# fetch_timing

Fig. 1: fetch_timing, met3 routing
Bar = 20 um.
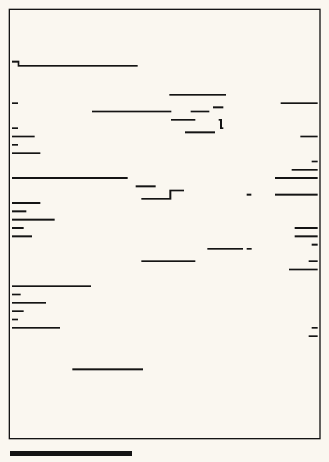
**src/rtl/fetch_timing.sv**
```systemverilog
// Instruction-fetch and machine-cycle timing stage for a 4-bit CPU.
// Runs the 8-phase A1..X3 cycle, owns the PC and latches opcode bytes.
//
// Ports:
//   clk        system clock, all state on the rising edge
//   rst        synchronous active-high reset (overrides hold and jumpEn)
//   hold       freezes phase counter, PC and all captures while high
//   romData    ROM byte at romAddr, valid by phase M1
//   jumpEn     PC load request, sampled only at X3
//   jumpAddr   PC value loaded when jumpEn is accepted
//   romAddr    current PC, drives the ROM
//   cycle      machine phase 0=A1 1=A2 2=A3 3=M1 4=M2 5=X1 6=X2 7=X3
//   sync       high during X3
//   opr/opa    instruction upper / lower nibble
//   operand2   second byte of a two-word instruction
//   secondWord high for the whole frame that fetches a second byte
module fetch_timing #(
    parameter int unsigned         PC_WIDTH = 12,
    parameter logic [PC_WIDTH-1:0] RESET_PC = '0
) (
    input  logic                clk,
    input  logic                rst,
    input  logic                hold,
    input  logic [7:0]          romData,
    input  logic                jumpEn,
    input  logic [PC_WIDTH-1:0] jumpAddr,
    output logic [PC_WIDTH-1:0] romAddr,
    output logic [2:0]          cycle,
    output logic                sync,
    output logic [3:0]          opr,
    output logic [3:0]          opa,
    output logic [7:0]          operand2,
    output logic                secondWord
);

    typedef enum logic [2:0] {
        PH_A1 = 3'd0,
        PH_A2 = 3'd1,
        PH_A3 = 3'd2,
        PH_M1 = 3'd3,
        PH_M2 = 3'd4,
        PH_X1 = 3'd5,
        PH_X2 = 3'd6,
        PH_X3 = 3'd7
    } phase_e;

    localparam logic [PC_WIDTH-1:0] PC_ONE =
        {{(PC_WIDTH-1){1'b0}}, 1'b1};

    phase_e              phase_q, phase_d;
    logic [PC_WIDTH-1:0] pc_q, pc_d;
    logic [3:0]          opr_q, opr_d;
    logic [3:0]          opa_q, opa_d;
    logic [7:0]          op2_q, op2_d;
    logic                sw_q, sw_d;
    logic                two_word;
    logic                jump_ok;

    // Opcodes that carry a second ROM byte: JCN, FIM (even pair),
    // JUN, JMS, ISZ. Decoded from the latched nibbles, which are
    // stable by X3.
    always_comb begin
        two_word = 1'b0;
        unique case (opr_q)
            4'h1,
            4'h4,
            4'h5,
            4'h7:    two_word = 1'b1;
            4'h2:    two_word = ~opa_q[0];
            default: two_word = 1'b0;
        endcase
    end

    // A jump requested during the first frame of a two-word opcode is
    // dropped so the second byte is always fetched from PC+1.
    assign jump_ok = jumpEn & (sw_q | ~two_word);

    always_comb begin
        phase_d = phase_q;
        pc_d    = pc_q;
        opr_d   = opr_q;
        opa_d   = opa_q;
        op2_d   = op2_q;
        sw_d    = sw_q;
        if (!hold) begin
            phase_d = phase_e'(phase_q + 3'd1);
            unique case (phase_q)
                PH_M1: begin
                    if (sw_q) op2_d[7:4] = romData[7:4];
                    else      opr_d      = romData[7:4];
                end
                PH_M2: begin
                    if (sw_q) op2_d[3:0] = romData[3:0];
                    else      opa_d      = romData[3:0];
                end
                PH_X3: begin
                    if (jump_ok) pc_d = jumpAddr;
                    else         pc_d = pc_q + PC_ONE;
                    // Set after a two-word first frame, cleared after
                    // the second frame.
                    sw_d = ~sw_q & two_word;
                end
                default: ;
            endcase
        end
    end

    always_ff @(posedge clk) begin
        if (rst) begin
            phase_q <= PH_A1;
            pc_q    <= RESET_PC;
            opr_q   <= 4'h0;
            opa_q   <= 4'h0;
            op2_q   <= 8'h00;
            sw_q    <= 1'b0;
        end else begin
            phase_q <= phase_d;
            pc_q    <= pc_d;
            opr_q   <= opr_d;
            opa_q   <= opa_d;
            op2_q   <= op2_d;
            sw_q    <= sw_d;
        end
    end

    assign romAddr    = pc_q;
    assign cycle      = phase_q;
    assign sync       = (phase_q == PH_X3);
    assign opr        = opr_q;
    assign opa        = opa_q;
    assign operand2   = op2_q;
    assign secondWord = sw_q;

endmodule

```
**config.mk**
```make
export PLATFORM = sky130hd
export DESIGN_NAME = fetch_timing
export DESIGN_NICKNAME = d
export VERILOG_FILES = /design/src/rtl/fetch_timing.sv
export SDC_FILE = /design/constraint.sdc
export NUM_CORES = 1
export LEC_CHECK = 0
export CORE_ASPECT_RATIO = 1.4
export CORE_UTILIZATION = 47
export DETAILED_ROUTE_END_ITERATION = 8
export PLACE_DENSITY_LB_ADDON = 0.15
export SKIP_LAST_GASP = 1
export SLEW_MARGIN = 20
export SYNTH_ARGS = -nofsm -noshare
export SYNTH_HDL_FRONTEND = slang
export SYNTH_SLANG_ARGS = --single-unit
export TNS_END_PERCENT = 20
```
**constraint.sdc**
```tcl
create_clock -name clk -period 4.3 [get_ports clk]
set_input_delay 0.86 -clock clk [delete_from_list [all_inputs] [get_ports clk]]
set_output_delay 0.86 -clock clk [all_outputs]
set_load 0.05 [all_outputs]
```
==> run summary <==
Implementation numbers.

- The flow ran to the end, and the final reports show no timing, DRC or antenna violations.
- The number of well taps is 39.
- The met2 routed wirelength reads roughly 2200 um.
- At the worst endpoint, the arrival time is around 1.9 ns.
- The sequential cell area share is slightly below 30%.
- The most used routing layer is met2.
- The dominant register cell is dfxtp_1.
- The tally of max-capacitance violations reads 0.
- The cell taking the most area after synthesis is dfxtp_1.
- Per the post-run analysis, buffers plus inverters along the critical path come to 1.
- Checking hold timing, the worst path is listed with class reg -> reg.
- The global-route wire length before repair reads roughly 6700 um.
- Looking at the clock tree report, the H-tree level count equals 2.
- The XOR/XNOR share of the synthesized area is less than 1%.
- Signal routing reaches up to met4.
- The routed length on met1 is roughly 1600 um.
- The final worst hold slack reads 0.498 ns.
About Fig. 1:
longest straight run: 19.3 um
main direction: horizontal
wire length on this layer: 210 um
nets with wire on the layer: 39
share of all routed wire: 5.2%
via count: 1578
WL final: 4060 um
grt met3 use: 7.63%

[where the power goes]
group / total (uW) / switching, uW / internal (uW) / leakage [uW]
Sequential: 302 / 2.90 / 299 / 0.000258
Combinational: 60.8 / 30.6 / 30.2 / 0.000484
Clock: 244 / 114 / 130 / 0.0000455
[worst paths after layout]
check	from	to	slack [ns]	depth (start not counted)
worst max-delay path	cycle[0]	sync	1.56	3
worst min-delay path	operand2[1]	operand2[1]	0.50	2
worst max register to register	cycle[0]	romAddr[7]	2.29	5
worst min register to register	operand2[1]	operand2[1]	0.50	2

# save_state_sequencer

<file path="src/rtl/save_state_sequencer.sv">
// save_state_sequencer: streams core-state words to or from a save-state controller,
// framed by a header word carrying MAGIC and the word count.
module save_state_sequencer #(
  parameter int          WORDS   = 1024,
  parameter logic [31:0] MAGIC   = 32'h53535631,
  parameter logic [15:0] TIMEOUT = 16'hFFFF
) (
  input  logic        clk_ppu_21_47,
  input  logic        reset_n,
  input  logic        ss_save,
  input  logic        ss_load,
  output logic        ss_req,
  output logic        ss_rnw,
  output logic [25:0] ss_addr,
  output logic [7:0]  ss_be,
  output logic [63:0] ss_dout,
  input  logic [63:0] ss_din,
  input  logic        ss_ack,
  output logic        ss_busy,
  output logic        core_pause,
  output logic [15:0] st_addr,
  output logic        st_rd,
  input  logic [63:0] st_rdata,
  output logic        st_wr,
  output logic [63:0] st_wdata,
  output logic        done,
  output logic        err
);
  localparam logic [16:0] LAST   = 17'(WORDS);
  localparam logic [63:0] HEADER = {MAGIC, 16'h0, LAST[15:0]};
  typedef enum logic [2:0] {
    IDLE, SAVE_FETCH, SAVE_LATCH, SAVE_REQ, SAVE_WAIT_ACK, LOAD_REQ, LOAD_WAIT_ACK, FINISH
  } state_t;
  state_t      state;
  logic [16:0] w;
  logic [15:0] cnt;
  logic        waiting, tmo, bad_hdr, fin, unused_din;
  assign unused_din = ^ss_din[31:16];
  // Any of these ends the operation on this edge, with busy dropping and done pulsing together.
  always_comb begin
    waiting = state == SAVE_WAIT_ACK || state == LOAD_WAIT_ACK;
    tmo     = waiting && !ss_ack && cnt == TIMEOUT - 16'd1;
    bad_hdr = state == LOAD_WAIT_ACK && ss_ack && w == '0 &&
              (ss_din[63:32] != MAGIC || ss_din[15:0] != LAST[15:0]);
    fin     = tmo || bad_hdr || (waiting && ss_ack && w == LAST);
  end
  always_ff @(posedge clk_ppu_21_47 or negedge reset_n) begin
    if (!reset_n) begin
      state      <= IDLE;
      w          <= '0;
      cnt        <= '0;
      ss_req     <= 1'b0;
      ss_rnw     <= 1'b0;
      ss_addr    <= '0;
      ss_be      <= '0;
      ss_dout    <= '0;
      ss_busy    <= 1'b0;
      core_pause <= 1'b0;
      done       <= 1'b0;
      err        <= 1'b0;
      st_rd      <= 1'b0;
      st_wr      <= 1'b0;
      st_addr    <= '0;
      st_wdata   <= '0;
    end else begin
      ss_req <= 1'b0;
      st_rd  <= 1'b0;
      st_wr  <= 1'b0;
      done   <= 1'b0;
      case (state)
        IDLE: if (ss_save || ss_load) begin
          w          <= '0;
          err        <= 1'b0;
          ss_busy    <= 1'b1;
          core_pause <= 1'b1;
          if (ss_save) ss_dout <= HEADER;
          state <= ss_save ? SAVE_REQ : LOAD_REQ;
        end
        SAVE_FETCH: state <= SAVE_LATCH;
        SAVE_LATCH: begin
          ss_dout <= st_rdata;
          state   <= SAVE_REQ;
        end
        SAVE_REQ, LOAD_REQ: begin
          ss_req  <= 1'b1;
          ss_rnw  <= state == LOAD_REQ;
          ss_addr <= {6'd0, w, 3'b000};
          ss_be   <= 8'hFF;
          cnt     <= '0;
          state   <= state == LOAD_REQ ? LOAD_WAIT_ACK : SAVE_WAIT_ACK;
        end
        SAVE_WAIT_ACK:
          if (!ss_ack) cnt <= cnt + 16'd1;
          else if (!fin) begin
            w       <= w + 17'd1;
            st_rd   <= 1'b1;
            st_addr <= w[15:0];
            state   <= SAVE_FETCH;
          end
        LOAD_WAIT_ACK:
          if (!ss_ack) cnt <= cnt + 16'd1;
          else begin
            if (w != '0) begin
              st_wr    <= 1'b1;
              st_addr  <= 16'(w - 17'd1);
              st_wdata <= ss_din;
            end
            if (!fin) begin
              w     <= w + 17'd1;
              state <= LOAD_REQ;
            end
          end
        FINISH: state <= IDLE;
        default: state <= IDLE;
      endcase
      if (fin) begin
        ss_busy    <= 1'b0;
        core_pause <= 1'b0;
        done       <= 1'b1;
        state      <= FINISH;
      end
      if (tmo || bad_hdr) err <= 1'b1;
    end
  end
endmodule
</file>
<file path="config.mk">
export PLATFORM = sky130hd
export DESIGN_NAME = save_state_sequencer
export DESIGN_NICKNAME = d
export VERILOG_FILES = /design/src/rtl/save_state_sequencer.sv
export SDC_FILE = /design/constraint.sdc
export NUM_CORES = 1
export LEC_CHECK = 0
export ABC_AREA = 1
export CAP_MARGIN = 20
export CELL_PAD_IN_SITES_DETAIL_PLACEMENT = 0
export CELL_PAD_IN_SITES_GLOBAL_PLACEMENT = 1
export CORE_ASPECT_RATIO = 1.75
export CORE_MARGIN = 4
export CORE_UTILIZATION = 30
export CTS_CLUSTER_DIAMETER = 30
export DETAILED_ROUTE_END_ITERATION = 6
export MAX_ROUTING_LAYER = met4
export PLACE_DENSITY_LB_ADDON = 0.1
export SETUP_SLACK_MARGIN = 0.02
export SYNTH_ARGS = -nofsm -noshare
export SYNTH_HDL_FRONTEND = slang
export SYNTH_SLANG_ARGS = --single-unit
</file>
<file path="constraint.sdc">
create_clock -name clk_ppu_21_47 -period 1.8 [get_ports clk_ppu_21_47]
set_clock_uncertainty 0.15 [all_clocks]
set_input_delay 0.45 -clock clk_ppu_21_47 [delete_from_list [all_inputs] [get_ports clk_ppu_21_47]]
set_output_delay 0.45 -clock clk_ppu_21_47 [all_outputs]
set_load 0.02 [all_outputs]
</file>
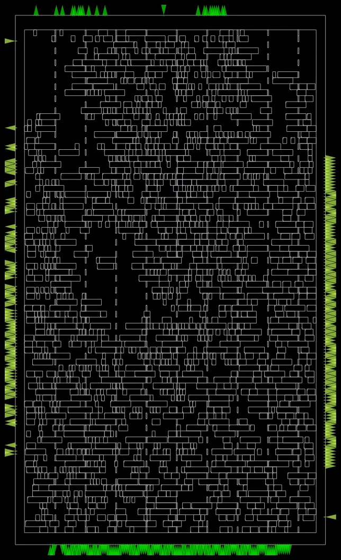
Fig. 2. Placed standard cells (save_state_sequencer).
Util after Layout: 50.2%
Tapcell Cnt: 387
core footprint: 30300 sq um
number of placement rows: 84

==> run summary <==
Implementation numbers.

- The final timing report gives a worst setup slack of -0.167 ns.
- The number of instances in the placed design reads between 1500 and 2000.
- Ranked by total cell area, the synthesized netlist is headed by dfrtp_1 55%, nand2_1 13%, a32o_1 5.2%.
- The relative slew slack reads between 60% and 70%.
- The run finished, with violations left.
- TritonCTS built the clock tree.
- The count of non-filler cells in the finished layout reads between 1500 and 2000.
- The endpoint of the lowest-slack register-to-register path is w[14].
- The vertical die dimension reported for this design is between 200 and 250 um.
- The ratio of routed vias to standard cells is about 4.6.
- The antenna diode count is 2.
- The required time at the worst endpoint is listed as roughly 2 ns.
- The worst min-delay path endpoint reads st_wdata[42].
- The final reports fail on negative setup slack.
- The final timing report counts setup violations totalling 37.
- For reference, the critical path is launched at w[8].
- The number of instances resized during post-cts repair is around 700.
- The sequential power reads slightly below 7000 uW.
- The floorplan step records an initial core utilization of 30.6%.
- The clock distribution power is 7460 uW.
[flip-flops by register name (all words and copies together) (netlist names)]
signal,cells
ss_dout,64
st_wdata,64
ss_addr,17
w,17
cnt,16
st_addr,16
state,3
core_pause,1
done,1
err,1
ss_be,1
ss_req,1
ss_rnw,1
st_rd,1
st_wr,1
[layer usage]
layer  vias up  GRT usage, %  part of all wire [%]
met3        56          4.30                   6.3
met4         0          6.73                   2.7
li1       4282             -                     -
met2       273          34.9                    54
met1      4158          20.0                    37
met5         -             -                     0

# clk_div_ratio_detector

$ cat src/rtl/clk_div_pkg.sv
// rtl/clk_div_pkg.sv - shared types and defaults for the divided-clock monitor
package clk_div_pkg;

  localparam int DEFAULT_CNT_W = 16;

  typedef enum logic [1:0] {
    IDLE    = 2'd0,
    ARMED   = 2'd1,
    MEASURE = 2'd2
  } state_e;

endpackage

$ cat src/rtl/edge_sync_detect.sv
// rtl/edge_sync_detect.sv - synchroniser plus history flop producing rise/fall strobes
module edge_sync_detect #(
  parameter int SYNC_STAGES = 2
) (
  input  logic i_clk,
  input  logic i_rstn,
  input  logic i_d,
  output logic o_rise,
  output logic o_fall
);

  logic s;
  logic s_d_q;

  generate
    if (SYNC_STAGES == 0) begin : g_nosync
      assign s = i_d;
    end else begin : g_sync
      logic [SYNC_STAGES-1:0] sync_q;
      always_ff @(posedge i_clk or negedge i_rstn) begin
        if (!i_rstn) begin
          sync_q <= '0;
        end else begin
          sync_q[0] <= i_d;
          for (int i = 1; i < SYNC_STAGES; i++) begin
            sync_q[i] <= sync_q[i-1];
          end
        end
      end
      assign s = sync_q[SYNC_STAGES-1];
    end
  endgenerate

  always_ff @(posedge i_clk or negedge i_rstn) begin
    if (!i_rstn) begin
      s_d_q <= 1'b0;
    end else begin
      s_d_q <= s;
    end
  end

  assign o_rise = s & ~s_d_q;
  assign o_fall = ~s & s_d_q;

endmodule

$ cat src/rtl/clk_div_ratio_detector.sv
// rtl/clk_div_ratio_detector.sv - measures period/high time of a divided clock and reports lock
module clk_div_ratio_detector
  import clk_div_pkg::*;
#(
  parameter int CNT_W       = DEFAULT_CNT_W,
  parameter int SYNC_STAGES = 2,
  parameter int LOCK_CNT    = 4,
  parameter int TIMEOUT     = 1000
) (
  input  logic             i_clk,
  input  logic             i_rstn,
  input  logic             i_en,
  input  logic             i_clk_in,
  output logic [CNT_W-1:0] o_period,
  output logic [CNT_W-1:0] o_high,
  output logic             o_valid,
  output logic             o_even,
  output logic             o_locked,
  output logic             o_timeout
);

  localparam int                 MATCH_W  = $clog2(LOCK_CNT + 1);
  localparam logic [CNT_W-1:0]   TO_VAL   = CNT_W'(TIMEOUT);
  localparam logic [MATCH_W-1:0] LOCK_MAX = MATCH_W'(LOCK_CNT);
  localparam logic [MATCH_W-1:0] LOCK_PRE = MATCH_W'(LOCK_CNT - 1);

  logic               rise, fall;
  state_e             state_q, state_d;
  logic [CNT_W-1:0]   cnt_q, cnt_d;
  logic [CNT_W-1:0]   high_tmp_q, high_tmp_d;
  logic [CNT_W-1:0]   period_q, period_d;
  logic [CNT_W-1:0]   high_q, high_d;
  logic               valid_q, valid_d;
  logic               even_q, even_d;
  logic               locked_q, locked_d;
  logic               timeout_q, timeout_d;
  logic [MATCH_W-1:0] match_q, match_d;

  edge_sync_detect #(
    .SYNC_STAGES(SYNC_STAGES)
  ) u_edge (
    .i_clk  (i_clk),
    .i_rstn (i_rstn),
    .i_d    (i_clk_in),
    .o_rise (rise),
    .o_fall (fall)
  );

  always_ff @(posedge i_clk or negedge i_rstn) begin
    if (!i_rstn) begin
      state_q    <= IDLE;
      cnt_q      <= '0;
      high_tmp_q <= '0;
      period_q   <= '0;
      high_q     <= '0;
      valid_q    <= 1'b0;
      even_q     <= 1'b0;
      locked_q   <= 1'b0;
      timeout_q  <= 1'b0;
      match_q    <= '0;
    end else begin
      state_q    <= state_d;
      cnt_q      <= cnt_d;
      high_tmp_q <= high_tmp_d;
      period_q   <= period_d;
      high_q     <= high_d;
      valid_q    <= valid_d;
      even_q     <= even_d;
      locked_q   <= locked_d;
      timeout_q  <= timeout_d;
      match_q    <= match_d;
    end
  end

  always_comb begin
    state_d    = state_q;
    cnt_d      = cnt_q;
    high_tmp_d = high_tmp_q;
    period_d   = period_q;
    high_d     = high_q;
    valid_d    = 1'b0;
    even_d     = even_q;
    locked_d   = locked_q;
    timeout_d  = 1'b0;
    match_d    = match_q;

    if (rise) begin
      cnt_d = CNT_W'(1);
    end else if (cnt_q != '1) begin
      cnt_d = cnt_q + 1'b1;
    end

    if (!i_en) begin
      state_d  = IDLE;
      locked_d = 1'b0;
      match_d  = '0;
    end else begin
      case (state_q)
        IDLE: begin
          if (rise) begin
            state_d    = ARMED;
            high_tmp_d = '0;
          end
        end
        ARMED, MEASURE: begin
          if (rise) begin
            state_d    = MEASURE;
            high_tmp_d = '0;
            period_d   = cnt_q;
            high_d     = high_tmp_q;
            even_d     = ~cnt_q[0] && (high_tmp_q == (cnt_q >> 1));
            valid_d    = 1'b1;
            // The publish that closes the ARMED period has no valid predecessor.
            if (state_q == MEASURE && cnt_q == period_q) begin
              if (match_q != LOCK_MAX) match_d = match_q + 1'b1;
              if (match_q >= LOCK_PRE) locked_d = 1'b1;
            end else begin
              match_d  = MATCH_W'(1);
              locked_d = 1'b0;
            end
          end else begin
            if (fall) high_tmp_d = cnt_q;
            if (cnt_q == TO_VAL) begin
              timeout_d = 1'b1;
              locked_d  = 1'b0;
              match_d   = '0;
              state_d   = IDLE;
            end
          end
        end
        default: state_d = IDLE;
      endcase
    end
  end

  assign o_period  = period_q;
  assign o_high    = high_q;
  assign o_valid   = valid_q;
  assign o_even    = even_q;
  assign o_locked  = locked_q;
  assign o_timeout = timeout_q;

endmodule

$ cat config.mk
export PLATFORM = sky130hd
export DESIGN_NAME = clk_div_ratio_detector
export DESIGN_NICKNAME = d
export VERILOG_FILES = /design/src/rtl/clk_div_pkg.sv /design/src/rtl/edge_sync_detect.sv /design/src/rtl/clk_div_ratio_detector.sv
export SDC_FILE = /design/constraint.sdc
export NUM_CORES = 1
export LEC_CHECK = 0
export CAP_MARGIN = 15
export CORE_ASPECT_RATIO = 2
export CORE_MARGIN = 8
export CORE_UTILIZATION = 45
export DETAILED_ROUTE_END_ITERATION = 10
export MAX_ROUTING_LAYER = met4
export PLACE_DENSITY_LB_ADDON = 0.12
export SLEW_MARGIN = 20
export SYNTH_ARGS = -nofsm -noshare
export SYNTH_HDL_FRONTEND = slang
export SYNTH_SLANG_ARGS = --single-unit
$ cat constraint.sdc
create_clock -name i_clk -period 1.6 [get_ports i_clk]
set_input_delay 0.24 -clock i_clk [delete_from_list [all_inputs] [get_ports i_clk]]
set_output_delay 0.24 -clock i_clk [all_outputs]
set_load 0.02 [all_outputs]
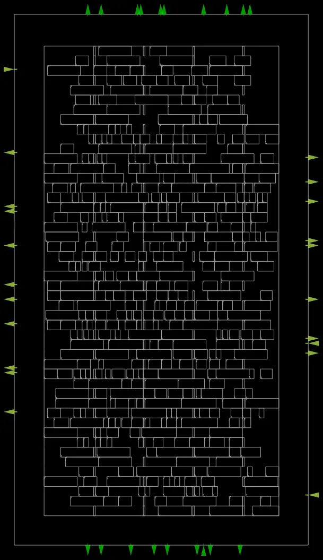
Fig. 3. Placed standard cells (clk_div_ratio_detector).
Tapcell Cnt: 100
number of cells in the finished layout apart from fillers: 542
number of placement rows: 48
number of fill cells in the layout: 689
flip-flops: 76

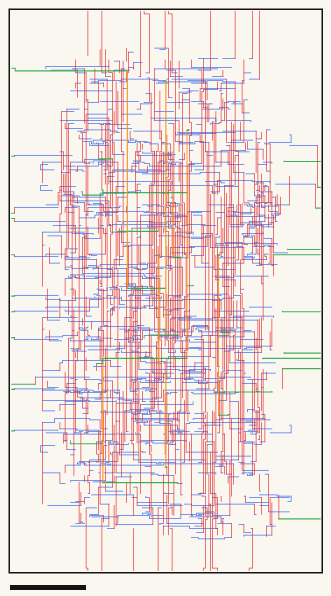
Fig. 4. Metal layers overlaid (clk_div_ratio_detector).
Bar = 20 um.
[met4] orange | wire length: 324 um
[met2] red | wire length: 5730 um
[met1] blue | wire length: 3680 um
[met3] green | wire length: 270 um
WL final: 10000 um
Overall Global Routing Usage: 18.2%

==> run summary <==
Implementation numbers.

- The XOR/XNOR share of the synthesized area is 10.1%.
- The number of instances in the synthesized netlist reads 355.
- The category of cells accounting for the largest share of critical-path delay is flip-flops.
- The proportion of final cell area spent on non-clock buffers is approximately 17%.
- The setup-violating endpoint count in the final report reads 10.
- The setup slack of the critical path after layout reads -0.138 ns.
- The count of state elements after synthesis reads approximately 76.
- The tool warning count for the run is 33.
- The delay of the slowest cell on the worst path is ~0.47 ns.
- The multi-input combinational cell count reads 239.
- The die span in y is around 150 um.
- The run finished, with violations left.
- The relative slew slack is 72.2%.
- The number of instances resized during post-cts repair is approximately 46.
- The worst-case setup slack after placement is -0.269 ns.
- Checking hold timing, the worst path is listed with class in -> reg.
- When the netlist entered floorplanning its net count stood at between 300 and 400.
- The checks that failed: negative setup slack.
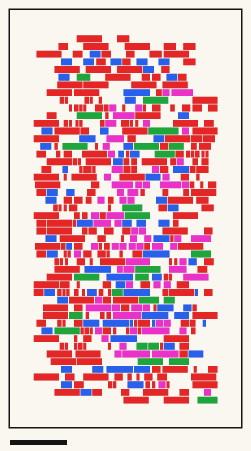
Fig. 5. Cells by drive strength (clk_div_ratio_detector).
Bar = 20 um.
[drive 2] blue | cells: 68 | share: 15%
[drive 3 to 4] magenta | cells: 72 | share: 16%
[drive 1 or less] red | cells: 278 | share: 63%
[drive 6 and up] green | cells: 24 | share: 5.4%

cells in the final DEF (no fill, tap or decap), types with 6 or more instances in the layout:
cell             synthesis  routed
dfrtp_1                 76      67
buf_4                    7      47
nand2_1                 46      44
mux2_2                  29      29
clkdlybuf4s50_1          0      23
xnor2_1                 27      22
nor2_1                  12      12
o21ai_1                  2      12
xor2_1                  11      11
o21ai_0                 22      11
inv_1                   14       9
clkbuf_16                0       9
dfrtp_2                  0       9
nand4_1                  8       8
dlygate4sd2_1            0       8
dlymetal6s2s_1           0       7
nor3_2                   0       6
xnor2_2                  2       6
buf_12                   0       6

# img_frame_loader

Fig. 6: img_frame_loader, metal layers overlaid
Bar = 20 um.
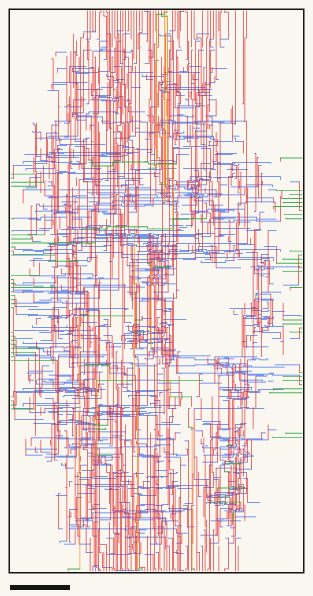
File: src/rtl/img_pkg.sv
`default_nettype none
// ============================================================================
// Module   : img_pkg
// Purpose  : Shared constants and loader state type for the image frame
//            loader and its byte packer.
// Revision : 1.0 - initial release
// ============================================================================
package img_pkg;

  localparam int IMG_BYTES   = 1024;
  localparam int WORD_BYTES  = 16;
  localparam int FRAME_WORDS = IMG_BYTES / WORD_BYTES;

  // Width of the RAM word address and of the byte-lane index.
  localparam int ADDR_W      = 8;
  localparam int BYTE_IDX_W  = $clog2(WORD_BYTES);

  typedef enum logic [1:0] {
    S_IDLE  = 2'd0,
    S_FILL  = 2'd1,
    S_WRITE = 2'd2,
    S_DONE  = 2'd3
  } loader_state_e;

endpackage
`default_nettype wire

File: src/rtl/img_byte_packer.sv
`default_nettype none
// ============================================================================
// Module   : img_byte_packer
// Purpose  : Packs accepted bytes little-endian into a wide word. Holds the
//            byte-lane index and the lane register; upper lanes keep stale
//            data until overwritten.
// Revision : 1.0 - initial release
// ============================================================================
module img_byte_packer #(
  parameter int WORD_BYTES = img_pkg::WORD_BYTES
) (
  input  logic                    clk,
  input  logic                    reset,
  input  logic                    clr_i,
  input  logic                    accept_i,
  input  logic [7:0]              byte_i,
  output logic [8*WORD_BYTES-1:0] dw_o,
  output logic                    last_o
);

  localparam int IDX_W = (WORD_BYTES > 1) ? $clog2(WORD_BYTES) : 1;
  localparam logic [IDX_W-1:0] LAST_IDX = IDX_W'(WORD_BYTES - 1);

  logic [IDX_W-1:0]        idx_q, idx_d;
  logic [8*WORD_BYTES-1:0] dw_q, dw_d;

  // The accepted byte completes the word when it lands in the top lane.
  assign last_o = accept_i && (idx_q == LAST_IDX);
  assign dw_o   = dw_q;

  // Next lane index and lane contents.
  always_comb begin
    idx_d = idx_q;
    dw_d  = dw_q;
    if (clr_i) begin
      idx_d = '0;
    end else if (accept_i) begin
      dw_d[{idx_q, 3'b000} +: 8] = byte_i;
      idx_d = (idx_q == LAST_IDX) ? '0 : idx_q + IDX_W'(1);
    end
  end

  // Lane index and word register.
  always_ff @(posedge clk or posedge reset) begin
    if (reset) begin
      idx_q <= '0;
      dw_q  <= '0;
    end else begin
      idx_q <= idx_d;
      dw_q  <= dw_d;
    end
  end

endmodule
`default_nettype wire

File: src/rtl/img_frame_loader.sv
`default_nettype none
// ============================================================================
// Module   : img_frame_loader
// Purpose  : Loads one image frame from a byte stream into the image RAM as
//            FRAME_WORDS wide words. Four-state FSM: IDLE, FILL, WRITE, DONE.
//            All strobes are decoded from the registered state.
// Revision : 1.0 - initial release
// ============================================================================
module img_frame_loader #(
  parameter int WORD_BYTES  = img_pkg::WORD_BYTES,
  parameter int FRAME_WORDS = img_pkg::FRAME_WORDS
) (
  input  logic                       clk,
  input  logic                       reset,
  input  logic                       start,
  input  logic                       abort,
  input  logic [7:0]                 byte_in,
  input  logic                       byte_valid,
  output logic                       byte_ready,
  output logic [8*WORD_BYTES-1:0]    dw,
  output logic [img_pkg::ADDR_W-1:0] addr_w,
  output logic                       write,
  output logic                       busy,
  output logic                       done,
  output logic [7:0]                 frame_cnt
);

  import img_pkg::*;

  localparam logic [ADDR_W-1:0] LAST_ADDR = ADDR_W'(FRAME_WORDS - 1);

  loader_state_e     state_q, state_d;
  logic [ADDR_W-1:0] addr_q, addr_d;
  logic [7:0]        cnt_q, cnt_d;
  logic              start_go;
  logic              accept;
  logic              word_full;

  // A start only counts in IDLE and loses to a simultaneous abort.
  assign start_go = (state_q == S_IDLE) && start && !abort;
  assign accept   = (state_q == S_FILL) && byte_valid;

  img_byte_packer #(
    .WORD_BYTES (WORD_BYTES)
  ) u_packer (
    .clk      (clk),
    .reset    (reset),
    .clr_i    (start_go),
    .accept_i (accept),
    .byte_i   (byte_in),
    .dw_o     (dw),
    .last_o   (word_full)
  );

  // Next state, address, frame counter, and state-decoded strobes.
  always_comb begin
    state_d    = state_q;
    addr_d     = addr_q;
    cnt_d      = cnt_q;
    byte_ready = (state_q == S_FILL);
    write      = (state_q == S_WRITE);
    done       = (state_q == S_DONE);
    busy       = (state_q != S_IDLE);
    if (abort) begin
      state_d = S_IDLE;
    end else begin
      unique case (state_q)
        S_IDLE: begin
          if (start) begin
            state_d = S_FILL;
            addr_d  = '0;
          end
        end
        S_FILL: begin
          if (word_full) state_d = S_WRITE;
        end
        S_WRITE: begin
          if (addr_q == LAST_ADDR) begin
            state_d = S_DONE;
          end else begin
            addr_d  = addr_q + ADDR_W'(1);
            state_d = S_FILL;
          end
        end
        S_DONE: begin
          cnt_d   = cnt_q + 8'd1;
          state_d = S_IDLE;
        end
        default: state_d = S_IDLE;
      endcase
    end
  end

  // State, address and frame-count registers.
  always_ff @(posedge clk or posedge reset) begin
    if (reset) begin
      state_q <= S_IDLE;
      addr_q  <= '0;
      cnt_q   <= '0;
    end else begin
      state_q <= state_d;
      addr_q  <= addr_d;
      cnt_q   <= cnt_d;
    end
  end

  assign addr_w    = addr_q;
  assign frame_cnt = cnt_q;

endmodule
`default_nettype wire

File: config.mk
export PLATFORM = sky130hd
export DESIGN_NAME = img_frame_loader
export DESIGN_NICKNAME = d
export VERILOG_FILES = /design/src/rtl/img_pkg.sv /design/src/rtl/img_byte_packer.sv /design/src/rtl/img_frame_loader.sv
export SDC_FILE = /design/constraint.sdc
export NUM_CORES = 1
export LEC_CHECK = 0
export CAP_MARGIN = 40
export CELL_PAD_IN_SITES_DETAIL_PLACEMENT = 0
export CELL_PAD_IN_SITES_GLOBAL_PLACEMENT = 1
export CORE_ASPECT_RATIO = 2
export CORE_MARGIN = 4
export CORE_UTILIZATION = 39
export CTS_BUF_LIST = sky130_fd_sc_hd__clkbuf_16
export CTS_CLUSTER_SIZE = 25
export DETAILED_ROUTE_END_ITERATION = 10
export PLACE_DENSITY = 0.81
export SYNTH_ARGS = -nofsm -noshare
export SYNTH_HDL_FRONTEND = slang
export SYNTH_SLANG_ARGS = --single-unit
File: constraint.sdc
create_clock -name clk -period 5.05 [get_ports clk]
set_input_delay 0.505 -clock clk [delete_from_list [all_inputs] [get_ports clk]]
set_output_delay 0.505 -clock clk [all_outputs]
set_load 0.005 [all_outputs]
==> run summary <==
Implementation numbers.

- The flow ran to the end, and the final reports show no timing, DRC or antenna violations.
- The number of global-route vias before repair reads around 4700.
- The total cell area at the placement stage reads just over 8000 sq um.
- The post-synthesis chip area from yosys is roughly 6400 sq um.
- The data required time reported for the critical path is around 5.4 ns.
- The script reports the combined buffer and inverter count of the critical path as 1.
- Dividing the synthesized area by the synthesized cell count gives 14.0 sq um.
- The number of top-level pins is 161.
- The total wire length reads about 17000 um.
- The count of clock buffers in the final design is 17.
- The internal power consumption reads 2450 uW.
- The relative slew slack reads about two fifths.
- The combinational share of power is slightly above 20%.
- The insertion delay at the late pin of the worst-skew pair reads between 0.4 and 0.5 ns.
- The flip-flop count of the largest register after layout is approximately 130.
- The clock tree from TritonCTS is yes.
- The total power density per cell area is roughly 380 nW/um^2.
- Once layout is complete, the utilization of the core stands at 55.0%.
- The cell taking the most area after synthesis is dfrtp_1.
- Per the layout area report, the combinational fraction of cell area is between 20% and 30%.
Notes on Fig. 6 above:
[met2] red | wire length: 9990 um
[met1] blue | wire length: 5990 um
[met3] green | wire length: 552 um
[met4] orange | wire length: 494 um

[final timing paths]
path | startpoint | to | slack, ns | cells after the start
min | reset | addr_w[4] | 0.40 | 2
min reg2reg | frame_cnt[7] | frame_cnt[7] | 0.48 | 1
max reg2reg | u_packer.idx_q[0] | u_packer.dw_o[101] | 2.19 | 6
max | u_packer.idx_q[0] | u_packer.dw_o[101] | 2.19 | 6
max in group asynchronous | reset | u_packer.dw_o[74] | 3.41 | 4
min in group clk | frame_cnt[7] | frame_cnt[7] | 0.48 | 1

# md_unit

Fig. 7: md_unit, met3 routing
Bar = 200 um.
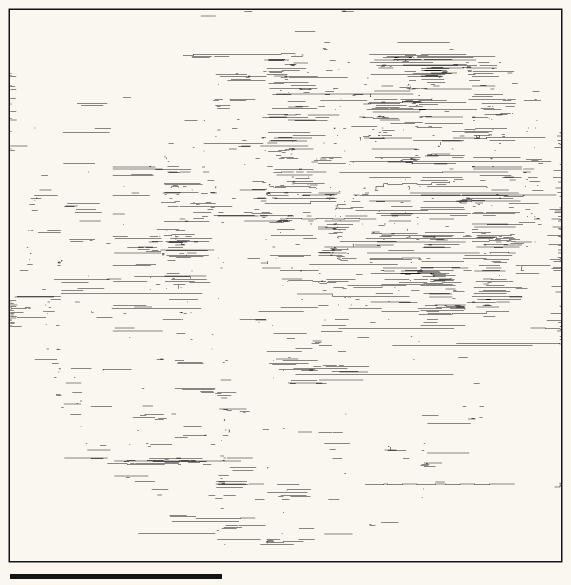
Fig. 8: md_unit, M4 wires
Supply wires on this layer in gray. Cells faint in the background.
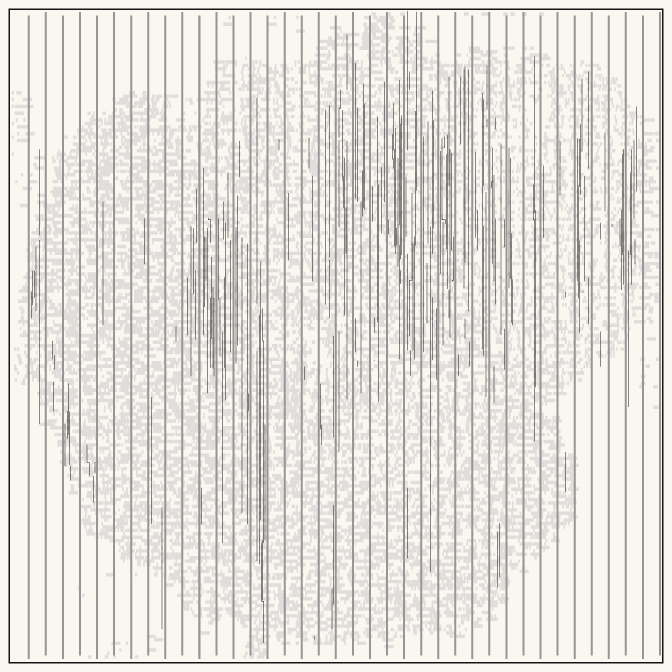
**src/rtl/md_pkg.sv**
```systemverilog
// Shared types for the execute-stage multiply/divide unit.
// Op encoding, FSM states and op-class helpers.
package md_pkg;

  typedef enum logic [3:0] {
    MD_MULT  = 4'd0,
    MD_MULTU = 4'd1,
    MD_DIV   = 4'd2,
    MD_DIVU  = 4'd3,
    MD_MADD  = 4'd4,
    MD_MADDU = 4'd5,
    MD_MSUB  = 4'd6,
    MD_MSUBU = 4'd7,
    MD_MTHI  = 4'd8,
    MD_MTLO  = 4'd9
  } op_e;

  typedef enum logic [2:0] {
    S_IDLE,
    S_MUL_WAIT,
    S_DIV_RUN,
    S_DIV_FIX,
    S_DIV_WAIT
  } state_e;

  function automatic logic is_signed(op_e op);
    return op inside {MD_MULT, MD_DIV, MD_MADD, MD_MSUB};
  endfunction

  function automatic logic is_div(op_e op);
    return op inside {MD_DIV, MD_DIVU};
  endfunction

  function automatic logic is_mul(op_e op);
    return op inside {MD_MULT, MD_MULTU, MD_MADD,
                      MD_MADDU, MD_MSUB, MD_MSUBU};
  endfunction

endpackage

```
**src/rtl/md_divider.sv**
```systemverilog
// Iterative restoring divider, one quotient bit per cycle,
// followed by a single sign fix-up cycle.
module md_divider
  import md_pkg::*;
#(
  parameter int W = 32
) (
  input  logic         clk,
  input  logic         reset,
  input  logic         start,
  input  logic         flush,
  input  logic         sign,
  input  logic [W-1:0] dividend,
  input  logic [W-1:0] divisor,
  output logic [W-1:0] quotient,
  output logic [W-1:0] remainder,
  output logic         valid,
  output logic         dz
);

  localparam int IW = $clog2(W + 1);
  localparam logic [W-1:0] MIN = {1'b1, {(W-1){1'b0}}};

  logic          run;
  logic          fix;
  logic          neg_q;
  logic          neg_r;
  logic          ovf;
  logic [IW-1:0] cnt;
  logic [W-1:0]  q;
  logic [W-1:0]  r;
  logic [W-1:0]  dvs;
  logic [W-1:0]  num;
  logic [W:0]    rem_sh;
  logic [W:0]    trial;

  function automatic logic [W-1:0] mag(
    input logic         s,
    input logic [W-1:0] x
  );
    return (s && x[W-1]) ? -x : x;
  endfunction

  assign rem_sh    = {r, q[W-1]};
  assign trial     = rem_sh - {1'b0, dvs};
  assign quotient  = q;
  assign remainder = r;

  always_ff @(posedge clk or negedge reset) begin
    if (!reset) begin
      run   <= 1'b0;
      fix   <= 1'b0;
      valid <= 1'b0;
      dz    <= 1'b0;
      ovf   <= 1'b0;
      neg_q <= 1'b0;
      neg_r <= 1'b0;
      cnt   <= '0;
      q     <= '0;
      r     <= '0;
      dvs   <= '0;
      num   <= '0;
    end else if (flush) begin
      run   <= 1'b0;
      fix   <= 1'b0;
      valid <= 1'b0;
    end else if (start) begin
      q     <= mag(sign, dividend);
      r     <= '0;
      dvs   <= mag(sign, divisor);
      num   <= dividend;
      neg_q <= sign & (dividend[W-1] ^ divisor[W-1]);
      neg_r <= sign & dividend[W-1];
      dz    <= (divisor == '0);
      ovf   <= sign && (dividend == MIN) && (divisor == '1);
      cnt   <= IW'(W);
      run   <= 1'b1;
      fix   <= 1'b0;
      valid <= 1'b0;
    end else if (run) begin
      if (!trial[W]) begin
        r <= trial[W-1:0];
        q <= {q[W-2:0], 1'b1};
      end else begin
        r <= rem_sh[W-1:0];
        q <= {q[W-2:0], 1'b0};
      end
      cnt <= cnt - 1'b1;
      if (cnt == IW'(1)) begin
        run <= 1'b0;
        fix <= 1'b1;
      end
    end else if (fix) begin
      fix   <= 1'b0;
      valid <= 1'b1;
      // quotient on divide-by-zero is forced to all ones by the consumer
      unique case (1'b1)
        dz: begin
          r <= num;
        end
        ovf: begin
          q <= MIN;
          r <= '0;
        end
        default: begin
          q <= neg_q ? -q : q;
          r <= neg_r ? -r : r;
        end
      endcase
    end
  end

endmodule

```
**src/rtl/md_unit.sv**
```systemverilog
// Execute-stage multiply/divide unit with HI/LO registers,
// multiply-accumulate and fixed per-class busy latencies.
module md_unit
  import md_pkg::*;
#(
  parameter int W           = 32,
  parameter int MULT_CYCLES = 5,
  parameter int DIV_CYCLES  = 34
) (
  input  logic         clk,
  input  logic         reset,
  input  logic         start,
  input  logic [3:0]   op,
  input  logic [W-1:0] a,
  input  logic [W-1:0] b,
  input  logic         flush,
  output logic         busy,
  output logic         done,
  output logic [W-1:0] hi,
  output logic [W-1:0] lo
);

  localparam int MAXC =
    (MULT_CYCLES > DIV_CYCLES) ? MULT_CYCLES : DIV_CYCLES;
  localparam int CW = $clog2(MAXC + 1);
  localparam logic [CW-1:0] MUL_N   = CW'(MULT_CYCLES);
  localparam logic [CW-1:0] DIV_N   = CW'(DIV_CYCLES);
  localparam logic [CW-1:0] RUN_END = CW'(DIV_CYCLES - W + 1);

  state_e          state;
  logic [CW-1:0]   cnt;
  logic [2*W-1:0]  prod;
  logic [2*W-1:0]  prod_n;
  logic [2*W-1:0]  ext_a;
  logic [2*W-1:0]  ext_b;
  logic [2*W-1:0]  acc_res;
  logic            acc_add;
  logic            acc_sub;
  op_e             op_d;
  logic            sgn;
  logic            accept;
  logic            div_start;
  logic [W-1:0]    div_q;
  logic [W-1:0]    div_r;
  logic            div_valid;
  logic            div_dz;

  assign op_d      = op_e'(op);
  assign sgn       = is_signed(op_d);
  assign accept    = start && (state == S_IDLE) && !flush;
  assign div_start = accept && is_div(op_d);

  assign ext_a  = sgn ? {{W{a[W-1]}}, a} : {{W{1'b0}}, a};
  assign ext_b  = sgn ? {{W{b[W-1]}}, b} : {{W{1'b0}}, b};
  assign prod_n = ext_a * ext_b;

  assign acc_res = acc_sub ? ({hi, lo} - prod) :
                   acc_add ? ({hi, lo} + prod) : prod;

  md_divider #(.W(W)) u_div (
    .clk       (clk),
    .reset     (reset),
    .start     (div_start),
    .flush     (flush),
    .sign      (sgn),
    .dividend  (a),
    .divisor   (b),
    .quotient  (div_q),
    .remainder (div_r),
    .valid     (div_valid),
    .dz        (div_dz)
  );

  always_ff @(posedge clk or negedge reset) begin
    if (!reset) begin
      state   <= S_IDLE;
      cnt     <= '0;
      busy    <= 1'b0;
      done    <= 1'b0;
      hi      <= '0;
      lo      <= '0;
      prod    <= '0;
      acc_add <= 1'b0;
      acc_sub <= 1'b0;
    end else begin
      done <= 1'b0;
      if (flush) begin
        state <= S_IDLE;
        cnt   <= '0;
        busy  <= 1'b0;
      end else begin
        unique case (state)
          S_IDLE: begin
            if (start) begin
              unique case (1'b1)
                op_d == MD_MTHI: hi <= a;
                op_d == MD_MTLO: lo <= a;
                is_mul(op_d): begin
                  prod    <= prod_n;
                  acc_add <= op_d inside {MD_MADD, MD_MADDU};
                  acc_sub <= op_d inside {MD_MSUB, MD_MSUBU};
                  cnt     <= MUL_N;
                  busy    <= 1'b1;
                  state   <= S_MUL_WAIT;
                end
                is_div(op_d): begin
                  cnt   <= DIV_N;
                  busy  <= 1'b1;
                  state <= S_DIV_RUN;
                end
                default: ;
              endcase
            end
          end
          S_MUL_WAIT: begin
            if (cnt == CW'(1)) begin
              {hi, lo} <= acc_res;
              done     <= 1'b1;
              busy     <= 1'b0;
              cnt      <= '0;
              state    <= S_IDLE;
            end else begin
              cnt <= cnt - 1'b1;
            end
          end
          S_DIV_RUN: begin
            cnt <= cnt - 1'b1;
            if (cnt == RUN_END) state <= S_DIV_FIX;
          end
          S_DIV_FIX: begin
            cnt   <= cnt - 1'b1;
            state <= S_DIV_WAIT;
          end
          S_DIV_WAIT: begin
            // divider result is held stable until the latency expires
            if (cnt == CW'(1) && div_valid) begin
              hi    <= div_r;
              lo    <= div_dz ? '1 : div_q;
              done  <= 1'b1;
              busy  <= 1'b0;
              cnt   <= '0;
              state <= S_IDLE;
            end else if (cnt != CW'(1)) begin
              cnt <= cnt - 1'b1;
            end
          end
          default: state <= S_IDLE;
        endcase
      end
    end
  end

endmodule

```
**config.mk**
```make
export PLATFORM = sky130hd
export DESIGN_NAME = md_unit
export DESIGN_NICKNAME = d
export VERILOG_FILES = /design/src/rtl/md_pkg.sv /design/src/rtl/md_divider.sv /design/src/rtl/md_unit.sv
export SDC_FILE = /design/constraint.sdc
export NUM_CORES = 2
export LEC_CHECK = 0
export ABC_AREA = 1
export CORE_MARGIN = 1
export CORE_UTILIZATION = 30
export CTS_CLUSTER_SIZE = 30
export DETAILED_ROUTE_END_ITERATION = 10
export PLACE_DENSITY = 0.49
export REMOVE_ABC_BUFFERS = 1
export SETUP_SLACK_MARGIN = 0.3
export SLEW_MARGIN = 20
export SYNTH_ARGS = -nofsm -noshare
export SYNTH_HDL_FRONTEND = slang
export SYNTH_SLANG_ARGS = --single-unit
export TNS_END_PERCENT = 5
```
**constraint.sdc**
```tcl
create_clock -name clk -period 6.15 [get_ports clk]
set_input_delay 1.23 -clock clk [delete_from_list [all_inputs] [get_ports clk]]
set_output_delay 1.23 -clock clk [all_outputs]
set_load 0.02 [all_outputs]
```
==> run summary <==
Implementation numbers.

- The die span in y is 519 um.
- The part of the cycle the worst path needs is 144%.
- The total cell area at the placement stage reads just over 90000 sq um.
- The class of the tightest hold or removal check is reg -> reg.
- The flow ran to the end, but the final reports show violations.
- The setup-violating endpoint count in the final report is between 50 and 60.
- The area-dominant cell class after layout is combinational gates.
- The setup slack of the critical path after layout reads -2.70 ns.
- The buffer depth of the longest clock path reads 3.
- The XOR/XNOR share of the synthesized area is under 10%.
- The total count of hold-check failures in the final report reads 0.
- The logs give a warning total of approximately 100.
- The post-synthesis chip area from yosys is around 80000 sq um.
- The final period demand of the worst path is roughly 8.8 ns.
- The register bank with the most flops is prod.
- The checks that failed: design-rule violations, negative setup slack.
- Summed over its instances, the top area cell type makes up 35.4% of the synthesized netlist area.
- The most frequently used library cell after synthesis is inv_1.
- The count of unresolved DRC violations after routing is 20.
- Logged for this run, the post-placement worst setup slack is -4.19 ns.
- The worst path arrival time reads approximately 9.3 ns.
- The insertion delay at the late pin of the worst-skew pair is 0.65 ns.
About Fig. 7:
main direction: horizontal
longest straight run: 190 um
wire length on this layer: 19400 um
nets with wire on the layer: 855
share of all routed wire: 5.6%

About Fig. 8:
longest straight run: 275 um
wire length on this layer: 14600 um
nets with wire on the layer: 162
main direction: vertical
share of all routed wire: 4.2%
WL final: 348000 um
via count: 74800

## metal layers
layer	routed length [um]	GRT usage [%]	vias up
li1	-	-	35100
met1	153000	35.0	37000
met2	160000	42.8	2259
met3	19400	2.39	422
met4	14600	9.18	6
met5	40	0	-
## worst max-delay path, delay by kind of cell
kind	cells	cell delay [ns]
AND-OR/OR-AND	4	0.56
buffers and inverters	12	1.16
AND/OR/NAND/NOR	6	0.79
adder cells (fa/ha/maj)	11	5.56
## what timing repair did
item	CTS	global route
pin swaps	124	139
gates cloned	0	1
buffers inserted	19	15
gates resized	346	222
endpoints found under the setup margin	57	57

# uart_max_tx

Fig. 9: uart_max_tx, met3 routing
Bar = 20 um.
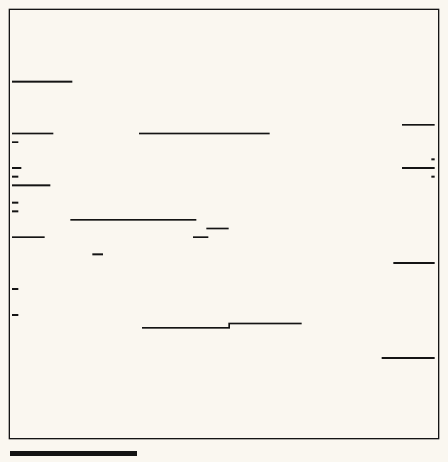
### config.mk
export PLATFORM = sky130hd
export DESIGN_NAME = uart_max_tx
export DESIGN_NICKNAME = d
export VERILOG_FILES = /design/src/rtl/uart_pkg.sv /design/src/rtl/uart_baud_tick.sv /design/src/rtl/uart_max_tx.sv
export SDC_FILE = /design/constraint.sdc
export NUM_CORES = 1
export LEC_CHECK = 0
export CORE_MARGIN = 4
export CORE_UTILIZATION = 50
export CTS_CLUSTER_SIZE = 30
export DETAILED_ROUTE_END_ITERATION = 8
export PLACE_DENSITY = 0.74
export SLEW_MARGIN = 20
export SYNTH_ARGS = -nofsm -noshare
export SYNTH_HDL_FRONTEND = slang
export SYNTH_HIERARCHICAL = 1
export SYNTH_SLANG_ARGS = --single-unit
### constraint.sdc
create_clock -name count_clock -period 2.65 [get_ports count_clock]
set_input_delay 0.53 -clock count_clock [delete_from_list [all_inputs] [get_ports count_clock]]
set_output_delay 0.53 -clock count_clock [all_outputs]
set_load 0.1 [all_outputs]
### src/rtl/uart_pkg.sv
// Shared UART definitions: FSM state encoding, line levels and frame geometry.
// Used by the running-maximum transmitter and reusable by the receiver.
package uart_pkg;

  typedef enum logic [2:0] {
    IDLE   = 3'd0,
    START  = 3'd1,
    DATA   = 3'd2,
    PARITY = 3'd3,
    STOP   = 3'd4
  } tx_state_t;

  localparam logic UART_IDLE_LVL = 1'b1;
  localparam logic START_LVL     = 1'b0;
  localparam logic STOP_LVL      = 1'b1;
  localparam int   DATA_BITS     = 8;

  // Even parity: the parity bit makes the total count of ones even.
  function automatic logic even_parity(input logic [DATA_BITS-1:0] b);
    return ^b;
  endfunction

endpackage

### src/rtl/uart_baud_tick.sv
// Bit-period counter: counts 0..CLKS_PER_BIT-1 and flags the last cycle of
// each bit. Held at zero while i_clr is high so a frame starts on a clean bit.
module uart_baud_tick #(
  parameter int CLKS_PER_BIT = 16
) (
  input  logic i_clk,
  input  logic i_rst_n,
  input  logic i_clr,
  output logic o_bit_end
);

  localparam int CW = (CLKS_PER_BIT > 1) ? $clog2(CLKS_PER_BIT) : 1;
  localparam logic [CW-1:0] LAST = CW'(CLKS_PER_BIT - 1);

  logic [CW-1:0] r_cnt;

  always_ff @(posedge i_clk or negedge i_rst_n) begin
    if (!i_rst_n) begin
      r_cnt <= '0;
    end else if (i_clr || (r_cnt == LAST)) begin
      r_cnt <= '0;
    end else begin
      r_cnt <= r_cnt + 1'b1;
    end
  end

  assign o_bit_end = (r_cnt == LAST);

endmodule

### src/rtl/uart_max_tx.sv
// Serialises the running maximum as an 8N1/8E1 frame, on request or whenever
// the maximum differs from the last byte sent. One request can be held while busy.
module uart_max_tx
  import uart_pkg::*;
#(
  parameter int CLKS_PER_BIT = 16,
  parameter bit PARITY_EN    = 1'b0,
  parameter bit AUTO_SEND    = 1'b1
) (
  input  logic       count_clock,
  input  logic       rst_n,
  input  logic [7:0] in_max,
  input  logic       send_req,
  output logic       tx_line,
  output logic       tx_busy,
  output logic       tx_done,
  output logic [7:0] last_sent,
  output logic [2:0] dbg_state
);

  // Handshake: send_req is a single-cycle strobe with no ready; a strobe seen
  // while busy is latched into r_pending (depth one) and launched from IDLE.

  tx_state_t r_state, w_state_nxt;
  logic [7:0] r_shift, w_shift_nxt;
  logic [7:0] r_byte;
  logic [2:0] r_bit_cnt, w_bit_cnt_nxt;
  logic       r_pending;
  logic [7:0] r_last_sent;
  logic       r_tx, w_tx_nxt;
  logic       w_launch;
  logic       w_done;
  logic       w_bit_end;
  logic       w_baud_clr;

  assign w_baud_clr = (r_state == IDLE);

  uart_baud_tick #(.CLKS_PER_BIT(CLKS_PER_BIT)) u_baud (
    .i_clk     (count_clock),
    .i_rst_n   (rst_n),
    .i_clr     (w_baud_clr),
    .o_bit_end (w_bit_end)
  );

  always_comb begin
    w_state_nxt   = r_state;
    w_shift_nxt   = r_shift;
    w_bit_cnt_nxt = r_bit_cnt;
    w_launch      = 1'b0;
    w_done        = 1'b0;
    case (r_state)
      IDLE: begin
        if (send_req || r_pending || (AUTO_SEND && (in_max != r_last_sent))) begin
          w_launch      = 1'b1;
          w_state_nxt   = START;
          w_shift_nxt   = in_max;
          w_bit_cnt_nxt = '0;
        end
      end
      START: if (w_bit_end) w_state_nxt = DATA;
      DATA: begin
        if (w_bit_end) begin
          w_shift_nxt = r_shift >> 1;
          if (r_bit_cnt == 3'(DATA_BITS - 1)) begin
            w_state_nxt = PARITY_EN ? PARITY : STOP;
          end else begin
            w_bit_cnt_nxt = r_bit_cnt + 3'd1;
          end
        end
      end
      PARITY: if (w_bit_end) w_state_nxt = STOP;
      STOP: begin
        if (w_bit_end) begin
          w_done      = 1'b1;
          w_state_nxt = IDLE;
        end
      end
      default: w_state_nxt = IDLE;
    endcase
  end

  // Line level is registered from the next state so the pin never glitches.
  always_comb begin
    w_tx_nxt = UART_IDLE_LVL;
    case (w_state_nxt)
      START:   w_tx_nxt = START_LVL;
      DATA:    w_tx_nxt = w_shift_nxt[0];
      PARITY:  w_tx_nxt = even_parity(r_byte);
      STOP:    w_tx_nxt = STOP_LVL;
      default: w_tx_nxt = UART_IDLE_LVL;
    endcase
  end

  always_ff @(posedge count_clock or negedge rst_n) begin
    if (!rst_n) begin
      r_state     <= IDLE;
      r_shift     <= '0;
      r_byte      <= '0;
      r_bit_cnt   <= '0;
      r_pending   <= 1'b0;
      r_last_sent <= '0;
      r_tx        <= UART_IDLE_LVL;
    end else begin
      r_state   <= w_state_nxt;
      r_shift   <= w_shift_nxt;
      r_bit_cnt <= w_bit_cnt_nxt;
      r_tx      <= w_tx_nxt;
      if (w_launch) begin
        r_byte    <= in_max;
        r_pending <= 1'b0;
      end else if (send_req && (r_state != IDLE)) begin
        r_pending <= 1'b1;
      end
      if (w_done) r_last_sent <= r_byte;
    end
  end

  assign tx_line   = r_tx;
  assign tx_busy   = (r_state != IDLE);
  assign tx_done   = w_done;
  assign last_sent = r_last_sent;
  assign dbg_state = r_state;

endmodule

==> run summary <==
Implementation numbers.

- The flow ran to the end, and the final reports show no timing, DRC or antenna violations.
- The dominant register cell reads dfrtp_1.
- Power attributed to combinational cells is ~39 uW.
- In this run, synthesis inferred 0 flip-flops with an integrated enable.
- The total count of hold-check failures in the final report reads 0.
- The fraction of final cell area spent on clock buffers and inverters in this run is under 10%.
- The part of the power in the clock network is roughly two fifths.
- The total cell area at the placement stage is just over 2000 sq um.
- The count of non-filler cells in the finished layout reads roughly 210.
- The script computed a power per unit cell area of ~460 nW/um^2.
- Listed in order, past its start point the critical path passes ha_1 -> and3_4 -> and3_1 -> buf_12.
- The total of buffers placed on input and output ports reads 24.
- The compound-cell area share of the yosys netlist reads roughly 13%.
- Per the layout area report, the combinational fraction of cell area is between 30% and 40%.
- STA lists the endpoint of the worst register-to-register path as r_bit_cnt[0].
- Setup repair after global routing left no endpoint under its margin.
- The die span in x reads approximately 67 um.
- The CTS buffer count reads 5.
- By startpoint and endpoint, the worst setup path is classified as reg -> out.
- The highest fanout seen on the critical path reads 10.
- The tightest hold path in the finished design has a slack of 0.492 ns.
- Dividing the detail-routed wire length by the instance count gives approximately 16 um.
- On the critical path the largest part of the delay comes from simple AND/OR/NAND/NOR gates.
- The sequential area share after synthesis is roughly 50%.
- The length in cells of the worst reg-to-reg path is 6.
- The transition at the pin with the smallest max-transition slack reads around 0.46 ns.
- The share of power burned in registers reads roughly 57%.
- Counting plain and timing-repair buffers in the layout gives 30.
About Fig. 9:
longest straight run: 20.2 um
nets with wire on the layer: 20
wire length on this layer: 128 um
via count: 1165
WL final: 3420 um
grt met3 use: 4.99%

-- flip-flops by register name (all words and copies together), names as in the netlist --
signal / flops
dbg_state: 3
last_sent: 8
r_bit_cnt: 3
r_byte: 8
r_pending: 1
r_shift: 8
tx_line: 1
u_baud/r_cnt: 4
-- metal layers --
metal | vias to the layer above | routed length, um
met3 | 5 | 127
li1 | 556 | -
met4 | 0 | 52
met1 | 578 | 1530
met5 | - | 0
met2 | 26 | 1720

# dm_arbiter

===== config.mk =====
export PLATFORM = sky130hd
export DESIGN_NAME = dm_arbiter
export DESIGN_NICKNAME = d
export VERILOG_FILES = /design/src/rtl/dm_arbiter_pkg.sv /design/src/rtl/dm_lane_ext.sv /design/src/rtl/dm_arbiter.sv
export SDC_FILE = /design/constraint.sdc
export NUM_CORES = 1
export LEC_CHECK = 0
export ABC_AREA = 0
export CORE_UTILIZATION = 39
export CTS_CLUSTER_SIZE = 16
export DETAILED_ROUTE_END_ITERATION = 12
export GPL_ROUTABILITY_DRIVEN = 0
export PLACE_DENSITY = 0.74
export SYNTH_ARGS = -nofsm -noshare
export SYNTH_HDL_FRONTEND = slang
export SYNTH_SLANG_ARGS = --single-unit

===== constraint.sdc =====
create_clock -name clk -period 1.76 [get_ports clk]
set_input_delay 0.352 -clock clk [delete_from_list [all_inputs] [get_ports clk]]
set_output_delay 0.352 -clock clk [all_outputs]
set_load 0.03 [all_outputs]

===== src/rtl/dm_arbiter_pkg.sv =====
// Shared definitions for the data-memory arbiter: access-size encodings,
// controller state enum, byte-enable constants and lane helper functions.
package dm_arbiter_pkg;

    localparam logic [1:0] SZ_BYTE = 2'b00;
    localparam logic [1:0] SZ_HALF = 2'b01;
    localparam logic [1:0] SZ_WORD = 2'b10;
    localparam logic [1:0] SZ_ILL  = 2'b11;

    localparam logic [3:0] BE_NONE    = 4'b0000;
    localparam logic [3:0] BE_BYTE    = 4'b0001;
    localparam logic [3:0] BE_HALF_LO = 4'b0011;
    localparam logic [3:0] BE_HALF_HI = 4'b1100;
    localparam logic [3:0] BE_WORD    = 4'b1111;

    localparam logic PORT_CPU = 1'b0;
    localparam logic PORT_DMA = 1'b1;

    typedef enum logic [2:0] {
        ST_IDLE  = 3'd0,
        ST_ISSUE = 3'd1,
        ST_WAIT  = 3'd2,
        ST_DONE  = 3'd3,
        ST_ERR   = 3'd4
    } dm_state_e;

    // Misaligned halves/words and the reserved size code are rejected.
    function automatic logic access_bad(input logic [1:0] size, input logic [1:0] lo);
        logic bad;
        case (size)
            SZ_BYTE: bad = 1'b0;
            SZ_HALF: bad = lo[0];
            SZ_WORD: bad = (lo != 2'b00);
            default: bad = 1'b1;
        endcase
        return bad;
    endfunction

    // Byte enables for the addressed lane(s) within the word.
    function automatic logic [3:0] byte_enables(input logic [1:0] size, input logic [1:0] lo);
        logic [3:0] be;
        case (size)
            SZ_BYTE: be = BE_BYTE << lo;
            SZ_HALF: be = lo[1] ? BE_HALF_HI : BE_HALF_LO;
            SZ_WORD: be = BE_WORD;
            default: be = BE_NONE;
        endcase
        return be;
    endfunction

    // Right-justified store data replicated across every lane so the RAM
    // only needs the byte enables to place it.
    function automatic logic [31:0] lane_wdata(input logic [1:0] size, input logic [31:0] wdata);
        logic [31:0] wd;
        case (size)
            SZ_BYTE: wd = {4{wdata[7:0]}};
            SZ_HALF: wd = {2{wdata[15:0]}};
            default: wd = wdata;
        endcase
        return wd;
    endfunction

endpackage


===== src/rtl/dm_lane_ext.sv =====
// Load-data lane selection with zero or sign extension.
module dm_lane_ext
    import dm_arbiter_pkg::*;
(
    input  logic [31:0] rdata,
    input  logic [1:0]  addr_lo,
    input  logic [1:0]  size,
    input  logic        is_unsigned,
    output logic [31:0] ext
);

    logic [7:0]  byte_s;
    logic [15:0] half_s;

    // Pick the addressed byte and half out of the full RAM word.
    always_comb begin
        byte_s = rdata[7:0];
        case (addr_lo)
            2'b00:   byte_s = rdata[7:0];
            2'b01:   byte_s = rdata[15:8];
            2'b10:   byte_s = rdata[23:16];
            2'b11:   byte_s = rdata[31:24];
            default: byte_s = rdata[7:0];
        endcase
        half_s = addr_lo[1] ? rdata[31:16] : rdata[15:0];
    end

    // Extend the selected lane; the fill bit is the lane MSB unless unsigned.
    always_comb begin
        ext = rdata;
        case (size)
            SZ_BYTE: ext = {{24{~is_unsigned & byte_s[7]}}, byte_s};
            SZ_HALF: ext = {{16{~is_unsigned & half_s[15]}}, half_s};
            default: ext = rdata;
        endcase
    end

endmodule


===== src/rtl/dm_arbiter.sv =====
// Data-memory access controller: round-robin arbitration between the CPU
// and DMA ports, fixed-latency RAM sequencing, and extended load return.
module dm_arbiter
    import dm_arbiter_pkg::*;
#(
    parameter int MEM_LATENCY = 2
) (
    input  logic        clk,
    input  logic        reset,
    input  logic        cpu_req,
    input  logic        cpu_we,
    input  logic [31:0] cpu_addr,
    input  logic [1:0]  cpu_size,
    input  logic        cpu_unsigned,
    input  logic [31:0] cpu_wdata,
    output logic        cpu_done,
    output logic        cpu_err,
    output logic [31:0] cpu_rdata,
    output logic        cpu_stall,
    input  logic        dma_req,
    input  logic        dma_we,
    input  logic [31:0] dma_addr,
    input  logic [1:0]  dma_size,
    input  logic        dma_unsigned,
    input  logic [31:0] dma_wdata,
    output logic        dma_done,
    output logic        dma_err,
    output logic [31:0] dma_rdata,
    output logic        mem_en,
    output logic        mem_we,
    output logic [31:0] mem_addr,
    output logic [3:0]  mem_be,
    output logic [31:0] mem_wdata,
    input  logic [31:0] mem_rdata
);

    // The counter only has to hold MEM_LATENCY-1.
    localparam int CNT_W = (MEM_LATENCY > 1) ? $clog2(MEM_LATENCY) : 1;
    localparam logic [CNT_W-1:0] CNT_LOAD = CNT_W'(MEM_LATENCY - 1);
    localparam logic [CNT_W-1:0] CNT_ONE  = CNT_W'(1);
    localparam logic [CNT_W-1:0] CNT_ZERO = CNT_W'(0);

    dm_state_e state_q, state_d;
    logic             prio_dma_q, prio_dma_d;   // 1: DMA wins a tie
    logic             gnt_dma_q, gnt_dma_d;     // owner of the transaction
    logic             we_q, we_d;
    logic [1:0]       addr_lo_q, addr_lo_d;
    logic [1:0]       size_q, size_d;
    logic             uns_q, uns_d;
    logic [CNT_W-1:0] cnt_q, cnt_d;
    logic             cpu_done_q, cpu_done_d, cpu_err_q, cpu_err_d;
    logic             dma_done_q, dma_done_d, dma_err_q, dma_err_d;
    logic [31:0]      cpu_rdata_q, cpu_rdata_d, dma_rdata_q, dma_rdata_d;
    logic             mem_en_q, mem_en_d, mem_we_q, mem_we_d;
    logic [31:0]      mem_addr_q, mem_addr_d, mem_wdata_q, mem_wdata_d;
    logic [3:0]       mem_be_q, mem_be_d;

    logic             gnt_dma_s;
    logic             sel_we_s;
    logic [31:0]      sel_addr_s;
    logic [1:0]       sel_size_s;
    logic             sel_uns_s;
    logic [31:0]      sel_wdata_s;
    logic [31:0]      ext_s;

    dm_lane_ext u_lane_ext (
        .rdata       (mem_rdata),
        .addr_lo     (addr_lo_q),
        .size        (size_q),
        .is_unsigned (uns_q),
        .ext         (ext_s)
    );

    // Round-robin winner and the request fields of the winning port.
    always_comb begin
        if (cpu_req && dma_req) begin
            gnt_dma_s = prio_dma_q;
        end else if (dma_req) begin
            gnt_dma_s = 1'b1;
        end else begin
            gnt_dma_s = 1'b0;
        end
        if (gnt_dma_s) begin
            sel_we_s    = dma_we;
            sel_addr_s  = dma_addr;
            sel_size_s  = dma_size;
            sel_uns_s   = dma_unsigned;
            sel_wdata_s = dma_wdata;
        end else begin
            sel_we_s    = cpu_we;
            sel_addr_s  = cpu_addr;
            sel_size_s  = cpu_size;
            sel_uns_s   = cpu_unsigned;
            sel_wdata_s = cpu_wdata;
        end
    end

    // Next-state and registered-output computation for the access sequencer.
    always_comb begin
        state_d     = state_q;
        prio_dma_d  = prio_dma_q;
        gnt_dma_d   = gnt_dma_q;
        we_d        = we_q;
        addr_lo_d   = addr_lo_q;
        size_d      = size_q;
        uns_d       = uns_q;
        cnt_d       = cnt_q;
        cpu_done_d  = 1'b0;
        cpu_err_d   = 1'b0;
        dma_done_d  = 1'b0;
        dma_err_d   = 1'b0;
        cpu_rdata_d = cpu_rdata_q;
        dma_rdata_d = dma_rdata_q;
        mem_en_d    = 1'b0;
        mem_we_d    = 1'b0;
        mem_addr_d  = mem_addr_q;
        mem_be_d    = mem_be_q;
        mem_wdata_d = mem_wdata_q;

        case (state_q)
            ST_IDLE: begin
                if (cpu_req || dma_req) begin
                    gnt_dma_d  = gnt_dma_s;
                    prio_dma_d = ~gnt_dma_s;
                    we_d       = sel_we_s;
                    addr_lo_d  = sel_addr_s[1:0];
                    size_d     = sel_size_s;
                    uns_d      = sel_uns_s;
                    if (access_bad(sel_size_s, sel_addr_s[1:0])) begin
                        // Rejected: report at once, the RAM is never touched.
                        state_d    = ST_ERR;
                        cpu_done_d = ~gnt_dma_s;
                        cpu_err_d  = ~gnt_dma_s;
                        dma_done_d = gnt_dma_s;
                        dma_err_d  = gnt_dma_s;
                    end else begin
                        // Strobe fields are registered so they appear in ISSUE.
                        state_d     = ST_ISSUE;
                        mem_en_d    = 1'b1;
                        mem_we_d    = sel_we_s;
                        mem_addr_d  = {sel_addr_s[31:2], 2'b00};
                        mem_be_d    = byte_enables(sel_size_s, sel_addr_s[1:0]);
                        mem_wdata_d = lane_wdata(sel_size_s, sel_wdata_s);
                    end
                end else begin
                    state_d = ST_IDLE;
                end
            end
            ST_ISSUE: begin
                cnt_d   = CNT_LOAD;
                state_d = ST_WAIT;
            end
            ST_WAIT: begin
                if (cnt_q == CNT_ZERO) begin
                    // mem_rdata is valid in this cycle only.
                    state_d    = ST_DONE;
                    cpu_done_d = ~gnt_dma_q;
                    dma_done_d = gnt_dma_q;
                    if (!we_q && !gnt_dma_q) begin
                        cpu_rdata_d = ext_s;
                    end else if (!we_q && gnt_dma_q) begin
                        dma_rdata_d = ext_s;
                    end else begin
                        cpu_rdata_d = cpu_rdata_q;
                    end
                end else begin
                    cnt_d = cnt_q - CNT_ONE;
                end
            end
            ST_DONE: begin
                state_d = ST_IDLE;
            end
            ST_ERR: begin
                state_d = ST_IDLE;
            end
            default: begin
                state_d = ST_IDLE;
            end
        endcase
    end

    // State and output registers with synchronous reset.
    always_ff @(posedge clk) begin
        if (reset) begin
            state_q     <= ST_IDLE;
            prio_dma_q  <= 1'b0;
            gnt_dma_q   <= 1'b0;
            we_q        <= 1'b0;
            addr_lo_q   <= 2'b00;
            size_q      <= SZ_BYTE;
            uns_q       <= 1'b0;
            cnt_q       <= CNT_ZERO;
            cpu_done_q  <= 1'b0;
            cpu_err_q   <= 1'b0;
            dma_done_q  <= 1'b0;
            dma_err_q   <= 1'b0;
            cpu_rdata_q <= 32'h0000_0000;
            dma_rdata_q <= 32'h0000_0000;
            mem_en_q    <= 1'b0;
            mem_we_q    <= 1'b0;
            mem_addr_q  <= 32'h0000_0000;
            mem_be_q    <= 4'b0000;
            mem_wdata_q <= 32'h0000_0000;
        end else begin
            state_q     <= state_d;
            prio_dma_q  <= prio_dma_d;
            gnt_dma_q   <= gnt_dma_d;
            we_q        <= we_d;
            addr_lo_q   <= addr_lo_d;
            size_q      <= size_d;
            uns_q       <= uns_d;
            cnt_q       <= cnt_d;
            cpu_done_q  <= cpu_done_d;
            cpu_err_q   <= cpu_err_d;
            dma_done_q  <= dma_done_d;
            dma_err_q   <= dma_err_d;
            cpu_rdata_q <= cpu_rdata_d;
            dma_rdata_q <= dma_rdata_d;
            mem_en_q    <= mem_en_d;
            mem_we_q    <= mem_we_d;
            mem_addr_q  <= mem_addr_d;
            mem_be_q    <= mem_be_d;
            mem_wdata_q <= mem_wdata_d;
        end
    end

    assign cpu_done  = cpu_done_q;
    assign cpu_err   = cpu_err_q;
    assign cpu_rdata = cpu_rdata_q;
    assign dma_done  = dma_done_q;
    assign dma_err   = dma_err_q;
    assign dma_rdata = dma_rdata_q;
    assign mem_en    = mem_en_q;
    assign mem_we    = mem_we_q;
    assign mem_addr  = mem_addr_q;
    assign mem_be    = mem_be_q;
    assign mem_wdata = mem_wdata_q;
    assign cpu_stall = cpu_req & ~cpu_done_q;

endmodule


==> run summary <==
Implementation numbers.

- The total congestion overflow reads 0.
- The number of global-route vias before repair reads about 8500.
- The checks that failed: negative setup slack.
- The class of the tightest hold or removal check reads in -> reg.
- The total of hold buffers inserted after clock tree synthesis reads 0.
- The worst hold path terminates at gnt_dma_q.
- The fraction of area in multi-input gates reads about 34%.
- The total power density per cell area reads 1060 nW/um^2.
- The most frequent logic cell in the layout is clkdlybuf4s50_1.
- The most used cell along the critical path is buf_12.
- The length in cells of the worst reg-to-reg path reads 6.
- Entering global routing, the biggest net connects around 47 pins.
- The buffer type at the clock tree root reads clkbuf_16.
- The flow ran to the end, but the final reports show violations.
- Yosys reported that registers with async set or reset make up 0%.
- The count of unresolved DRC violations after routing is 0.
- Note, the detailed placer reported a final HPWL of between 20000 and 25000 um.
- During I/O placement, the number of pins put on the boundary was 311.
- The Yosys step of the flow raised 0 warnings.
- The multi-input combinational cell count is between 600 and 700.
- The setup slack of the critical path after layout is -0.0263 ns.
- The worst-case setup slack after placement reads -0.399 ns.
- For this run, the script counts the antenna cells in the layout as 2.
- The initial antenna violation count reads 0.
- The routed layout has ~8700 vias.
- Per the finish-stage timing summary, setup violations number 31.
worst max-delay path, delay by kind of cell, from the launching register on:
| kind | cells | cell delay [ns] |
|---|---|---|
| buffers and inverters | 2 | 0.32 |
| AND-OR/OR-AND | 2 | 0.27 |
| AND/OR/NAND/NOR | 2 | 0.75 |
| flip-flops | 1 | 0.31 |
synth_stat cells, types with 11 or more instances:
cell type and count:
nor2_1 88, buf_2 27, nand2b_1 20, o211ai_1 16, nand2_1 130, a311oi_1 51
a221oi_1 21, clkbuf_1 56, a211o_1 14, dfxtp_1 148, a31oi_1 47, a211oi_1 68
nor2b_1 22, mux2i_1 44, o21ai_0 11
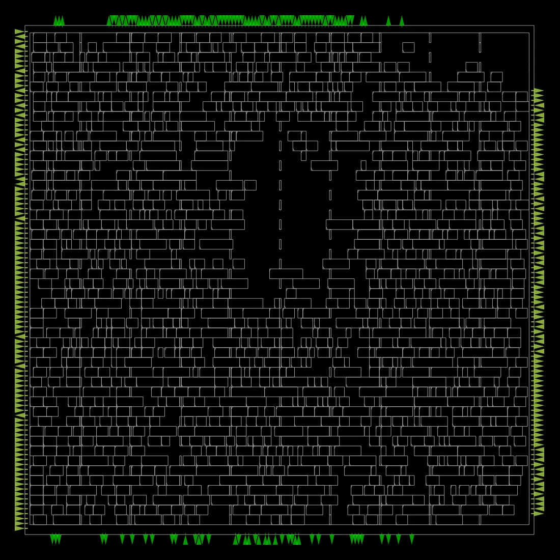
Fig. 10. Placed standard cells (dm_arbiter).
number of cells in the finished layout apart from fillers: 1485
Util after Layout: 66.2%
flip-flops: 148
number of fill cells in the layout: 1553

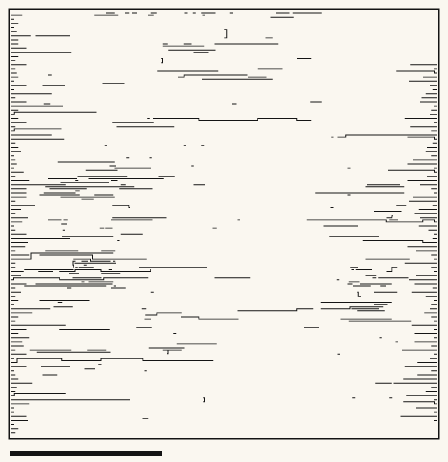
Fig. 11. Met3 routing (dm_arbiter).
Bar = 50 um.
main direction: horizontal
share of all routed wire: 8.2%
nets with wire on the layer: 294

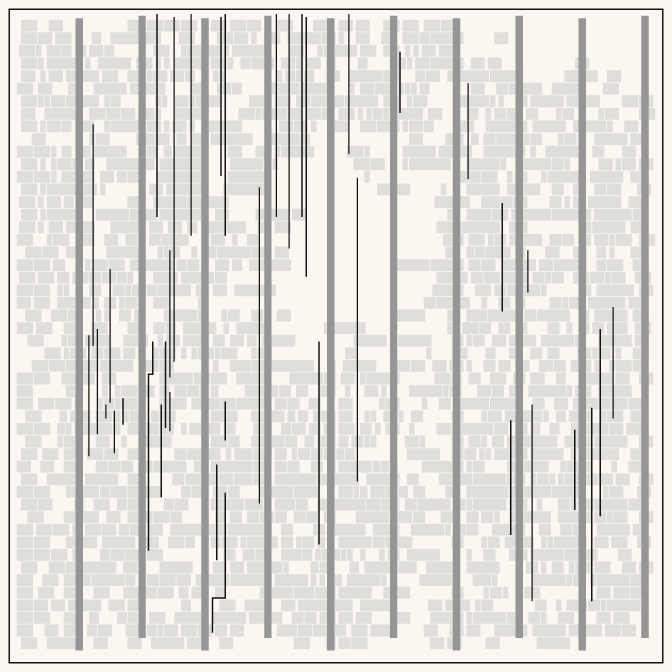
Fig. 12. M4 wires (dm_arbiter).
Supply wires on this layer in gray. Cells faint in the background.
nets with wire on the layer: 35
main direction: vertical
longest straight run: 74.1 um
wire length on this layer: 1220 um


# flap_position_controller

`config.mk`:
```
export PLATFORM = sky130hd
export DESIGN_NAME = flap_position_controller
export DESIGN_NICKNAME = d
export VERILOG_FILES = /design/src/rtl/flap_pkg.sv /design/src/rtl/flap_travel_timer.sv /design/src/rtl/flap_position_controller.sv
export SDC_FILE = /design/constraint.sdc
export NUM_CORES = 1
export LEC_CHECK = 0
export CELL_PAD_IN_SITES_DETAIL_PLACEMENT = 1
export CELL_PAD_IN_SITES_GLOBAL_PLACEMENT = 1
export CORE_ASPECT_RATIO = 2
export CORE_MARGIN = 3
export CORE_UTILIZATION = 42
export DETAILED_ROUTE_END_ITERATION = 10
export GPL_ROUTABILITY_DRIVEN = 1
export GPL_TIMING_DRIVEN = 1
export PLACE_DENSITY = 0.79
export REMOVE_ABC_BUFFERS = 1
export SLEW_MARGIN = 20
export SYNTH_ARGS = -nofsm -noshare
export SYNTH_HDL_FRONTEND = slang
export SYNTH_SLANG_ARGS = --single-unit
```
`constraint.sdc`:
```
create_clock -name clk -period 3.25 [get_ports clk]
set_clock_uncertainty 0.2 [all_clocks]
set_input_delay 0.325 -clock clk [delete_from_list [all_inputs] [get_ports clk]]
set_output_delay 0.325 -clock clk [all_outputs]
set_load 0.1 [all_outputs]
```
`src/rtl/flap_pkg.sv`:
```
// Shared definitions for the flap position controller.
// Holds the position encoding, the FSM state type and small position helpers.
package flap_pkg;

    typedef enum logic [1:0] {
        POS_UP      = 2'd0,
        POS_HOR     = 2'd1,
        POS_DOWN    = 2'd2,
        POS_INVALID = 2'd3
    } flap_pos_t;

    typedef enum logic {
        ST_IDLE,
        ST_MOVE
    } flap_state_t;

    // One-hot indicator ordered {down, hor, up}.
    function automatic logic [2:0] pos_onehot(flap_pos_t pos);
        logic [2:0] onehot;
        onehot = 3'b000;
        case (pos)
            POS_UP:   onehot = 3'b001;
            POS_HOR:  onehot = 3'b010;
            POS_DOWN: onehot = 3'b100;
            default:  onehot = 3'b000;
        endcase
        return onehot;
    endfunction

    function automatic flap_pos_t step_toward(flap_pos_t pos, flap_pos_t tgt);
        flap_pos_t next_pos;
        next_pos = pos;
        if (tgt > pos) begin
            next_pos = flap_pos_t'(pos + 2'd1);
        end else if (tgt < pos) begin
            next_pos = flap_pos_t'(pos - 2'd1);
        end
        return next_pos;
    endfunction

endpackage

```
`src/rtl/flap_travel_timer.sv`:
```
// Per-step travel timer: loads TRAVEL_CYCLES-1 and counts down to zero.
// done is high whenever the count has reached zero.
module flap_travel_timer
    import flap_pkg::*;
#(
    parameter int TRAVEL_CYCLES = 1000
) (
    input  logic clk,
    input  logic async_reset,
    input  logic load,
    input  logic count,
    output logic done
);

    localparam int CW = $clog2(TRAVEL_CYCLES);
    localparam logic [CW-1:0] RELOAD = CW'(TRAVEL_CYCLES - 1);

    logic [CW-1:0] cnt;

    // Load wins over count so a step can immediately rearm the next one.
    always_ff @(posedge clk or posedge async_reset) begin
        if (async_reset) begin
            cnt <= '0;
        end else if (load) begin
            cnt <= RELOAD;
        end else if (count && (cnt != '0)) begin
            cnt <= cnt - CW'(1);
        end
    end

    assign done = (cnt == '0);

endmodule

```
`src/rtl/flap_position_controller.sv`:
```
// Three-position flap controller arbitrating pilot and autopilot requests
// and driving the motor one position step per TRAVEL_CYCLES cycles.
module flap_position_controller
    import flap_pkg::*;
#(
    parameter int TRAVEL_CYCLES = 1000
) (
    input  logic       clk,
    input  logic       async_reset,
    input  logic       req_pilot,
    input  logic [1:0] target_pilot,
    input  logic       req_ap,
    input  logic [1:0] target_ap,
    output logic       ack_pilot,
    output logic       ack_ap,
    output logic       err,
    output logic       motor_extend,
    output logic       motor_retract,
    output logic       busy,
    output logic       up,
    output logic       hor,
    output logic       down
);

    flap_state_t state;
    flap_pos_t   position;
    flap_pos_t   target_q;

    logic        accept;
    logic        sel_invalid;
    logic        start_move;
    flap_pos_t   sel_target;
    flap_pos_t   next_pos;
    logic        arrive;
    logic        timer_load;
    logic        timer_count;
    logic        timer_done;

    // Pilot has priority; the losing autopilot request simply stays pending.
    always_comb begin
        sel_target  = flap_pos_t'(req_pilot ? target_pilot : target_ap);
        accept      = (state == ST_IDLE) && (req_pilot || req_ap);
        sel_invalid = (sel_target == POS_INVALID);
        start_move  = accept && !sel_invalid && (sel_target != position);
        next_pos    = step_toward(position, target_q);
        arrive      = (next_pos == target_q);
        timer_load  = start_move || ((state == ST_MOVE) && timer_done && !arrive);
        timer_count = (state == ST_MOVE) && !timer_done;
    end

    flap_travel_timer #(
        .TRAVEL_CYCLES(TRAVEL_CYCLES)
    ) u_timer (
        .clk         (clk),
        .async_reset (async_reset),
        .load        (timer_load),
        .count       (timer_count),
        .done        (timer_done)
    );

    always_ff @(posedge clk or posedge async_reset) begin
        if (async_reset) begin
            state         <= ST_IDLE;
            position      <= POS_UP;
            target_q      <= POS_UP;
            ack_pilot     <= 1'b0;
            ack_ap        <= 1'b0;
            err           <= 1'b0;
            motor_extend  <= 1'b0;
            motor_retract <= 1'b0;
            busy          <= 1'b0;
            up            <= 1'b1;
            hor           <= 1'b0;
            down          <= 1'b0;
        end else begin
            ack_pilot <= accept && req_pilot;
            ack_ap    <= accept && !req_pilot;
            err       <= accept && sel_invalid;
            case (state)
                ST_IDLE: begin
                    if (start_move) begin
                        state         <= ST_MOVE;
                        target_q      <= sel_target;
                        busy          <= 1'b1;
                        motor_extend  <= (sel_target > position);
                        motor_retract <= (sel_target < position);
                    end
                end
                ST_MOVE: begin
                    // The settled indicators only change when a step completes.
                    if (timer_done) begin
                        position          <= next_pos;
                        {down, hor, up}   <= pos_onehot(next_pos);
                        if (arrive) begin
                            state         <= ST_IDLE;
                            busy          <= 1'b0;
                            motor_extend  <= 1'b0;
                            motor_retract <= 1'b0;
                        end
                    end
                end
                default: begin
                    state <= ST_IDLE;
                end
            endcase
        end
    end

endmodule

```
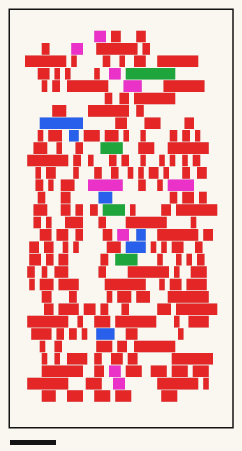
Fig. 13. Cells by drive strength (flap_position_controller).
Bar = 10 um.
[drive 2] blue | cells: 6 | share: 3.1%
[drive 3 to 4] magenta | cells: 9 | share: 4.6%
[drive 6 and up] green | cells: 4 | share: 2.1%
[drive 1 or less] red | cells: 175 | share: 90%

==> run summary <==
Implementation numbers.

- The flow ran to the end, and the final reports show no timing, DRC or antenna violations.
- The layer flagged by global routing as most heavily used is met2.
- The timing report notes that buffer and inverter cells on the critical path total 1.
- The XOR/XNOR share of the synthesized area is around 2.3%.
- The launching element type of the critical path is a flip-flop.
- After synthesis, the most frequently instantiated cells are 23 x dfrtp_1, 23 x nor2_1, 15 x a21oi_1.
- The area of all placed cells without fillers reads 1810 sq um.
- The termination of the worst setup path is u_timer.cnt[5].
- The proportion of layout cells with a drive suffix above 1 reads 9.79%.
- The register bank with the most flops reads u_timer.cnt.
- The HPWL after detailed placement is roughly 3600 um.
- The insertion delay at the late pin of the worst-skew pair is 0.27 ns.
- The post-route utilization of the core is recorded as between 50% and 60%.
- The total tool warning count is 26.
- The compound-cell area share of the yosys netlist reads around 23%.
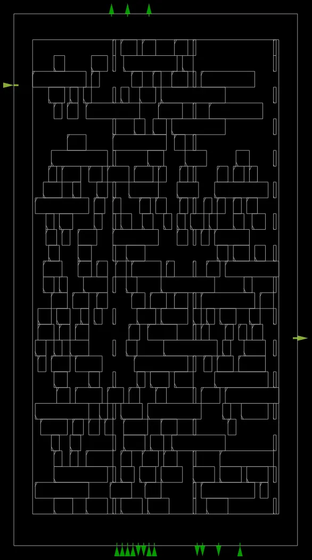
Fig. 14. Placed standard cells (flap_position_controller).
share of cell area taken by flip-flops and latches: 33.3%
number of fill cells in the layout: 411
core footprint: 3450 sq um
number of cells in the finished layout apart from fillers: 242

==> cells in the final DEF (no fill, tap or decap), types with 2 or more instances in the layout <==
cell,n
xnor2_1,4
nor4_1,2
nor2b_1,7
inv_1,10
nor2_1,23
a221o_1,2
clkbuf_8,3
o21ai_0,10
a21o_1,3
ha_1,6
nand2b_1,5
o21ai_1,2
a22o_1,2
nand3b_1,2
a22oi_1,2
nand3_1,7
o31ai_1,2
clkdlybuf4s50_1,11
nand2_1,13
a31oi_1,2
buf_4,6
nor3_1,5
a21oi_1,15
o2111ai_1,2
dfrtp_1,23

# btn_event_ctrl

==> src/rtl/btn_event_ctrl.sv <==
// Button event sequencer: edge-detects debounced buttons, arbitrates round-robin into an event FIFO.
// Optional macro BTN_RELEASE_EVT_EN adds release (falling-edge) events as extra sources.
module btn_event_ctrl #(
  parameter  int N_BTN = 4,
  parameter  int DEPTH = 4,
  localparam int ID_W  = $clog2(N_BTN)
) (
  input  logic                     clk,
  input  logic                     rst,
  input  logic [N_BTN-1:0]         btn_i,
  input  logic [N_BTN-1:0]         mask_i,
  input  logic                     evt_ready_i,
  input  logic                     ovf_clr_i,
  output logic                     evt_valid_o,
  output logic [ID_W:0]            evt_id_o,
  output logic [$clog2(DEPTH):0]   evt_count_o,
  output logic                     ovf_o,
  output logic                     irq_o
);

  localparam int AW = $clog2(DEPTH);
`ifdef BTN_RELEASE_EVT_EN
  localparam int N_SRC = 2 * N_BTN;
`else
  localparam int N_SRC = N_BTN;
`endif
  localparam int SRC_W = $clog2(N_SRC);
  localparam logic [AW:0] FULL_CNT = (AW+1)'(DEPTH);

  logic [N_BTN-1:0] btn_q;
  logic             armed;
  logic [N_SRC-1:0] pending;
  logic [N_SRC-1:0] pending_nxt;
  logic [N_SRC-1:0] src_edge;
  logic [N_SRC-1:0] src_en;
  logic [N_SRC-1:0] grant_oh;
  logic [SRC_W-1:0] rr_ptr;
  logic [SRC_W-1:0] rr_nxt;
  logic [SRC_W-1:0] grant_idx;
  logic             grant_vld;
  logic             push_ok;
  logic             push;
  logic             pop;
  logic             lost;
  logic [ID_W:0]    entry;
  logic [ID_W:0]    mem [DEPTH];
  logic [AW-1:0]    wr_ptr;
  logic [AW-1:0]    rd_ptr;
  logic [AW:0]      count;

  assign evt_valid_o = (count != '0);
  assign irq_o       = evt_valid_o;
  assign evt_count_o = count;
  assign evt_id_o    = evt_valid_o ? mem[rd_ptr] : '0;
  assign pop         = evt_valid_o & evt_ready_i;
  assign push_ok     = (count != FULL_CNT) | pop;
  assign push        = grant_vld;

  // Source vector: presses first, then releases when enabled.
  always_comb begin
    logic [N_BTN-1:0] rise;
    rise = {N_BTN{armed}} & btn_i & ~btn_q & mask_i;
`ifdef BTN_RELEASE_EVT_EN
    src_edge = {{N_BTN{armed}} & ~btn_i & btn_q & mask_i, rise};
    src_en   = {mask_i, mask_i};
`else
    src_edge = rise;
    src_en   = mask_i;
`endif
  end

  always_comb begin
    grant_vld = 1'b0;
    grant_idx = '0;
    for (int k = 0; k < N_SRC; k++) begin
      automatic int idx = (int'(rr_ptr) + k) % N_SRC;
      if (!grant_vld && push_ok && pending[idx]) begin
        grant_vld = 1'b1;
        grant_idx = SRC_W'(idx);
      end
    end
  end

  // Edge set wins over the grant clear; disabled sources drop their pending bit.
  always_comb begin
    grant_oh    = grant_vld ? (N_SRC'(1) << grant_idx) : '0;
    pending_nxt = ((pending & ~grant_oh) | src_edge) & src_en;
    lost        = |(src_edge & pending & ~grant_oh);
    rr_nxt      = rr_ptr;
    if (grant_vld)
      rr_nxt = (int'(grant_idx) == N_SRC - 1) ? '0 : grant_idx + SRC_W'(1);
  end

  always_comb begin
`ifdef BTN_RELEASE_EVT_EN
    if (int'(grant_idx) >= N_BTN)
      entry = {1'b1, ID_W'(int'(grant_idx) - N_BTN)};
    else
      entry = {1'b0, ID_W'(grant_idx)};
`else
    entry = {1'b0, ID_W'(grant_idx)};
`endif
  end

  always_ff @(posedge clk or posedge rst) begin
    if (rst) begin
      btn_q   <= '0;
      armed   <= 1'b0;
      pending <= '0;
      rr_ptr  <= '0;
      wr_ptr  <= '0;
      rd_ptr  <= '0;
      count   <= '0;
      ovf_o   <= 1'b0;
    end else begin
      btn_q   <= btn_i;
      armed   <= 1'b1;
      pending <= pending_nxt;
      rr_ptr  <= rr_nxt;
      if (push)
        wr_ptr <= wr_ptr + AW'(1);
      if (pop)
        rd_ptr <= rd_ptr + AW'(1);
      case ({push, pop})
        2'b10:   count <= count + (AW+1)'(1);
        2'b01:   count <= count - (AW+1)'(1);
        default: count <= count;
      endcase
      if (lost)
        ovf_o <= 1'b1;
      else if (ovf_clr_i)
        ovf_o <= 1'b0;
    end
  end

  // Storage needs no reset: empty entries are never presented.
  always_ff @(posedge clk) begin
    if (push)
      mem[wr_ptr] <= entry;
  end

endmodule
==> config.mk <==
export PLATFORM = sky130hd
export DESIGN_NAME = btn_event_ctrl
export DESIGN_NICKNAME = d
export VERILOG_FILES = /design/src/rtl/btn_event_ctrl.sv
export SDC_FILE = /design/constraint.sdc
export NUM_CORES = 1
export LEC_CHECK = 0
export ABC_AREA = 1
export CAP_MARGIN = 20
export CORE_MARGIN = 1
export CORE_UTILIZATION = 28
export CTS_CLUSTER_SIZE = 14
export DETAILED_ROUTE_END_ITERATION = 6
export HOLD_SLACK_MARGIN = 0.05
export PLACE_DENSITY = 0.53
export SKIP_CTS_REPAIR_TIMING = 1
export SYNTH_ARGS = -nofsm -noshare
export SYNTH_HDL_FRONTEND = slang
export SYNTH_SLANG_ARGS = --single-unit
export TNS_END_PERCENT = 20
==> constraint.sdc <==
create_clock -name clk -period 2.89 [get_ports clk]
set_clock_uncertainty 0.2 [all_clocks]
set_input_delay 0.289 -clock clk [delete_from_list [all_inputs] [get_ports clk]]
set_output_delay 0.289 -clock clk [all_outputs]
set_load 0.01 [all_outputs]
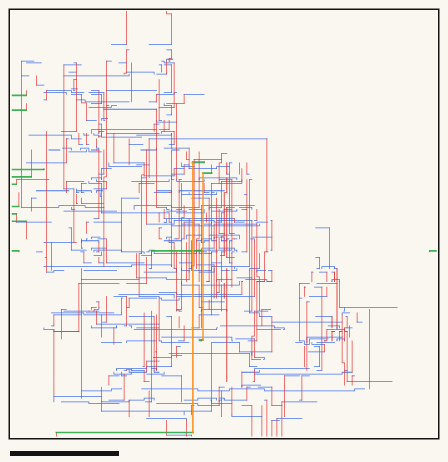
Fig. 15. Metal layers overlaid (btn_event_ctrl).
Bar = 20 um.
[met3] green | wire length: 60.0 um
[met1] blue | wire length: 1440 um
[met2] red | wire length: 1380 um
[met4] orange | wire length: 80.2 um
WL final: 2970 um
wire per inst: 10.6 um

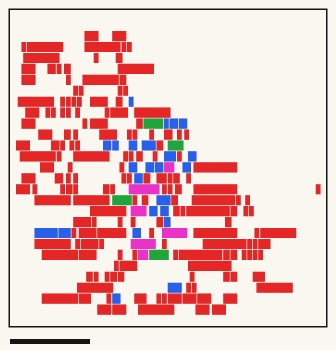
Fig. 16. Cells by drive strength (btn_event_ctrl).
Bar = 20 um.
[drive 6 and up] green | cells: 4 | share: 1.9%
[drive 3 to 4] magenta | cells: 6 | share: 2.9%
[drive 1 or less] red | cells: 174 | share: 84%
[drive 2] blue | cells: 24 | share: 12%
slack of the critical path: 0.279 ns
post-route design area: 1940 sq um
post-synthesis to final-layout area growth: 18.3%
non-clock buffer total of the final layout: 21

==> run summary <==
Implementation numbers.

- The total tool warning count is 32.
- After the last flow step, the layout net total stands at between 200 and 250.
- The total congestion overflow reads 0.
- The final period demand of the worst path is between 2 and 3 ns.
- Together, buffers and inverters on the worst path number 3.
- Per the synth stats, the flop cell with the highest instance count is dfrtp_1.
- The post-synthesis instance area reads between 1500 and 2000 sq um.
- The most frequently used cell type in the post-synthesis netlist reads nand2_1.
- The total power density per cell area is around 1200 nW/um^2.
- The launch point of the worst register-to-register path is recorded as rr_ptr[0].
- The count of state elements after synthesis reads 27.
- The run finished with clean final reports.
- Using the TritonRoute via totals, the vias-per-cell ratio works out to 4.19.
- Once detail routing completed, the nets flagged for antenna violations numbered 0.
- The core box area reads 5570 sq um.
- Listed in order, past its start point the critical path passes inv_8 -> nand2_1 -> nand2_2 -> nand3_1 -> nand2_2 -> nand3_4 -> inv_1 -> ha_1 -> inv_1 -> fa_1 -> a21oi_1 -> o21ai_0 -> xor2_1.
- The synthesized netlist contains 33 unique library cells.
- The worst IR drop on VDD is around 460 uV.
- The synthesis run shows the most used standard cells to be 36 x nand2_1, 29 x inv_1, 19 x dfrtp_1.
- Per the CTS log, the maximum H-tree level is 1.
- The share of power burned in registers reads a little under a third.
## area by class of cell
class                   instances  area (sq um)
clock inverters                 1          5.00
well taps                      72          90.1
multi-input cells             123           752
repair buffers                 21           205
inverters                      33           133
flip-flops and latches         27           716
clock buffers                   3          41.3
fillers                       571          3630
## kinds of logic after synthesis
kind of cell,Yosys count,synth area share (%)
other cells,2,0.457
compound gates,17,5.79
flops,27,43.6
fa+ha+maj,10,8.08
xor+xnor,5,3.13
buf+inv,38,10.6
simple gates,89,28.4

# screen_line_prefetch_flat

File: src/rtl/screen_line_prefetch_if.sv
// screen_line_prefetch_if: screen RAM read bus between the line prefetcher and screen RAM
interface screen_line_prefetch_if #(parameter int ADDR_WIDTH = 11);
  logic                  screen_read_en;
  logic [ADDR_WIDTH-1:0] screen_read_addr;
  logic [7:0]            screen_read_data;
  modport master(output screen_read_en, screen_read_addr, input screen_read_data);
  modport slave(input screen_read_en, screen_read_addr, output screen_read_data);
endinterface

File: src/rtl/screen_line_prefetch.sv
// screen_line_prefetch: copies one screen row from screen RAM into a double-buffered line store
module screen_line_prefetch #(
  parameter int unsigned BASE_ADDR   = 'h200,
  parameter int          ADDR_WIDTH  = 11,
  parameter int          COL_BITS    = 5,
  parameter int          ROW_BITS    = 5,
  parameter int          RAM_LATENCY = 1
) (
  input  logic                clk,
  input  logic                reset,
  input  logic                fetch_req,
  input  logic [ROW_BITS-1:0] fetch_row,
  input  logic                swap,
  screen_line_prefetch_if.master ram,
  input  logic [COL_BITS-1:0] rd_x,
  output logic [7:0]          rd_data,
  output logic                busy,
  output logic                ready,
  output logic                underrun
);
  typedef enum logic [1:0] {IDLE, ISSUE, DRAIN} state_t;
  state_t                   state;
  logic [ROW_BITS-1:0]      row;
  logic [COL_BITS-1:0]      col;
  logic                     bank;
  logic [RAM_LATENCY-1:0]   pv;
  logic [COL_BITS-1:0]      pc [RAM_LATENCY];
  logic [7:0]               store [0:2**(COL_BITS+1)-1];
  logic                     last;
  function automatic logic [ADDR_WIDTH-1:0] row_addr(input logic [ROW_BITS-1:0] r, input logic [COL_BITS-1:0] c);
    return ADDR_WIDTH'(BASE_ADDR) + ADDR_WIDTH'({r, c});
  endfunction
  assign last = pv[RAM_LATENCY-1] && (&pc[RAM_LATENCY-1]);
  always_ff @(posedge clk or negedge reset)
    if (!reset) begin
      state <= IDLE;
      busy <= 1'b0;
      ready <= 1'b0;
      underrun <= 1'b0;
      bank <= 1'b0;
      row <= '0;
      col <= '0;
      pv <= '0;
      pc <= '{default: '0};
      rd_data <= '0;
      ram.screen_read_en <= 1'b0;
      ram.screen_read_addr <= '0;
    end else begin
      rd_data <= store[{bank, rd_x}];
      for (int i = RAM_LATENCY - 1; i > 0; i--) begin
        pv[i] <= pv[i-1];
        pc[i] <= pc[i-1];
      end
      pv[0] <= state == ISSUE;
      pc[0] <= col;
      // ready is never set while busy, so a swap can only toggle between fetches
      if (swap) begin
        if (ready) begin
          bank <= ~bank;
          ready <= 1'b0;
        end else underrun <= 1'b1;
      end
      case (state)
        IDLE: if (fetch_req) begin
          state <= ISSUE;
          busy <= 1'b1;
          ready <= 1'b0;
          row <= fetch_row;
          col <= '0;
          ram.screen_read_en <= 1'b1;
          ram.screen_read_addr <= row_addr(fetch_row, '0);
        end
        ISSUE: if (&col) begin
          state <= DRAIN;
          ram.screen_read_en <= 1'b0;
        end else begin
          col <= col + 1'b1;
          ram.screen_read_addr <= row_addr(row, col + 1'b1);
        end
        DRAIN: if (last) begin
          state <= IDLE;
          busy <= 1'b0;
          ready <= 1'b1;
        end
        default: state <= IDLE;
      endcase
    end
  always_ff @(posedge clk)
    if (pv[RAM_LATENCY-1]) store[{~bank, pc[RAM_LATENCY-1]}] <= ram.screen_read_data;
endmodule

File: src/flat_wrapper.sv
// flat-port wrapper written by rule: the top's interface ports become plain ports
module screen_line_prefetch_flat 
#(
  parameter int unsigned BASE_ADDR   = 'h200,
  parameter int          ADDR_WIDTH  = 11,
  parameter int          COL_BITS    = 5,
  parameter int          ROW_BITS    = 5,
  parameter int          RAM_LATENCY = 1
)
  (clk, reset, fetch_req, fetch_row, swap, rd_x, rd_data, busy, ready, underrun, ram_screen_read_en, ram_screen_read_addr, ram_screen_read_data);
  screen_line_prefetch_if #(.ADDR_WIDTH(ADDR_WIDTH)) ram_i ();
  input  logic clk;
  input  logic reset;
  input  logic fetch_req;
  input  logic [ROW_BITS-1:0] fetch_row;
  input  logic swap;
  input  logic [COL_BITS-1:0] rd_x;
  output logic [7:0] rd_data;
  output logic busy;
  output logic ready;
  output logic underrun;
  output wire logic [$bits(ram_i.screen_read_en)-1:0] ram_screen_read_en;
  output wire logic [$bits(ram_i.screen_read_addr)-1:0] ram_screen_read_addr;
  input wire logic [$bits(ram_i.screen_read_data)-1:0] ram_screen_read_data;
  assign ram_screen_read_en = ram_i.screen_read_en;
  assign ram_screen_read_addr = ram_i.screen_read_addr;
  assign ram_i.screen_read_data = ram_screen_read_data;
  screen_line_prefetch #(.BASE_ADDR(BASE_ADDR), .ADDR_WIDTH(ADDR_WIDTH), .COL_BITS(COL_BITS), .ROW_BITS(ROW_BITS), .RAM_LATENCY(RAM_LATENCY)) u_core (.clk(clk), .reset(reset), .fetch_req(fetch_req), .fetch_row(fetch_row), .swap(swap), .ram(ram_i), .rd_x(rd_x), .rd_data(rd_data), .busy(busy), .ready(ready), .underrun(underrun));
endmodule
File: config.mk
export PLATFORM = sky130hd
export DESIGN_NAME = screen_line_prefetch_flat
export DESIGN_NICKNAME = d
export VERILOG_FILES = /design/src/rtl/screen_line_prefetch_if.sv /design/src/rtl/screen_line_prefetch.sv /design/src/flat_wrapper.sv
export SDC_FILE = /design/constraint.sdc
export NUM_CORES = 1
export LEC_CHECK = 0
export CORE_MARGIN = 1
export CORE_UTILIZATION = 43
export CTS_CLUSTER_DIAMETER = 40
export DETAILED_ROUTE_END_ITERATION = 8
export SYNTH_ARGS = -nofsm -noshare
export SYNTH_HDL_FRONTEND = slang
export SYNTH_SLANG_ARGS = --single-unit
File: constraint.sdc
create_clock -name clk -period 2.9 [get_ports clk]
set_input_delay 0.58 -clock clk [delete_from_list [all_inputs] [get_ports clk]]
set_output_delay 0.58 -clock clk [all_outputs]
set_load 0.1 [all_outputs]
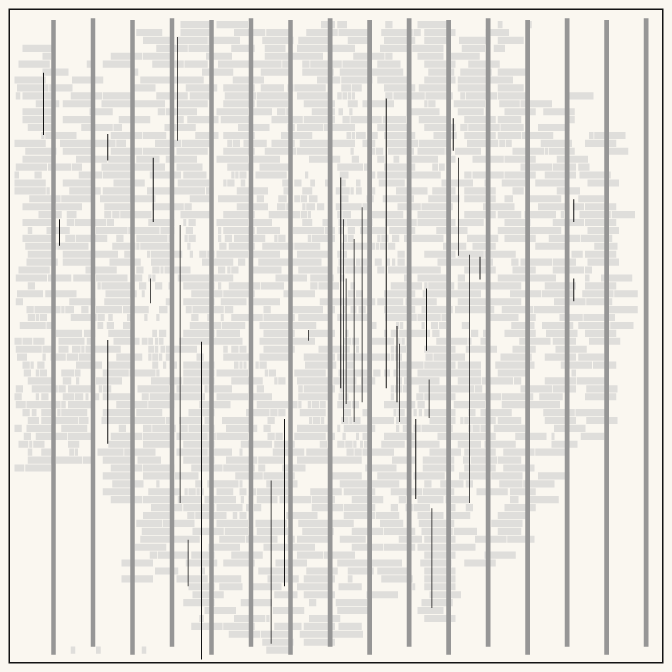
Fig. 17. M4 wires (screen_line_prefetch_flat).
Supply wires on this layer in gray. Cells faint in the background.
share of all routed wire: 2.4%
nets with wire on the layer: 19
via count: 10600
WL final: 49200 um

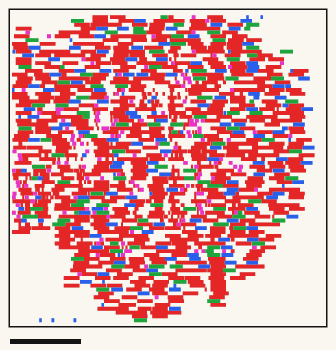
Fig. 18. Cells by drive strength (screen_line_prefetch_flat).
Bar = 50 um.
[drive 3 to 4] magenta | cells: 141 | share: 11%
[drive 1 or less] red | cells: 847 | share: 68%
[drive 2] blue | cells: 159 | share: 13%
[drive 6 and up] green | cells: 103 | share: 8.2%
non-clock buffer total of the final layout: 161
slack of the critical path: 0.717 ns

==> run summary <==
Implementation numbers.

- The antenna diode count is 0.
- The share of power burned in registers is roughly 45%.
- The start point of the critical path is u_core.col[0].
- The synthesized area divided by synthesized cell count reads approximately 21 sq um.
- The report shows a maximum critical-path fanout of 13.
- Clock skew on the completed layout was measured at 0.0263 ns.
- The final period demand of the worst path reads 2.18 ns.
- The cell taking the most area after synthesis reads edfxtp_1.
- The reported combinational group power is approximately 3000 uW.
- The initial antenna violation count was 0.
- The signed area change from the synthesized netlist to the final layout is 20.2%.
- The topmost layer with routed signal wires is met4.
- The total power density per cell area is around 840 nW/um^2.
- The most frequent logic cell in the layout is edfxtp_1.
- Counting endpoints that fail hold in the final report gives 0.
- The endpoint of the lowest-slack register-to-register path reads u_core.ram.screen_read_addr[10].
- The number of different library cells used by synthesis comes to 44.
- Once the floorplan was initialized, standard cells occupied 44.0% of the core.
- The critical path endpoint category is a flip-flop.
- For reference, the clock transition at the flip-flops on the worst setup and hold paths is approximately 0.050 ns.
- The insertion delay at the late pin of the worst-skew pair is approximately 0.6 ns.
- The chip area line in the Yosys stat output reads 21200 sq um.
- The inverter count reads 2.
- The run finished with clean final reports.
- The ratio of routed vias to standard cells is 5.56.
- The post-CTS setup buffer count reads 0.
- The number of cells reported by Yosys stat comes to around 1000.
- The chip footprint reads between 50000 and 60000 sq um.
## synth_stat cells, drive strengths merged
master	number
a22oi	40
dfrtp	37
nand2b	9
or2	3
inv	2
or3b	2
or3	1
nand3b	5
o221ai	6
clkbuf	22
nand3	5
o31a	2
nand2	41
and3	1
nor3	1
edfxtp	512
o2111ai	2
ha	2
a21o	3
o31ai	5
o21a	1
mux4	128
or4b	2
a21oi	4
o21ai	22
xnor2	1
nor3b	1
o22a	2
a22o	2
nor2b	10
and2	3
mux2i	13
xor2	2
nand4	2
buf	31
nor2	72
o22ai	6
mux2	10

# calc_result_buffer

Fig. 19: calc_result_buffer, placed standard cells
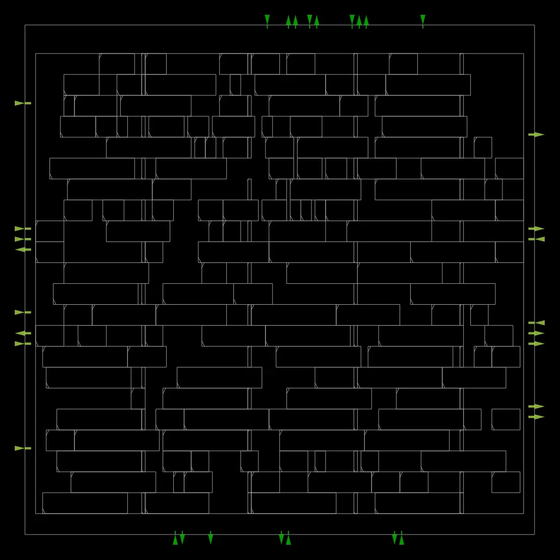
Fig. 20: calc_result_buffer, pin map
Bar = 20 um. Pins as bars across the die edge, other pins in gray.
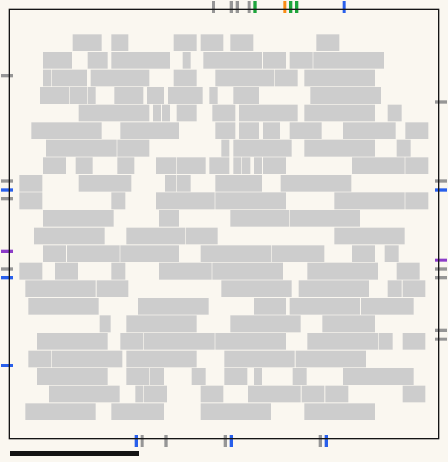
Fig. 21: calc_result_buffer, met3 routing
Bar = 20 um.
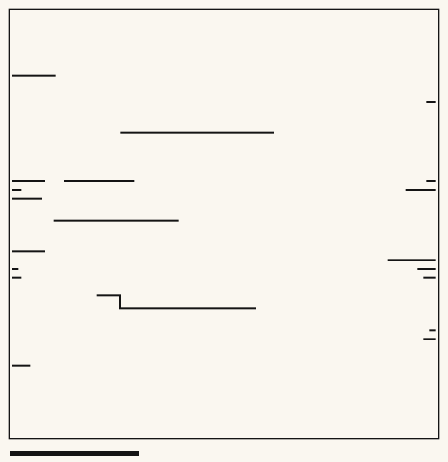
===== config.mk =====
export PLATFORM = sky130hd
export DESIGN_NAME = calc_result_buffer
export DESIGN_NICKNAME = d
export VERILOG_FILES = /design/src/rtl/calc_pkg.sv /design/src/rtl/calc_fifo.sv /design/src/rtl/calc_result_buffer.sv
export SDC_FILE = /design/constraint.sdc
export NUM_CORES = 1
export LEC_CHECK = 0
export CORE_UTILIZATION = 50
export CTS_CLUSTER_DIAMETER = 80
export DETAILED_ROUTE_END_ITERATION = 10
export PLACE_DENSITY_LB_ADDON = 0.05
export SETUP_SLACK_MARGIN = 0.1
export SLEW_MARGIN = 15
export SYNTH_ARGS = -nofsm -noshare
export SYNTH_HDL_FRONTEND = slang
export SYNTH_SLANG_ARGS = --single-unit

===== constraint.sdc =====
create_clock -name clk -period 4.15 [get_ports clk]
set_input_delay 0.83 -clock clk [delete_from_list [all_inputs] [get_ports clk]]
set_output_delay 0.83 -clock clk [all_outputs]
set_load 0.05 [all_outputs]

===== src/rtl/calc_pkg.sv =====
// Shared definitions for the 8-bit calculator, its tester and the result buffer.
package calc_pkg;

  localparam int ANCHO   = 8;
  localparam int MODO_W  = 2;
  localparam int ENTRY_W = ANCHO + MODO_W;

  // One stage of the request tag pipeline: the strobe plus the mode it carried.
  typedef struct packed {
    logic              en;
    logic [MODO_W-1:0] modo;
  } tag_t;

  // A stored result; the mode is kept in the low bits.
  typedef struct packed {
    logic [ANCHO-1:0]  data;
    logic [MODO_W-1:0] modo;
  } entry_t;

endpackage


===== src/rtl/calc_fifo.sv =====
// Generic first-word-fall-through FIFO with an explicitly tracked occupancy count.
// The head entry is presented combinationally from storage and reads as zero while empty.
module calc_fifo #(
  parameter  int W     = 8,
  parameter  int DEPTH = 4,
  localparam int PTR_W = $clog2(DEPTH),
  localparam int CNT_W = $clog2(DEPTH + 1)
) (
  input  logic             clk,
  input  logic             rst,
  input  logic             push,
  input  logic [W-1:0]     din,
  input  logic             pop,
  output logic [W-1:0]     dout,
  output logic [CNT_W-1:0] count,
  output logic             full,
  output logic             empty
);

  logic [W-1:0]     mem_q [DEPTH];
  logic [W-1:0]     mem_d [DEPTH];
  logic [PTR_W-1:0] wr_ptr_q, wr_ptr_d;
  logic [PTR_W-1:0] rd_ptr_q, rd_ptr_d;
  logic [CNT_W-1:0] count_q, count_d;
  logic             push_ok;
  logic             pop_ok;

  // Status is decoded only from the registered count, so no input reaches it combinationally.
  always_comb begin
    full  = (count_q == CNT_W'(DEPTH));
    empty = (count_q == '0);
    count = count_q;
    dout  = empty ? '0 : mem_q[rd_ptr_q];
  end

  // Qualify requests: pop needs data, push needs room (a simultaneous pop frees a slot).
  always_comb begin
    pop_ok  = pop && !empty;
    push_ok = push && (!full || pop_ok);
  end

  // Next-state for storage, pointers and occupancy.
  always_comb begin
    mem_d    = mem_q;
    wr_ptr_d = wr_ptr_q;
    rd_ptr_d = rd_ptr_q;
    count_d  = count_q;
    if (push_ok) begin
      mem_d[wr_ptr_q] = din;
      wr_ptr_d        = wr_ptr_q + PTR_W'(1);
    end
    if (pop_ok) begin
      rd_ptr_d = rd_ptr_q + PTR_W'(1);
    end
    case ({push_ok, pop_ok})
      2'b10:   count_d = count_q + CNT_W'(1);
      2'b01:   count_d = count_q - CNT_W'(1);
      default: count_d = count_q;
    endcase
  end

  // Storage is not reset; stale contents are hidden behind the count.
  always_ff @(posedge clk) begin
    mem_q <= mem_d;
  end

  // Pointer and count registers.
  always_ff @(posedge clk or negedge rst) begin
    if (!rst) begin
      wr_ptr_q <= '0;
      rd_ptr_q <= '0;
      count_q  <= '0;
    end else begin
      wr_ptr_q <= wr_ptr_d;
      rd_ptr_q <= rd_ptr_d;
      count_q  <= count_d;
    end
  end

endmodule


===== src/rtl/calc_result_buffer.sv =====
// Captures each calculator result LAT cycles after its request and queues it, with its
// mode tag, for a valid/ready consumer. Drops on a full queue are recorded in a sticky flag.
module calc_result_buffer #(
  parameter int ANCHO = calc_pkg::ANCHO,
  parameter int LAT   = 1,
  parameter int DEPTH = 4
) (
  input  logic                         clk,
  input  logic                         rst,
  input  logic                         en,
  input  logic [1:0]                   MODO,
  input  logic [ANCHO-1:0]             c,
  input  logic                         clr_ovf,
  input  logic                         out_ready,
  output logic                         out_valid,
  output logic [ANCHO-1:0]             out_data,
  output logic [1:0]                   out_modo,
  output logic [$clog2(DEPTH+1)-1:0]   count,
  output logic                         full,
  output logic                         empty,
  output logic                         overflow
);
  import calc_pkg::*;

  localparam int EW = ANCHO + MODO_W;

  tag_t          tag_q [LAT];
  tag_t          tag_d [LAT];
  logic          overflow_q, overflow_d;
  logic          capture;
  logic          push;
  logic          pop;
  logic [EW-1:0] push_entry;
  logic [EW-1:0] head_entry;

  // Shift {en, MODO} down the pipeline; the last stage lines up with the result on c.
  always_comb begin
    tag_d[0] = '{en: en, modo: MODO};
    for (int i = 1; i < LAT; i++) begin
      tag_d[i] = tag_q[i-1];
    end
  end

  // Tag pipeline registers; reset discards any request still in flight.
  always_ff @(posedge clk or negedge rst) begin
    if (!rst) begin
      for (int i = 0; i < LAT; i++) begin
        tag_q[i] <= '0;
      end
    end else begin
      for (int i = 0; i < LAT; i++) begin
        tag_q[i] <= tag_d[i];
      end
    end
  end

  // Handshake and drop gating: a capture is pushed only if there is room or a pop frees it.
  always_comb begin
    capture    = tag_q[LAT-1].en;
    pop        = out_valid && out_ready;
    push       = capture && (!full || pop);
    push_entry = {c, tag_q[LAT-1].modo};
  end

  // Sticky overflow: a dropped capture sets it and beats a same-cycle clear.
  always_comb begin
    overflow_d = overflow_q;
    if (clr_ovf) begin
      overflow_d = 1'b0;
    end
    if (capture && full && !pop) begin
      overflow_d = 1'b1;
    end
  end

  // Overflow flag register.
  always_ff @(posedge clk or negedge rst) begin
    if (!rst) begin
      overflow_q <= 1'b0;
    end else begin
      overflow_q <= overflow_d;
    end
  end

  calc_fifo #(
    .W     (EW),
    .DEPTH (DEPTH)
  ) u_fifo (
    .clk   (clk),
    .rst   (rst),
    .push  (push),
    .din   (push_entry),
    .pop   (pop),
    .dout  (head_entry),
    .count (count),
    .full  (full),
    .empty (empty)
  );

  // Split the head entry back into result and tag for the consumer.
  always_comb begin
    out_valid = !empty;
    out_data  = head_entry[EW-1:MODO_W];
    out_modo  = head_entry[MODO_W-1:0];
    overflow  = overflow_q;
  end

endmodule


==> run summary <==
Implementation numbers.

- The critical path maximum fanout is 12.
- The number of DRC violations after detailed-routing iteration 0 reads 38.
- met1 track demand over resource after global routing is 23.0%.
- The internal power consumption is between 1000 and 1500 uW.
- Across all hold checks on the routed design, the worst slack comes to a little under 0.5 ns.
- The clock tree from TritonCTS is yes.
- The transition at the pin with the smallest max-transition slack reads just over 0.7 ns.
- Per STA, the worst path is made up of mux4_2 -> and2_1 -> clkdlybuf4s50_1.
- The cell row count reads 22.
- The cell with the largest stage delay on the worst path is dfrtp_1.
- The post-synthesis chip area from yosys is 2070 sq um.
- The setup-violating endpoint count in the final report reads 0.
- Per the repair_timing log after CTS, setup buffers inserted total 0.
- The flow reports power dissipated in combinational cells as just under 1000 uW.
- The largest cell class by area is sequential cells.
- The adder-cell area share of the yosys netlist reads ~4%.
- The critical register-to-register path startpoint is u_fifo.count[0].
- The final clock skew reads 0.0112 ns.
- The global-route wire length before repair reads 5380 um.
- The launching element type of the critical path is a flip-flop.
- The post-CTS clock slew at the launch and capture registers of the worst setup and hold paths reads ~0.090 ns.
- The ratio of routed vias to standard cells is 5.13.
- The number of instances resized during post-cts repair is 0.
- The routed length on met1 is ~1400 um.
- The run finished with clean final reports.
- The compound-cell area share of the yosys netlist reads 1.15%.
## Picture notes: Fig. 19
Util after Layout: 65.9%
flip-flops: 51

## Picture notes: Fig. 20
[c] blue | pins: 8 | direction: input | edge: 3 west, 3 south, 1 north, 1 east
[rst] orange | pins: 1 | direction: input | edge: north
[MODO] purple | pins: 2 | direction: input | edge: 1 east, 1 west
[count] green | pins: 3 | direction: output | edge: north
all pins by edge: 9 north, 8 east, 8 west, 7 south
Die Width: 66.3 um
Die Ht: 66.3 um
Port Buffers: 31

## Picture notes: Fig. 21
main direction: horizontal
wire length on this layer: 126 um
longest straight run: 23.5 um
via count: 991
grt met3 use: 6.72%
WL final: 3230 um

==> flip-flops by register name, indices dropped and copies added, names as in the netlist <==
| name | flops |
|---|---|
| u_fifo.mem_q | 40 |
| u_fifo.count | 3 |
| push_entry | 2 |
| u_fifo.rd_ptr_q | 2 |
| u_fifo.wr_ptr_q | 2 |
| capture | 1 |
| overflow | 1 |
==> Yosys cell counts, drive strengths merged <==
master	count
and2	15
edfxtp	40
mux4	10
buf	2
ha	5
fa	1
nor2	1
xnor2	3
inv	10
o32ai	1
o21a	1
nand3	1
xor2	3
clkbuf	1
or3	1
or3b	1
mux2i	1
dfrtp	11
mux2	1

# mem_arbiter

`src/rtl/cache_pkg.sv`:
```
// Shared widths and encodings for the cache/memory arbitration slice.
package cache_pkg;

  localparam int unsigned C_BLOCK_SIZE = 2;
  localparam int unsigned C_LINE_SIZE  = 32;
  localparam int unsigned ADDRESS_SIZE = 32;
  localparam int unsigned AW = ADDRESS_SIZE - C_BLOCK_SIZE - 2;
  localparam int unsigned BW = (2 ** C_BLOCK_SIZE) * C_LINE_SIZE;

  typedef enum logic [1:0] {IDLE, ISSUE, WAIT, RESP} state_t;
  typedef enum logic {OP_RD, OP_WR} op_t;
  typedef enum logic [1:0] {G_NONE, G_I, G_D} grant_t;

  // Control captured at grant for the transaction in flight
  typedef struct packed {
    grant_t grant;
    op_t    op;
  } txn_t;

endpackage

```
`src/rtl/mem_arbiter_rr_arb2.sv`:
```
// Two-way round-robin picker; bit 0 is the I-cache, bit 1 the D-cache.
module rr_arb2 (
  input  logic       clk,
  input  logic       rst_n,
  input  logic [1:0] req,
  input  logic       advance,
  output logic [1:0] gnt
);

  logic ptr;

  // On contention the pointer holder wins; a lone requester always wins
  always_comb begin
    gnt = req;
    if (req == 2'b11) gnt = ptr ? 2'b10 : 2'b01;
  end

  always_ff @(posedge clk) begin
    if (!rst_n) ptr <= 1'b1;
    else if (advance && (req == 2'b11)) ptr <= ~ptr;
  end

endmodule

```
`src/rtl/mem_arbiter.sv`:
```
// Shares the block-wide memory port between I-cache and D-cache,
// sequencing the memory strobe against its busywait.
module mem_arbiter
  import cache_pkg::*;
#(
  parameter  int unsigned c_block_size = C_BLOCK_SIZE,
  parameter  int unsigned c_line_size  = C_LINE_SIZE,
  parameter  int unsigned address_size = ADDRESS_SIZE,
  localparam int unsigned AW_L = address_size - c_block_size - 2,
  localparam int unsigned BW_L = (2 ** c_block_size) * c_line_size
) (
  input  logic            a_clk_i,
  input  logic            a_reset_i,
  input  logic            i_read_i,
  input  logic [AW_L-1:0] i_addr_i,
  output logic            i_busywait_o,
  output logic [BW_L-1:0] i_read_data_o,
  input  logic            d_read_i,
  input  logic            d_wr_i,
  input  logic [AW_L-1:0] d_addr_i,
  input  logic [BW_L-1:0] d_wr_data_i,
  output logic            d_busywait_o,
  output logic [BW_L-1:0] d_read_data_o,
  output logic            m_read_o,
  output logic            m_wr_o,
  output logic [AW_L-1:0] m_addr_o,
  output logic [BW_L-1:0] m_wr_data_o,
  input  logic            m_busywait_i,
  input  logic [BW_L-1:0] m_read_data_i
);

  state_t          state;
  txn_t            txn;
  logic            seen_busy;
  logic [1:0]      req;
  logic [1:0]      gnt;
  logic            advance;
  logic            in_xfer;
  logic            busy_done;

  assign req     = {d_read_i | d_wr_i, i_read_i};
  assign advance = (state == IDLE) && (|req);

  rr_arb2 u_rr (
    .clk     (a_clk_i),
    .rst_n   (a_reset_i),
    .req     (req),
    .advance (advance),
    .gnt     (gnt)
  );

  // Strobe drops in the cycle busy falls so the memory cannot retrigger
  assign in_xfer   = (state == ISSUE) || (state == WAIT);
  assign busy_done = seen_busy && !m_busywait_i;
  assign m_read_o  = in_xfer && (txn.op == OP_RD) && !busy_done;
  assign m_wr_o    = in_xfer && (txn.op == OP_WR) && !busy_done;

  assign i_busywait_o = i_read_i && !((state == RESP) && (txn.grant == G_I));
  assign d_busywait_o = (d_read_i | d_wr_i) && !((state == RESP) && (txn.grant == G_D));

  always_ff @(posedge a_clk_i) begin
    if (!a_reset_i) begin
      state         <= IDLE;
      txn           <= '{grant: G_NONE, op: OP_RD};
      seen_busy     <= 1'b0;
      m_addr_o      <= '0;
      m_wr_data_o   <= '0;
      i_read_data_o <= '0;
      d_read_data_o <= '0;
    end else begin
      case (state)
        IDLE: begin
          if (|req) begin
            state     <= ISSUE;
            seen_busy <= 1'b0;
            if (gnt[1]) begin
              // Simultaneous read and write from the D side: read wins
              txn         <= '{grant: G_D, op: (d_read_i ? OP_RD : OP_WR)};
              m_addr_o    <= d_addr_i;
              m_wr_data_o <= d_wr_data_i;
            end else begin
              txn      <= '{grant: G_I, op: OP_RD};
              m_addr_o <= i_addr_i;
            end
          end
        end
        ISSUE: begin
          if (m_busywait_i) begin
            seen_busy <= 1'b1;
            state     <= WAIT;
          end
        end
        WAIT: begin
          if (!m_busywait_i) begin
            state <= RESP;
            if (txn.op == OP_RD) begin
              if (txn.grant == G_I) i_read_data_o <= m_read_data_i;
              else if (txn.grant == G_D) d_read_data_o <= m_read_data_i;
            end
          end
        end
        RESP:    state <= IDLE;
        default: state <= IDLE;
      endcase
    end
  end

endmodule

```
`config.mk`:
```
export PLATFORM = sky130hd
export DESIGN_NAME = mem_arbiter
export DESIGN_NICKNAME = d
export VERILOG_FILES = /design/src/rtl/cache_pkg.sv /design/src/rtl/mem_arbiter_rr_arb2.sv /design/src/rtl/mem_arbiter.sv
export SDC_FILE = /design/constraint.sdc
export NUM_CORES = 1
export LEC_CHECK = 0
export CORE_AREA = 2 2 285 287
export DETAILED_ROUTE_END_ITERATION = 8
export DIE_AREA = 0 0 287 289
export GPL_ROUTABILITY_DRIVEN = 0
export PLACE_DENSITY = 0.5
export RECOVER_POWER = 50
export SLEW_MARGIN = 20
export SYNTH_ARGS = -nofsm -noshare
export SYNTH_HDL_FRONTEND = slang
export SYNTH_HIERARCHICAL = 1
export SYNTH_SLANG_ARGS = --single-unit
```
`constraint.sdc`:
```
create_clock -name a_clk_i -period 1.9 [get_ports a_clk_i]
set_input_delay 0.285 -clock a_clk_i [delete_from_list [all_inputs] [get_ports a_clk_i]]
set_output_delay 0.285 -clock a_clk_i [all_outputs]
set_load 0.01 [all_outputs]
```
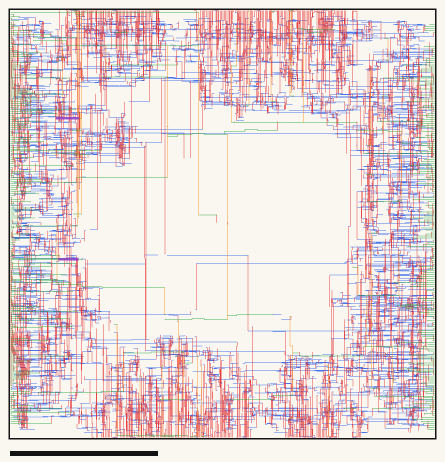
Fig. 22. Metal layers overlaid (mem_arbiter).
Bar = 100 um.
[met4] orange | wire length: 2110 um
[met1] blue | wire length: 24.0 mm
[met5] purple | wire length: 25.8 um
[met3] green | wire length: 5100 um
[met2] red | wire length: 30.0 mm
WL final: 61300 um
via count: 14600
wire per inst: 17.2 um

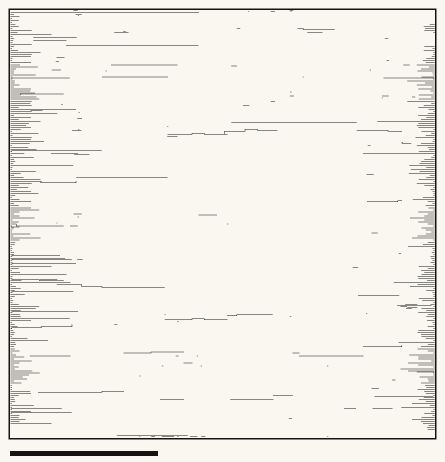
Fig. 23. Met3 routing (mem_arbiter).
Bar = 100 um.
main direction: horizontal
longest straight run: 127 um
nets with wire on the layer: 447
share of all routed wire: 8.3%
grt met3 use: 4.49%

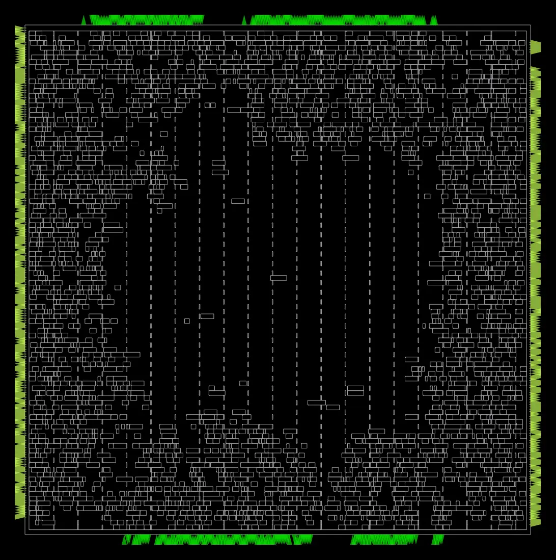
Fig. 24. Placed standard cells (mem_arbiter).
flip-flops: 419
Util after Layout: 34.2%
number of placement rows: 104
share of cell area taken by flip-flops and latches: 30.7%
core footprint: 79900 sq um

==> run summary <==
Implementation numbers.

- For this run, global-route usage on met2 was measured as between 20% and 30%.
- The met1 track demand over resource is approximately 16%.
- The reported combinational group power reads a little under 8000 uW.
- The die is a little under 300 um tall.
- The ratio of routed vias to standard cells reads between 4 and 5.
- Counting every sink on the clock net gives approximately 420.
- The category of cells accounting for the largest share of critical-path delay reads flip-flops.
- The H-tree depth is 2.
- The run finished with clean final reports.
- The most frequent logic cell in the layout is clkdlybuf4s50_1.
- The HPWL after detailed placement reads roughly 46000 um.
- Per the detail_route log, met2 wirelength is about 30000 um.
- Looking at the reg2reg group, the worst path starts from state[0].
- The critical path start-end classification reads reg -> out.
- The total cell area at the placement stage reads 25300 sq um.
- The startpoint of the most critical hold path is a_reset_i.
- The area of all placed cells without fillers is roughly 27000 sq um.
- Per the OpenROAD floorplan log, the width of the die is around 290 um.
- The routed design uses around 5100 um of met3 wire.
- The final period demand of the worst path reads about 1.9 ns.
- The insertion delay at the late pin of the worst-skew pair reads roughly 0.6 ns.
- Setup repair after global routing could not meet its margin everywhere.
- The chip footprint reads slightly above 80000 sq um.
-- area by class of cell --
class | instances | area [sq um]
fill | 8139 | 52500
timing repair buffer | 828 | 8410
sequential | 419 | 8400
multi-input combinational | 1149 | 7340
clock buffer | 73 | 1520
tap | 1060 | 1330
clock inverter | 20 | 329
inverter | 6 | 25.0
antenna | 3 | 7.51
-- metrics by stage --
stage,setup TNS [ns],util (%),cells,hold WS [ns]
finish,0,34.2,3558,0.226
global route,-2.07,34.2,3557,0.213
CTS,-0.133,34.1,3551,0.185
detailed placement,-55.16,31.7,3456,0.440
global placement,-51.14,31.7,3456,0.435
floorplan,0,-,1715,0.344

# wrf_stall_sink_flat

Fig. 25: wrf_stall_sink_flat, placed standard cells
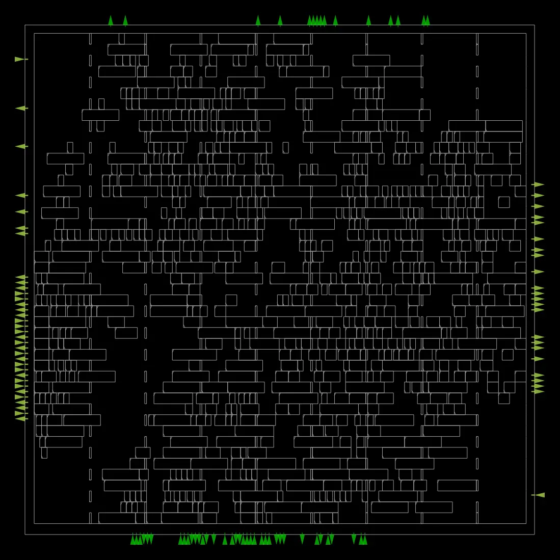
<file path="src/rtl/wrf_pkg.sv">
// WR-fabric sink shared definitions.
// Fabric address map, LFSR taps and the captured beat bundle.
package wrf_pkg;

    localparam logic [1:0] c_WRF_DATA   = 2'd0;
    localparam logic [1:0] c_WRF_OOB    = 2'd1;
    localparam logic [1:0] c_WRF_STATUS = 2'd2;
    localparam logic [1:0] c_WRF_USER   = 2'd3;

    // Right-shift Galois mask for x^16+x^14+x^13+x^11+1
    localparam logic [15:0] c_LFSR_TAPS = 16'hB400;

    typedef struct packed {
        logic [1:0]  adr;
        logic [1:0]  sel;
        logic [15:0] dat;
        logic        sof;
    } wrf_beat_t;

endpackage

</file>
<file path="src/rtl/wrf_stall_sink_if.sv">
// Pipelined Wishbone fabric bus between a source and the sink.
// Signal suffixes are as seen from the sink.
interface wrf_stall_sink_if;

    logic        cyc_i;
    logic        stb_i;
    logic        we_i;
    logic [1:0]  sel_i;
    logic [1:0]  adr_i;
    logic [15:0] dat_i;
    logic        ack_o;
    logic        err_o;
    logic        stall_o;

    modport master (
        output cyc_i, stb_i, we_i, sel_i, adr_i, dat_i,
        input  ack_o, err_o, stall_o
    );

    modport slave (
        input  cyc_i, stb_i, we_i, sel_i, adr_i, dat_i,
        output ack_o, err_o, stall_o
    );

endinterface

</file>
<file path="src/rtl/wrf_stall_gen.sv">
// Pseudo-random stall source: free-running LFSR,
// probability threshold and a consecutive-run limiter.
module wrf_stall_gen
    import wrf_pkg::*;
#(
    parameter logic [15:0] g_lfsr_seed     = 16'hACE1,
    parameter int unsigned g_max_stall_run = 4
) (
    input  logic       clk_i,
    input  logic       rst_n_i,
    input  logic       en_i,
    input  logic [7:0] thresh_i,
    output logic       rand_stall_o
);

    localparam logic [3:0] c_MAX_RUN = 4'(g_max_stall_run);

    logic [15:0] lfsr_q, lfsr_d;
    logic [3:0]  run_q, run_d;
    logic        rand_stall_q, rand_stall_d;

    // Next LFSR value, stall decision and run length
    always_comb begin
        lfsr_d = {1'b0, lfsr_q[15:1]};
        if (lfsr_q[0]) begin
            lfsr_d = lfsr_d ^ c_LFSR_TAPS;
        end
        rand_stall_d = en_i
                     & (lfsr_q[7:0] < thresh_i)
                     & (run_q < c_MAX_RUN);
        run_d = 4'd0;
        if (rand_stall_d) begin
            run_d = (run_q == c_MAX_RUN) ? run_q : run_q + 4'd1;
        end
    end

    // State registers
    always_ff @(posedge clk_i or negedge rst_n_i) begin
        if (!rst_n_i) begin
            lfsr_q       <= g_lfsr_seed;
            run_q        <= 4'd0;
            rand_stall_q <= 1'b0;
        end else begin
            lfsr_q       <= lfsr_d;
            run_q        <= run_d;
            rand_stall_q <= rand_stall_d;
        end
    end

    assign rand_stall_o = rand_stall_q;

endmodule

</file>
<file path="src/rtl/wrf_stall_sink.sv">
// WR-fabric sink endpoint with random throttling,
// one-deep registered stream output and frame accounting.
module wrf_stall_sink
    import wrf_pkg::*;
#(
    parameter logic [15:0] g_lfsr_seed     = 16'hACE1,
    parameter int unsigned g_max_stall_run = 4
) (
    input  logic        clk_i,
    input  logic        rst_n_i,
    wrf_stall_sink_if.slave snk,
    input  logic        stall_en_i,
    input  logic [7:0]  stall_thresh_i,
    output logic        out_valid_o,
    input  logic        out_ready_i,
    output logic [1:0]  out_adr_o,
    output logic [1:0]  out_sel_o,
    output logic [15:0] out_dat_o,
    output logic        out_sof_o,
    output logic        eof_o,
    output logic [15:0] last_beats_o,
    output logic [31:0] frame_cnt_o
);

    logic rand_stall, hold_stall;
    logic accept, wr_acc, rd_acc;
    logic cyc_rise, cyc_fall;

    wrf_beat_t   beat_q, beat_d;
    logic        valid_q, valid_d;
    logic        ack_q, ack_d;
    logic        err_q, err_d;
    logic        cyc_q, cyc_d;
    logic        sof_pend_q, sof_pend_d;
    logic        eof_q, eof_d;
    logic [15:0] beat_cnt_q, beat_cnt_d;
    logic [15:0] last_beats_q, last_beats_d;
    logic [31:0] frame_cnt_q, frame_cnt_d;

    wrf_stall_gen #(
        .g_lfsr_seed     (g_lfsr_seed),
        .g_max_stall_run (g_max_stall_run)
    ) u_stall_gen (
        .clk_i        (clk_i),
        .rst_n_i      (rst_n_i),
        .en_i         (stall_en_i),
        .thresh_i     (stall_thresh_i),
        .rand_stall_o (rand_stall)
    );

    assign hold_stall  = valid_q & ~out_ready_i;
    assign snk.stall_o = hold_stall | rand_stall;
    assign accept      = snk.cyc_i & snk.stb_i & ~snk.stall_o;
    assign wr_acc      = accept & snk.we_i;
    assign rd_acc      = accept & ~snk.we_i;
    assign cyc_rise    = snk.cyc_i & ~cyc_q;
    assign cyc_fall    = ~snk.cyc_i & cyc_q;

    // Beat capture, handshake replies and frame accounting
    always_comb begin
        beat_d       = beat_q;
        valid_d      = valid_q;
        ack_d        = wr_acc;
        err_d        = rd_acc;
        cyc_d        = snk.cyc_i;
        eof_d        = cyc_fall;
        beat_cnt_d   = beat_cnt_q;
        last_beats_d = last_beats_q;
        frame_cnt_d  = frame_cnt_q;
        sof_pend_d   = (sof_pend_q | cyc_rise) & ~wr_acc & ~cyc_fall;

        if (wr_acc) begin
            beat_d.adr = snk.adr_i;
            beat_d.sel = snk.sel_i;
            beat_d.dat = snk.dat_i;
            beat_d.sof = sof_pend_q | cyc_rise;
            valid_d    = 1'b1;
        end else if (valid_q & out_ready_i) begin
            valid_d = 1'b0;
        end

        if (cyc_fall) begin
            beat_cnt_d   = 16'd0;
            last_beats_d = beat_cnt_q;
            frame_cnt_d  = frame_cnt_q + 32'd1;
        end else if (wr_acc && beat_cnt_q != 16'hFFFF) begin
            beat_cnt_d = beat_cnt_q + 16'd1;
        end
    end

    // State registers
    always_ff @(posedge clk_i or negedge rst_n_i) begin
        if (!rst_n_i) begin
            beat_q       <= '0;
            valid_q      <= 1'b0;
            ack_q        <= 1'b0;
            err_q        <= 1'b0;
            cyc_q        <= 1'b0;
            sof_pend_q   <= 1'b0;
            eof_q        <= 1'b0;
            beat_cnt_q   <= 16'd0;
            last_beats_q <= 16'd0;
            frame_cnt_q  <= 32'd0;
        end else begin
            beat_q       <= beat_d;
            valid_q      <= valid_d;
            ack_q        <= ack_d;
            err_q        <= err_d;
            cyc_q        <= cyc_d;
            sof_pend_q   <= sof_pend_d;
            eof_q        <= eof_d;
            beat_cnt_q   <= beat_cnt_d;
            last_beats_q <= last_beats_d;
            frame_cnt_q  <= frame_cnt_d;
        end
    end

    assign snk.ack_o    = ack_q;
    assign snk.err_o    = err_q;
    assign out_valid_o  = valid_q;
    assign out_adr_o    = beat_q.adr;
    assign out_sel_o    = beat_q.sel;
    assign out_dat_o    = beat_q.dat;
    assign out_sof_o    = beat_q.sof;
    assign eof_o        = eof_q;
    assign last_beats_o = last_beats_q;
    assign frame_cnt_o  = frame_cnt_q;

endmodule

</file>
<file path="src/flat_wrapper.sv">
// flat-port wrapper written by rule: the top's interface ports become plain ports
module wrf_stall_sink_flat import wrf_pkg::*;
#(
    parameter logic [15:0] g_lfsr_seed     = 16'hACE1,
    parameter int unsigned g_max_stall_run = 4
)
  (clk_i, rst_n_i, stall_en_i, stall_thresh_i, out_valid_o, out_ready_i, out_adr_o, out_sel_o, out_dat_o, out_sof_o, eof_o, last_beats_o, frame_cnt_o, snk_cyc_i, snk_stb_i, snk_we_i, snk_sel_i, snk_adr_i, snk_dat_i, snk_ack_o, snk_err_o, snk_stall_o);
  wrf_stall_sink_if snk_i ();
  input  logic clk_i;
  input  logic rst_n_i;
  input  logic stall_en_i;
  input  logic [7:0] stall_thresh_i;
  output logic out_valid_o;
  input  logic out_ready_i;
  output logic [1:0] out_adr_o;
  output logic [1:0] out_sel_o;
  output logic [15:0] out_dat_o;
  output logic out_sof_o;
  output logic eof_o;
  output logic [15:0] last_beats_o;
  output logic [31:0] frame_cnt_o;
  input wire logic [$bits(snk_i.cyc_i)-1:0] snk_cyc_i;
  input wire logic [$bits(snk_i.stb_i)-1:0] snk_stb_i;
  input wire logic [$bits(snk_i.we_i)-1:0] snk_we_i;
  input wire logic [$bits(snk_i.sel_i)-1:0] snk_sel_i;
  input wire logic [$bits(snk_i.adr_i)-1:0] snk_adr_i;
  input wire logic [$bits(snk_i.dat_i)-1:0] snk_dat_i;
  output wire logic [$bits(snk_i.ack_o)-1:0] snk_ack_o;
  output wire logic [$bits(snk_i.err_o)-1:0] snk_err_o;
  output wire logic [$bits(snk_i.stall_o)-1:0] snk_stall_o;
  assign snk_i.cyc_i = snk_cyc_i;
  assign snk_i.stb_i = snk_stb_i;
  assign snk_i.we_i = snk_we_i;
  assign snk_i.sel_i = snk_sel_i;
  assign snk_i.adr_i = snk_adr_i;
  assign snk_i.dat_i = snk_dat_i;
  assign snk_ack_o = snk_i.ack_o;
  assign snk_err_o = snk_i.err_o;
  assign snk_stall_o = snk_i.stall_o;
  wrf_stall_sink #(.g_lfsr_seed(g_lfsr_seed), .g_max_stall_run(g_max_stall_run)) u_core (.clk_i(clk_i), .rst_n_i(rst_n_i), .snk(snk_i), .stall_en_i(stall_en_i), .stall_thresh_i(stall_thresh_i), .out_valid_o(out_valid_o), .out_ready_i(out_ready_i), .out_adr_o(out_adr_o), .out_sel_o(out_sel_o), .out_dat_o(out_dat_o), .out_sof_o(out_sof_o), .eof_o(eof_o), .last_beats_o(last_beats_o), .frame_cnt_o(frame_cnt_o));
endmodule
</file>
<file path="config.mk">
export PLATFORM = sky130hd
export DESIGN_NAME = wrf_stall_sink_flat
export DESIGN_NICKNAME = d
export VERILOG_FILES = /design/src/rtl/wrf_pkg.sv /design/src/rtl/wrf_stall_sink_if.sv /design/src/rtl/wrf_stall_gen.sv /design/src/rtl/wrf_stall_sink.sv /design/src/flat_wrapper.sv
export SDC_FILE = /design/constraint.sdc
export NUM_CORES = 1
export LEC_CHECK = 0
export ABC_AREA = 1
export CAP_MARGIN = 30
export CORE_MARGIN = 2
export CORE_UTILIZATION = 35
export DETAILED_ROUTE_END_ITERATION = 12
export DONT_BUFFER_PORTS = 1
export MAX_ROUTING_LAYER = met4
export PLACE_DENSITY = 0.49
export SYNTH_ARGS = -nofsm -noshare
export SYNTH_HDL_FRONTEND = slang
export SYNTH_SLANG_ARGS = --single-unit
</file>
<file path="constraint.sdc">
create_clock -name clk_i -period 1.4 [get_ports clk_i]
set_input_delay 0.21 -clock clk_i [delete_from_list [all_inputs] [get_ports clk_i]]
set_output_delay 0.21 -clock clk_i [all_outputs]
set_load 0.03 [all_outputs]
</file>
==> run summary <==
Implementation numbers.

- The combinational share of power is between 15 and 20%.
- The count of unresolved DRC violations after routing is 0.
- The cell type that accounts for the most area after synthesis is dfrtp_1.
- The final reports fail on negative hold slack, negative setup slack.
- The sequential area share after synthesis is a little over half.
- The final worst hold slack reads -0.455 ns.
- Recorded from the global router log, the overflow total was 0.
- The most frequently used cell type in the post-synthesis netlist is nand2_1.
- The initial antenna violation count reads 0.
- The flow ran to the end, but the final reports show violations.
- The total count of hold-check failures in the final report is about 110.
- The total of hold buffers inserted after clock tree synthesis is 24.
- Per the Yosys statistics, synthesis produced 649 cells.
- Along the worst path, the maximum fanout reaches 7.
- On met2, the global router reports a usage of 29.9%.
- The routed length on met1 is about 6000 um.
- The setup-violating endpoint count in the final report reads 16.
- The inverter count reads between 50 and 60.
- For reference, the top cells by area after synthesis are dfrtp_1 49%, nand2_1 18%, nor2_1 5.4%.
- In this run the deepest clock path goes through 2 buffers.
- The layout report lists the combined flip-flop and latch area as approximately 2800 sq um.
- The internal power consumption reads approximately 5500 uW.
- The post-synthesis instance area reads between 5000 and 6000 sq um.
- The largest power group is registers.
- The synthesis report lists the Yosys warning total as 0.
- Setup slack on the critical path of the routed design comes to -0.0918 ns.
Notes on Fig. 25 above:
Tapcell Cnt: 188
share of cell area taken by flip-flops and latches: 38.0%
number of fill cells in the layout: 1401
Util after Layout: 49.8%

critical path, stage by stage, from the launching register on:
cell	delay [ns]
dfrtp_1	0.36
ha_2	0.19
nand2_2	0.07
nor2_4	0.10
nand2_2	0.09
nor2_4	0.13
nor2_4	0.07
nor2_8	0.14
clkbuf_16	0.18
o21ai_1	0.06
logic make-up after synthesis:
family,count (synthesis),synth area share [%]
buffers and inverters,69,5.32
xor gates and xnor gates,24,3.96
and+or+nand+nor,398,31.5
DFF,112,52.9
AOI/OAI and AO/OA,34,3.60
other,1,0.0706
adders and majority gates,11,2.59

# ntt_sequencer

$ cat src/rtl/ntt_sequencer.sv
// Address / twiddle / control sequencer for an in-place 256-point NTT (CT forward, GS inverse).
// Issues one butterfly per cycle and replays the operand addresses as write-backs PIPE cycles later.
module ntt_sequencer #(
    parameter int PIPE = 2
) (
    input  logic       clk_i,
    input  logic       rst_ni,
    input  logic       start_i,
    input  logic       inverse_i,
    input  logic       sel_red_i,
    output logic       rd_en_o,
    output logic [7:0] rd_addr_a_o,
    output logic [7:0] rd_addr_b_o,
    output logic [7:0] zeta_idx_o,
    output logic       sel_butterfly_o,
    output logic       sel_red_o,
    output logic       wr_en_o,
    output logic [7:0] wr_addr_a_o,
    output logic [7:0] wr_addr_b_o,
    output logic       busy_o,
    output logic       done_o
);

    localparam int CW = (PIPE > 1) ? $clog2(PIPE) : 1;

    typedef enum logic [2:0] {IDLE, ISSUE, GAP, DRAIN, DONE} state_t;

    state_t          state_q, state_d;
    logic [2:0]      s_q, s_d;
    logic [6:0]      c_q, c_d;
    logic [CW-1:0]   cnt_q, cnt_d;
    logic            inv_q, inv_d, red_q, red_d;
    logic            last_stage, cnt_end, issue;

    assign last_stage = red_q ? (s_q == 3'd6) : (s_q == 3'd7);
    assign cnt_end    = (cnt_q == CW'(PIPE - 1));
    assign issue      = (state_q == ISSUE);

    always_comb begin
        state_d = state_q;
        s_d     = s_q;
        c_d     = c_q;
        cnt_d   = cnt_q;
        inv_d   = inv_q;
        red_d   = red_q;
        case (state_q)
            IDLE: if (start_i) begin
                state_d = ISSUE;
                inv_d   = inverse_i;
                red_d   = sel_red_i;
                s_d     = 3'd0;
                c_d     = 7'd0;
                cnt_d   = '0;
            end
            ISSUE: begin
                c_d   = c_q + 7'd1;
                cnt_d = '0;
                if (c_q == 7'd127) state_d = last_stage ? DRAIN : GAP;
            end
            // GAP lets the last write of a stage land before the next stage reads it
            GAP: if (cnt_end) begin
                state_d = ISSUE;
                s_d     = s_q + 3'd1;
                c_d     = 7'd0;
                cnt_d   = '0;
            end else begin
                cnt_d = cnt_q + CW'(1);
            end
            DRAIN: if (cnt_end) state_d = DONE;
                   else         cnt_d   = cnt_q + CW'(1);
            DONE:    state_d = IDLE;
            default: state_d = IDLE;
        endcase
    end

    always_ff @(posedge clk_i or negedge rst_ni) begin
        if (!rst_ni) begin
            state_q <= IDLE;
            s_q     <= 3'd0;
            c_q     <= 7'd0;
            cnt_q   <= '0;
            inv_q   <= 1'b0;
            red_q   <= 1'b0;
        end else begin
            state_q <= state_d;
            s_q     <= s_d;
            c_q     <= c_d;
            cnt_q   <= cnt_d;
            inv_q   <= inv_d;
            red_q   <= red_d;
        end
    end

    // lg = log2(half-span); group g = c>>lg, a = g*2*len + (c mod len)
    logic [2:0] lg;
    logic [3:0] lg1;
    logic [7:0] len, g, a, b;
    logic [8:0] zeta;

    always_comb begin
        lg   = inv_q ? (s_q + {2'b00, red_q}) : (3'd7 - s_q);
        lg1  = {1'b0, lg} + 4'd1;
        len  = 8'd1 << lg;
        g    = {1'b0, c_q} >> lg;
        a    = (g << lg1) | ({1'b0, c_q} & (len - 8'd1));
        b    = a + len;
        zeta = inv_q ? ((9'd256 >> lg) - 9'd1 - {1'b0, g})
                     : ((9'd128 >> lg) + {1'b0, g});
    end

    assign rd_en_o     = issue;
    assign rd_addr_a_o = issue ? a : 8'd0;
    assign rd_addr_b_o = issue ? b : 8'd0;
    assign zeta_idx_o  = issue ? zeta[7:0] : 8'd0;

    logic [PIPE-1:0]       wen_q;
    logic [PIPE-1:0][7:0]  wa_q, wb_q;

    always_ff @(posedge clk_i or negedge rst_ni) begin
        if (!rst_ni) begin
            wen_q <= '0;
            wa_q  <= '0;
            wb_q  <= '0;
        end else begin
            wen_q[0] <= rd_en_o;
            wa_q[0]  <= rd_addr_a_o;
            wb_q[0]  <= rd_addr_b_o;
            for (int i = 1; i < PIPE; i++) begin
                wen_q[i] <= wen_q[i-1];
                wa_q[i]  <= wa_q[i-1];
                wb_q[i]  <= wb_q[i-1];
            end
        end
    end

    assign wr_en_o         = wen_q[PIPE-1];
    assign wr_addr_a_o     = wa_q[PIPE-1];
    assign wr_addr_b_o     = wb_q[PIPE-1];
    assign sel_butterfly_o = inv_q;
    assign sel_red_o       = red_q;
    assign busy_o          = (state_q == ISSUE) || (state_q == GAP) || (state_q == DRAIN);
    assign done_o          = (state_q == DONE);

endmodule

$ cat config.mk
export PLATFORM = sky130hd
export DESIGN_NAME = ntt_sequencer
export DESIGN_NICKNAME = d
export VERILOG_FILES = /design/src/rtl/ntt_sequencer.sv
export SDC_FILE = /design/constraint.sdc
export NUM_CORES = 1
export LEC_CHECK = 0
export ABC_CLOCK_PERIOD_IN_PS = 5200
export CAP_MARGIN = 20
export CORE_MARGIN = 2
export CORE_UTILIZATION = 50
export CTS_CLUSTER_SIZE = 14
export DETAILED_ROUTE_END_ITERATION = 8
export PLACE_DENSITY = 0.88
export RECOVER_POWER = 50
export SETUP_SLACK_MARGIN = 0.3
export SYNTH_ARGS = -nofsm -noshare
export SYNTH_HDL_FRONTEND = slang
export SYNTH_SLANG_ARGS = --single-unit
$ cat constraint.sdc
create_clock -name clk_i -period 5.2 [get_ports clk_i]
set_input_delay 1.3 -clock clk_i [delete_from_list [all_inputs] [get_ports clk_i]]
set_output_delay 1.3 -clock clk_i [all_outputs]
set_load 0.1 [all_outputs]
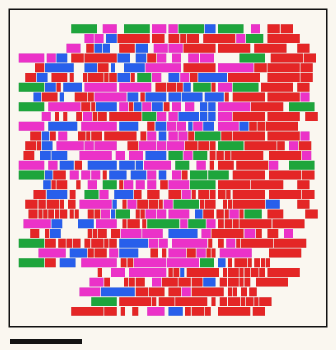
Fig. 26. Cells by drive strength (ntt_sequencer).
Bar = 20 um.
[drive 3 to 4] magenta | cells: 112 | share: 23%
[drive 1 or less] red | cells: 258 | share: 54%
[drive 6 and up] green | cells: 34 | share: 7.1%
[drive 2] blue | cells: 74 | share: 15%
non-clock buffer total of the final layout: 115
post-route design area: 5440 sq um
post-synthesis to final-layout area growth: 53.4%
slack of the critical path: -0.208 ns

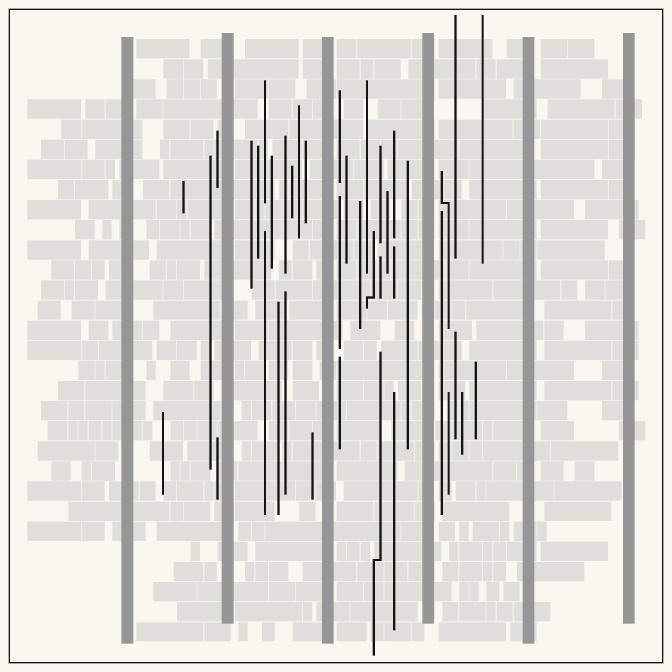
Fig. 27. M4 wires (ntt_sequencer).
Supply wires on this layer in gray. Cells faint in the background.
longest straight run: 42.2 um
wire length on this layer: 746 um

-- layout make-up --
cell class	instances	area share, %
inverter	17	1.45
clock buffer	5	1.27
multi-input combinational	288	49.6
tap	96	2.21
clock inverter	3	0.529
timing repair buffer	115	21.9
sequential	50	23.1
-- routing by layer --
layer	vias up	global-route usage [%]	wire length [um]
li1	1527	-	-
met2	307	48.5	6240
met3	85	5.04	1150
met1	1787	36.7	4880
met5	-	0	0
met4	0	12.1	746
-- through the flow --
step                TNS, ns  hold WS (ns)
global placement          0         0.332
global route          -1.37         0.364
finish               -0.837         0.358
detailed placement        0         0.335
floorplan            -0.562         0.331
CTS                       0         0.357
==> run summary <==
Implementation numbers.

- The flow ran to the end, but the final reports show violations.
- The checks that failed: max-capacitance violations, max-slew violations, negative setup slack.
- The number of slew-limit violations in the final report reads approximately 43.
- The final timing report gives a worst setup slack of -0.208 ns.
- The final clock skew is between 0.01 and 0.015 ns.
- The setup-violating endpoint count in the final report reads 7.
- The total of hold buffers inserted after clock tree synthesis is 0.
- The die span in y is between 80 and 90 um.
- The area fraction of the dominant cell type after synthesis reads between 30% and 40%.
- The total of buffers placed on input and output ports is around 50.
- The synthesized netlist occupies a cell area of roughly 3500 sq um.
- The tally of max-capacitance violations reads 1.
- Across all stage logs, warnings added up to 32.
- The effective utilization at floorplan is about half.
- The clock tree from TritonCTS is yes.
- Entering global routing, the biggest net connects just over 50 pins.
- Broken down by cell family, the worst path's largest delay share belongs to simple AND/OR/NAND/NOR gates.
- The fmax is around 180 MHz.

# bitty_fetch_sequencer

Fig. 28: bitty_fetch_sequencer, metal layers overlaid
Bar = 20 um.
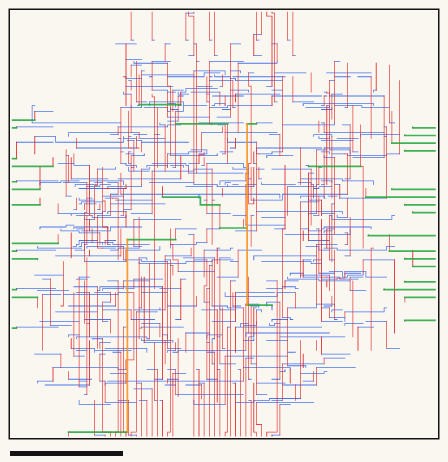
--- src/rtl/bitty_fetch_sequencer.sv ---
// ---------------------------------------------------------------------------
// bitty_fetch_sequencer
//
// Purpose:
//   Fetches 16-bit instructions from an instruction memory one at a time,
//   presents each one to bitty_processor and waits for it to finish before
//   advancing the program counter. A designated halt word stops sequencing
//   until start is pulsed again, which restarts the program from address 0.
//
// Parameters:
//   ADDR_W     - program counter / memory address width
//   HALT_INSTR - instruction word that stops sequencing (not issued)
//   TIMEOUT    - maximum WAIT_MEM cycles before the fetch is re-issued
//                (only meaningful when FETCH_TIMEOUT_EN is defined)
//
// Build option:
//   FETCH_TIMEOUT_EN - when defined, a wait counter runs in WAIT_MEM and a
//                      fetch that gets no mem_valid within TIMEOUT cycles
//                      is retried at the same pc. When undefined, WAIT_MEM
//                      waits forever and no counter is built.
//
// Ports:
//   clk          in   single clock, rising edge
//   reset        in   asynchronous active-low reset
//   start        in   begin execution (IDLE) or restart from 0 (HALTED)
//   mem_req      out  one-cycle instruction-memory read request
//   mem_addr     out  read address, always equal to pc
//   mem_rdata    in   instruction word from memory
//   mem_valid    in   mem_rdata valid this cycle
//   instruction  out  instruction presented to bitty_processor
//   instr_valid  out  one-cycle pulse marking a new instruction
//   done         in   completion pulse from bitty_processor
//   pc           out  current program counter
//   halted       out  high while in HALTED
//   retired      out  count of completed instructions (wraps)
// ---------------------------------------------------------------------------
module bitty_fetch_sequencer #(
    parameter int          ADDR_W     = 8,
    parameter logic [15:0] HALT_INSTR = 16'hFFFF,
    parameter int          TIMEOUT    = 16
) (
    input  logic              clk,
    input  logic              reset,
    input  logic              start,
    output logic              mem_req,
    output logic [ADDR_W-1:0] mem_addr,
    input  logic [15:0]       mem_rdata,
    input  logic              mem_valid,
    output logic [15:0]       instruction,
    output logic              instr_valid,
    input  logic              done,
    output logic [ADDR_W-1:0] pc,
    output logic              halted,
    output logic [15:0]       retired
);

    typedef enum logic [2:0] {
        IDLE,
        FETCH,
        WAIT_MEM,
        ISSUE,
        EXEC,
        HALTED
    } state_t;

    state_t state;
    state_t state_next;

    // A returned word is either a real instruction (goes to ISSUE) or the
    // halt word (goes straight to HALTED and is never latched or issued).
    logic rdata_is_halt;
    logic capture_instr;
    logic advance_pc;
    logic restart_pc;

    assign rdata_is_halt = (mem_rdata == HALT_INSTR);
    assign capture_instr = (state == WAIT_MEM) && mem_valid && !rdata_is_halt;
    assign advance_pc    = (state == EXEC) && done;
    assign restart_pc    = (state == HALTED) && start;

`ifdef FETCH_TIMEOUT_EN
    // Counter sized to hold TIMEOUT; it counts WAIT_MEM cycles already spent.
    localparam int CNT_W = (TIMEOUT < 2) ? 1 : $clog2(TIMEOUT + 1);

    logic [CNT_W-1:0] wait_cnt;
    logic             wait_expired;

    // The TIMEOUT-th consecutive WAIT_MEM cycle without mem_valid gives up
    // and sends the sequencer back to FETCH for the same pc.
    assign wait_expired = (wait_cnt == CNT_W'(TIMEOUT - 1));

    // Cleared whenever we are outside WAIT_MEM so every fetch attempt gets
    // a fresh budget, including retries.
    always_ff @(posedge clk or negedge reset) begin
        if (!reset) begin
            wait_cnt <= '0;
        end else if (state == WAIT_MEM) begin
            wait_cnt <= wait_cnt + CNT_W'(1);
        end else begin
            wait_cnt <= '0;
        end
    end
`endif

    // State register.
    always_ff @(posedge clk or negedge reset) begin
        if (!reset) begin
            state <= IDLE;
        end else begin
            state <= state_next;
        end
    end

    // Next-state logic. start only matters in IDLE and HALTED, done only in
    // EXEC, mem_valid only in WAIT_MEM; everything else is ignored.
    always_comb begin
        state_next = state;
        unique case (state)
            IDLE: begin
                if (start) begin
                    state_next = FETCH;
                end
            end
            FETCH: begin
                state_next = WAIT_MEM;
            end
            WAIT_MEM: begin
                if (mem_valid) begin
                    state_next = rdata_is_halt ? HALTED : ISSUE;
                end
`ifdef FETCH_TIMEOUT_EN
                else if (wait_expired) begin
                    state_next = FETCH;
                end
`endif
            end
            ISSUE: begin
                state_next = EXEC;
            end
            EXEC: begin
                if (done) begin
                    state_next = FETCH;
                end
            end
            HALTED: begin
                if (start) begin
                    state_next = FETCH;
                end
            end
            default: begin
                state_next = IDLE;
            end
        endcase
    end

    // Outputs are pure decodes of the state, so reset clears them at once
    // without waiting for a clock edge.
    always_comb begin
        mem_req     = 1'b0;
        instr_valid = 1'b0;
        halted      = 1'b0;
        unique case (state)
            FETCH:   mem_req     = 1'b1;
            ISSUE:   instr_valid = 1'b1;
            HALTED:  halted      = 1'b1;
            default: begin
            end
        endcase
    end

    assign mem_addr = pc;

    // Program counter: advances (with natural wrap) when an instruction
    // completes, and returns to 0 on a restart out of HALTED. A start from
    // IDLE keeps the current pc, which is 0 after reset.
    always_ff @(posedge clk or negedge reset) begin
        if (!reset) begin
            pc <= '0;
        end else if (advance_pc) begin
            pc <= pc + ADDR_W'(1);
        end else if (restart_pc) begin
            pc <= '0;
        end
    end

    // Instruction latch: holds the last real instruction until the next
    // capture; the halt word leaves it untouched.
    always_ff @(posedge clk or negedge reset) begin
        if (!reset) begin
            instruction <= 16'h0000;
        end else if (capture_instr) begin
            instruction <= mem_rdata;
        end
    end

    // Retired count survives a restart from HALTED; only reset clears it.
    always_ff @(posedge clk or negedge reset) begin
        if (!reset) begin
            retired <= 16'h0000;
        end else if (advance_pc) begin
            retired <= retired + 16'd1;
        end
    end

endmodule

--- config.mk ---
export PLATFORM = sky130hd
export DESIGN_NAME = bitty_fetch_sequencer
export DESIGN_NICKNAME = d
export VERILOG_FILES = /design/src/rtl/bitty_fetch_sequencer.sv
export SDC_FILE = /design/constraint.sdc
export NUM_CORES = 1
export LEC_CHECK = 0
export CAP_MARGIN = 20
export CORE_MARGIN = 4
export CORE_UTILIZATION = 45
export DETAILED_ROUTE_END_ITERATION = 16
export GPL_ROUTABILITY_DRIVEN = 1
export PLACE_DENSITY = 0.77
export SYNTH_ARGS = -nofsm -noshare
export SYNTH_HDL_FRONTEND = slang
export SYNTH_SLANG_ARGS = --single-unit
--- constraint.sdc ---
create_clock -name clk -period 2.1 [get_ports clk]
set_input_delay 0.21 -clock clk [delete_from_list [all_inputs] [get_ports clk]]
set_output_delay 0.21 -clock clk [all_outputs]
set_load 0.01 [all_outputs]
==> run summary <==
Implementation numbers.

- The flow ran to the end, and the final reports show no timing, DRC or antenna violations.
- The CTS buffer count is 5.
- The tally of max-capacitance violations reads 0.
- Using the TritonRoute via totals, the vias-per-cell ratio works out to 5.12.
- For reference, the critical path is launched at state[0].
- The final worst hold slack is about 0.43 ns.
- The worst-case setup slack after placement is 0.148 ns.
- Counting along the longest clock path gives a buffer depth of 2.
- For the worst setup path, the data arrival time is 1.69 ns.
- The cell row count is 24.
- The cell family contributing the most delay on the critical path is buffers and inverters.
- The setup slack on the worst flop-to-flop path is around 0.33 ns.
- In the final layout, the fill cell count is ~370.
- The core box area is 4380 sq um.
- The initial antenna violation count is 0.
- The number of nets at floorplan is around 190.
- The met2 layer usage reported by global route reads a little over a quarter.
- The proportion of final cell area spent on non-clock buffers is a little over a quarter.
- The total of buffers placed on input and output ports reads about 71.
- Across the whole layout, storage elements account for around 1100 sq um.
- The most common logic cells in the final layout are 70 x clkdlybuf4s50_1, 43 x dfrtp_1, 18 x nand2_1, 11 x xnor2_1, 11 x o21ai_0.
- The class of the tightest hold or removal check reads in -> async.
- The most used routing layer reads met2.
- The highest clock rate this design can be run at is between 500 and 600 MHz.
Notes on Fig. 28 above:
[met2] red | wire length: 2200 um
[met4] orange | wire length: 66.0 um
[met1] blue | wire length: 1980 um
[met3] green | wire length: 213 um
wire per inst: 15.3 um
via count: 1495
WL final: 4460 um
Overall Global Routing Usage: 16.8%

## cells by family (layout without fill, tap and decap cells)
group	count (synthesis)	count (layout)	share of synthesized area, %
DFF	43	43	52.4
AOI/OAI and AO/OA	21	21	5.85
adders and majority gates	2	2	1.22
xor gates and xnor gates	15	15	6.40
and+or+nand+nor	57	57	18.8
muxes	16	16	10.6
buffers and inverters	13	86	4.63
## where the power goes
group	leakage (uW)	switching (uW)	internal [uW]	total (uW)
clock	0.0000470	263	258	521
sequential	0.000558	197	1060	1250
combinational	0.000660	461	786	1250

# tbuf_bus_arbiter

Fig. 29: tbuf_bus_arbiter, placed standard cells
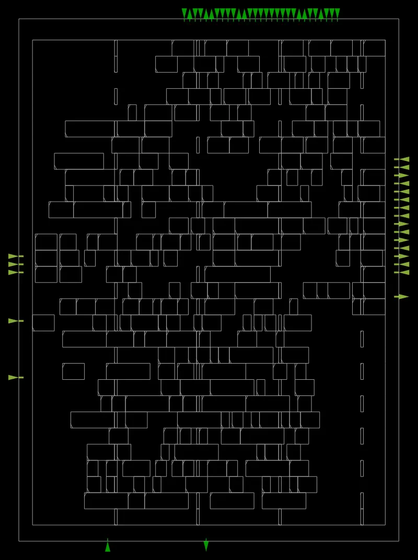
Fig. 30: tbuf_bus_arbiter, met3 routing
Bar = 20 um.
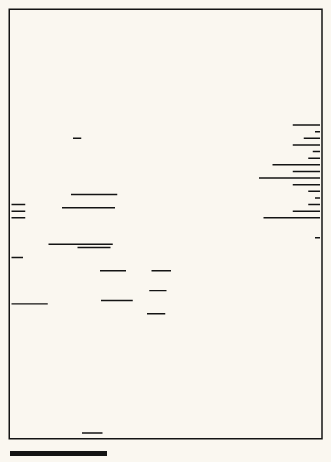
===== src/rtl/tbuf_bus_arbiter.sv =====
`default_nettype none
// ============================================================================
// Module   : tbuf_bus_arbiter
// Brief    : Round-robin owner controller for a tri-state pad bus with a
//            programmable dead interval between owners.
// Revision : 1.0 - initial release
// ============================================================================
module tbuf_bus_arbiter #(
    parameter int N       = 4,
    parameter int W       = 8,
    parameter int TURN    = 1,
    parameter int MAXHOLD = 16
) (
    input  logic             C,
    input  logic             R,
    input  logic [N-1:0]     REQ,
    input  logic [N*W-1:0]   DIN,
    output logic [N-1:0]     GNT,
    output logic [W-1:0]     PAD_I,
    output logic             PAD_T,
    output logic             TURNING
);

    localparam int         c_IW      = (N > 1) ? $clog2(N) : 1;
    localparam logic [7:0] c_MAXHOLD = 8'(MAXHOLD);
    localparam logic [3:0] c_TURN    = 4'(TURN);

    localparam logic [1:0] c_S_IDLE  = 2'd0;
    localparam logic [1:0] c_S_DRIVE = 2'd1;
    localparam logic [1:0] c_S_TURN  = 2'd2;

    logic [1:0]      r_state,   w_state;
    logic [N-1:0]    r_gnt,     w_gnt;
    logic [c_IW-1:0] r_ptr,     w_ptr;
    logic [7:0]      r_hold,    w_hold;
    logic [3:0]      r_turn,    w_turn;
    logic            r_pad_t,   w_pad_t;
    logic            r_turning, w_turning;

    logic            w_found;
    logic [N-1:0]    w_win_oh;
    logic [c_IW-1:0] w_next_ptr;
    logic            w_do_grant;
    logic            w_owner_req;
    logic            w_others;
    logic [W-1:0]    w_pad_i;

    // Rotating priority search: first set REQ bit at or above the pointer.
    always_comb begin
        w_found    = 1'b0;
        w_win_oh   = '0;
        w_next_ptr = '0;
        for (int i = 0; i < N; i++) begin
            int idx;
            idx = int'(r_ptr) + i;
            if (idx >= N) idx = idx - N;
            if (!w_found && REQ[idx]) begin
                w_found       = 1'b1;
                w_win_oh[idx] = 1'b1;
                w_next_ptr    = (idx == N - 1) ? '0 : c_IW'(idx + 1);
            end
        end
    end

    assign w_owner_req = |(REQ & r_gnt);
    assign w_others    = |(REQ & ~r_gnt);

    always_comb begin
        w_state    = r_state;
        w_gnt      = r_gnt;
        w_ptr      = r_ptr;
        w_hold     = r_hold;
        w_turn     = r_turn;
        w_pad_t    = r_pad_t;
        w_turning  = r_turning;
        w_do_grant = 1'b0;

        case (r_state)
            c_S_IDLE: begin
                w_gnt      = '0;
                w_pad_t    = 1'b1;
                w_turning  = 1'b0;
                w_do_grant = w_found;
            end
            c_S_DRIVE: begin
                if (!w_owner_req || ((r_hold == c_MAXHOLD) && w_others)) begin
                    w_state   = c_S_TURN;
                    w_gnt     = '0;
                    w_pad_t   = 1'b1;
                    w_turn    = 4'd1;
                    w_turning = 1'b1;
                end else if (r_hold != c_MAXHOLD) begin
                    w_hold = r_hold + 8'd1;
                end
            end
            c_S_TURN: begin
                if (r_turn == c_TURN) begin
                    w_state    = c_S_IDLE;
                    w_gnt      = '0;
                    w_pad_t    = 1'b1;
                    w_turning  = 1'b0;
                    w_do_grant = w_found;
                end else begin
                    w_turn = r_turn + 4'd1;
                end
            end
            default: begin
                w_state   = c_S_IDLE;
                w_gnt     = '0;
                w_pad_t   = 1'b1;
                w_turning = 1'b0;
            end
        endcase

        // A grant from IDLE or the last dead cycle goes straight to DRIVE.
        if (w_do_grant) begin
            w_state   = c_S_DRIVE;
            w_gnt     = w_win_oh;
            w_ptr     = w_next_ptr;
            w_hold    = 8'd1;
            w_pad_t   = 1'b0;
            w_turning = 1'b0;
        end
    end

    always_ff @(posedge C) begin
        if (R) begin
            r_state   <= c_S_IDLE;
            r_gnt     <= '0;
            r_ptr     <= '0;
            r_hold    <= '0;
            r_turn    <= '0;
            r_pad_t   <= 1'b1;
            r_turning <= 1'b0;
        end else begin
            r_state   <= w_state;
            r_gnt     <= w_gnt;
            r_ptr     <= w_ptr;
            r_hold    <= w_hold;
            r_turn    <= w_turn;
            r_pad_t   <= w_pad_t;
            r_turning <= w_turning;
        end
    end

    // Unregistered data path; forced to zero whenever the pads are released.
    always_comb begin
        w_pad_i = '0;
        for (int k = 0; k < N; k++) begin
            if (r_gnt[k] && !r_pad_t) w_pad_i = DIN[k*W +: W];
        end
    end

    assign GNT     = r_gnt;
    assign PAD_T   = r_pad_t;
    assign TURNING = r_turning;
    assign PAD_I   = w_pad_i;

endmodule
`default_nettype wire


===== config.mk =====
export PLATFORM = sky130hd
export DESIGN_NAME = tbuf_bus_arbiter
export DESIGN_NICKNAME = d
export VERILOG_FILES = /design/src/rtl/tbuf_bus_arbiter.sv
export SDC_FILE = /design/constraint.sdc
export NUM_CORES = 1
export LEC_CHECK = 0
export CAP_MARGIN = 30
export CORE_ASPECT_RATIO = 1.4
export CORE_MARGIN = 2
export CORE_UTILIZATION = 35
export DETAILED_ROUTE_END_ITERATION = 10
export HOLD_SLACK_MARGIN = 0.12
export PLACE_DENSITY = 0.67
export SETUP_SLACK_MARGIN = 0.15
export SYNTH_ARGS = -nofsm -noshare
export SYNTH_HDL_FRONTEND = slang
export SYNTH_SLANG_ARGS = --single-unit

===== constraint.sdc =====
create_clock -name C -period 6.2 [get_ports C]
set_input_delay 0.62 -clock C [delete_from_list [all_inputs] [get_ports C]]
set_output_delay 0.62 -clock C [all_outputs]
set_load 0.01 [all_outputs]

==> run summary <==
Implementation numbers.

- The worst path arrival time is around 3.4 ns.
- The chip footprint reads about 5600 sq um.
- The final timing report lists a max-slew violation count of 0.
- In this run the number of cells on the critical path is 7.
- The run finished with clean final reports.
- After detailed routing, the number of vias per cell comes to 5.38.
- The buffer depth of the longest clock path reads 2.
- The critical path buffer and inverter count is 1.
- The number of instances in the synthesized netlist is about 220.
- The endpoint of the lowest-slack register-to-register path is r_ptr[1].
- The insertion delay at the late pin of the worst-skew pair reads between 0.2 and 0.3 ns.
- The final period demand of the worst path reads between 3 and 4 ns.
- The most frequent logic cell in the layout reads clkdlybuf4s50_1.
- The total of buffers placed on input and output ports reads roughly 51.
- The fmax is between 300 and 400 MHz.
## Picture notes: Fig. 29
number of fill cells in the layout: 473
number of placement rows: 30
Tapcell Cnt: 64
Util after Layout: 48.4%

## Picture notes: Fig. 30
nets with wire on the layer: 30
wire length on this layer: 155 um
share of all routed wire: 3.4%
WL final: 4590 um
via count: 1716
grt met3 use: 1.29%

-- registers in the layout (all words and copies together) (netlist names) --
register  count
TURNING       1
r_ptr         2
r_turn        4
r_state       2
r_hold        8
GNT           4
PAD_T         1
-- where the power goes --
part / internal [uW] / switching (uW)
Clock: 86.2 / 47.0
Combinational: 254 / 237
Sequential: 173 / 82.5
Total: 513 / 367
-- area by class of cell --
type | instances | area [sq um]
repair buffers | 51 | 510
well taps | 64 | 80.1
inverters | 7 | 26.3
fillers | 473 | 2500
clock inverters | 1 | 30.0
multi-input cells | 171 | 1210
flip-flops and latches | 22 | 440
clock buffers | 3 | 41.3

# serial_frame_tx

## src/rtl/serial_pkg.sv

```systemverilog
// rtl/serial_pkg.sv - shared state encodings and line levels for the serial transmit/receive pair
package serial_pkg;

    // Frame FSM states; the receive side decodes the same encoding.
    typedef enum logic [2:0] {
        IDLE   = 3'd0,
        START  = 3'd1,
        DATA   = 3'd2,
        PARITY = 3'd3,
        STOP   = 3'd4
    } tx_state_t;

    // Line levels seen on the single-wire serial stream.
    localparam logic LINE_IDLE = 1'b1;
    localparam logic START_BIT = 1'b0;
    localparam logic STOP_BIT  = 1'b1;

    // Counter width able to hold 0..n-1, never narrower than one bit.
    function automatic int cnt_width(input int n);
        return (n > 1) ? $clog2(n) : 1;
    endfunction

endpackage

```

## src/rtl/serial_bit_timer.sv

```systemverilog
// rtl/serial_bit_timer.sv - bit-period timer, ticks on the last cycle of each serial bit
module serial_bit_timer
    import serial_pkg::*;
#(
    parameter int BIT_CYCLES = 4
) (
    input  logic clk,
    input  logic rst,
    input  logic run,
    output logic tick
);

    localparam int CW = cnt_width(BIT_CYCLES);
    localparam logic [CW-1:0] LAST = CW'(BIT_CYCLES - 1);

    logic [CW-1:0] count;

    // The tick is only meaningful while a frame is running.
    assign tick = run && (count == LAST);

    // Count 0..BIT_CYCLES-1 while running; hold at zero when stopped.
    always_ff @(posedge clk) begin
        if (rst || !run) begin
            count <= '0;
        end else if (tick) begin
            count <= '0;
        end else begin
            count <= count + CW'(1);
        end
    end

endmodule

```

## src/rtl/serial_frame_tx.sv

```systemverilog
// rtl/serial_frame_tx.sv - framed LSB-first serial transmitter; SERIAL_FRAME_TX_PARITY_EN adds an even-parity bit
module serial_frame_tx
    import serial_pkg::*;
#(
    parameter int DATA_W     = 8,
    parameter int BIT_CYCLES = 4
) (
    input  logic              clk,
    input  logic              rst,
    input  logic [DATA_W-1:0] tx_data,
    input  logic              tx_valid,
    output logic              tx_ready,
    output logic              serial_out,
    output logic              busy,
    output logic              done
);

    localparam int IW = cnt_width(DATA_W);
    localparam logic [IW-1:0] LAST_BIT = IW'(DATA_W - 1);

    tx_state_t         state;
    tx_state_t         state_next;
    logic [IW-1:0]     bit_idx;
    logic [IW-1:0]     bit_idx_next;
    logic [DATA_W-1:0] shreg;
    logic [DATA_W-1:0] shreg_next;
    logic [DATA_W-1:0] shreg_shift;
    logic              serial_out_next;
    logic              tx_ready_next;
    logic              busy_next;
    logic              done_next;
    logic              tick;
`ifdef SERIAL_FRAME_TX_PARITY_EN
    logic              parity_q;
    logic              parity_next;
`endif

    // The next data bit is always the LSB of the word shifted by one.
    assign shreg_shift = shreg >> 1;

    serial_bit_timer #(
        .BIT_CYCLES(BIT_CYCLES)
    ) u_timer (
        .clk (clk),
        .rst (rst),
        .run (state != IDLE),
        .tick(tick)
    );

    // State and registered outputs; every output comes straight from a flop.
    always_ff @(posedge clk) begin
        if (rst) begin
            state      <= IDLE;
            bit_idx    <= '0;
            shreg      <= '0;
            serial_out <= LINE_IDLE;
            tx_ready   <= 1'b1;
            busy       <= 1'b0;
            done       <= 1'b0;
`ifdef SERIAL_FRAME_TX_PARITY_EN
            parity_q   <= 1'b0;
`endif
        end else begin
            state      <= state_next;
            bit_idx    <= bit_idx_next;
            shreg      <= shreg_next;
            serial_out <= serial_out_next;
            tx_ready   <= tx_ready_next;
            busy       <= busy_next;
            done       <= done_next;
`ifdef SERIAL_FRAME_TX_PARITY_EN
            parity_q   <= parity_next;
`endif
        end
    end

    // Next state plus the line level of the bit that the next state drives.
    always_comb begin
        state_next      = state;
        bit_idx_next    = bit_idx;
        shreg_next      = shreg;
        serial_out_next = serial_out;
        tx_ready_next   = tx_ready;
        busy_next       = busy;
        done_next       = 1'b0;
`ifdef SERIAL_FRAME_TX_PARITY_EN
        parity_next     = parity_q;
`endif
        case (state)
            IDLE: begin
                serial_out_next = LINE_IDLE;
                tx_ready_next   = 1'b1;
                busy_next       = 1'b0;
                bit_idx_next    = '0;
                if (tx_valid && tx_ready) begin
                    shreg_next      = tx_data;
`ifdef SERIAL_FRAME_TX_PARITY_EN
                    parity_next     = ^tx_data;
`endif
                    state_next      = START;
                    tx_ready_next   = 1'b0;
                    busy_next       = 1'b1;
                    serial_out_next = START_BIT;
                end
            end
            START: begin
                if (tick) begin
                    state_next      = DATA;
                    bit_idx_next    = '0;
                    serial_out_next = shreg[0];
                end
            end
            DATA: begin
                if (tick) begin
                    if (bit_idx == LAST_BIT) begin
`ifdef SERIAL_FRAME_TX_PARITY_EN
                        state_next      = PARITY;
                        serial_out_next = parity_q;
`else
                        state_next      = STOP;
                        serial_out_next = STOP_BIT;
`endif
                    end else begin
                        bit_idx_next    = bit_idx + IW'(1);
                        shreg_next      = shreg_shift;
                        serial_out_next = shreg_shift[0];
                    end
                end
            end
`ifdef SERIAL_FRAME_TX_PARITY_EN
            PARITY: begin
                if (tick) begin
                    state_next      = STOP;
                    serial_out_next = STOP_BIT;
                end
            end
`endif
            STOP: begin
                if (tick) begin
                    state_next      = IDLE;
                    serial_out_next = LINE_IDLE;
                    tx_ready_next   = 1'b1;
                    busy_next       = 1'b0;
                    done_next       = 1'b1;
                end
            end
            default: begin
                state_next      = IDLE;
                bit_idx_next    = '0;
                serial_out_next = LINE_IDLE;
                tx_ready_next   = 1'b1;
                busy_next       = 1'b0;
                done_next       = 1'b0;
            end
        endcase
    end

endmodule

```

## config.mk

```make
export PLATFORM = sky130hd
export DESIGN_NAME = serial_frame_tx
export DESIGN_NICKNAME = d
export VERILOG_FILES = /design/src/rtl/serial_pkg.sv /design/src/rtl/serial_bit_timer.sv /design/src/rtl/serial_frame_tx.sv
export SDC_FILE = /design/constraint.sdc
export NUM_CORES = 1
export LEC_CHECK = 0
export CORE_MARGIN = 2
export CORE_UTILIZATION = 52
export CTS_CLUSTER_DIAMETER = 80
export DETAILED_ROUTE_END_ITERATION = 16
export HOLD_SLACK_MARGIN = 0.1
export PLACE_DENSITY_LB_ADDON = 0.3
export RECOVER_POWER = 25
export SLEW_MARGIN = 20
export SYNTH_ARGS = -nofsm -noshare
export SYNTH_HDL_FRONTEND = slang
export SYNTH_SLANG_ARGS = --single-unit
```

## constraint.sdc

```tcl
create_clock -name clk -period 1.95 [get_ports clk]
set_input_delay 0.195 -clock clk [delete_from_list [all_inputs] [get_ports clk]]
set_output_delay 0.195 -clock clk [all_outputs]
set_load 0.05 [all_outputs]
```

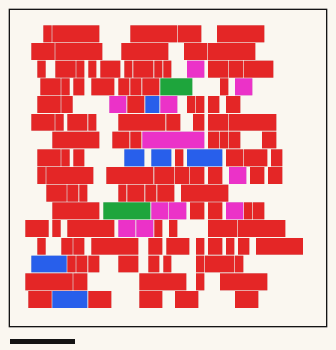
Fig. 31. Cells by drive strength (serial_frame_tx).
Bar = 10 um.
[drive 6 and up] green | cells: 2 | share: 1.4%
[drive 3 to 4] magenta | cells: 11 | share: 8.0%
[drive 2] blue | cells: 6 | share: 4.3%
[drive 1 or less] red | cells: 119 | share: 86%

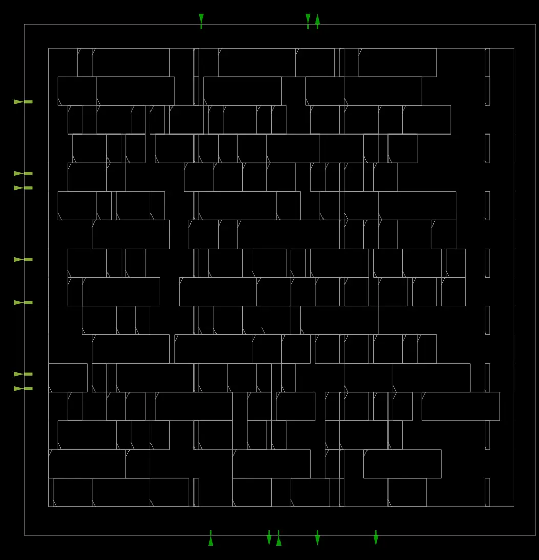
Fig. 32. Placed standard cells (serial_frame_tx).
flip-flops: 20
number of cells in the finished layout apart from fillers: 165

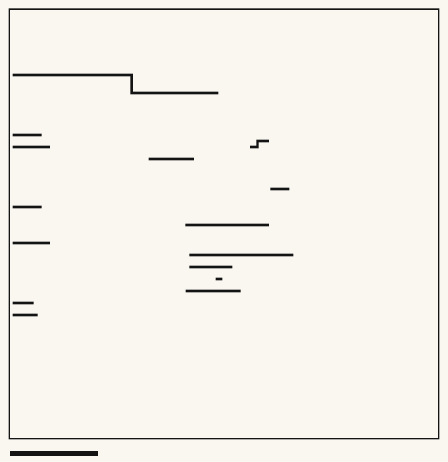
Fig. 33. Met3 routing (serial_frame_tx).
Bar = 10 um.
nets with wire on the layer: 13
longest straight run: 13.3 um
main direction: horizontal
grt met3 use: 4.32%
WL final: 2170 um
via count: 950

==> run summary <==
Implementation numbers.

- Of the total power, combinational logic draws between 50% and 60%.
- The share of cell area taken by muxes after synthesis reads 0%.
- The category of cells accounting for the largest share of critical-path delay reads AND-OR/OR-AND gates.
- In the final layout, the registers with the most flip-flops are shreg x8, bit_idx x3, state x3.
- The run finished with clean final reports.
- The register with the most flip-flops in the layout has 8 of them.
- The highest fanout seen on the critical path is 16.
- The total tool warning count is 26.
- The proportion of final cell area spent on non-clock buffers is 16.8%.
- The final layout reports a setup TNS of 0 ns.
- The number of instances in the synthesized netlist is between 100 and 150.
- The largest net degree at the start of global routing reads 17.
- The total design power reads approximately 1900 uW.
- The final period demand of the worst path is 1.81 ns.
- Pins over their slew limit in the final report were tallied at 0.
- Setup repair after global routing left no endpoint under its margin.
-- routing by layer --
layer | routed length (um) | track usage, % | vias up
met1 | 933 | 24.4 | 453
met4 | 36 | 8.57 | 0
met5 | 0 | 0 | -
li1 | - | - | 473
met2 | 1110 | 34.0 | 20
met3 | 83 | 4.32 | 4
-- metrics by stage --
stage               setup WS, ns  area (sq um)
finish                     0.141          1260
global route              0.0315          1260
CTS                        0.135          1260
detailed placement         0.163          1230
global placement           0.229          1230
floorplan                  0.185          1030

# uart_tx_buffer

[config.mk]
export PLATFORM = sky130hd
export DESIGN_NAME = uart_tx_buffer
export DESIGN_NICKNAME = d
export VERILOG_FILES = /design/src/rtl/uart_pkg.sv /design/src/rtl/uart_tx_fifo.sv /design/src/rtl/uart_tx_buffer.sv
export SDC_FILE = /design/constraint.sdc
export NUM_CORES = 1
export LEC_CHECK = 0
export CAP_MARGIN = 20
export CORE_MARGIN = 8
export CORE_UTILIZATION = 40
export CTS_CLUSTER_SIZE = 28
export DETAILED_ROUTE_END_ITERATION = 6
export SYNTH_ARGS = -nofsm -noshare
export SYNTH_HDL_FRONTEND = slang
export SYNTH_SLANG_ARGS = --single-unit
[constraint.sdc]
create_clock -name clk -period 6.4 [get_ports clk]
set_input_delay 0.96 -clock clk [delete_from_list [all_inputs] [get_ports clk]]
set_output_delay 0.96 -clock clk [all_outputs]
set_load 0.02 [all_outputs]
[src/rtl/uart_pkg.sv]
// Shared definitions for the debug UART transmit path: byte width,
// serializer bit-timer limit and the buffer FSM state encodings.
package uart_pkg;

    localparam int BYTE_W = 8;

    // 100 MHz / 115200 baud, shared with the uart_tx serializer bit timer
    localparam int BIT_TMR_MAX = 868;

    typedef enum logic [1:0] {
        ST_IDLE    = 2'b00,
        ST_SEND    = 2'b01,
        ST_RELEASE = 2'b10
    } tx_state_t;

endpackage

[src/rtl/uart_tx_fifo.sv]
// Parameterised synchronous byte FIFO with registered occupancy, full and
// empty flags; pointers wrap modulo 2^DEPTH_LOG2.
module uart_tx_fifo
    import uart_pkg::*;
#(
    parameter int DEPTH_LOG2 = 4
) (
    input  logic                  clk,
    input  logic                  rst,
    input  logic                  push,
    input  logic [BYTE_W-1:0]     push_data,
    input  logic                  pop,
    output logic [BYTE_W-1:0]     head,
    output logic [DEPTH_LOG2:0]   count,
    output logic                  full,
    output logic                  empty
);

    localparam int DEPTH = 1 << DEPTH_LOG2;
    localparam logic [DEPTH_LOG2:0] DEPTH_CNT = {1'b1, {DEPTH_LOG2{1'b0}}};

    logic [BYTE_W-1:0]     mem [DEPTH];
    logic [DEPTH_LOG2-1:0] wr_ptr;
    logic [DEPTH_LOG2-1:0] rd_ptr;
    logic                  push_ok;
    logic                  pop_ok;
    logic [DEPTH_LOG2:0]   count_next;

    // Qualify requests against the pre-edge flags and form the next occupancy
    always_comb begin
        push_ok    = push & ~full;
        pop_ok     = pop & ~empty;
        count_next = count;
        case ({push_ok, pop_ok})
            2'b10:   count_next = count + {{DEPTH_LOG2{1'b0}}, 1'b1};
            2'b01:   count_next = count - {{DEPTH_LOG2{1'b0}}, 1'b1};
            default: count_next = count;
        endcase
    end

    // Storage array; contents need no reset since count gates every read
    always_ff @(posedge clk) begin
        if (push_ok) begin
            mem[wr_ptr] <= push_data;
        end
    end

    // Pointers, occupancy and flags, all registered
    always_ff @(posedge clk) begin
        if (rst) begin
            wr_ptr <= {DEPTH_LOG2{1'b0}};
            rd_ptr <= {DEPTH_LOG2{1'b0}};
            count  <= {(DEPTH_LOG2 + 1){1'b0}};
            full   <= 1'b0;
            empty  <= 1'b1;
        end else begin
            if (push_ok) begin
                wr_ptr <= wr_ptr + {{(DEPTH_LOG2 - 1){1'b0}}, 1'b1};
            end
            if (pop_ok) begin
                rd_ptr <= rd_ptr + {{(DEPTH_LOG2 - 1){1'b0}}, 1'b1};
            end
            count <= count_next;
            full  <= (count_next == DEPTH_CNT);
            empty <= (count_next == {(DEPTH_LOG2 + 1){1'b0}});
        end
    end

    assign head = mem[rd_ptr];

endmodule

[src/rtl/uart_tx_buffer.sv]
// Byte-queueing front end for the debug UART: FIFO plus send/done handshake FSM.
// Define UART_TXBUF_OVF_EN to build the sticky overflow flag; otherwise it reads 0.
module uart_tx_buffer
    import uart_pkg::*;
#(
    parameter int DEPTH_LOG2 = 4
) (
    input  logic                  clk,
    input  logic                  rst,
    input  logic                  wr_en,
    input  logic [BYTE_W-1:0]     wr_data,
    output logic                  full,
    output logic                  empty,
    output logic [DEPTH_LOG2:0]   count,
    output logic                  busy,
    output logic                  overflow,
    output logic                  tx_send,
    output logic [BYTE_W-1:0]     tx_data,
    input  logic                  tx_done
);

    tx_state_t         state;
    logic              pop;
    logic [BYTE_W-1:0] head;

    uart_tx_fifo #(
        .DEPTH_LOG2 (DEPTH_LOG2)
    ) u_fifo (
        .clk       (clk),
        .rst       (rst),
        .push      (wr_en),
        .push_data (wr_data),
        .pop       (pop),
        .head      (head),
        .count     (count),
        .full      (full),
        .empty     (empty)
    );

    // Pop on the same edge that loads the holding register and raises tx_send
    always_comb begin
        pop = 1'b0;
        if ((state == ST_IDLE) && !empty) begin
            pop = 1'b1;
        end else begin
            pop = 1'b0;
        end
    end

    // Handshake FSM; tx_data is loaded only on IDLE->SEND so it stays stable all frame
    always_ff @(posedge clk) begin
        if (rst) begin
            state   <= ST_IDLE;
            tx_send <= 1'b0;
            tx_data <= {BYTE_W{1'b0}};
        end else begin
            case (state)
                ST_IDLE: begin
                    if (!empty) begin
                        tx_data <= head;
                        tx_send <= 1'b1;
                        state   <= ST_SEND;
                    end
                end
                ST_SEND: begin
                    if (tx_done) begin
                        tx_send <= 1'b0;
                        state   <= ST_RELEASE;
                    end
                end
                ST_RELEASE: begin
                    if (!tx_done) begin
                        state <= ST_IDLE;
                    end
                end
                default: begin
                    tx_send <= 1'b0;
                    state   <= ST_IDLE;
                end
            endcase
        end
    end

    assign busy = !empty || (state != ST_IDLE);

`ifdef UART_TXBUF_OVF_EN
    logic overflow_r;

    // Sticky record of any dropped push, cleared only by reset
    always_ff @(posedge clk) begin
        if (rst) begin
            overflow_r <= 1'b0;
        end else if (wr_en && full) begin
            overflow_r <= 1'b1;
        end
    end

    assign overflow = overflow_r;
`else
    assign overflow = 1'b0;
`endif

endmodule

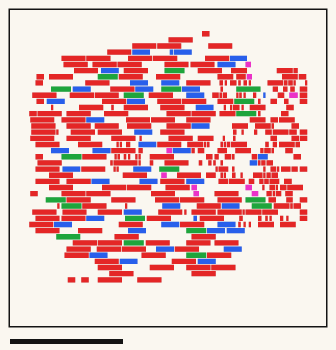
Fig. 34. Cells by drive strength (uart_tx_buffer).
Bar = 50 um.
[drive 2] blue | cells: 46 | share: 12%
[drive 3 to 4] magenta | cells: 9 | share: 2.3%
[drive 6 and up] green | cells: 19 | share: 4.9%
[drive 1 or less] red | cells: 313 | share: 81%

==> run summary <==
Implementation numbers.

- 164 cells are multi-input combinational gates.
- The synthesis run shows the most used standard cells to be 128 x edfxtp_1, 40 x mux4_2, 27 x nand2_1, 27 x nor2_1, 26 x dfxtp_1.
- The met2 layer usage reported by global route reads 19.4%.
- The global-route total usage across every layer is about an eighth.
- The routing usage on met3 reads slightly above 4%.
- The share of cell area taken by muxes after synthesis reads between 10% and 20%.
- The initial antenna violation count reads 0.
- The adder-cell area share of the yosys netlist reads under 10%.
- Summing all placed instances gives a cell area of ~6600 sq um.
- The number of instances in the placed design is between 500 and 600.
- The startpoint of the most critical hold path is tx_data[5].
- The cell with the largest stage delay on the worst path reads nor2b_1.
- On the worst path, the slowest cell contributes a delay of roughly 0.64 ns.
- The met1 track demand over resource reads 17.0%.
- The core utilization of the finished layout is 47.2%.
- The run finished with clean final reports.
- The area fraction of the dominant cell type after synthesis reads roughly 63%.
- The fmax reads around 280 MHz.
- The sequential cell area share is 61.3%.
- In this run the remaining antenna-violating nets after routing total 0.
- The total of hold buffers inserted after clock tree synthesis is 0.
- The number of optimization iterations in the first detailed-route pass is 4.
- The proportion of layout cells with a drive suffix above 1 reads 19.1%.
- Per the slew report, the remaining headroom to the max-slew limit stands at a little over a third.
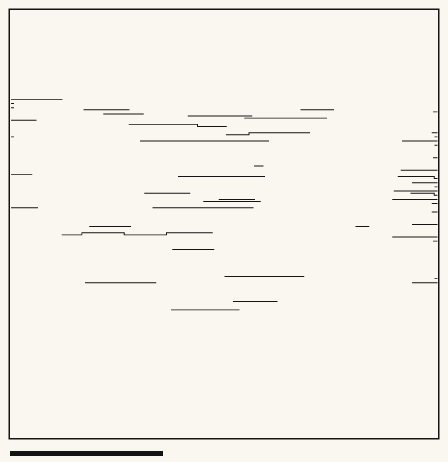
Fig. 35. Met3 routing (uart_tx_buffer).
Bar = 50 um.
wire length on this layer: 628 um
share of all routed wire: 5.4%

==> sequential cells by signal, indices dropped and copies added, names as in the netlist <==
| name | count |
|---|---|
| u_fifo.empty | 1 |
| u_fifo.count | 5 |
| tx_send | 1 |
| u_fifo.mem | 128 |
| state | 2 |
| u_fifo.wr_ptr | 4 |
| tx_data | 8 |
| u_fifo.full | 1 |
| u_fifo.rd_ptr | 4 |
==> where the power goes <==
group | switching (uW) | leakage [uW] | internal, uW | total [uW]
registers | 45.6 | 0.00137 | 1150 | 1190
logic | 315 | 0.000651 | 288 | 603
clock network | 360 | 0.000264 | 561 | 921

# fifo_wr_arbiter

Fig. 36: fifo_wr_arbiter, placed standard cells
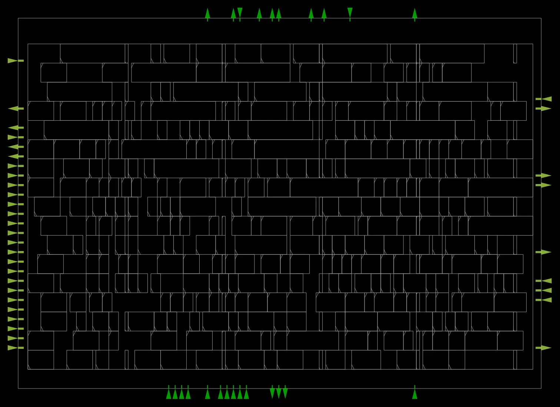
Fig. 37: fifo_wr_arbiter, metal layers overlaid
Bar = 20 um.
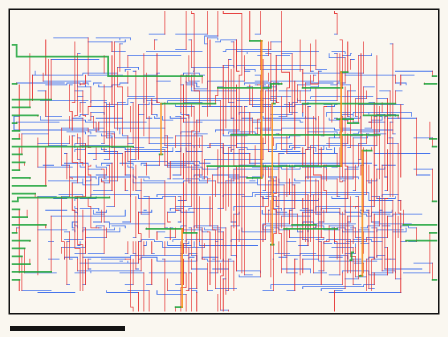
`config.mk`:
```
export PLATFORM = sky130hd
export DESIGN_NAME = fifo_wr_arbiter
export DESIGN_NICKNAME = d
export VERILOG_FILES = /design/src/rtl/fifo_wr_arbiter.sv
export SDC_FILE = /design/constraint.sdc
export NUM_CORES = 1
export LEC_CHECK = 0
export ABC_AREA = 1
export CAP_MARGIN = 25
export CORE_ASPECT_RATIO = 0.7
export CORE_UTILIZATION = 46
export CTS_CLUSTER_DIAMETER = 40
export DETAILED_ROUTE_END_ITERATION = 8
export HOLD_SLACK_MARGIN = 0.08
export PLACE_DENSITY_LB_ADDON = 0.3
export SYNTH_ARGS = -nofsm -noshare
export SYNTH_HDL_FRONTEND = slang
export SYNTH_SLANG_ARGS = --single-unit
```
`constraint.sdc`:
```
create_clock -name clk -period 3 [get_ports clk]
set_clock_uncertainty 0.15 [all_clocks]
set_input_delay 0.45 -clock clk [delete_from_list [all_inputs] [get_ports clk]]
set_output_delay 0.45 -clock clk [all_outputs]
set_load 0.02 [all_outputs]
```
`src/rtl/fifo_wr_arbiter.sv`:
```
// Round-robin write-port arbiter for a shared synchronous FIFO: bounded bursts,
// one-hot combinational ready, registered write strobe/data, slot reservation count.
module fifo_wr_arbiter #(
  parameter int NREQ      = 4,
  parameter int DW        = 8,
  parameter int DEPTH     = 8,
  parameter int MAX_BURST = 4
) (
  input  logic                         clk,
  input  logic                         reset,
  input  logic [NREQ-1:0]              req_valid,
  input  logic [NREQ*DW-1:0]           req_data,
  output logic [NREQ-1:0]              req_ready,
  output logic                         fifo_wr,
  output logic [DW-1:0]                fifo_din,
  input  logic                         fifo_pop,
  output logic [$clog2(DEPTH+1)-1:0]   occupancy,
  output logic [$clog2(NREQ)-1:0]      grant_id,
  output logic                         hold_active
);

  localparam int OW = $clog2(DEPTH+1);
  localparam int GW = $clog2(NREQ);
  localparam int BW = $clog2(MAX_BURST+1);
  localparam logic [OW-1:0] DEPTH_L = OW'(DEPTH);
  localparam logic [BW-1:0] MAXB_L  = BW'(MAX_BURST);

  typedef enum logic {S_IDLE, S_HOLD} state_t;

  state_t          r_state;
  logic [BW-1:0]   r_burst;
  logic [OW-1:0]   r_occ;
  logic [GW-1:0]   r_gid;
  logic            r_vld_p1;
  logic [DW-1:0]   r_din_p1;

  logic [GW-1:0]   w_cand;
  logic            w_cand_ok;
  logic            w_full;
  logic            w_others;
  logic            w_grant;
  logic [GW-1:0]   w_gidx;
  state_t          w_nstate;
  logic [BW-1:0]   w_nburst;

  // Round-robin search: lowest offset from the last grant wins.
  always_comb begin
    logic [GW-1:0] idx;
    w_cand    = '0;
    w_cand_ok = 1'b0;
    for (int k = NREQ; k >= 1; k--) begin
      idx = GW'((int'(r_gid) + k) % NREQ);
      if (req_valid[idx]) begin
        w_cand    = idx;
        w_cand_ok = 1'b1;
      end
    end
  end

  assign w_full   = (r_occ == DEPTH_L);
  assign w_others = |(req_valid & ~(NREQ'(1) << r_gid));

  always_comb begin
    w_grant  = 1'b0;
    w_gidx   = r_gid;
    w_nstate = r_state;
    w_nburst = r_burst;
    case (r_state)
      S_IDLE: begin
        if (w_cand_ok && !w_full) begin
          w_grant  = 1'b1;
          w_gidx   = w_cand;
          w_nburst = BW'(1);
          w_nstate = S_HOLD;
        end
      end
      S_HOLD: begin
        if (!req_valid[r_gid]) begin
          w_nstate = S_IDLE;
        end else if (!w_full) begin
          // Full FIFO keeps the hold with the burst count frozen.
          if (r_burst < MAXB_L || !w_others) begin
            w_grant = 1'b1;
            if (r_burst < MAXB_L) w_nburst = r_burst + BW'(1);
          end else begin
            w_nstate = S_IDLE;
          end
        end
      end
      default: w_nstate = S_IDLE;
    endcase
  end

  assign req_ready = (w_grant && !reset) ? (NREQ'(1) << w_gidx) : '0;

  // Stage p1: registered FIFO write, reservation counter and FSM state.
  always_ff @(posedge clk or posedge reset) begin
    if (reset) begin
      r_state  <= S_IDLE;
      r_burst  <= '0;
      r_occ    <= '0;
      r_gid    <= GW'(NREQ-1);
      r_vld_p1 <= 1'b0;
      r_din_p1 <= '0;
    end else begin
      r_state  <= w_nstate;
      r_burst  <= w_nburst;
      r_vld_p1 <= w_grant;
      if (w_grant) begin
        r_gid    <= w_gidx;
        r_din_p1 <= req_data[w_gidx*DW +: DW];
      end
      if (w_grant && !fifo_pop)
        r_occ <= r_occ + OW'(1);
      else if (!w_grant && fifo_pop && r_occ != '0)
        r_occ <= r_occ - OW'(1);
    end
  end

  assign fifo_wr     = r_vld_p1;
  assign fifo_din    = r_din_p1;
  assign occupancy   = r_occ;
  assign grant_id    = r_gid;
  assign hold_active = (r_state == S_HOLD);

endmodule

```
==> run summary <==
Implementation numbers.

- Traced cell by cell, the critical path runs through clkdlybuf4s50_1 -> inv_2 -> nand2_4 -> nand2_4 -> inv_1 -> nand2_1 -> nand2_1 -> inv_2 -> nor2_4 -> nand3b_1 -> nand2_2 -> buf_4 -> nand2_4 -> ha_4 -> and3_4 -> a211oi_4 -> nand3b_1 -> nand3_1 -> nand2_1 -> inv_1.
- The most frequent logic cell in the layout is nand2_1.
- The transition at the pin with the smallest max-transition slack is approximately 0.27 ns.
- The final worst hold slack reads approximately 0.34 ns.
- Among all cell types in the netlist, the one instantiated most often is nand2_1.
- The final setup TNS reads 0 ns.
- The largest power group reads combinational cells.
- The endpoint of the lowest-slack register-to-register path is occupancy[3].
- The tree is rooted in a clkbuf_8.
- The routed design could run at a clock period as short as slightly below 3 ns.
- In this run the worst setup path terminates at occupancy[3].
- The number of optimization iterations in the first detailed-route pass reads 4.
- The post-synthesis instance area reads between 1500 and 2000 sq um.
- The total wire length is 5040 um.
- The run finished with clean final reports.
- The effective utilization at floorplan is about half.
- Combinational power for this build is a little over 3000 uW.
- The critical path endpoint category is a flip-flop.
- The post-CTS clock slew at the launch and capture registers of the worst setup and hold paths reads approximately 0.07 ns.
- The count of non-filler cells in the finished layout is a little under 400.
- The commonest cells after synthesis are 108 x nand2_1, 26 x nand3_1, 18 x inv_1.
- The sequential area share after synthesis is between 20% and 30%.
- The max-slew check reports its worst relative slack as around 80%.
About Fig. 36:
core footprint: 3320 sq um
number of placement rows: 17
flip-flops: 19
number of fill cells in the layout: 243
Util after Layout: 79.9%

About Fig. 37:
[met4] orange | wire length: 109 um
[met2] red | wire length: 2590 um
[met1] blue | wire length: 2050 um
[met3] green | wire length: 295 um
via count: 1920
Overall Global Routing Usage: 27.8%

## layer usage
layer  routed length, um  global-route usage [%]  vias to the layer above
li1                    -                       -                      973
met1                2050                    31.1                      863
met2                2590                    52.3                       72
met3                 294                    6.73                       12
met4                 108                    7.86                        0
met5                   0                       0                        -
## kinds of logic after synthesis
kind of cell / synth area share, %
compound gates: 6.39
xor+xnor: 1.04
fa+ha+maj: 6.39
buf+inv: 9.36
flops: 28.4
simple gates: 48.4
## layout make-up
class                      count  area share, %
sequential                    19           18.0
tap                           47           2.22
inverter                      23           3.45
clock buffer                   4           1.70
multi-input combinational    200           42.7
timing repair buffer          95           31.9

# flow_match_engine

[src/rtl/flow_pkg.sv]
`default_nettype none
// +----------------------------------------------------------------------------+
// | Package     : flow_pkg                                                     |
// | Description : Shared constants and entry layout for the flow match engine. |
// | Revision    : 1.0 - initial release                                        |
// +----------------------------------------------------------------------------+
package flow_pkg;

    localparam int c_FT_ADDR_WIDTH  = 4;
    localparam int c_FT_DEPTH       = 16;
    localparam int c_NUM_ACTIONS    = 4;
    localparam int c_THREAD_BITS    = 2;
    localparam int c_KEY_WIDTH      = 32;
    localparam int c_CNT_WIDTH      = 32;
    localparam int c_DEFAULT_ACTION = 0;

    // The miss counter sits one past the last entry counter.
    localparam int c_MISS_CNT_ADDR  = c_FT_DEPTH;

    typedef struct packed {
        logic                     valid;
        logic [c_KEY_WIDTH-1:0]   key;
        logic [c_KEY_WIDTH-1:0]   mask;
        logic [c_NUM_ACTIONS-1:0] action;
    } ft_entry_t;

endpackage : flow_pkg
`default_nettype wire

[src/rtl/ft_sat_counter_bank.sv]
`default_nettype none
// +----------------------------------------------------------------------------+
// | Module      : ft_sat_counter_bank                                          |
// | Description : Bank of saturating counters with registered clear-on-read.   |
// | Revision    : 1.0 - initial release                                        |
// +----------------------------------------------------------------------------+
module ft_sat_counter_bank #(
    parameter int NUM_CNT    = 17,
    parameter int ADDR_WIDTH = 5,
    parameter int CNT_WIDTH  = 32
) (
    input  logic                  clk,
    input  logic                  reset,
    input  logic                  inc_en,
    input  logic [ADDR_WIDTH-1:0] inc_addr,
    input  logic                  rd_en,
    input  logic [ADDR_WIDTH-1:0] rd_addr,
    input  logic                  rd_clr,
    output logic                  rd_valid,
    output logic [CNT_WIDTH-1:0]  rd_data
);

    logic [CNT_WIDTH-1:0] r_cnt [NUM_CNT];
    logic [CNT_WIDTH-1:0] w_rd_mux;
    logic                 r_rd_valid;
    logic [CNT_WIDTH-1:0] r_rd_data;

    for (genvar i = 0; i < NUM_CNT; i++) begin : g_cnt
        logic w_inc;
        logic w_clr;

        assign w_inc = inc_en && (inc_addr == ADDR_WIDTH'(i));
        assign w_clr = rd_en && rd_clr && (rd_addr == ADDR_WIDTH'(i));

        // A clear racing an increment leaves the increment counted.
        always_ff @(posedge clk or negedge reset) begin
            if (!reset) begin
                r_cnt[i] <= '0;
            end else if (w_clr) begin
                r_cnt[i] <= w_inc ? CNT_WIDTH'(1) : '0;
            end else if (w_inc && !(&r_cnt[i])) begin
                r_cnt[i] <= r_cnt[i] + CNT_WIDTH'(1);
            end
        end
    end

    always_comb begin
        w_rd_mux = '0;
        for (int i = 0; i < NUM_CNT; i++) begin
            if (rd_addr == ADDR_WIDTH'(i)) begin
                w_rd_mux = r_cnt[i];
            end
        end
    end

    always_ff @(posedge clk or negedge reset) begin
        if (!reset) begin
            r_rd_valid <= 1'b0;
            r_rd_data  <= '0;
        end else begin
            r_rd_valid <= rd_en;
            if (rd_en) begin
                r_rd_data <= w_rd_mux;
            end
        end
    end

    assign rd_valid = r_rd_valid;
    assign rd_data  = r_rd_data;

endmodule : ft_sat_counter_bank
`default_nettype wire

[src/rtl/flow_match_engine.sv]
`default_nettype none
// +----------------------------------------------------------------------------+
// | Module      : flow_match_engine                                            |
// | Description : Ternary flow-table lookup, 2-stage pipeline, hit counters.   |
// | Revision    : 1.0 - initial release                                        |
// +----------------------------------------------------------------------------+
module flow_match_engine
    import flow_pkg::*;
#(
    parameter int FT_ADDR_WIDTH = c_FT_ADDR_WIDTH,
    parameter int FT_DEPTH      = c_FT_DEPTH,
    parameter int NUM_ACTIONS   = c_NUM_ACTIONS,
    parameter int THREAD_BITS   = c_THREAD_BITS,
    parameter int KEY_WIDTH     = c_KEY_WIDTH,
    parameter int CNT_WIDTH     = c_CNT_WIDTH,
    parameter logic [NUM_ACTIONS-1:0] DEFAULT_ACTION = NUM_ACTIONS'(c_DEFAULT_ACTION)
) (
    input  logic                     clk,
    input  logic                     reset,
    input  logic                     req_valid,
    output logic                     req_ready,
    input  logic [KEY_WIDTH-1:0]     req_key,
    input  logic [THREAD_BITS-1:0]   req_thread,
    output logic                     resp_valid,
    output logic                     resp_hit,
    output logic [FT_ADDR_WIDTH-1:0] resp_index,
    output logic [NUM_ACTIONS-1:0]   resp_action,
    output logic [THREAD_BITS-1:0]   resp_thread,
    input  logic                     cfg_we,
    input  logic [FT_ADDR_WIDTH-1:0] cfg_addr,
    input  logic                     cfg_valid,
    input  logic [KEY_WIDTH-1:0]     cfg_key,
    input  logic [KEY_WIDTH-1:0]     cfg_mask,
    input  logic [NUM_ACTIONS-1:0]   cfg_action,
    input  logic                     cnt_rd_en,
    input  logic [FT_ADDR_WIDTH:0]   cnt_rd_addr,
    input  logic                     cnt_clr,
    output logic                     cnt_rd_valid,
    output logic [CNT_WIDTH-1:0]     cnt_rd_data
);

    localparam logic [FT_ADDR_WIDTH:0] c_MISS_ADDR = (FT_ADDR_WIDTH+1)'(FT_DEPTH);

    logic [FT_DEPTH-1:0]    r_valid;
    logic [KEY_WIDTH-1:0]   r_key    [FT_DEPTH];
    logic [KEY_WIDTH-1:0]   r_mask   [FT_DEPTH];
    logic [NUM_ACTIONS-1:0] r_action [FT_DEPTH];

    logic                   w_accept;
    logic [FT_DEPTH-1:0]    w_hit_vec;

    logic                   r_s1_valid;
    logic [THREAD_BITS-1:0] r_s1_thread;
    logic [FT_DEPTH-1:0]    r_s1_hit_vec;

    logic                     w_any;
    logic [FT_ADDR_WIDTH-1:0] w_idx;
    logic [NUM_ACTIONS-1:0]   w_act;

    logic                     r_resp_valid;
    logic                     r_resp_hit;
    logic [FT_ADDR_WIDTH-1:0] r_resp_index;
    logic [NUM_ACTIONS-1:0]   r_resp_action;
    logic [THREAD_BITS-1:0]   r_resp_thread;

    // Config writes own the table for the cycle, so lookups are held off.
    assign w_accept = req_valid && !cfg_we;

    for (genvar i = 0; i < FT_DEPTH; i++) begin : g_entry
        logic w_wr;

        assign w_wr         = cfg_we && (cfg_addr == FT_ADDR_WIDTH'(i));
        assign w_hit_vec[i] = r_valid[i] && (((req_key ^ r_key[i]) & r_mask[i]) == '0);

        always_ff @(posedge clk or negedge reset) begin
            if (!reset) begin
                r_valid[i] <= 1'b0;
            end else if (w_wr) begin
                r_valid[i] <= cfg_valid;
            end
        end

        always_ff @(posedge clk) begin
            if (w_wr) begin
                r_key[i]    <= cfg_key;
                r_mask[i]   <= cfg_mask;
                r_action[i] <= cfg_action;
            end
        end
    end

    always_ff @(posedge clk or negedge reset) begin
        if (!reset) begin
            r_s1_valid   <= 1'b0;
            r_s1_thread  <= '0;
            r_s1_hit_vec <= '0;
        end else begin
            r_s1_valid <= w_accept;
            if (w_accept) begin
                r_s1_thread  <= req_thread;
                r_s1_hit_vec <= w_hit_vec;
            end
        end
    end

    // Scanning downwards lets the lowest matching index overwrite the others.
    always_comb begin
        w_any = 1'b0;
        w_idx = '0;
        w_act = DEFAULT_ACTION;
        for (int i = FT_DEPTH - 1; i >= 0; i--) begin
            if (r_s1_hit_vec[i]) begin
                w_any = 1'b1;
                w_idx = FT_ADDR_WIDTH'(i);
                w_act = r_action[i];
            end
        end
    end

    always_ff @(posedge clk or negedge reset) begin
        if (!reset) begin
            r_resp_valid  <= 1'b0;
            r_resp_hit    <= 1'b0;
            r_resp_index  <= '0;
            r_resp_action <= '0;
            r_resp_thread <= '0;
        end else begin
            r_resp_valid <= r_s1_valid;
            if (r_s1_valid) begin
                r_resp_hit    <= w_any;
                r_resp_index  <= w_idx;
                r_resp_action <= w_act;
                r_resp_thread <= r_s1_thread;
            end
        end
    end

    ft_sat_counter_bank #(
        .NUM_CNT    (FT_DEPTH + 1),
        .ADDR_WIDTH (FT_ADDR_WIDTH + 1),
        .CNT_WIDTH  (CNT_WIDTH)
    ) u_cnt_bank (
        .clk      (clk),
        .reset    (reset),
        .inc_en   (r_s1_valid),
        .inc_addr (w_any ? {1'b0, w_idx} : c_MISS_ADDR),
        .rd_en    (cnt_rd_en),
        .rd_addr  (cnt_rd_addr),
        .rd_clr   (cnt_clr),
        .rd_valid (cnt_rd_valid),
        .rd_data  (cnt_rd_data)
    );

    assign req_ready   = !cfg_we;
    assign resp_valid  = r_resp_valid;
    assign resp_hit    = r_resp_hit;
    assign resp_index  = r_resp_index;
    assign resp_action = r_resp_action;
    assign resp_thread = r_resp_thread;

endmodule : flow_match_engine
`default_nettype wire

[config.mk]
export PLATFORM = sky130hd
export DESIGN_NAME = flow_match_engine
export DESIGN_NICKNAME = d
export VERILOG_FILES = /design/src/rtl/flow_pkg.sv /design/src/rtl/ft_sat_counter_bank.sv /design/src/rtl/flow_match_engine.sv
export SDC_FILE = /design/constraint.sdc
export NUM_CORES = 2
export LEC_CHECK = 0
export CAP_MARGIN = 20
export CORE_MARGIN = 3
export CORE_UTILIZATION = 45
export CTS_CLUSTER_SIZE = 16
export DETAILED_ROUTE_END_ITERATION = 6
export PLACE_DENSITY = 0.71
export SLEW_MARGIN = 20
export SYNTH_ARGS = -nofsm -noshare
export SYNTH_HDL_FRONTEND = slang
export SYNTH_HIERARCHICAL = 1
export SYNTH_SLANG_ARGS = --single-unit
[constraint.sdc]
create_clock -name clk -period 3.8 [get_ports clk]
set_clock_uncertainty 0.05 [all_clocks]
set_input_delay 0.76 -clock clk [delete_from_list [all_inputs] [get_ports clk]]
set_output_delay 0.76 -clock clk [all_outputs]
set_load 0.1 [all_outputs]
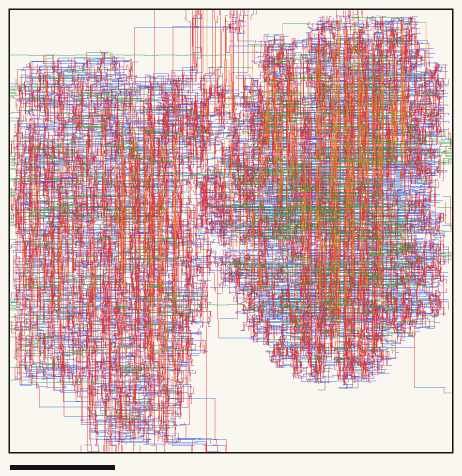
Fig. 38. Metal layers overlaid (flow_match_engine).
Bar = 100 um.
[met3] green | wire length: 22.6 mm
[met5] purple | wire length: 41.4 um
[met1] blue | wire length: 99.9 mm
[met2] red | wire length: 115 mm
[met4] orange | wire length: 16100 um
WL final: 254000 um
via count: 56600
Overall Global Routing Usage: 28.3%

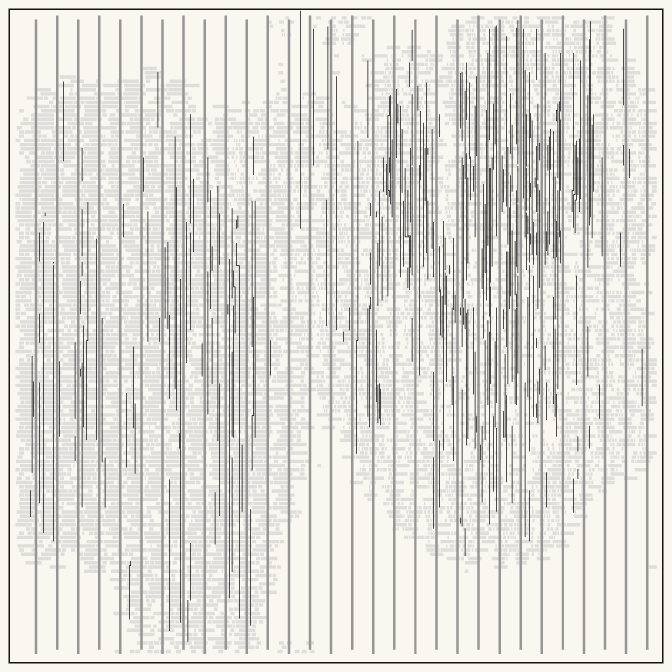
Fig. 39. M4 wires (flow_match_engine).
Supply wires on this layer in gray. Cells faint in the background.
nets with wire on the layer: 235
longest straight run: 227 um
wire length on this layer: 16100 um
main direction: vertical
share of all routed wire: 6.3%

==> run summary <==
Implementation numbers.

- The post-CTS clock slew at the launch and capture registers of the worst setup and hold paths reads 0.06 ns.
- The register with the most flip-flops in the layout has about 540 of them.
- The adder-cell area share of the yosys netlist reads less than 1%.
- Synthesis produced a netlist with a net count of between 6000 and 7000.
- The global-route wire length before repair reads 368000 um.
- The area fraction of the dominant cell type after synthesis is roughly 42%.
- The number of global-route vias before repair reads 54200.
- The synthesized netlist has a Yosys-reported chip area of between 70000 and 80000 sq um.
- The part of the cycle the worst path needs reads between 90% and 100%.
- The checks that failed: design-rule violations.
- The number of instances resized during post-cts repair reads 2.
- The sequential cell area share reads a little over half.
- After synthesis, the netlist uses 92 different library cells.
- The number of enable flip-flop cells reads around 1100.
- The flow ran to the end, but the final reports show violations.
- The delay of the slowest cell on the worst path is about 0.56 ns.
- The inverter count is 87.
- The total tool warning count reads 29.
- The total count of hold-check failures in the final report is 0.
- The highest fanout seen on the critical path reads 9.
- The total number of nets in the final design reads between 6000 and 7000.
- Summed over all layers, the global routing overflow is 0.
- The count of unresolved DRC violations after routing is 4.
- The met2 routed wirelength reads approximately 120000 um.
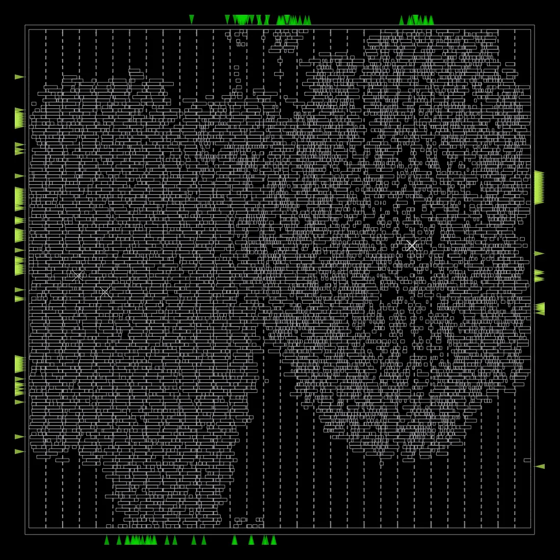
Fig. 40. Placed standard cells (flow_match_engine).
number of cells in the finished layout apart from fillers: 9137
Tapcell Cnt: 2218
flip-flops: 1712

[metrics by stage]
step	cells	area, sq um	TNS, ns	util (%)
2_1_floorplan	6324	77100	-480.37	-
6_report	9137	89700	0	52.8
4_1_cts	9130	89700	0	52.8
5_1_grt	9131	89700	-0.0737	52.8
3_5_place_dp	8805	84000	-0.762	49.5
3_3_place_gp	8805	84000	-0.405	49.5
[power breakdown]
part,switching (uW),internal (uW),leakage (uW)
Combinational,4000,2400,0.0122
Sequential,2810,21500,0.0166
Clock,7440,9490,0.00276
Total,14200,33400,0.0316

# ram128_arb_flat

Fig. 41: ram128_arb_flat, placed standard cells
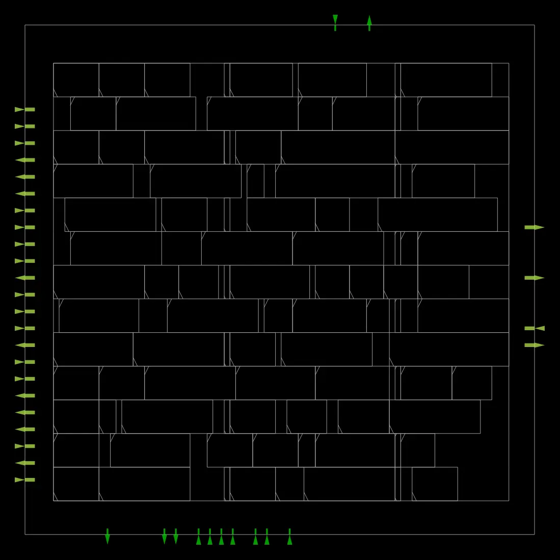
Fig. 42: ram128_arb_flat, metal layers overlaid
Bar = 10 um.
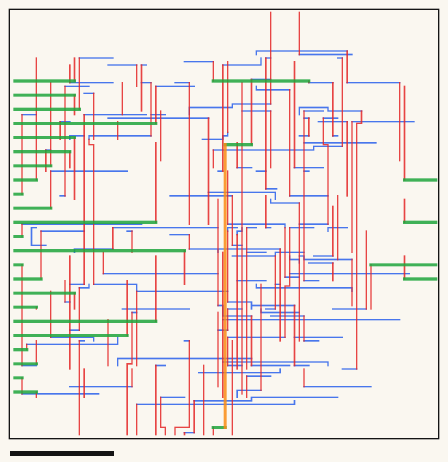
**config.mk**
```make
export PLATFORM = sky130hd
export DESIGN_NAME = ram128_arb_flat
export DESIGN_NICKNAME = d
export VERILOG_FILES = /design/src/rtl/ram128_arb_if.sv /design/src/rtl/ram128_arb.sv /design/src/flat_wrapper.sv
export SDC_FILE = /design/constraint.sdc
export NUM_CORES = 1
export LEC_CHECK = 0
export CORE_MARGIN = 2
export CORE_UTILIZATION = 23
export CTS_BUF_LIST = sky130_fd_sc_hd__clkbuf_8
export CTS_CLUSTER_DIAMETER = 50
export DETAILED_ROUTE_END_ITERATION = 6
export PLACE_DENSITY = 0.77
export SLEW_MARGIN = 0
export SYNTH_ARGS = -nofsm -noshare
export SYNTH_HDL_FRONTEND = slang
export SYNTH_SLANG_ARGS = --single-unit
```
**constraint.sdc**
```tcl
create_clock -name clk -period 1.2 [get_ports clk]
set_clock_uncertainty 0.05 [all_clocks]
set_input_delay 0.18 -clock clk [delete_from_list [all_inputs] [get_ports clk]]
set_output_delay 0.18 -clock clk [all_outputs]
set_load 0.1 [all_outputs]
```
**src/rtl/ram128_arb_if.sv**
```systemverilog
// ram128_arb_if -- requester bus for the two-port 128x1 RAM arbiter.
//
// Carries both requesters' transaction signals, named a_* for requester A and
// b_* for requester B.
//   x_req    : transaction request, held until x_gnt
//   x_we     : 1 = write, 0 = read
//   x_addr   : 7-bit RAM address
//   x_wd     : write data
//   x_gnt    : single-cycle grant; the transaction executes in that cycle
//   x_rvalid : one-cycle pulse, the cycle after a read grant
//   x_rdata  : read data, held until that requester's next read completes
// Modports: master = requester side, slave = arbiter side.
interface ram128_arb_if;
  logic       a_req;
  logic       a_we;
  logic [6:0] a_addr;
  logic       a_wd;
  logic       a_gnt;
  logic       a_rvalid;
  logic       a_rdata;

  logic       b_req;
  logic       b_we;
  logic [6:0] b_addr;
  logic       b_wd;
  logic       b_gnt;
  logic       b_rvalid;
  logic       b_rdata;

  modport master (
    output a_req, a_we, a_addr, a_wd,
    output b_req, b_we, b_addr, b_wd,
    input  a_gnt, a_rvalid, a_rdata,
    input  b_gnt, b_rvalid, b_rdata
  );

  modport slave (
    input  a_req, a_we, a_addr, a_wd,
    input  b_req, b_we, b_addr, b_wd,
    output a_gnt, a_rvalid, a_rdata,
    output b_gnt, b_rvalid, b_rdata
  );
endinterface

```
**src/rtl/ram128_arb.sv**
```systemverilog
// ram128_arb -- round-robin arbiter giving two requesters access to one
// external 128x1 RAM with asynchronous read, plus an optional init sweep.
//
// Build option: define RAM128_ARB_INIT_EN to compile in the INIT state, which
// writes INIT_VAL to all 128 locations after reset (busy=1 for 128 cycles).
// Without it the arbiter serves from the first cycle after reset, busy is tied
// low and the RAM contents after reset are whatever the RAM holds.
//
// Ports:
//   clk, rst_n : clock (rising edge), asynchronous active-low reset
//   bus        : requester bus (ram128_arb_if.slave), requesters A and B
//   ram_we     : RAM write enable
//   ram_a      : RAM address
//   ram_d      : RAM write data
//   ram_spo    : RAM asynchronous read data at ram_a
//   busy       : high while the init sweep runs
module ram128_arb #(
  parameter logic INIT_VAL = 1'b0
) (
  input  logic        clk,
  input  logic        rst_n,
  ram128_arb_if.slave bus,
  output logic        ram_we,
  output logic [6:0]  ram_a,
  output logic        ram_d,
  input  logic        ram_spo,
  output logic        busy
);

  logic serve;     // arbiter may grant this cycle
  logic ptr;       // tie-break: 0 favours A, 1 favours B
  logic gnt_a;
  logic gnt_b;
  logic a_rvalid_q;
  logic a_rdata_q;
  logic b_rvalid_q;
  logic b_rdata_q;

`ifdef RAM128_ARB_INIT_EN
  typedef enum logic {INIT, SERVE} state_t;

  state_t     state;
  state_t     state_nxt;
  logic [6:0] cnt;
  logic [6:0] cnt_nxt;

  // NOTE: state registers use non-blocking assignments so every flop samples
  // pre-edge values; blocking here would create order-dependent races.
  always_ff @(posedge clk or negedge rst_n) begin
    if (!rst_n) begin
      state <= INIT;
      cnt   <= '0;
    end else begin
      state <= state_nxt;
      cnt   <= cnt_nxt;
    end
  end

  // NOTE: every always_comb output gets a default before any branch; a path
  // that leaves one unassigned would infer a latch.
  always_comb begin
    state_nxt = state;
    cnt_nxt   = cnt;
    if (state == INIT) begin
      cnt_nxt = cnt + 7'd1;
      if (cnt == 7'd127) state_nxt = SERVE;
    end
  end

  assign serve = (state == SERVE);
`else
  assign serve = 1'b1;
`endif

  // A lone request wins outright; a tie goes to the side ptr points at.
  // rst_n gates the grants so nothing is granted while reset is held, which
  // matters when the INIT state is compiled out.
  assign gnt_a = rst_n & serve & bus.a_req & (~bus.b_req | ~ptr);
  assign gnt_b = rst_n & serve & bus.b_req & (~bus.a_req |  ptr);

  assign bus.a_gnt    = gnt_a;
  assign bus.b_gnt    = gnt_b;
  assign bus.a_rvalid = a_rvalid_q;
  assign bus.a_rdata  = a_rdata_q;
  assign bus.b_rvalid = b_rvalid_q;
  assign bus.b_rdata  = b_rdata_q;

  // RAM port mux: the granted requester drives the RAM for its cycle; with no
  // grant the RAM sees a harmless read of address 0.
  always_comb begin
    ram_we = 1'b0;
    ram_a  = '0;
    ram_d  = INIT_VAL;
    busy   = 1'b0;
    if (gnt_a) begin
      ram_we = bus.a_we;
      ram_a  = bus.a_addr;
      ram_d  = bus.a_wd;
    end else if (gnt_b) begin
      ram_we = bus.b_we;
      ram_a  = bus.b_addr;
      ram_d  = bus.b_wd;
    end
`ifdef RAM128_ARB_INIT_EN
    if (state == INIT) begin
      ram_we = 1'b1;
      ram_a  = cnt;
      ram_d  = INIT_VAL;
      busy   = 1'b1;
    end
`endif
  end

  // Pointer flips to the other requester on every grant. Read data is taken
  // from ram_spo at the edge that closes the grant cycle, so rvalid/rdata
  // appear one cycle after the grant; a write at that same edge is visible to
  // a read granted in the next cycle.
  always_ff @(posedge clk or negedge rst_n) begin
    if (!rst_n) begin
      ptr        <= 1'b0;
      a_rvalid_q <= 1'b0;
      a_rdata_q  <= 1'b0;
      b_rvalid_q <= 1'b0;
      b_rdata_q  <= 1'b0;
    end else begin
      if (gnt_a)      ptr <= 1'b1;
      else if (gnt_b) ptr <= 1'b0;

      a_rvalid_q <= gnt_a & ~bus.a_we;
      b_rvalid_q <= gnt_b & ~bus.b_we;
      if (gnt_a & ~bus.a_we) a_rdata_q <= ram_spo;
      if (gnt_b & ~bus.b_we) b_rdata_q <= ram_spo;
    end
  end

endmodule

```
**src/flat_wrapper.sv**
```systemverilog
// flat-port wrapper written by rule: the top's interface ports become plain ports
module ram128_arb_flat 
#(
  parameter logic INIT_VAL = 1'b0
)
  (clk, rst_n, ram_we, ram_a, ram_d, ram_spo, busy, bus_a_req, bus_a_we, bus_a_addr, bus_a_wd, bus_b_req, bus_b_we, bus_b_addr, bus_b_wd, bus_a_gnt, bus_a_rvalid, bus_a_rdata, bus_b_gnt, bus_b_rvalid, bus_b_rdata);
  ram128_arb_if bus_i ();
  input  logic clk;
  input  logic rst_n;
  output logic ram_we;
  output logic [6:0] ram_a;
  output logic ram_d;
  input  logic ram_spo;
  output logic busy;
  input wire logic [$bits(bus_i.a_req)-1:0] bus_a_req;
  input wire logic [$bits(bus_i.a_we)-1:0] bus_a_we;
  input wire logic [$bits(bus_i.a_addr)-1:0] bus_a_addr;
  input wire logic [$bits(bus_i.a_wd)-1:0] bus_a_wd;
  input wire logic [$bits(bus_i.b_req)-1:0] bus_b_req;
  input wire logic [$bits(bus_i.b_we)-1:0] bus_b_we;
  input wire logic [$bits(bus_i.b_addr)-1:0] bus_b_addr;
  input wire logic [$bits(bus_i.b_wd)-1:0] bus_b_wd;
  output wire logic [$bits(bus_i.a_gnt)-1:0] bus_a_gnt;
  output wire logic [$bits(bus_i.a_rvalid)-1:0] bus_a_rvalid;
  output wire logic [$bits(bus_i.a_rdata)-1:0] bus_a_rdata;
  output wire logic [$bits(bus_i.b_gnt)-1:0] bus_b_gnt;
  output wire logic [$bits(bus_i.b_rvalid)-1:0] bus_b_rvalid;
  output wire logic [$bits(bus_i.b_rdata)-1:0] bus_b_rdata;
  assign bus_i.a_req = bus_a_req;
  assign bus_i.a_we = bus_a_we;
  assign bus_i.a_addr = bus_a_addr;
  assign bus_i.a_wd = bus_a_wd;
  assign bus_i.b_req = bus_b_req;
  assign bus_i.b_we = bus_b_we;
  assign bus_i.b_addr = bus_b_addr;
  assign bus_i.b_wd = bus_b_wd;
  assign bus_a_gnt = bus_i.a_gnt;
  assign bus_a_rvalid = bus_i.a_rvalid;
  assign bus_a_rdata = bus_i.a_rdata;
  assign bus_b_gnt = bus_i.b_gnt;
  assign bus_b_rvalid = bus_i.b_rvalid;
  assign bus_b_rdata = bus_i.b_rdata;
  ram128_arb #(.INIT_VAL(INIT_VAL)) u_core (.clk(clk), .rst_n(rst_n), .bus(bus_i), .ram_we(ram_we), .ram_a(ram_a), .ram_d(ram_d), .ram_spo(ram_spo), .busy(busy));
endmodule
```
==> run summary <==
Implementation numbers.

- The flow ran to the end, but the final reports show violations.
- The synthesized design contains 0 enable-type register cells.
- After global routing, the most crowded layer is met2.
- The core utilization of the finished layout is roughly 86%.
- Summed over all nets, the half-perimeter wirelength after detailed placement is 1120 um.
- The count of non-CTS buffers in the layout is 49.
- The effective utilization at floorplan is between 20 and 25%.
- The number of top-level pins is 39.
- The global-route wire length before repair is 1990 um.
- After layout, the worst setup slack is -0.367 ns.
- The setup-violating endpoint count in the final report is 14.
- The global-route total usage across every layer reads 18.9%.
- The final reports fail on negative setup slack.
- After synthesis, the chip area reported by Yosys is 318 sq um.
- The most frequently used cell type in the post-synthesis netlist reads a22o_2.
- The share of power burned in registers reads between 15 and 20%.
## Picture notes: Fig. 41
share of cell area taken by flip-flops and latches: 11.5%
core footprint: 1300 sq um
number of placement rows: 13
number of fill cells in the layout: 70

## Picture notes: Fig. 42
[met1] blue | wire length: 487 um
[met4] orange | wire length: 27.2 um
[met2] red | wire length: 704 um
[met3] green | wire length: 152 um
via count: 456
wire per inst: 14.6 um

cell families (layout without fill, tap and decap cells):
family	after synthesis	in the layout	synth area share (%)
AND-OR/OR-AND	14	14	45.3
buffers and inverters	2	54	3.54
flip-flops	5	5	39.4
multiplexers	2	2	7.09
other	1	1	1.18
AND/OR/NAND/NOR	3	3	3.54
registers in the layout, indices dropped and copies added (netlist names):
name                 cells
u_core.bus.a_rdata       1
u_core.ptr               1
u_core.bus.a_rvalid      1
u_core.bus.b_rvalid      1
u_core.bus.b_rdata       1

# seq_signed_multiplier_flat

Fig. 43: seq_signed_multiplier_flat, placed standard cells
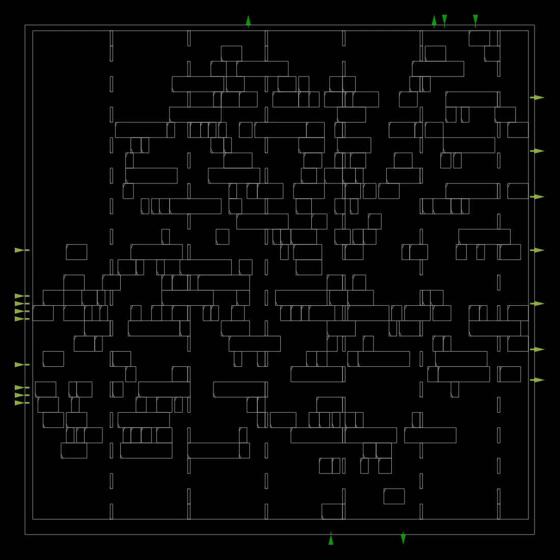
Fig. 44: seq_signed_multiplier_flat, cells by drive strength
Bar = 20 um.
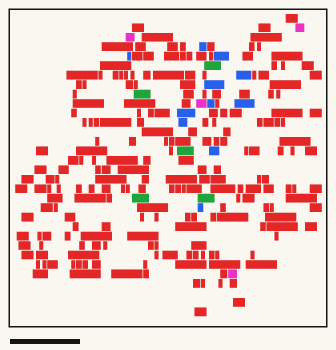
### config.mk
export PLATFORM = sky130hd
export DESIGN_NAME = seq_signed_multiplier_flat
export DESIGN_NICKNAME = d
export VERILOG_FILES = /design/src/rtl/seq_signed_multiplier_if.sv /design/src/rtl/seq_signed_multiplier.sv /design/src/flat_wrapper.sv
export SDC_FILE = /design/constraint.sdc
export NUM_CORES = 1
export LEC_CHECK = 0
export CELL_PAD_IN_SITES_DETAIL_PLACEMENT = 0
export CELL_PAD_IN_SITES_GLOBAL_PLACEMENT = 2
export CORE_UTILIZATION = 25
export DETAILED_ROUTE_END_ITERATION = 10
export PLACE_DENSITY = 0.64
export SLEW_MARGIN = 25
export SYNTH_ARGS = -nofsm -noshare
export SYNTH_HDL_FRONTEND = slang
export SYNTH_SLANG_ARGS = --single-unit
### constraint.sdc
create_clock -name clk -period 4.1 [get_ports clk]
set_clock_uncertainty 0.05 [all_clocks]
set_input_delay 1.025 -clock clk [delete_from_list [all_inputs] [get_ports clk]]
set_output_delay 1.025 -clock clk [all_outputs]
set_load 0.03 [all_outputs]
### src/rtl/seq_signed_multiplier_if.sv
`default_nettype none
// ============================================================================
//  Module   : seq_signed_multiplier_if
//  Purpose  : Request/result bundle between a multiplier client and the
//             sequential signed/unsigned multiplier.
//  Revision : 1.0  initial release
// ============================================================================
interface seq_signed_multiplier_if #(
    parameter int WIDTH = 4
);
    logic                 start;
    logic                 signed_mode;
    logic [WIDTH-1:0]     multiplicand;
    logic [WIDTH-1:0]     multiplier;
    logic                 busy;
    logic                 done;
    logic [2*WIDTH-1:0]   product;

    // Client side: issues operands, observes status and result
    modport master (
        output start, signed_mode, multiplicand, multiplier,
        input  busy, done, product
    );

    // Multiplier side
    modport slave (
        input  start, signed_mode, multiplicand, multiplier,
        output busy, done, product
    );
endinterface
`default_nettype wire

### src/rtl/seq_signed_multiplier.sv
`default_nettype none
// ============================================================================
//  Module   : seq_signed_multiplier
//  Purpose  : Radix-2 shift-add multiplier, one step per cycle. Signed
//             operands are reduced to magnitudes at capture and the result
//             is negated once at completion, so the datapath is unsigned.
//  Revision : 1.0  initial release
// ============================================================================
module seq_signed_multiplier #(
    parameter int WIDTH = 4
) (
    input  logic                  clk,
    input  logic                  rst_n,
    seq_signed_multiplier_if.slave bus
);
    localparam int             CW     = $clog2(WIDTH + 1);
    localparam logic [CW-1:0]  c_LAST = CW'(WIDTH - 1);

    typedef enum logic [1:0] {
        IDLE = 2'd0,
        RUN  = 2'd1,
        DONE = 2'd2
    } state_t;

    state_t               state_q, state_d;
    logic [2*WIDTH-1:0]   a_q, a_d;        // |A|, shifted left each step
    logic [WIDTH-1:0]     b_q, b_d;        // |B|, shifted right each step
    logic [2*WIDTH-1:0]   acc_q, acc_d;
    logic [2*WIDTH-1:0]   prod_q, prod_d;
    logic [CW-1:0]        cnt_q, cnt_d;
    logic                 neg_q, neg_d;    // result must be negated at the end

    logic [WIDTH-1:0]     mag_a, mag_b;
    logic [2*WIDTH-1:0]   acc_step;

    // Operand magnitudes; -2^(WIDTH-1) negates to itself, which read as
    // unsigned is exactly its magnitude.
    always_comb begin
        mag_a = (bus.signed_mode && bus.multiplicand[WIDTH-1]) ? -bus.multiplicand
                                                               : bus.multiplicand;
        mag_b = (bus.signed_mode && bus.multiplier[WIDTH-1])   ? -bus.multiplier
                                                               : bus.multiplier;
    end

    // Partial sum after the current step
    always_comb begin
        acc_step = acc_q + (b_q[0] ? a_q : '0);
    end

    // Next-state and datapath control
    always_comb begin
        state_d = state_q;
        a_d     = a_q;
        b_d     = b_q;
        acc_d   = acc_q;
        prod_d  = prod_q;
        cnt_d   = cnt_q;
        neg_d   = neg_q;
        case (state_q)
            IDLE: begin
                if (bus.start) begin
                    a_d     = {{WIDTH{1'b0}}, mag_a};
                    b_d     = mag_b;
                    acc_d   = '0;
                    cnt_d   = '0;
                    neg_d   = bus.signed_mode &
                              (bus.multiplicand[WIDTH-1] ^ bus.multiplier[WIDTH-1]);
                    state_d = RUN;
                end
            end
            RUN: begin
                acc_d = acc_step;
                a_d   = a_q << 1;
                b_d   = b_q >> 1;
                cnt_d = cnt_q + CW'(1);
                // Last step: publish the finished sum directly, never a partial one
                if (cnt_q == c_LAST) begin
                    prod_d  = neg_q ? -acc_step : acc_step;
                    state_d = DONE;
                end
            end
            DONE: begin
                state_d = IDLE;
            end
            default: begin
                state_d = IDLE;
            end
        endcase
    end

    // State and datapath registers, cleared immediately by reset
    always_ff @(posedge clk or negedge rst_n) begin
        if (!rst_n) begin
            state_q <= IDLE;
            a_q     <= '0;
            b_q     <= '0;
            acc_q   <= '0;
            prod_q  <= '0;
            cnt_q   <= '0;
            neg_q   <= 1'b0;
        end else begin
            state_q <= state_d;
            a_q     <= a_d;
            b_q     <= b_d;
            acc_q   <= acc_d;
            prod_q  <= prod_d;
            cnt_q   <= cnt_d;
            neg_q   <= neg_d;
        end
    end

    assign bus.busy    = (state_q == RUN);
    assign bus.done    = (state_q == DONE);
    assign bus.product = prod_q;

endmodule
`default_nettype wire

### src/flat_wrapper.sv
// flat-port wrapper written by rule: the top's interface ports become plain ports
module seq_signed_multiplier_flat 
#(
    parameter int WIDTH = 4
)
  (clk, rst_n, bus_start, bus_signed_mode, bus_multiplicand, bus_multiplier, bus_busy, bus_done, bus_product);
  seq_signed_multiplier_if #(.WIDTH(WIDTH)) bus_i ();
  input  logic clk;
  input  logic rst_n;
  input wire logic [$bits(bus_i.start)-1:0] bus_start;
  input wire logic [$bits(bus_i.signed_mode)-1:0] bus_signed_mode;
  input wire logic [$bits(bus_i.multiplicand)-1:0] bus_multiplicand;
  input wire logic [$bits(bus_i.multiplier)-1:0] bus_multiplier;
  output wire logic [$bits(bus_i.busy)-1:0] bus_busy;
  output wire logic [$bits(bus_i.done)-1:0] bus_done;
  output wire logic [$bits(bus_i.product)-1:0] bus_product;
  assign bus_i.start = bus_start;
  assign bus_i.signed_mode = bus_signed_mode;
  assign bus_i.multiplicand = bus_multiplicand;
  assign bus_i.multiplier = bus_multiplier;
  assign bus_busy = bus_i.busy;
  assign bus_done = bus_i.done;
  assign bus_product = bus_i.product;
  seq_signed_multiplier #(.WIDTH(WIDTH)) u_core (.clk(clk), .rst_n(rst_n), .bus(bus_i));
endmodule
==> run summary <==
Implementation numbers.

- The number of optimization iterations in the first detailed-route pass reads 4.
- The dominant register cell is dfrtp_1.
- The cell row count is 32.
- The critical path data required time reads roughly 3 ns.
- Per the synthesis report, the adder-cell share of the synthesized area is under 10%.
- The termination of the worst setup path reads bus_busy.
- The number of instances in the placed design is about 330.
- The number of distinct standard cells referenced by the synthesized netlist is 41.
- The critical path start-end classification is reg -> out.
- By count the netlist is led by 38 x nand2_1, 34 x dfrtp_1, 25 x o21ai_0.
- Hold timing on the final database bottoms out at a slack of between 0.4 and 0.5 ns.
- The run finished with clean final reports.
- The core utilization of the finished layout is around 31%.
- The setup-violating endpoint count in the final report reads 0.
- The critical path endpoint category reads a primary output.
- The tally of max-capacitance violations reads 0.
- In this run the worst hold path is classified as reg -> reg.
## Picture notes: Fig. 43
flip-flops: 34
core footprint: 7690 sq um
Tapcell Cnt: 102
number of cells in the finished layout apart from fillers: 337

## Picture notes: Fig. 44
[drive 6 and up] green | cells: 5 | share: 2.1%
[drive 2] blue | cells: 11 | share: 4.7%
[drive 1 or less] red | cells: 215 | share: 91%
[drive 3 to 4] magenta | cells: 4 | share: 1.7%
post-synthesis to final-layout area growth: 20.6%
non-clock buffer total of the final layout: 24

layer usage:
layer  up-vias  share of wire [%]
met3         6                2.2
met2        23                 43
li1        776                  -
met4         0                1.7
met5         -                  0
met1       700                 53
worst max-delay path, cell delays in order, from the launching register on:
cell and delay, ns:
dfrtp_1 0.40, nand2b_1 0.14, buf_4 0.20, inv_2 0.07, clkdlybuf4s50_1 0.66
power by group:
group | switching (uW) | internal, uW
Combinational | 554 | 377
Sequential | 97.7 | 478
Clock | 127 | 120

# paddle_position_controller

==> config.mk <==
export PLATFORM = sky130hd
export DESIGN_NAME = paddle_position_controller
export DESIGN_NICKNAME = d
export VERILOG_FILES = /design/src/rtl/paddle_position_controller.sv
export SDC_FILE = /design/constraint.sdc
export NUM_CORES = 1
export LEC_CHECK = 0
export CORE_AREA = 2 2 86 88
export CTS_CLUSTER_SIZE = 20
export DETAILED_ROUTE_END_ITERATION = 12
export DIE_AREA = 0 0 88 90
export PLACE_DENSITY = 0.84
export SLEW_MARGIN = 20
export SYNTH_ARGS = -nofsm -noshare
export SYNTH_HDL_FRONTEND = slang
export SYNTH_SLANG_ARGS = --single-unit
==> constraint.sdc <==
create_clock -name i_clk -period 5.52 [get_ports i_clk]
set_clock_uncertainty 0.2 [all_clocks]
set_input_delay 1.104 -clock i_clk [delete_from_list [all_inputs] [get_ports i_clk]]
set_output_delay 1.104 -clock i_clk [all_outputs]
set_load 0.005 [all_outputs]
==> src/rtl/paddle_position_controller.sv <==
// Paddle Y position owner: synchronised buttons, per-frame update sequencer,
// optional AI tracking for paddle 2, positions clamped to the screen.
module paddle_position_controller #(
  parameter int paddle_height = 50,
  parameter int screen_height = 480,
  parameter int paddle_speed  = 4,
  parameter int ai_speed      = 2,
  parameter int ai_deadzone   = 4
) (
  input  logic       i_clk,
  input  logic       i_reset_n,
  input  logic       i_frame_tick,
  input  logic       i_p1_up,
  input  logic       i_p1_down,
  input  logic       i_p2_up,
  input  logic       i_p2_down,
  input  logic       i_p2_ai,
  input  logic [9:0] i_ball_y,
  output logic [9:0] o_y_paddle1_pos,
  output logic [9:0] o_y_paddle2_pos,
  output logic       o_update_done
);

  localparam logic [10:0] MaxPos = 11'(screen_height - paddle_height);
  localparam logic [9:0]  RstPos = 10'((screen_height - paddle_height) / 2);
  localparam logic [10:0] Half   = 11'(paddle_height / 2);
  localparam logic [10:0] HumStp = 11'(paddle_speed);
  localparam logic [10:0] AiStp  = 11'(ai_speed);
  localparam logic [10:0] Dz     = 11'(ai_deadzone);

  typedef enum logic [1:0] {
    IDLE,
    UPD_P1,
    UPD_P2,
    DONE
  } state_e;

  state_e     state_q, state_d;
  logic [9:0] pos1_q, pos1_d;
  logic [9:0] pos2_q, pos2_d;
  logic       done_q, done_d;
  logic       tick_q, tick_d;
  logic [3:0] sync1_q, sync2_q;

  logic       p1_up, p1_dn, p2_up, p2_dn;
  logic [10:0] ball, centre;
  logic       ai_up, ai_dn;

  function automatic logic [9:0] move(
    input logic [9:0]  pos,
    input logic        up,
    input logic        dn,
    input logic [10:0] s
  );
    logic [10:0] p;
    logic [10:0] r;
    p = {1'b0, pos};
    r = p;
    if (up && !dn) begin
      r = (p < s) ? 11'd0 : p - s;
    end else if (dn && !up) begin
      r = (p + s > MaxPos) ? MaxPos : p + s;
    end
    return r[9:0];
  endfunction

  assign p1_up = sync2_q[0];
  assign p1_dn = sync2_q[1];
  assign p2_up = sync2_q[2];
  assign p2_dn = sync2_q[3];

  assign ball   = {1'b0, i_ball_y};
  assign centre = {1'b0, pos2_q} + Half;
  assign ai_up  = (ball + Dz) < centre;
  assign ai_dn  = ball > (centre + Dz);

  // A tick is only captured while idle; one already pending blocks another.
  always_comb begin
    state_d = state_q;
    pos1_d  = pos1_q;
    pos2_d  = pos2_q;
    done_d  = 1'b0;
    tick_d  = i_frame_tick && (state_q == IDLE) && !tick_q;
    unique case (state_q)
      IDLE: begin
        if (tick_q) state_d = UPD_P1;
      end
      UPD_P1: begin
        pos1_d  = move(pos1_q, p1_up, p1_dn, HumStp);
        state_d = UPD_P2;
      end
      UPD_P2: begin
        if (i_p2_ai) pos2_d = move(pos2_q, ai_up, ai_dn, AiStp);
        else         pos2_d = move(pos2_q, p2_up, p2_dn, HumStp);
        done_d  = 1'b1;
        state_d = DONE;
      end
      DONE: begin
        state_d = IDLE;
      end
      default: state_d = IDLE;
    endcase
  end

  always_ff @(posedge i_clk) begin
    if (!i_reset_n) begin
      state_q <= IDLE;
      pos1_q  <= RstPos;
      pos2_q  <= RstPos;
      done_q  <= 1'b0;
      tick_q  <= 1'b0;
      sync1_q <= '0;
      sync2_q <= '0;
    end else begin
      state_q <= state_d;
      pos1_q  <= pos1_d;
      pos2_q  <= pos2_d;
      done_q  <= done_d;
      tick_q  <= tick_d;
      sync1_q <= {i_p2_down, i_p2_up, i_p1_down, i_p1_up};
      sync2_q <= sync1_q;
    end
  end

  assign o_y_paddle1_pos = pos1_q;
  assign o_y_paddle2_pos = pos2_q;
  assign o_update_done   = done_q;

endmodule

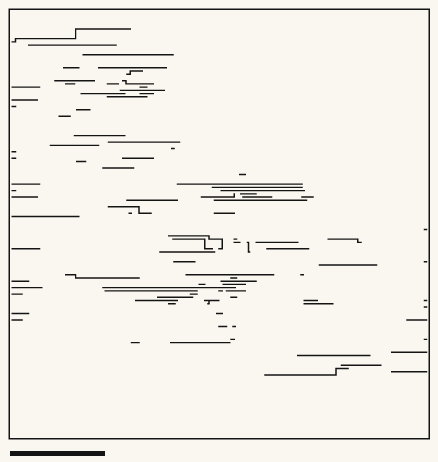
Fig. 45. Met3 routing (paddle_position_controller).
Bar = 20 um.
longest straight run: 27.8 um
wire length on this layer: 678 um
nets with wire on the layer: 73
share of all routed wire: 6.7%
main direction: horizontal
via count: 3838
WL final: 10100 um
grt met3 use: 4.32%

==> run summary <==
Implementation numbers.

- The run finished with clean final reports.
- The share of cell area taken by muxes after synthesis is 1.62%.
- Detailed-route iteration 0 reported a violation count of 293.
- The largest power group reads combinational cells.
- The area fraction of the dominant cell type after synthesis reads ~17%.
- Switching power as a fraction of the total was reported as between 40% and 50%.
- The filler cells instantiated in the layout total around 630.
- In this design, the stage delay of the slowest critical-path cell is around 0.62 ns.
- The cell taking the most area after synthesis reads dfxtp_1.
- The report lists the cells along the critical path as ha_1 -> nand2_1 -> xnor2_1 -> inv_1 -> nor3_1 -> nand2_1 -> nor3_1 -> xor2_1 -> ha_1 -> nand3_1 -> o31a_1 -> o31ai_4 -> o21ai_2 -> a31oi_4 -> o21ai_0 -> a31o_1.
- Per the timing report, the achievable frequency comes out to just over 200 MHz.
- The sequential power is approximately 320 uW.
- The worst path arrival time reads ~4.9 ns.
- The reported leakage power reads between 0.0015 and 0.002 uW.
- In the final layout, multi-input gates take up 66.9% of the cell area.
- The routed design shows a via density per instance of about 6.3.
- The setup-violating endpoint count in the final report is 0.
- The number of cells reported by Yosys stat comes to between 400 and 500.
- The insertion delay at the late pin of the worst-skew pair reads between 0.2 and 0.3 ns.
- The average wire length per cell after detail routing reads ~16 um.
- After synthesis the netlist holds a flip-flop and latch count of 32.
- The critical path endpoint category is a flip-flop.
- The report shows a maximum critical-path fanout of 19.
- The total cell area at the placement stage is between 4000 and 5000 sq um.
- After synthesis the cells add up to ~3700 sq um.
- The met2 routed wirelength is 4840 um.
- The cell row count reads 31.
- The effective utilization at floorplan reads between 50 and 60%.
- The number of slew-limit violations in the final report reads 0.
- The clock tree from TritonCTS is yes.
-- critical path, delay by kind of cell (launching register included) --
kind                     cells  cell delay, ns
AND-OR/OR-AND                6            1.71
AND/OR/NAND/NOR              5            1.00
adder cells (fa/ha/maj)      2            0.79
flip-flops                   1            0.62
XOR/XNOR                     2            0.35
buffers and inverters        1            0.09
-- registers in the layout, indices dropped and copies added, names as in the netlist --
signal / flops
sync1_q: 4
state_q: 2
tick_q: 1
sync2_q: 4
o_update_done: 1
o_y_paddle2_pos: 10
o_y_paddle1_pos: 10

# message_rotator

$ cat src/rtl/message_rotator.sv
// message_rotator
// Source side of the 4-digit scan interface. Holds a circular buffer of
// MSG_LEN 4-bit character codes and presents a 4-character window of it on
// char_an3..char_an0. The window start pointer advances by one character
// every DELAY clkdv ticks while run is high, giving constant-rate scrolling.
// The buffer can be rewritten at any time through a single-cycle write port.
//
// Optional feature macro: ROTATOR_DIR_EN
//   When defined, adds the dir input. dir = 1 scrolls right instead of left.
//   dir is only looked at on the edge where the pointer moves.
//
// Ports:
//   clkdv            scan/system clock, rising edge
//   reset            asynchronous, active-high reset
//   run              1 = counter and rotation enabled, 0 = freeze
//   dir              (ROTATOR_DIR_EN only) 0 = rotate left, 1 = rotate right
//   wr_en            buffer write strobe
//   wr_addr[3:0]     buffer index to write (ignored when >= MSG_LEN)
//   wr_data[3:0]     character code to write
//   char_an3..0[3:0] msg[ptr], msg[ptr+1], msg[ptr+2], msg[ptr+3] (mod MSG_LEN)
//   step             one-cycle pulse when the pointer advances
//   wrap             one-cycle pulse when the pointer wraps, coincides with step

module message_rotator #(
    parameter int MSG_LEN = 16,
    parameter int DELAY   = 50000
) (
    input  logic       clkdv,
    input  logic       reset,
    input  logic       run,
`ifdef ROTATOR_DIR_EN
    input  logic       dir,
`endif
    input  logic       wr_en,
    input  logic [3:0] wr_addr,
    input  logic [3:0] wr_data,
    output logic [3:0] char_an3,
    output logic [3:0] char_an2,
    output logic [3:0] char_an1,
    output logic [3:0] char_an0,
    output logic       step,
    output logic       wrap
);

    localparam logic [3:0]  PTR_LAST = 4'(MSG_LEN - 1);
    localparam logic [4:0]  LEN5     = 5'(MSG_LEN);
    localparam logic [23:0] CNT_TC   = 24'(DELAY - 1);

    logic [3:0]  r_msg [MSG_LEN];
    logic [3:0]  r_ptr;
    logic [23:0] r_cnt;

    logic        w_tc;
    logic [3:0]  w_ptr_nxt;
    logic        w_wrap_nxt;
    logic        w_wr_ok;
    logic [3:0]  w_idx1;
    logic [3:0]  w_idx2;
    logic [3:0]  w_idx3;

    // ptr < MSG_LEN and k <= 3 < MSG_LEN, so one conditional subtract
    // brings the sum back into range.
    function automatic logic [3:0] idx_add(input logic [3:0] ptr, input logic [1:0] k);
        logic [4:0] s;
        s = {1'b0, ptr} + {3'b000, k};
        if (s >= LEN5) begin
            s = s - LEN5;
        end
        return s[3:0];
    endfunction

    assign w_tc    = run && (r_cnt == CNT_TC);
    assign w_wr_ok = wr_en && ({1'b0, wr_addr} < LEN5);
    assign w_idx1  = idx_add(r_ptr, 2'd1);
    assign w_idx2  = idx_add(r_ptr, 2'd2);
    assign w_idx3  = idx_add(r_ptr, 2'd3);

    always_comb begin
        w_ptr_nxt  = (r_ptr == PTR_LAST) ? 4'd0 : r_ptr + 4'd1;
        w_wrap_nxt = (r_ptr == PTR_LAST);
`ifdef ROTATOR_DIR_EN
        if (dir) begin
            w_ptr_nxt  = (r_ptr == 4'd0) ? PTR_LAST : r_ptr - 4'd1;
            w_wrap_nxt = (r_ptr == 4'd0);
        end
`endif
    end

    always_ff @(posedge clkdv or posedge reset) begin
        if (reset) begin
            r_cnt <= '0;
            r_ptr <= '0;
            step  <= 1'b0;
            wrap  <= 1'b0;
        end else begin
            step <= 1'b0;
            wrap <= 1'b0;
            if (run) begin
                if (w_tc) begin
                    r_cnt <= '0;
                    r_ptr <= w_ptr_nxt;
                    step  <= 1'b1;
                    wrap  <= w_wrap_nxt;
                end else begin
                    r_cnt <= r_cnt + 24'd1;
                end
            end
        end
    end

    always_ff @(posedge clkdv or posedge reset) begin
        if (reset) begin
            for (int i = 0; i < MSG_LEN; i++) begin
                r_msg[i] <= 4'(i);
            end
        end else if (w_wr_ok) begin
            r_msg[wr_addr] <= wr_data;
        end
    end

    // Window is reloaded every edge from the pre-edge buffer and pointer,
    // so any pointer move or write shows up one cycle later.
    always_ff @(posedge clkdv or posedge reset) begin
        if (reset) begin
            char_an3 <= 4'd0;
            char_an2 <= 4'd1;
            char_an1 <= 4'd2;
            char_an0 <= 4'd3;
        end else begin
            char_an3 <= r_msg[r_ptr];
            char_an2 <= r_msg[w_idx1];
            char_an1 <= r_msg[w_idx2];
            char_an0 <= r_msg[w_idx3];
        end
    end

endmodule
$ cat config.mk
export PLATFORM = sky130hd
export DESIGN_NAME = message_rotator
export DESIGN_NICKNAME = d
export VERILOG_FILES = /design/src/rtl/message_rotator.sv
export SDC_FILE = /design/constraint.sdc
export NUM_CORES = 1
export LEC_CHECK = 0
export CAP_MARGIN = 20
export CELL_PAD_IN_SITES_DETAIL_PLACEMENT = 0
export CELL_PAD_IN_SITES_GLOBAL_PLACEMENT = 1
export CORE_AREA = 10 10 130 132
export DETAILED_ROUTE_END_ITERATION = 10
export DIE_AREA = 0 0 140 142
export HOLD_SLACK_MARGIN = 0.1
export PLACE_DENSITY = 0.75
export SETUP_SLACK_MARGIN = 0.5
export SLEW_MARGIN = 20
export SYNTH_ARGS = -nofsm -noshare
export SYNTH_HDL_FRONTEND = slang
export SYNTH_SLANG_ARGS = --single-unit
$ cat constraint.sdc
create_clock -name clkdv -period 8.55 [get_ports clkdv]
set_clock_uncertainty 0.2 [all_clocks]
set_input_delay 2.1375 -clock clkdv [delete_from_list [all_inputs] [get_ports clkdv]]
set_output_delay 2.1375 -clock clkdv [all_outputs]
set_load 0.05 [all_outputs]
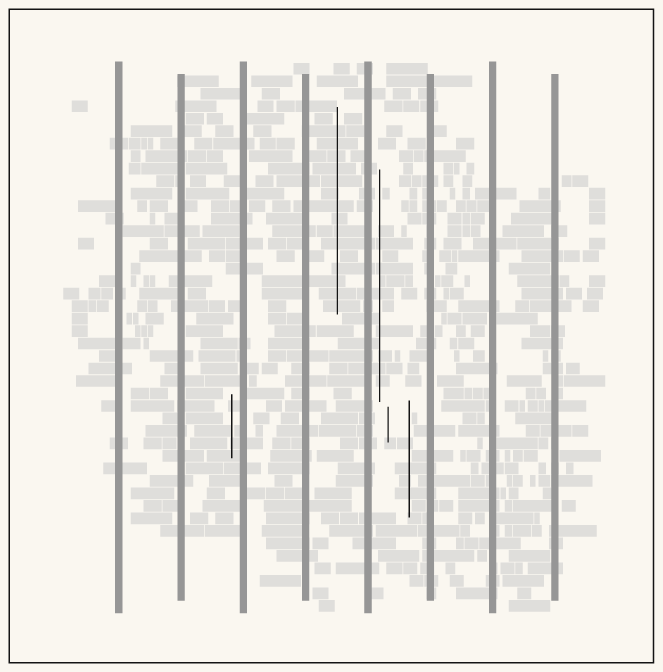
Fig. 46. M4 wires (message_rotator).
Supply wires on this layer in gray. Cells faint in the background.
longest straight run: 50.3 um
wire length on this layer: 141 um
main direction: vertical
share of all routed wire: 0.97%
nets with wire on the layer: 3

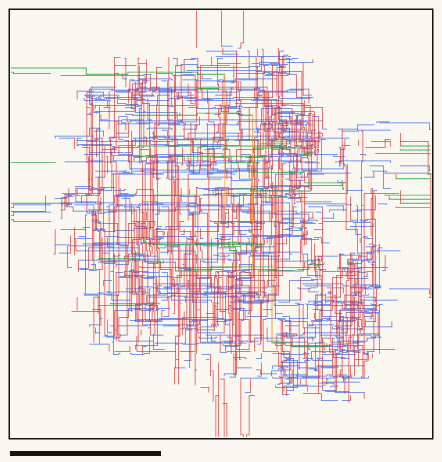
Fig. 47. Metal layers overlaid (message_rotator).
Bar = 50 um.
[met4] orange | wire length: 141 um
[met3] green | wire length: 766 um
[met2] red | wire length: 7180 um
[met1] blue | wire length: 6520 um

==> run summary <==
Implementation numbers.

- CTS saw ~110 sinks.
- The register area is approximately 2800 sq um.
- The total wire length reads ~15000 um.
- The flow ran to the end, and the final reports show no timing, DRC or antenna violations.
- The critical register-to-register path startpoint is r_ptr[0].
- The chip footprint is about 20000 sq um.
- The layout report gives the multi-input gate share of total cell area as a little under half.
- The class of the tightest hold or removal check reads reg -> reg.
- The number of nets at floorplan reads around 500.
- After Yosys synthesis, AND-OR and OR-AND compound gates account for ~4% of the synthesized area.
- The post-CTS clock slew at the launch and capture registers of the worst setup and hold paths is approximately 0.08 ns.
- The synthesized area divided by synthesized cell count is about 13 sq um.
- The H-tree depth is 3.
- The delay of the slowest cell on the worst path is approximately 0.66 ns.
- Global route summary, busiest routing layer listed as met2.
- Per the post-synthesis report, the number of cells in the design is ~480.
- The topmost layer with routed signal wires is met4.
- In this run the static leakage power is ~0.0029 uW.
- The flip-flop count of the largest register after layout is roughly 64.
- Of the cells placed in the final design, the portion with a size suffix greater than 1 is approximately 36%.
- In the setup report, the worst path falls into the class in -> reg.
- The average wire length per cell after detail routing reads roughly 21 um.
- The buffer type at the clock tree root reads clkbuf_16.
- The switching share of power reads 30.8%.
- Counting the fill cells in the layout gives roughly 1300.
-- kinds of logic after synthesis --
kind of cell / count (synthesis)
AOI/OAI and AO/OA: 36
xor gates and xnor gates: 28
adders and majority gates: 5
buffers and inverters: 33
DFF: 110
muxes: 154
and+or+nand+nor: 113
-- worst register-to-register path, delay by kind of cell, from the launching register on --
family,cells,cell delay (ns)
buffers and inverters,2,0.92
muxes,3,0.66
xor gates and xnor gates,1,0.60
DFF,1,0.35
adders and majority gates,1,0.32

# mc_controller

===== src/rtl/mc_pkg.sv =====
// Shared encodings for the multicycle ARM-subset controller: FSM states,
// datapath select codes, opcode classes, condition codes and the ALU decode.
package mc_pkg;

   typedef enum logic [3:0] {
      FETCH  = 4'd0,
      DECODE = 4'd1,
      MEMADR = 4'd2,
      MEMRD  = 4'd3,
      MEMWB  = 4'd4,
      MEMWR  = 4'd5,
      EXECR  = 4'd6,
      EXECI  = 4'd7,
      ALUWB  = 4'd8,
      BRANCH = 4'd9,
      BRLINK = 4'd10
   } mc_state_t;

   localparam logic [2:0] ALU_ADD = 3'b000;
   localparam logic [2:0] ALU_SUB = 3'b001;
   localparam logic [2:0] ALU_AND = 3'b010;
   localparam logic [2:0] ALU_ORR = 3'b011;

   localparam logic [1:0] IMM_DP  = 2'b00;
   localparam logic [1:0] IMM_MEM = 2'b01;
   localparam logic [1:0] IMM_BR  = 2'b10;

   localparam logic [1:0] RES_ALUOUT = 2'b00;
   localparam logic [1:0] RES_DATA   = 2'b01;
   localparam logic [1:0] RES_ALU    = 2'b10;

   localparam logic [1:0] SRCA_REG  = 2'b00;
   localparam logic [1:0] SRCA_PC   = 2'b01;
   localparam logic [1:0] SRCB_REG  = 2'b00;
   localparam logic [1:0] SRCB_IMM  = 2'b01;
   localparam logic [1:0] SRCB_FOUR = 2'b10;

   localparam logic [1:0] OP_DP  = 2'b00;
   localparam logic [1:0] OP_MEM = 2'b01;
   localparam logic [1:0] OP_BR  = 2'b10;
   localparam logic [1:0] OP_NOP = 2'b11;

   localparam logic [3:0] CMD_ADD = 4'b0100;
   localparam logic [3:0] CMD_SUB = 4'b0010;
   localparam logic [3:0] CMD_AND = 4'b0000;
   localparam logic [3:0] CMD_ORR = 4'b1100;

   localparam logic [3:0] COND_EQ = 4'b0000;
   localparam logic [3:0] COND_NE = 4'b0001;
   localparam logic [3:0] COND_CS = 4'b0010;
   localparam logic [3:0] COND_CC = 4'b0011;
   localparam logic [3:0] COND_MI = 4'b0100;
   localparam logic [3:0] COND_PL = 4'b0101;
   localparam logic [3:0] COND_VS = 4'b0110;
   localparam logic [3:0] COND_VC = 4'b0111;
   localparam logic [3:0] COND_HI = 4'b1000;
   localparam logic [3:0] COND_LS = 4'b1001;
   localparam logic [3:0] COND_GE = 4'b1010;
   localparam logic [3:0] COND_LT = 4'b1011;
   localparam logic [3:0] COND_GT = 4'b1100;
   localparam logic [3:0] COND_LE = 4'b1101;
   localparam logic [3:0] COND_AL = 4'b1110;
   localparam logic [3:0] COND_NV = 4'b1111;

   // Unsupported commands fall back to ADD.
   function automatic logic [2:0] alu_decode(input logic [3:0] cmd);
      case (cmd)
         CMD_ADD: alu_decode = ALU_ADD;
         CMD_SUB: alu_decode = ALU_SUB;
         CMD_AND: alu_decode = ALU_AND;
         CMD_ORR: alu_decode = ALU_ORR;
         default: alu_decode = ALU_ADD;
      endcase
   endfunction

endpackage


===== src/rtl/condcheck.sv =====
// Combinational ARM condition-field evaluation against the NZCV flags.
// Encoding 1111 is treated as never-execute.
module condcheck
   import mc_pkg::*;
(
   input  logic [3:0] cond,
   input  logic [3:0] flags,
   output logic       condex
);

   logic n, z, c, v;
   assign {n, z, c, v} = flags;

   always_comb begin
      condex = 1'b0;
      case (cond)
         COND_EQ: condex = z;
         COND_NE: condex = ~z;
         COND_CS: condex = c;
         COND_CC: condex = ~c;
         COND_MI: condex = n;
         COND_PL: condex = ~n;
         COND_VS: condex = v;
         COND_VC: condex = ~v;
         COND_HI: condex = c & ~z;
         COND_LS: condex = ~c | z;
         COND_GE: condex = (n == v);
         COND_LT: condex = (n != v);
         COND_GT: condex = ~z & (n == v);
         COND_LE: condex = z | (n != v);
         COND_AL: condex = 1'b1;
         COND_NV: condex = 1'b0;
      endcase
   end

endmodule


===== src/rtl/mc_controller.sv =====
// Moore-FSM multicycle controller with NZCV flags and predicated writes.
// Define MC_CTRL_BL_EN to add the BRLINK state for branch-with-link.
module mc_controller
   import mc_pkg::*;
(
   input  logic       clk,
   input  logic       reset,
   input  logic [3:0] Cond,
   input  logic [1:0] Op,
   input  logic [5:0] Funct,
   input  logic [3:0] Rd,
   input  logic [3:0] ALUFlags,
   output logic       PCWrite,
   output logic       MemWrite,
   output logic       RegWrite,
   output logic       IRWrite,
   output logic       AdrSrc,
   output logic [1:0] ResultSrc,
   output logic [1:0] ALUSrcA,
   output logic [1:0] ALUSrcB,
   output logic [1:0] ImmSrc,
   output logic [1:0] RegSrc,
   output logic [2:0] ALUControl,
   output mc_state_t  state
);

   mc_state_t  state_q, state_d;
   logic [3:0] flags_q;
   logic       condex, condex_q;
   logic       exec, flags_we_nz, flags_we_cv;

   condcheck u_condcheck (
      .cond   (Cond),
      .flags  (flags_q),
      .condex (condex)
   );

   assign exec        = (state_q == EXECR) || (state_q == EXECI);
   assign flags_we_nz = exec & Funct[0] & condex_q;
   assign flags_we_cv = flags_we_nz & ((Funct[4:1] == CMD_ADD) || (Funct[4:1] == CMD_SUB));
   assign state       = reset ? FETCH : state_q;

   always_ff @(posedge clk) begin
      if (reset) begin
         state_q  <= FETCH;
         flags_q  <= 4'b0000;
         condex_q <= 1'b0;
      end else begin
         state_q <= state_d;
         if (state_q == DECODE) condex_q <= condex;
         if (flags_we_nz) flags_q[3:2] <= ALUFlags[3:2];
         if (flags_we_cv) flags_q[1:0] <= ALUFlags[1:0];
      end
   end

   always_comb begin
      state_d    = FETCH;
      PCWrite    = 1'b0;
      MemWrite   = 1'b0;
      RegWrite   = 1'b0;
      IRWrite    = 1'b0;
      AdrSrc     = 1'b0;
      ResultSrc  = RES_ALUOUT;
      ALUSrcA    = SRCA_REG;
      ALUSrcB    = SRCB_REG;
      ALUControl = ALU_ADD;
      ImmSrc     = (Op == OP_MEM) ? IMM_MEM : (Op == OP_BR) ? IMM_BR : IMM_DP;
      RegSrc     = {Op == OP_MEM, Op == OP_BR};
      case (state_q)
         FETCH: begin
            IRWrite   = 1'b1;
            PCWrite   = 1'b1;
            ALUSrcA   = SRCA_PC;
            ALUSrcB   = SRCB_FOUR;
            ResultSrc = RES_ALU;
            state_d   = DECODE;
         end
         DECODE: begin
            ALUSrcA   = SRCA_PC;
            ALUSrcB   = SRCB_FOUR;
            ResultSrc = RES_ALU;
            case (Op)
               OP_MEM:  state_d = MEMADR;
               OP_DP:   state_d = Funct[5] ? EXECI : EXECR;
`ifdef MC_CTRL_BL_EN
               OP_BR:   state_d = Funct[4] ? BRLINK : BRANCH;
`else
               OP_BR:   state_d = BRANCH;
`endif
               OP_NOP:  state_d = FETCH;
               default: state_d = FETCH;
            endcase
         end
         MEMADR: begin
            ALUSrcB = SRCB_IMM;
            state_d = Funct[0] ? MEMRD : MEMWR;
         end
         MEMRD: begin
            AdrSrc  = 1'b1;
            state_d = MEMWB;
         end
         MEMWB: begin
            ResultSrc = RES_DATA;
            RegWrite  = condex_q;
         end
         MEMWR: begin
            AdrSrc   = 1'b1;
            MemWrite = condex_q;
         end
         EXECR, EXECI: begin
            ALUSrcB    = (state_q == EXECI) ? SRCB_IMM : SRCB_REG;
            ALUControl = alu_decode(Funct[4:1]);
            state_d    = ALUWB;
         end
         ALUWB: begin
            RegWrite = condex_q;
            PCWrite  = condex_q & (Rd == 4'd15);
         end
`ifdef MC_CTRL_BL_EN
         // Link write of PC+4 into r14 ahead of the branch target update.
         BRLINK: begin
            ALUSrcA  = SRCA_PC;
            RegSrc   = 2'b11;
            RegWrite = condex_q;
            state_d  = BRANCH;
         end
`endif
         BRANCH: begin
            ALUSrcB   = SRCB_IMM;
            ImmSrc    = IMM_BR;
            ResultSrc = RES_ALU;
            PCWrite   = condex_q;
         end
         default: state_d = FETCH;
      endcase
      if (reset) begin
         PCWrite    = 1'b0;
         MemWrite   = 1'b0;
         RegWrite   = 1'b0;
         IRWrite    = 1'b0;
         AdrSrc     = 1'b0;
         ResultSrc  = 2'b00;
         ALUSrcA    = 2'b00;
         ALUSrcB    = 2'b00;
         ImmSrc     = 2'b00;
         RegSrc     = 2'b00;
         ALUControl = 3'b000;
      end
   end

endmodule


===== config.mk =====
export PLATFORM = sky130hd
export DESIGN_NAME = mc_controller
export DESIGN_NICKNAME = d
export VERILOG_FILES = /design/src/rtl/mc_pkg.sv /design/src/rtl/condcheck.sv /design/src/rtl/mc_controller.sv
export SDC_FILE = /design/constraint.sdc
export NUM_CORES = 1
export LEC_CHECK = 0
export CORE_ASPECT_RATIO = 1.1
export CORE_MARGIN = 2
export CORE_UTILIZATION = 42
export CTS_CLUSTER_DIAMETER = 50
export DETAILED_ROUTE_END_ITERATION = 10
export PLACE_DENSITY = 0.85
export SYNTH_ARGS = -nofsm -noshare
export SYNTH_HDL_FRONTEND = slang
export SYNTH_SLANG_ARGS = --single-unit

===== constraint.sdc =====
create_clock -name clk -period 5.01 [get_ports clk]
set_clock_uncertainty 0.15 [all_clocks]
set_input_delay 1.002 -clock clk [delete_from_list [all_inputs] [get_ports clk]]
set_output_delay 1.002 -clock clk [all_outputs]
set_load 0.1 [all_outputs]

==> run summary <==
Implementation numbers.

- The total area inside the core boundary comes to approximately 1800 sq um.
- The worst IR drop on VDD reads roughly 220 uV.
- The length in cells of the worst reg-to-reg path is 5.
- The share of power burned in registers is 30.6%.
- The most used cell along the critical path reads buf_4.
- The total clock sinks reads 9.
- After synthesis, the mean cell area works out to ~7.3 sq um.
- STA classifies the critical path endpoint as a primary output.
- The area fraction of the dominant cell type after synthesis reads a little over a fifth.
- The die span in y is roughly 51 um.
- The timing report lists the critical path depth as 5 cells.
- Per the OpenROAD floorplan log, the width of the die is ~47 um.
- The reported leakage power reads 0.000538 uW.
- The run finished with clean final reports.
- The total of buffers placed on input and output ports reads 41.
- The launching element type of the critical path reads a primary input.
- The met1 track demand over resource reads approximately a quarter.
- The switching power of the nets is around 120 uW.
- The number of maximum-capacitance violations recorded for the run is 0.
- For reference, the top logic cell family by area is simple AND/OR/NAND/NOR gates.
- The number of slew-limit violations in the final report reads 0.
- The post-CTS clock slew at the launch and capture registers of the worst setup and hold paths is roughly 0.060 ns.
-- power by group through the flow --
| stage | Sequential (uW) | Combinational (uW) | Clock, uW |
|---|---|---|---|
| 2_1_floorplan | 78.0 | 105 | 0 |
| 3_3_place_gp | 84.4 | 130 | 0 |
| 3_5_place_dp | 84.4 | 132 | 0 |
| 4_1_cts | 82.7 | 132 | 58.3 |
| 5_1_grt | 83.7 | 139 | 60.7 |
| 6_report | 82.9 | 132 | 56.5 |
-- worst register-to-register path, delay by kind of cell, from the launching register on --
family / cells / cell delay (ns)
DFF: 1 / 0.65
muxes: 1 / 0.16
and+or+nand+nor: 4 / 1.04
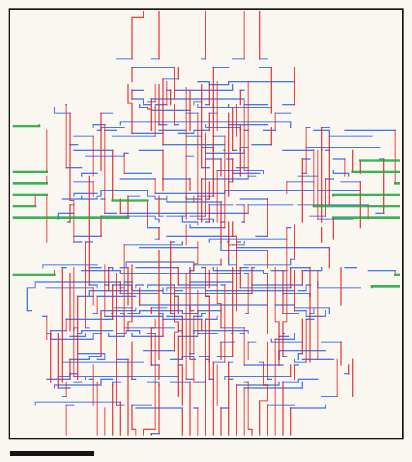
Fig. 48. Metal layers overlaid (mc_controller).
Bar = 10 um.
[met2] red | wire length: 1050 um
[met1] blue | wire length: 931 um
[met3] green | wire length: 79.5 um
Overall Global Routing Usage: 17.9%
WL final: 2060 um
wire per inst: 11.6 um
via count: 908



==> screenshots <==
Placed standard cells.
(a)
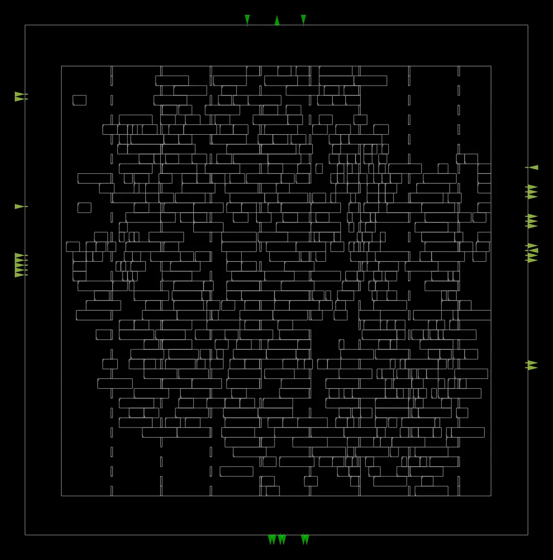
(b)
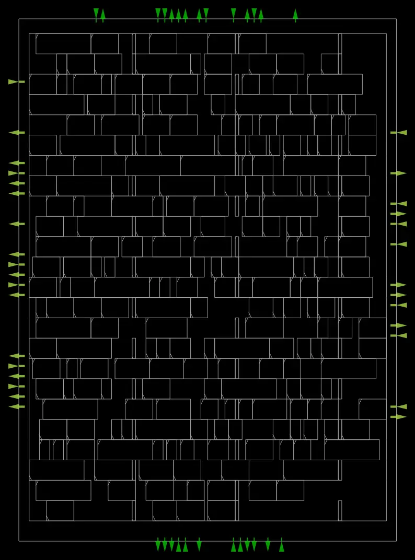
(c)
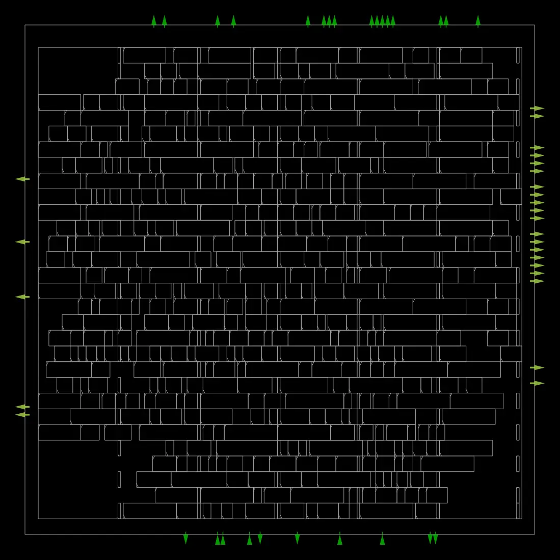
(d)
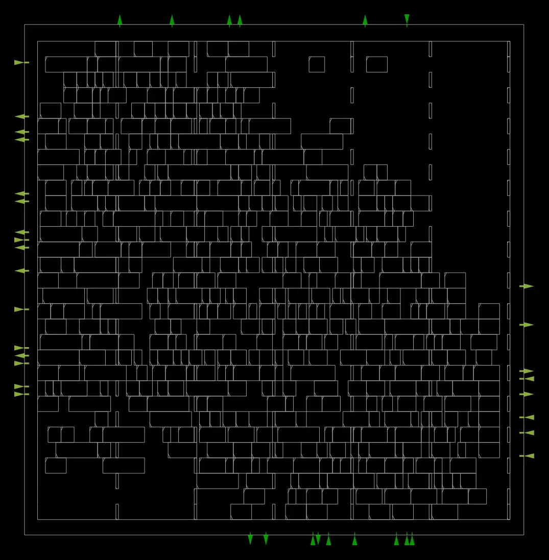
(e)
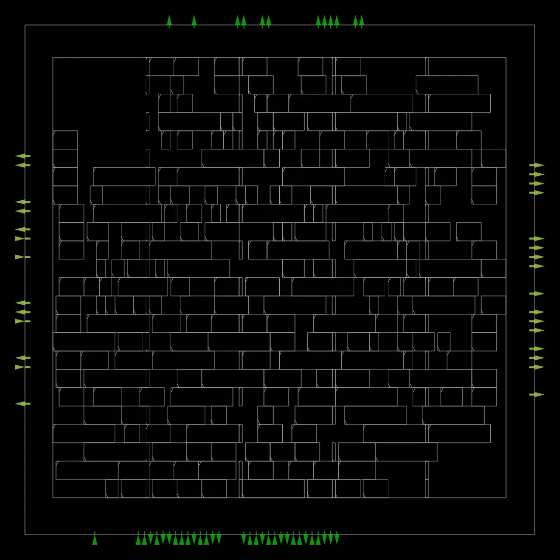
(f)
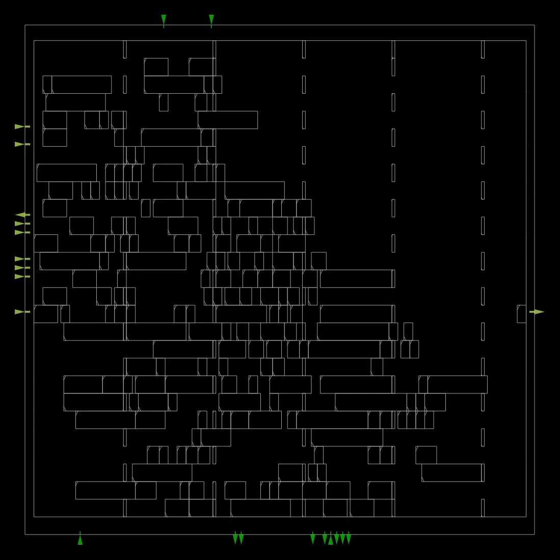
(f) is btn_event_ctrl.
(b) is fetch_timing.
(d) is paddle_position_controller.
(e) is bitty_fetch_sequencer.
(a) is message_rotator.
(c) is ntt_sequencer.
The one with the most sequential cells is (a).
The one with the lowest utilization is (f).


==> notes/layouts.md <==
Pictures saved along the way, in no particular order.

Met3 routing.
picture 1
Bar = 100 um.
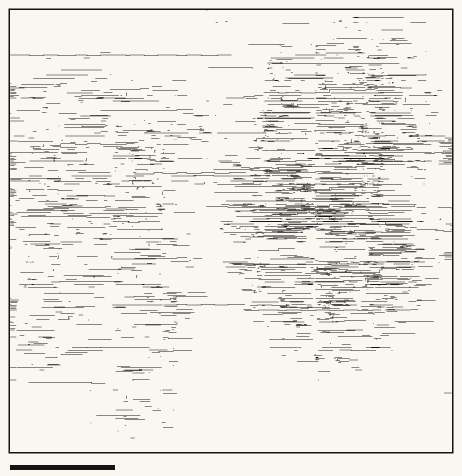
picture 2
Bar = 50 um.
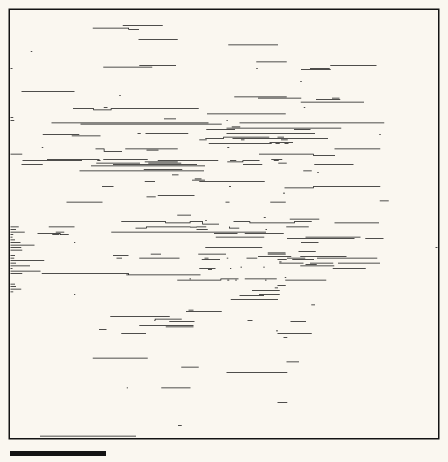
picture 3
Bar = 50 um.
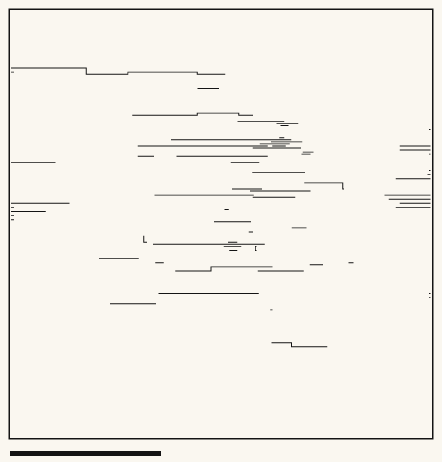
picture 4
Bar = 50 um.
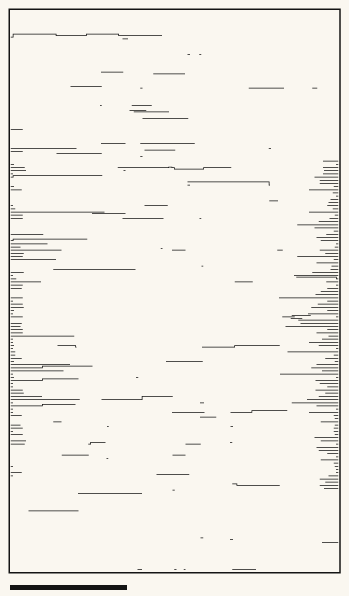
picture 5
Bar = 50 um.
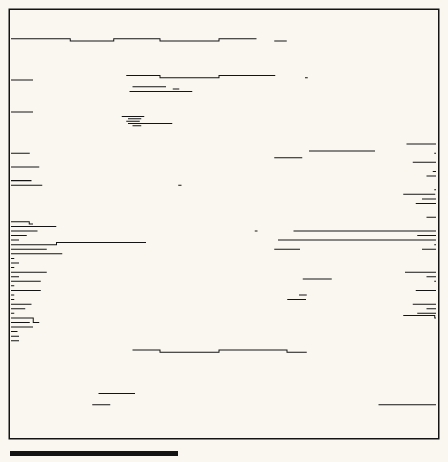
picture 6
Bar = 10 um.
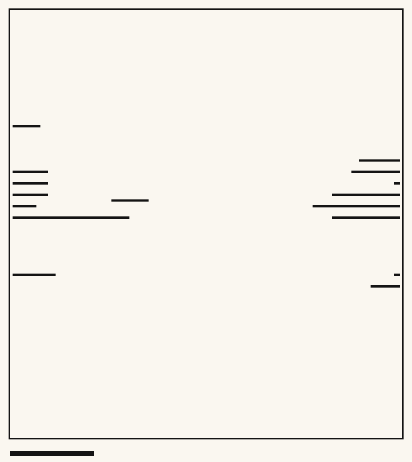
picture 2: screen_line_prefetch_flat
picture 5: wrf_stall_sink_flat
picture 4: save_state_sequencer
picture 1: flow_match_engine
picture 6: mc_controller
picture 3: message_rotator

Key to picture 2:
nets with wire on the layer: 137
share of all routed wire: 6.4%
main direction: horizontal

Power figures rest on the tool's default switching activity, not on a simulated workload.
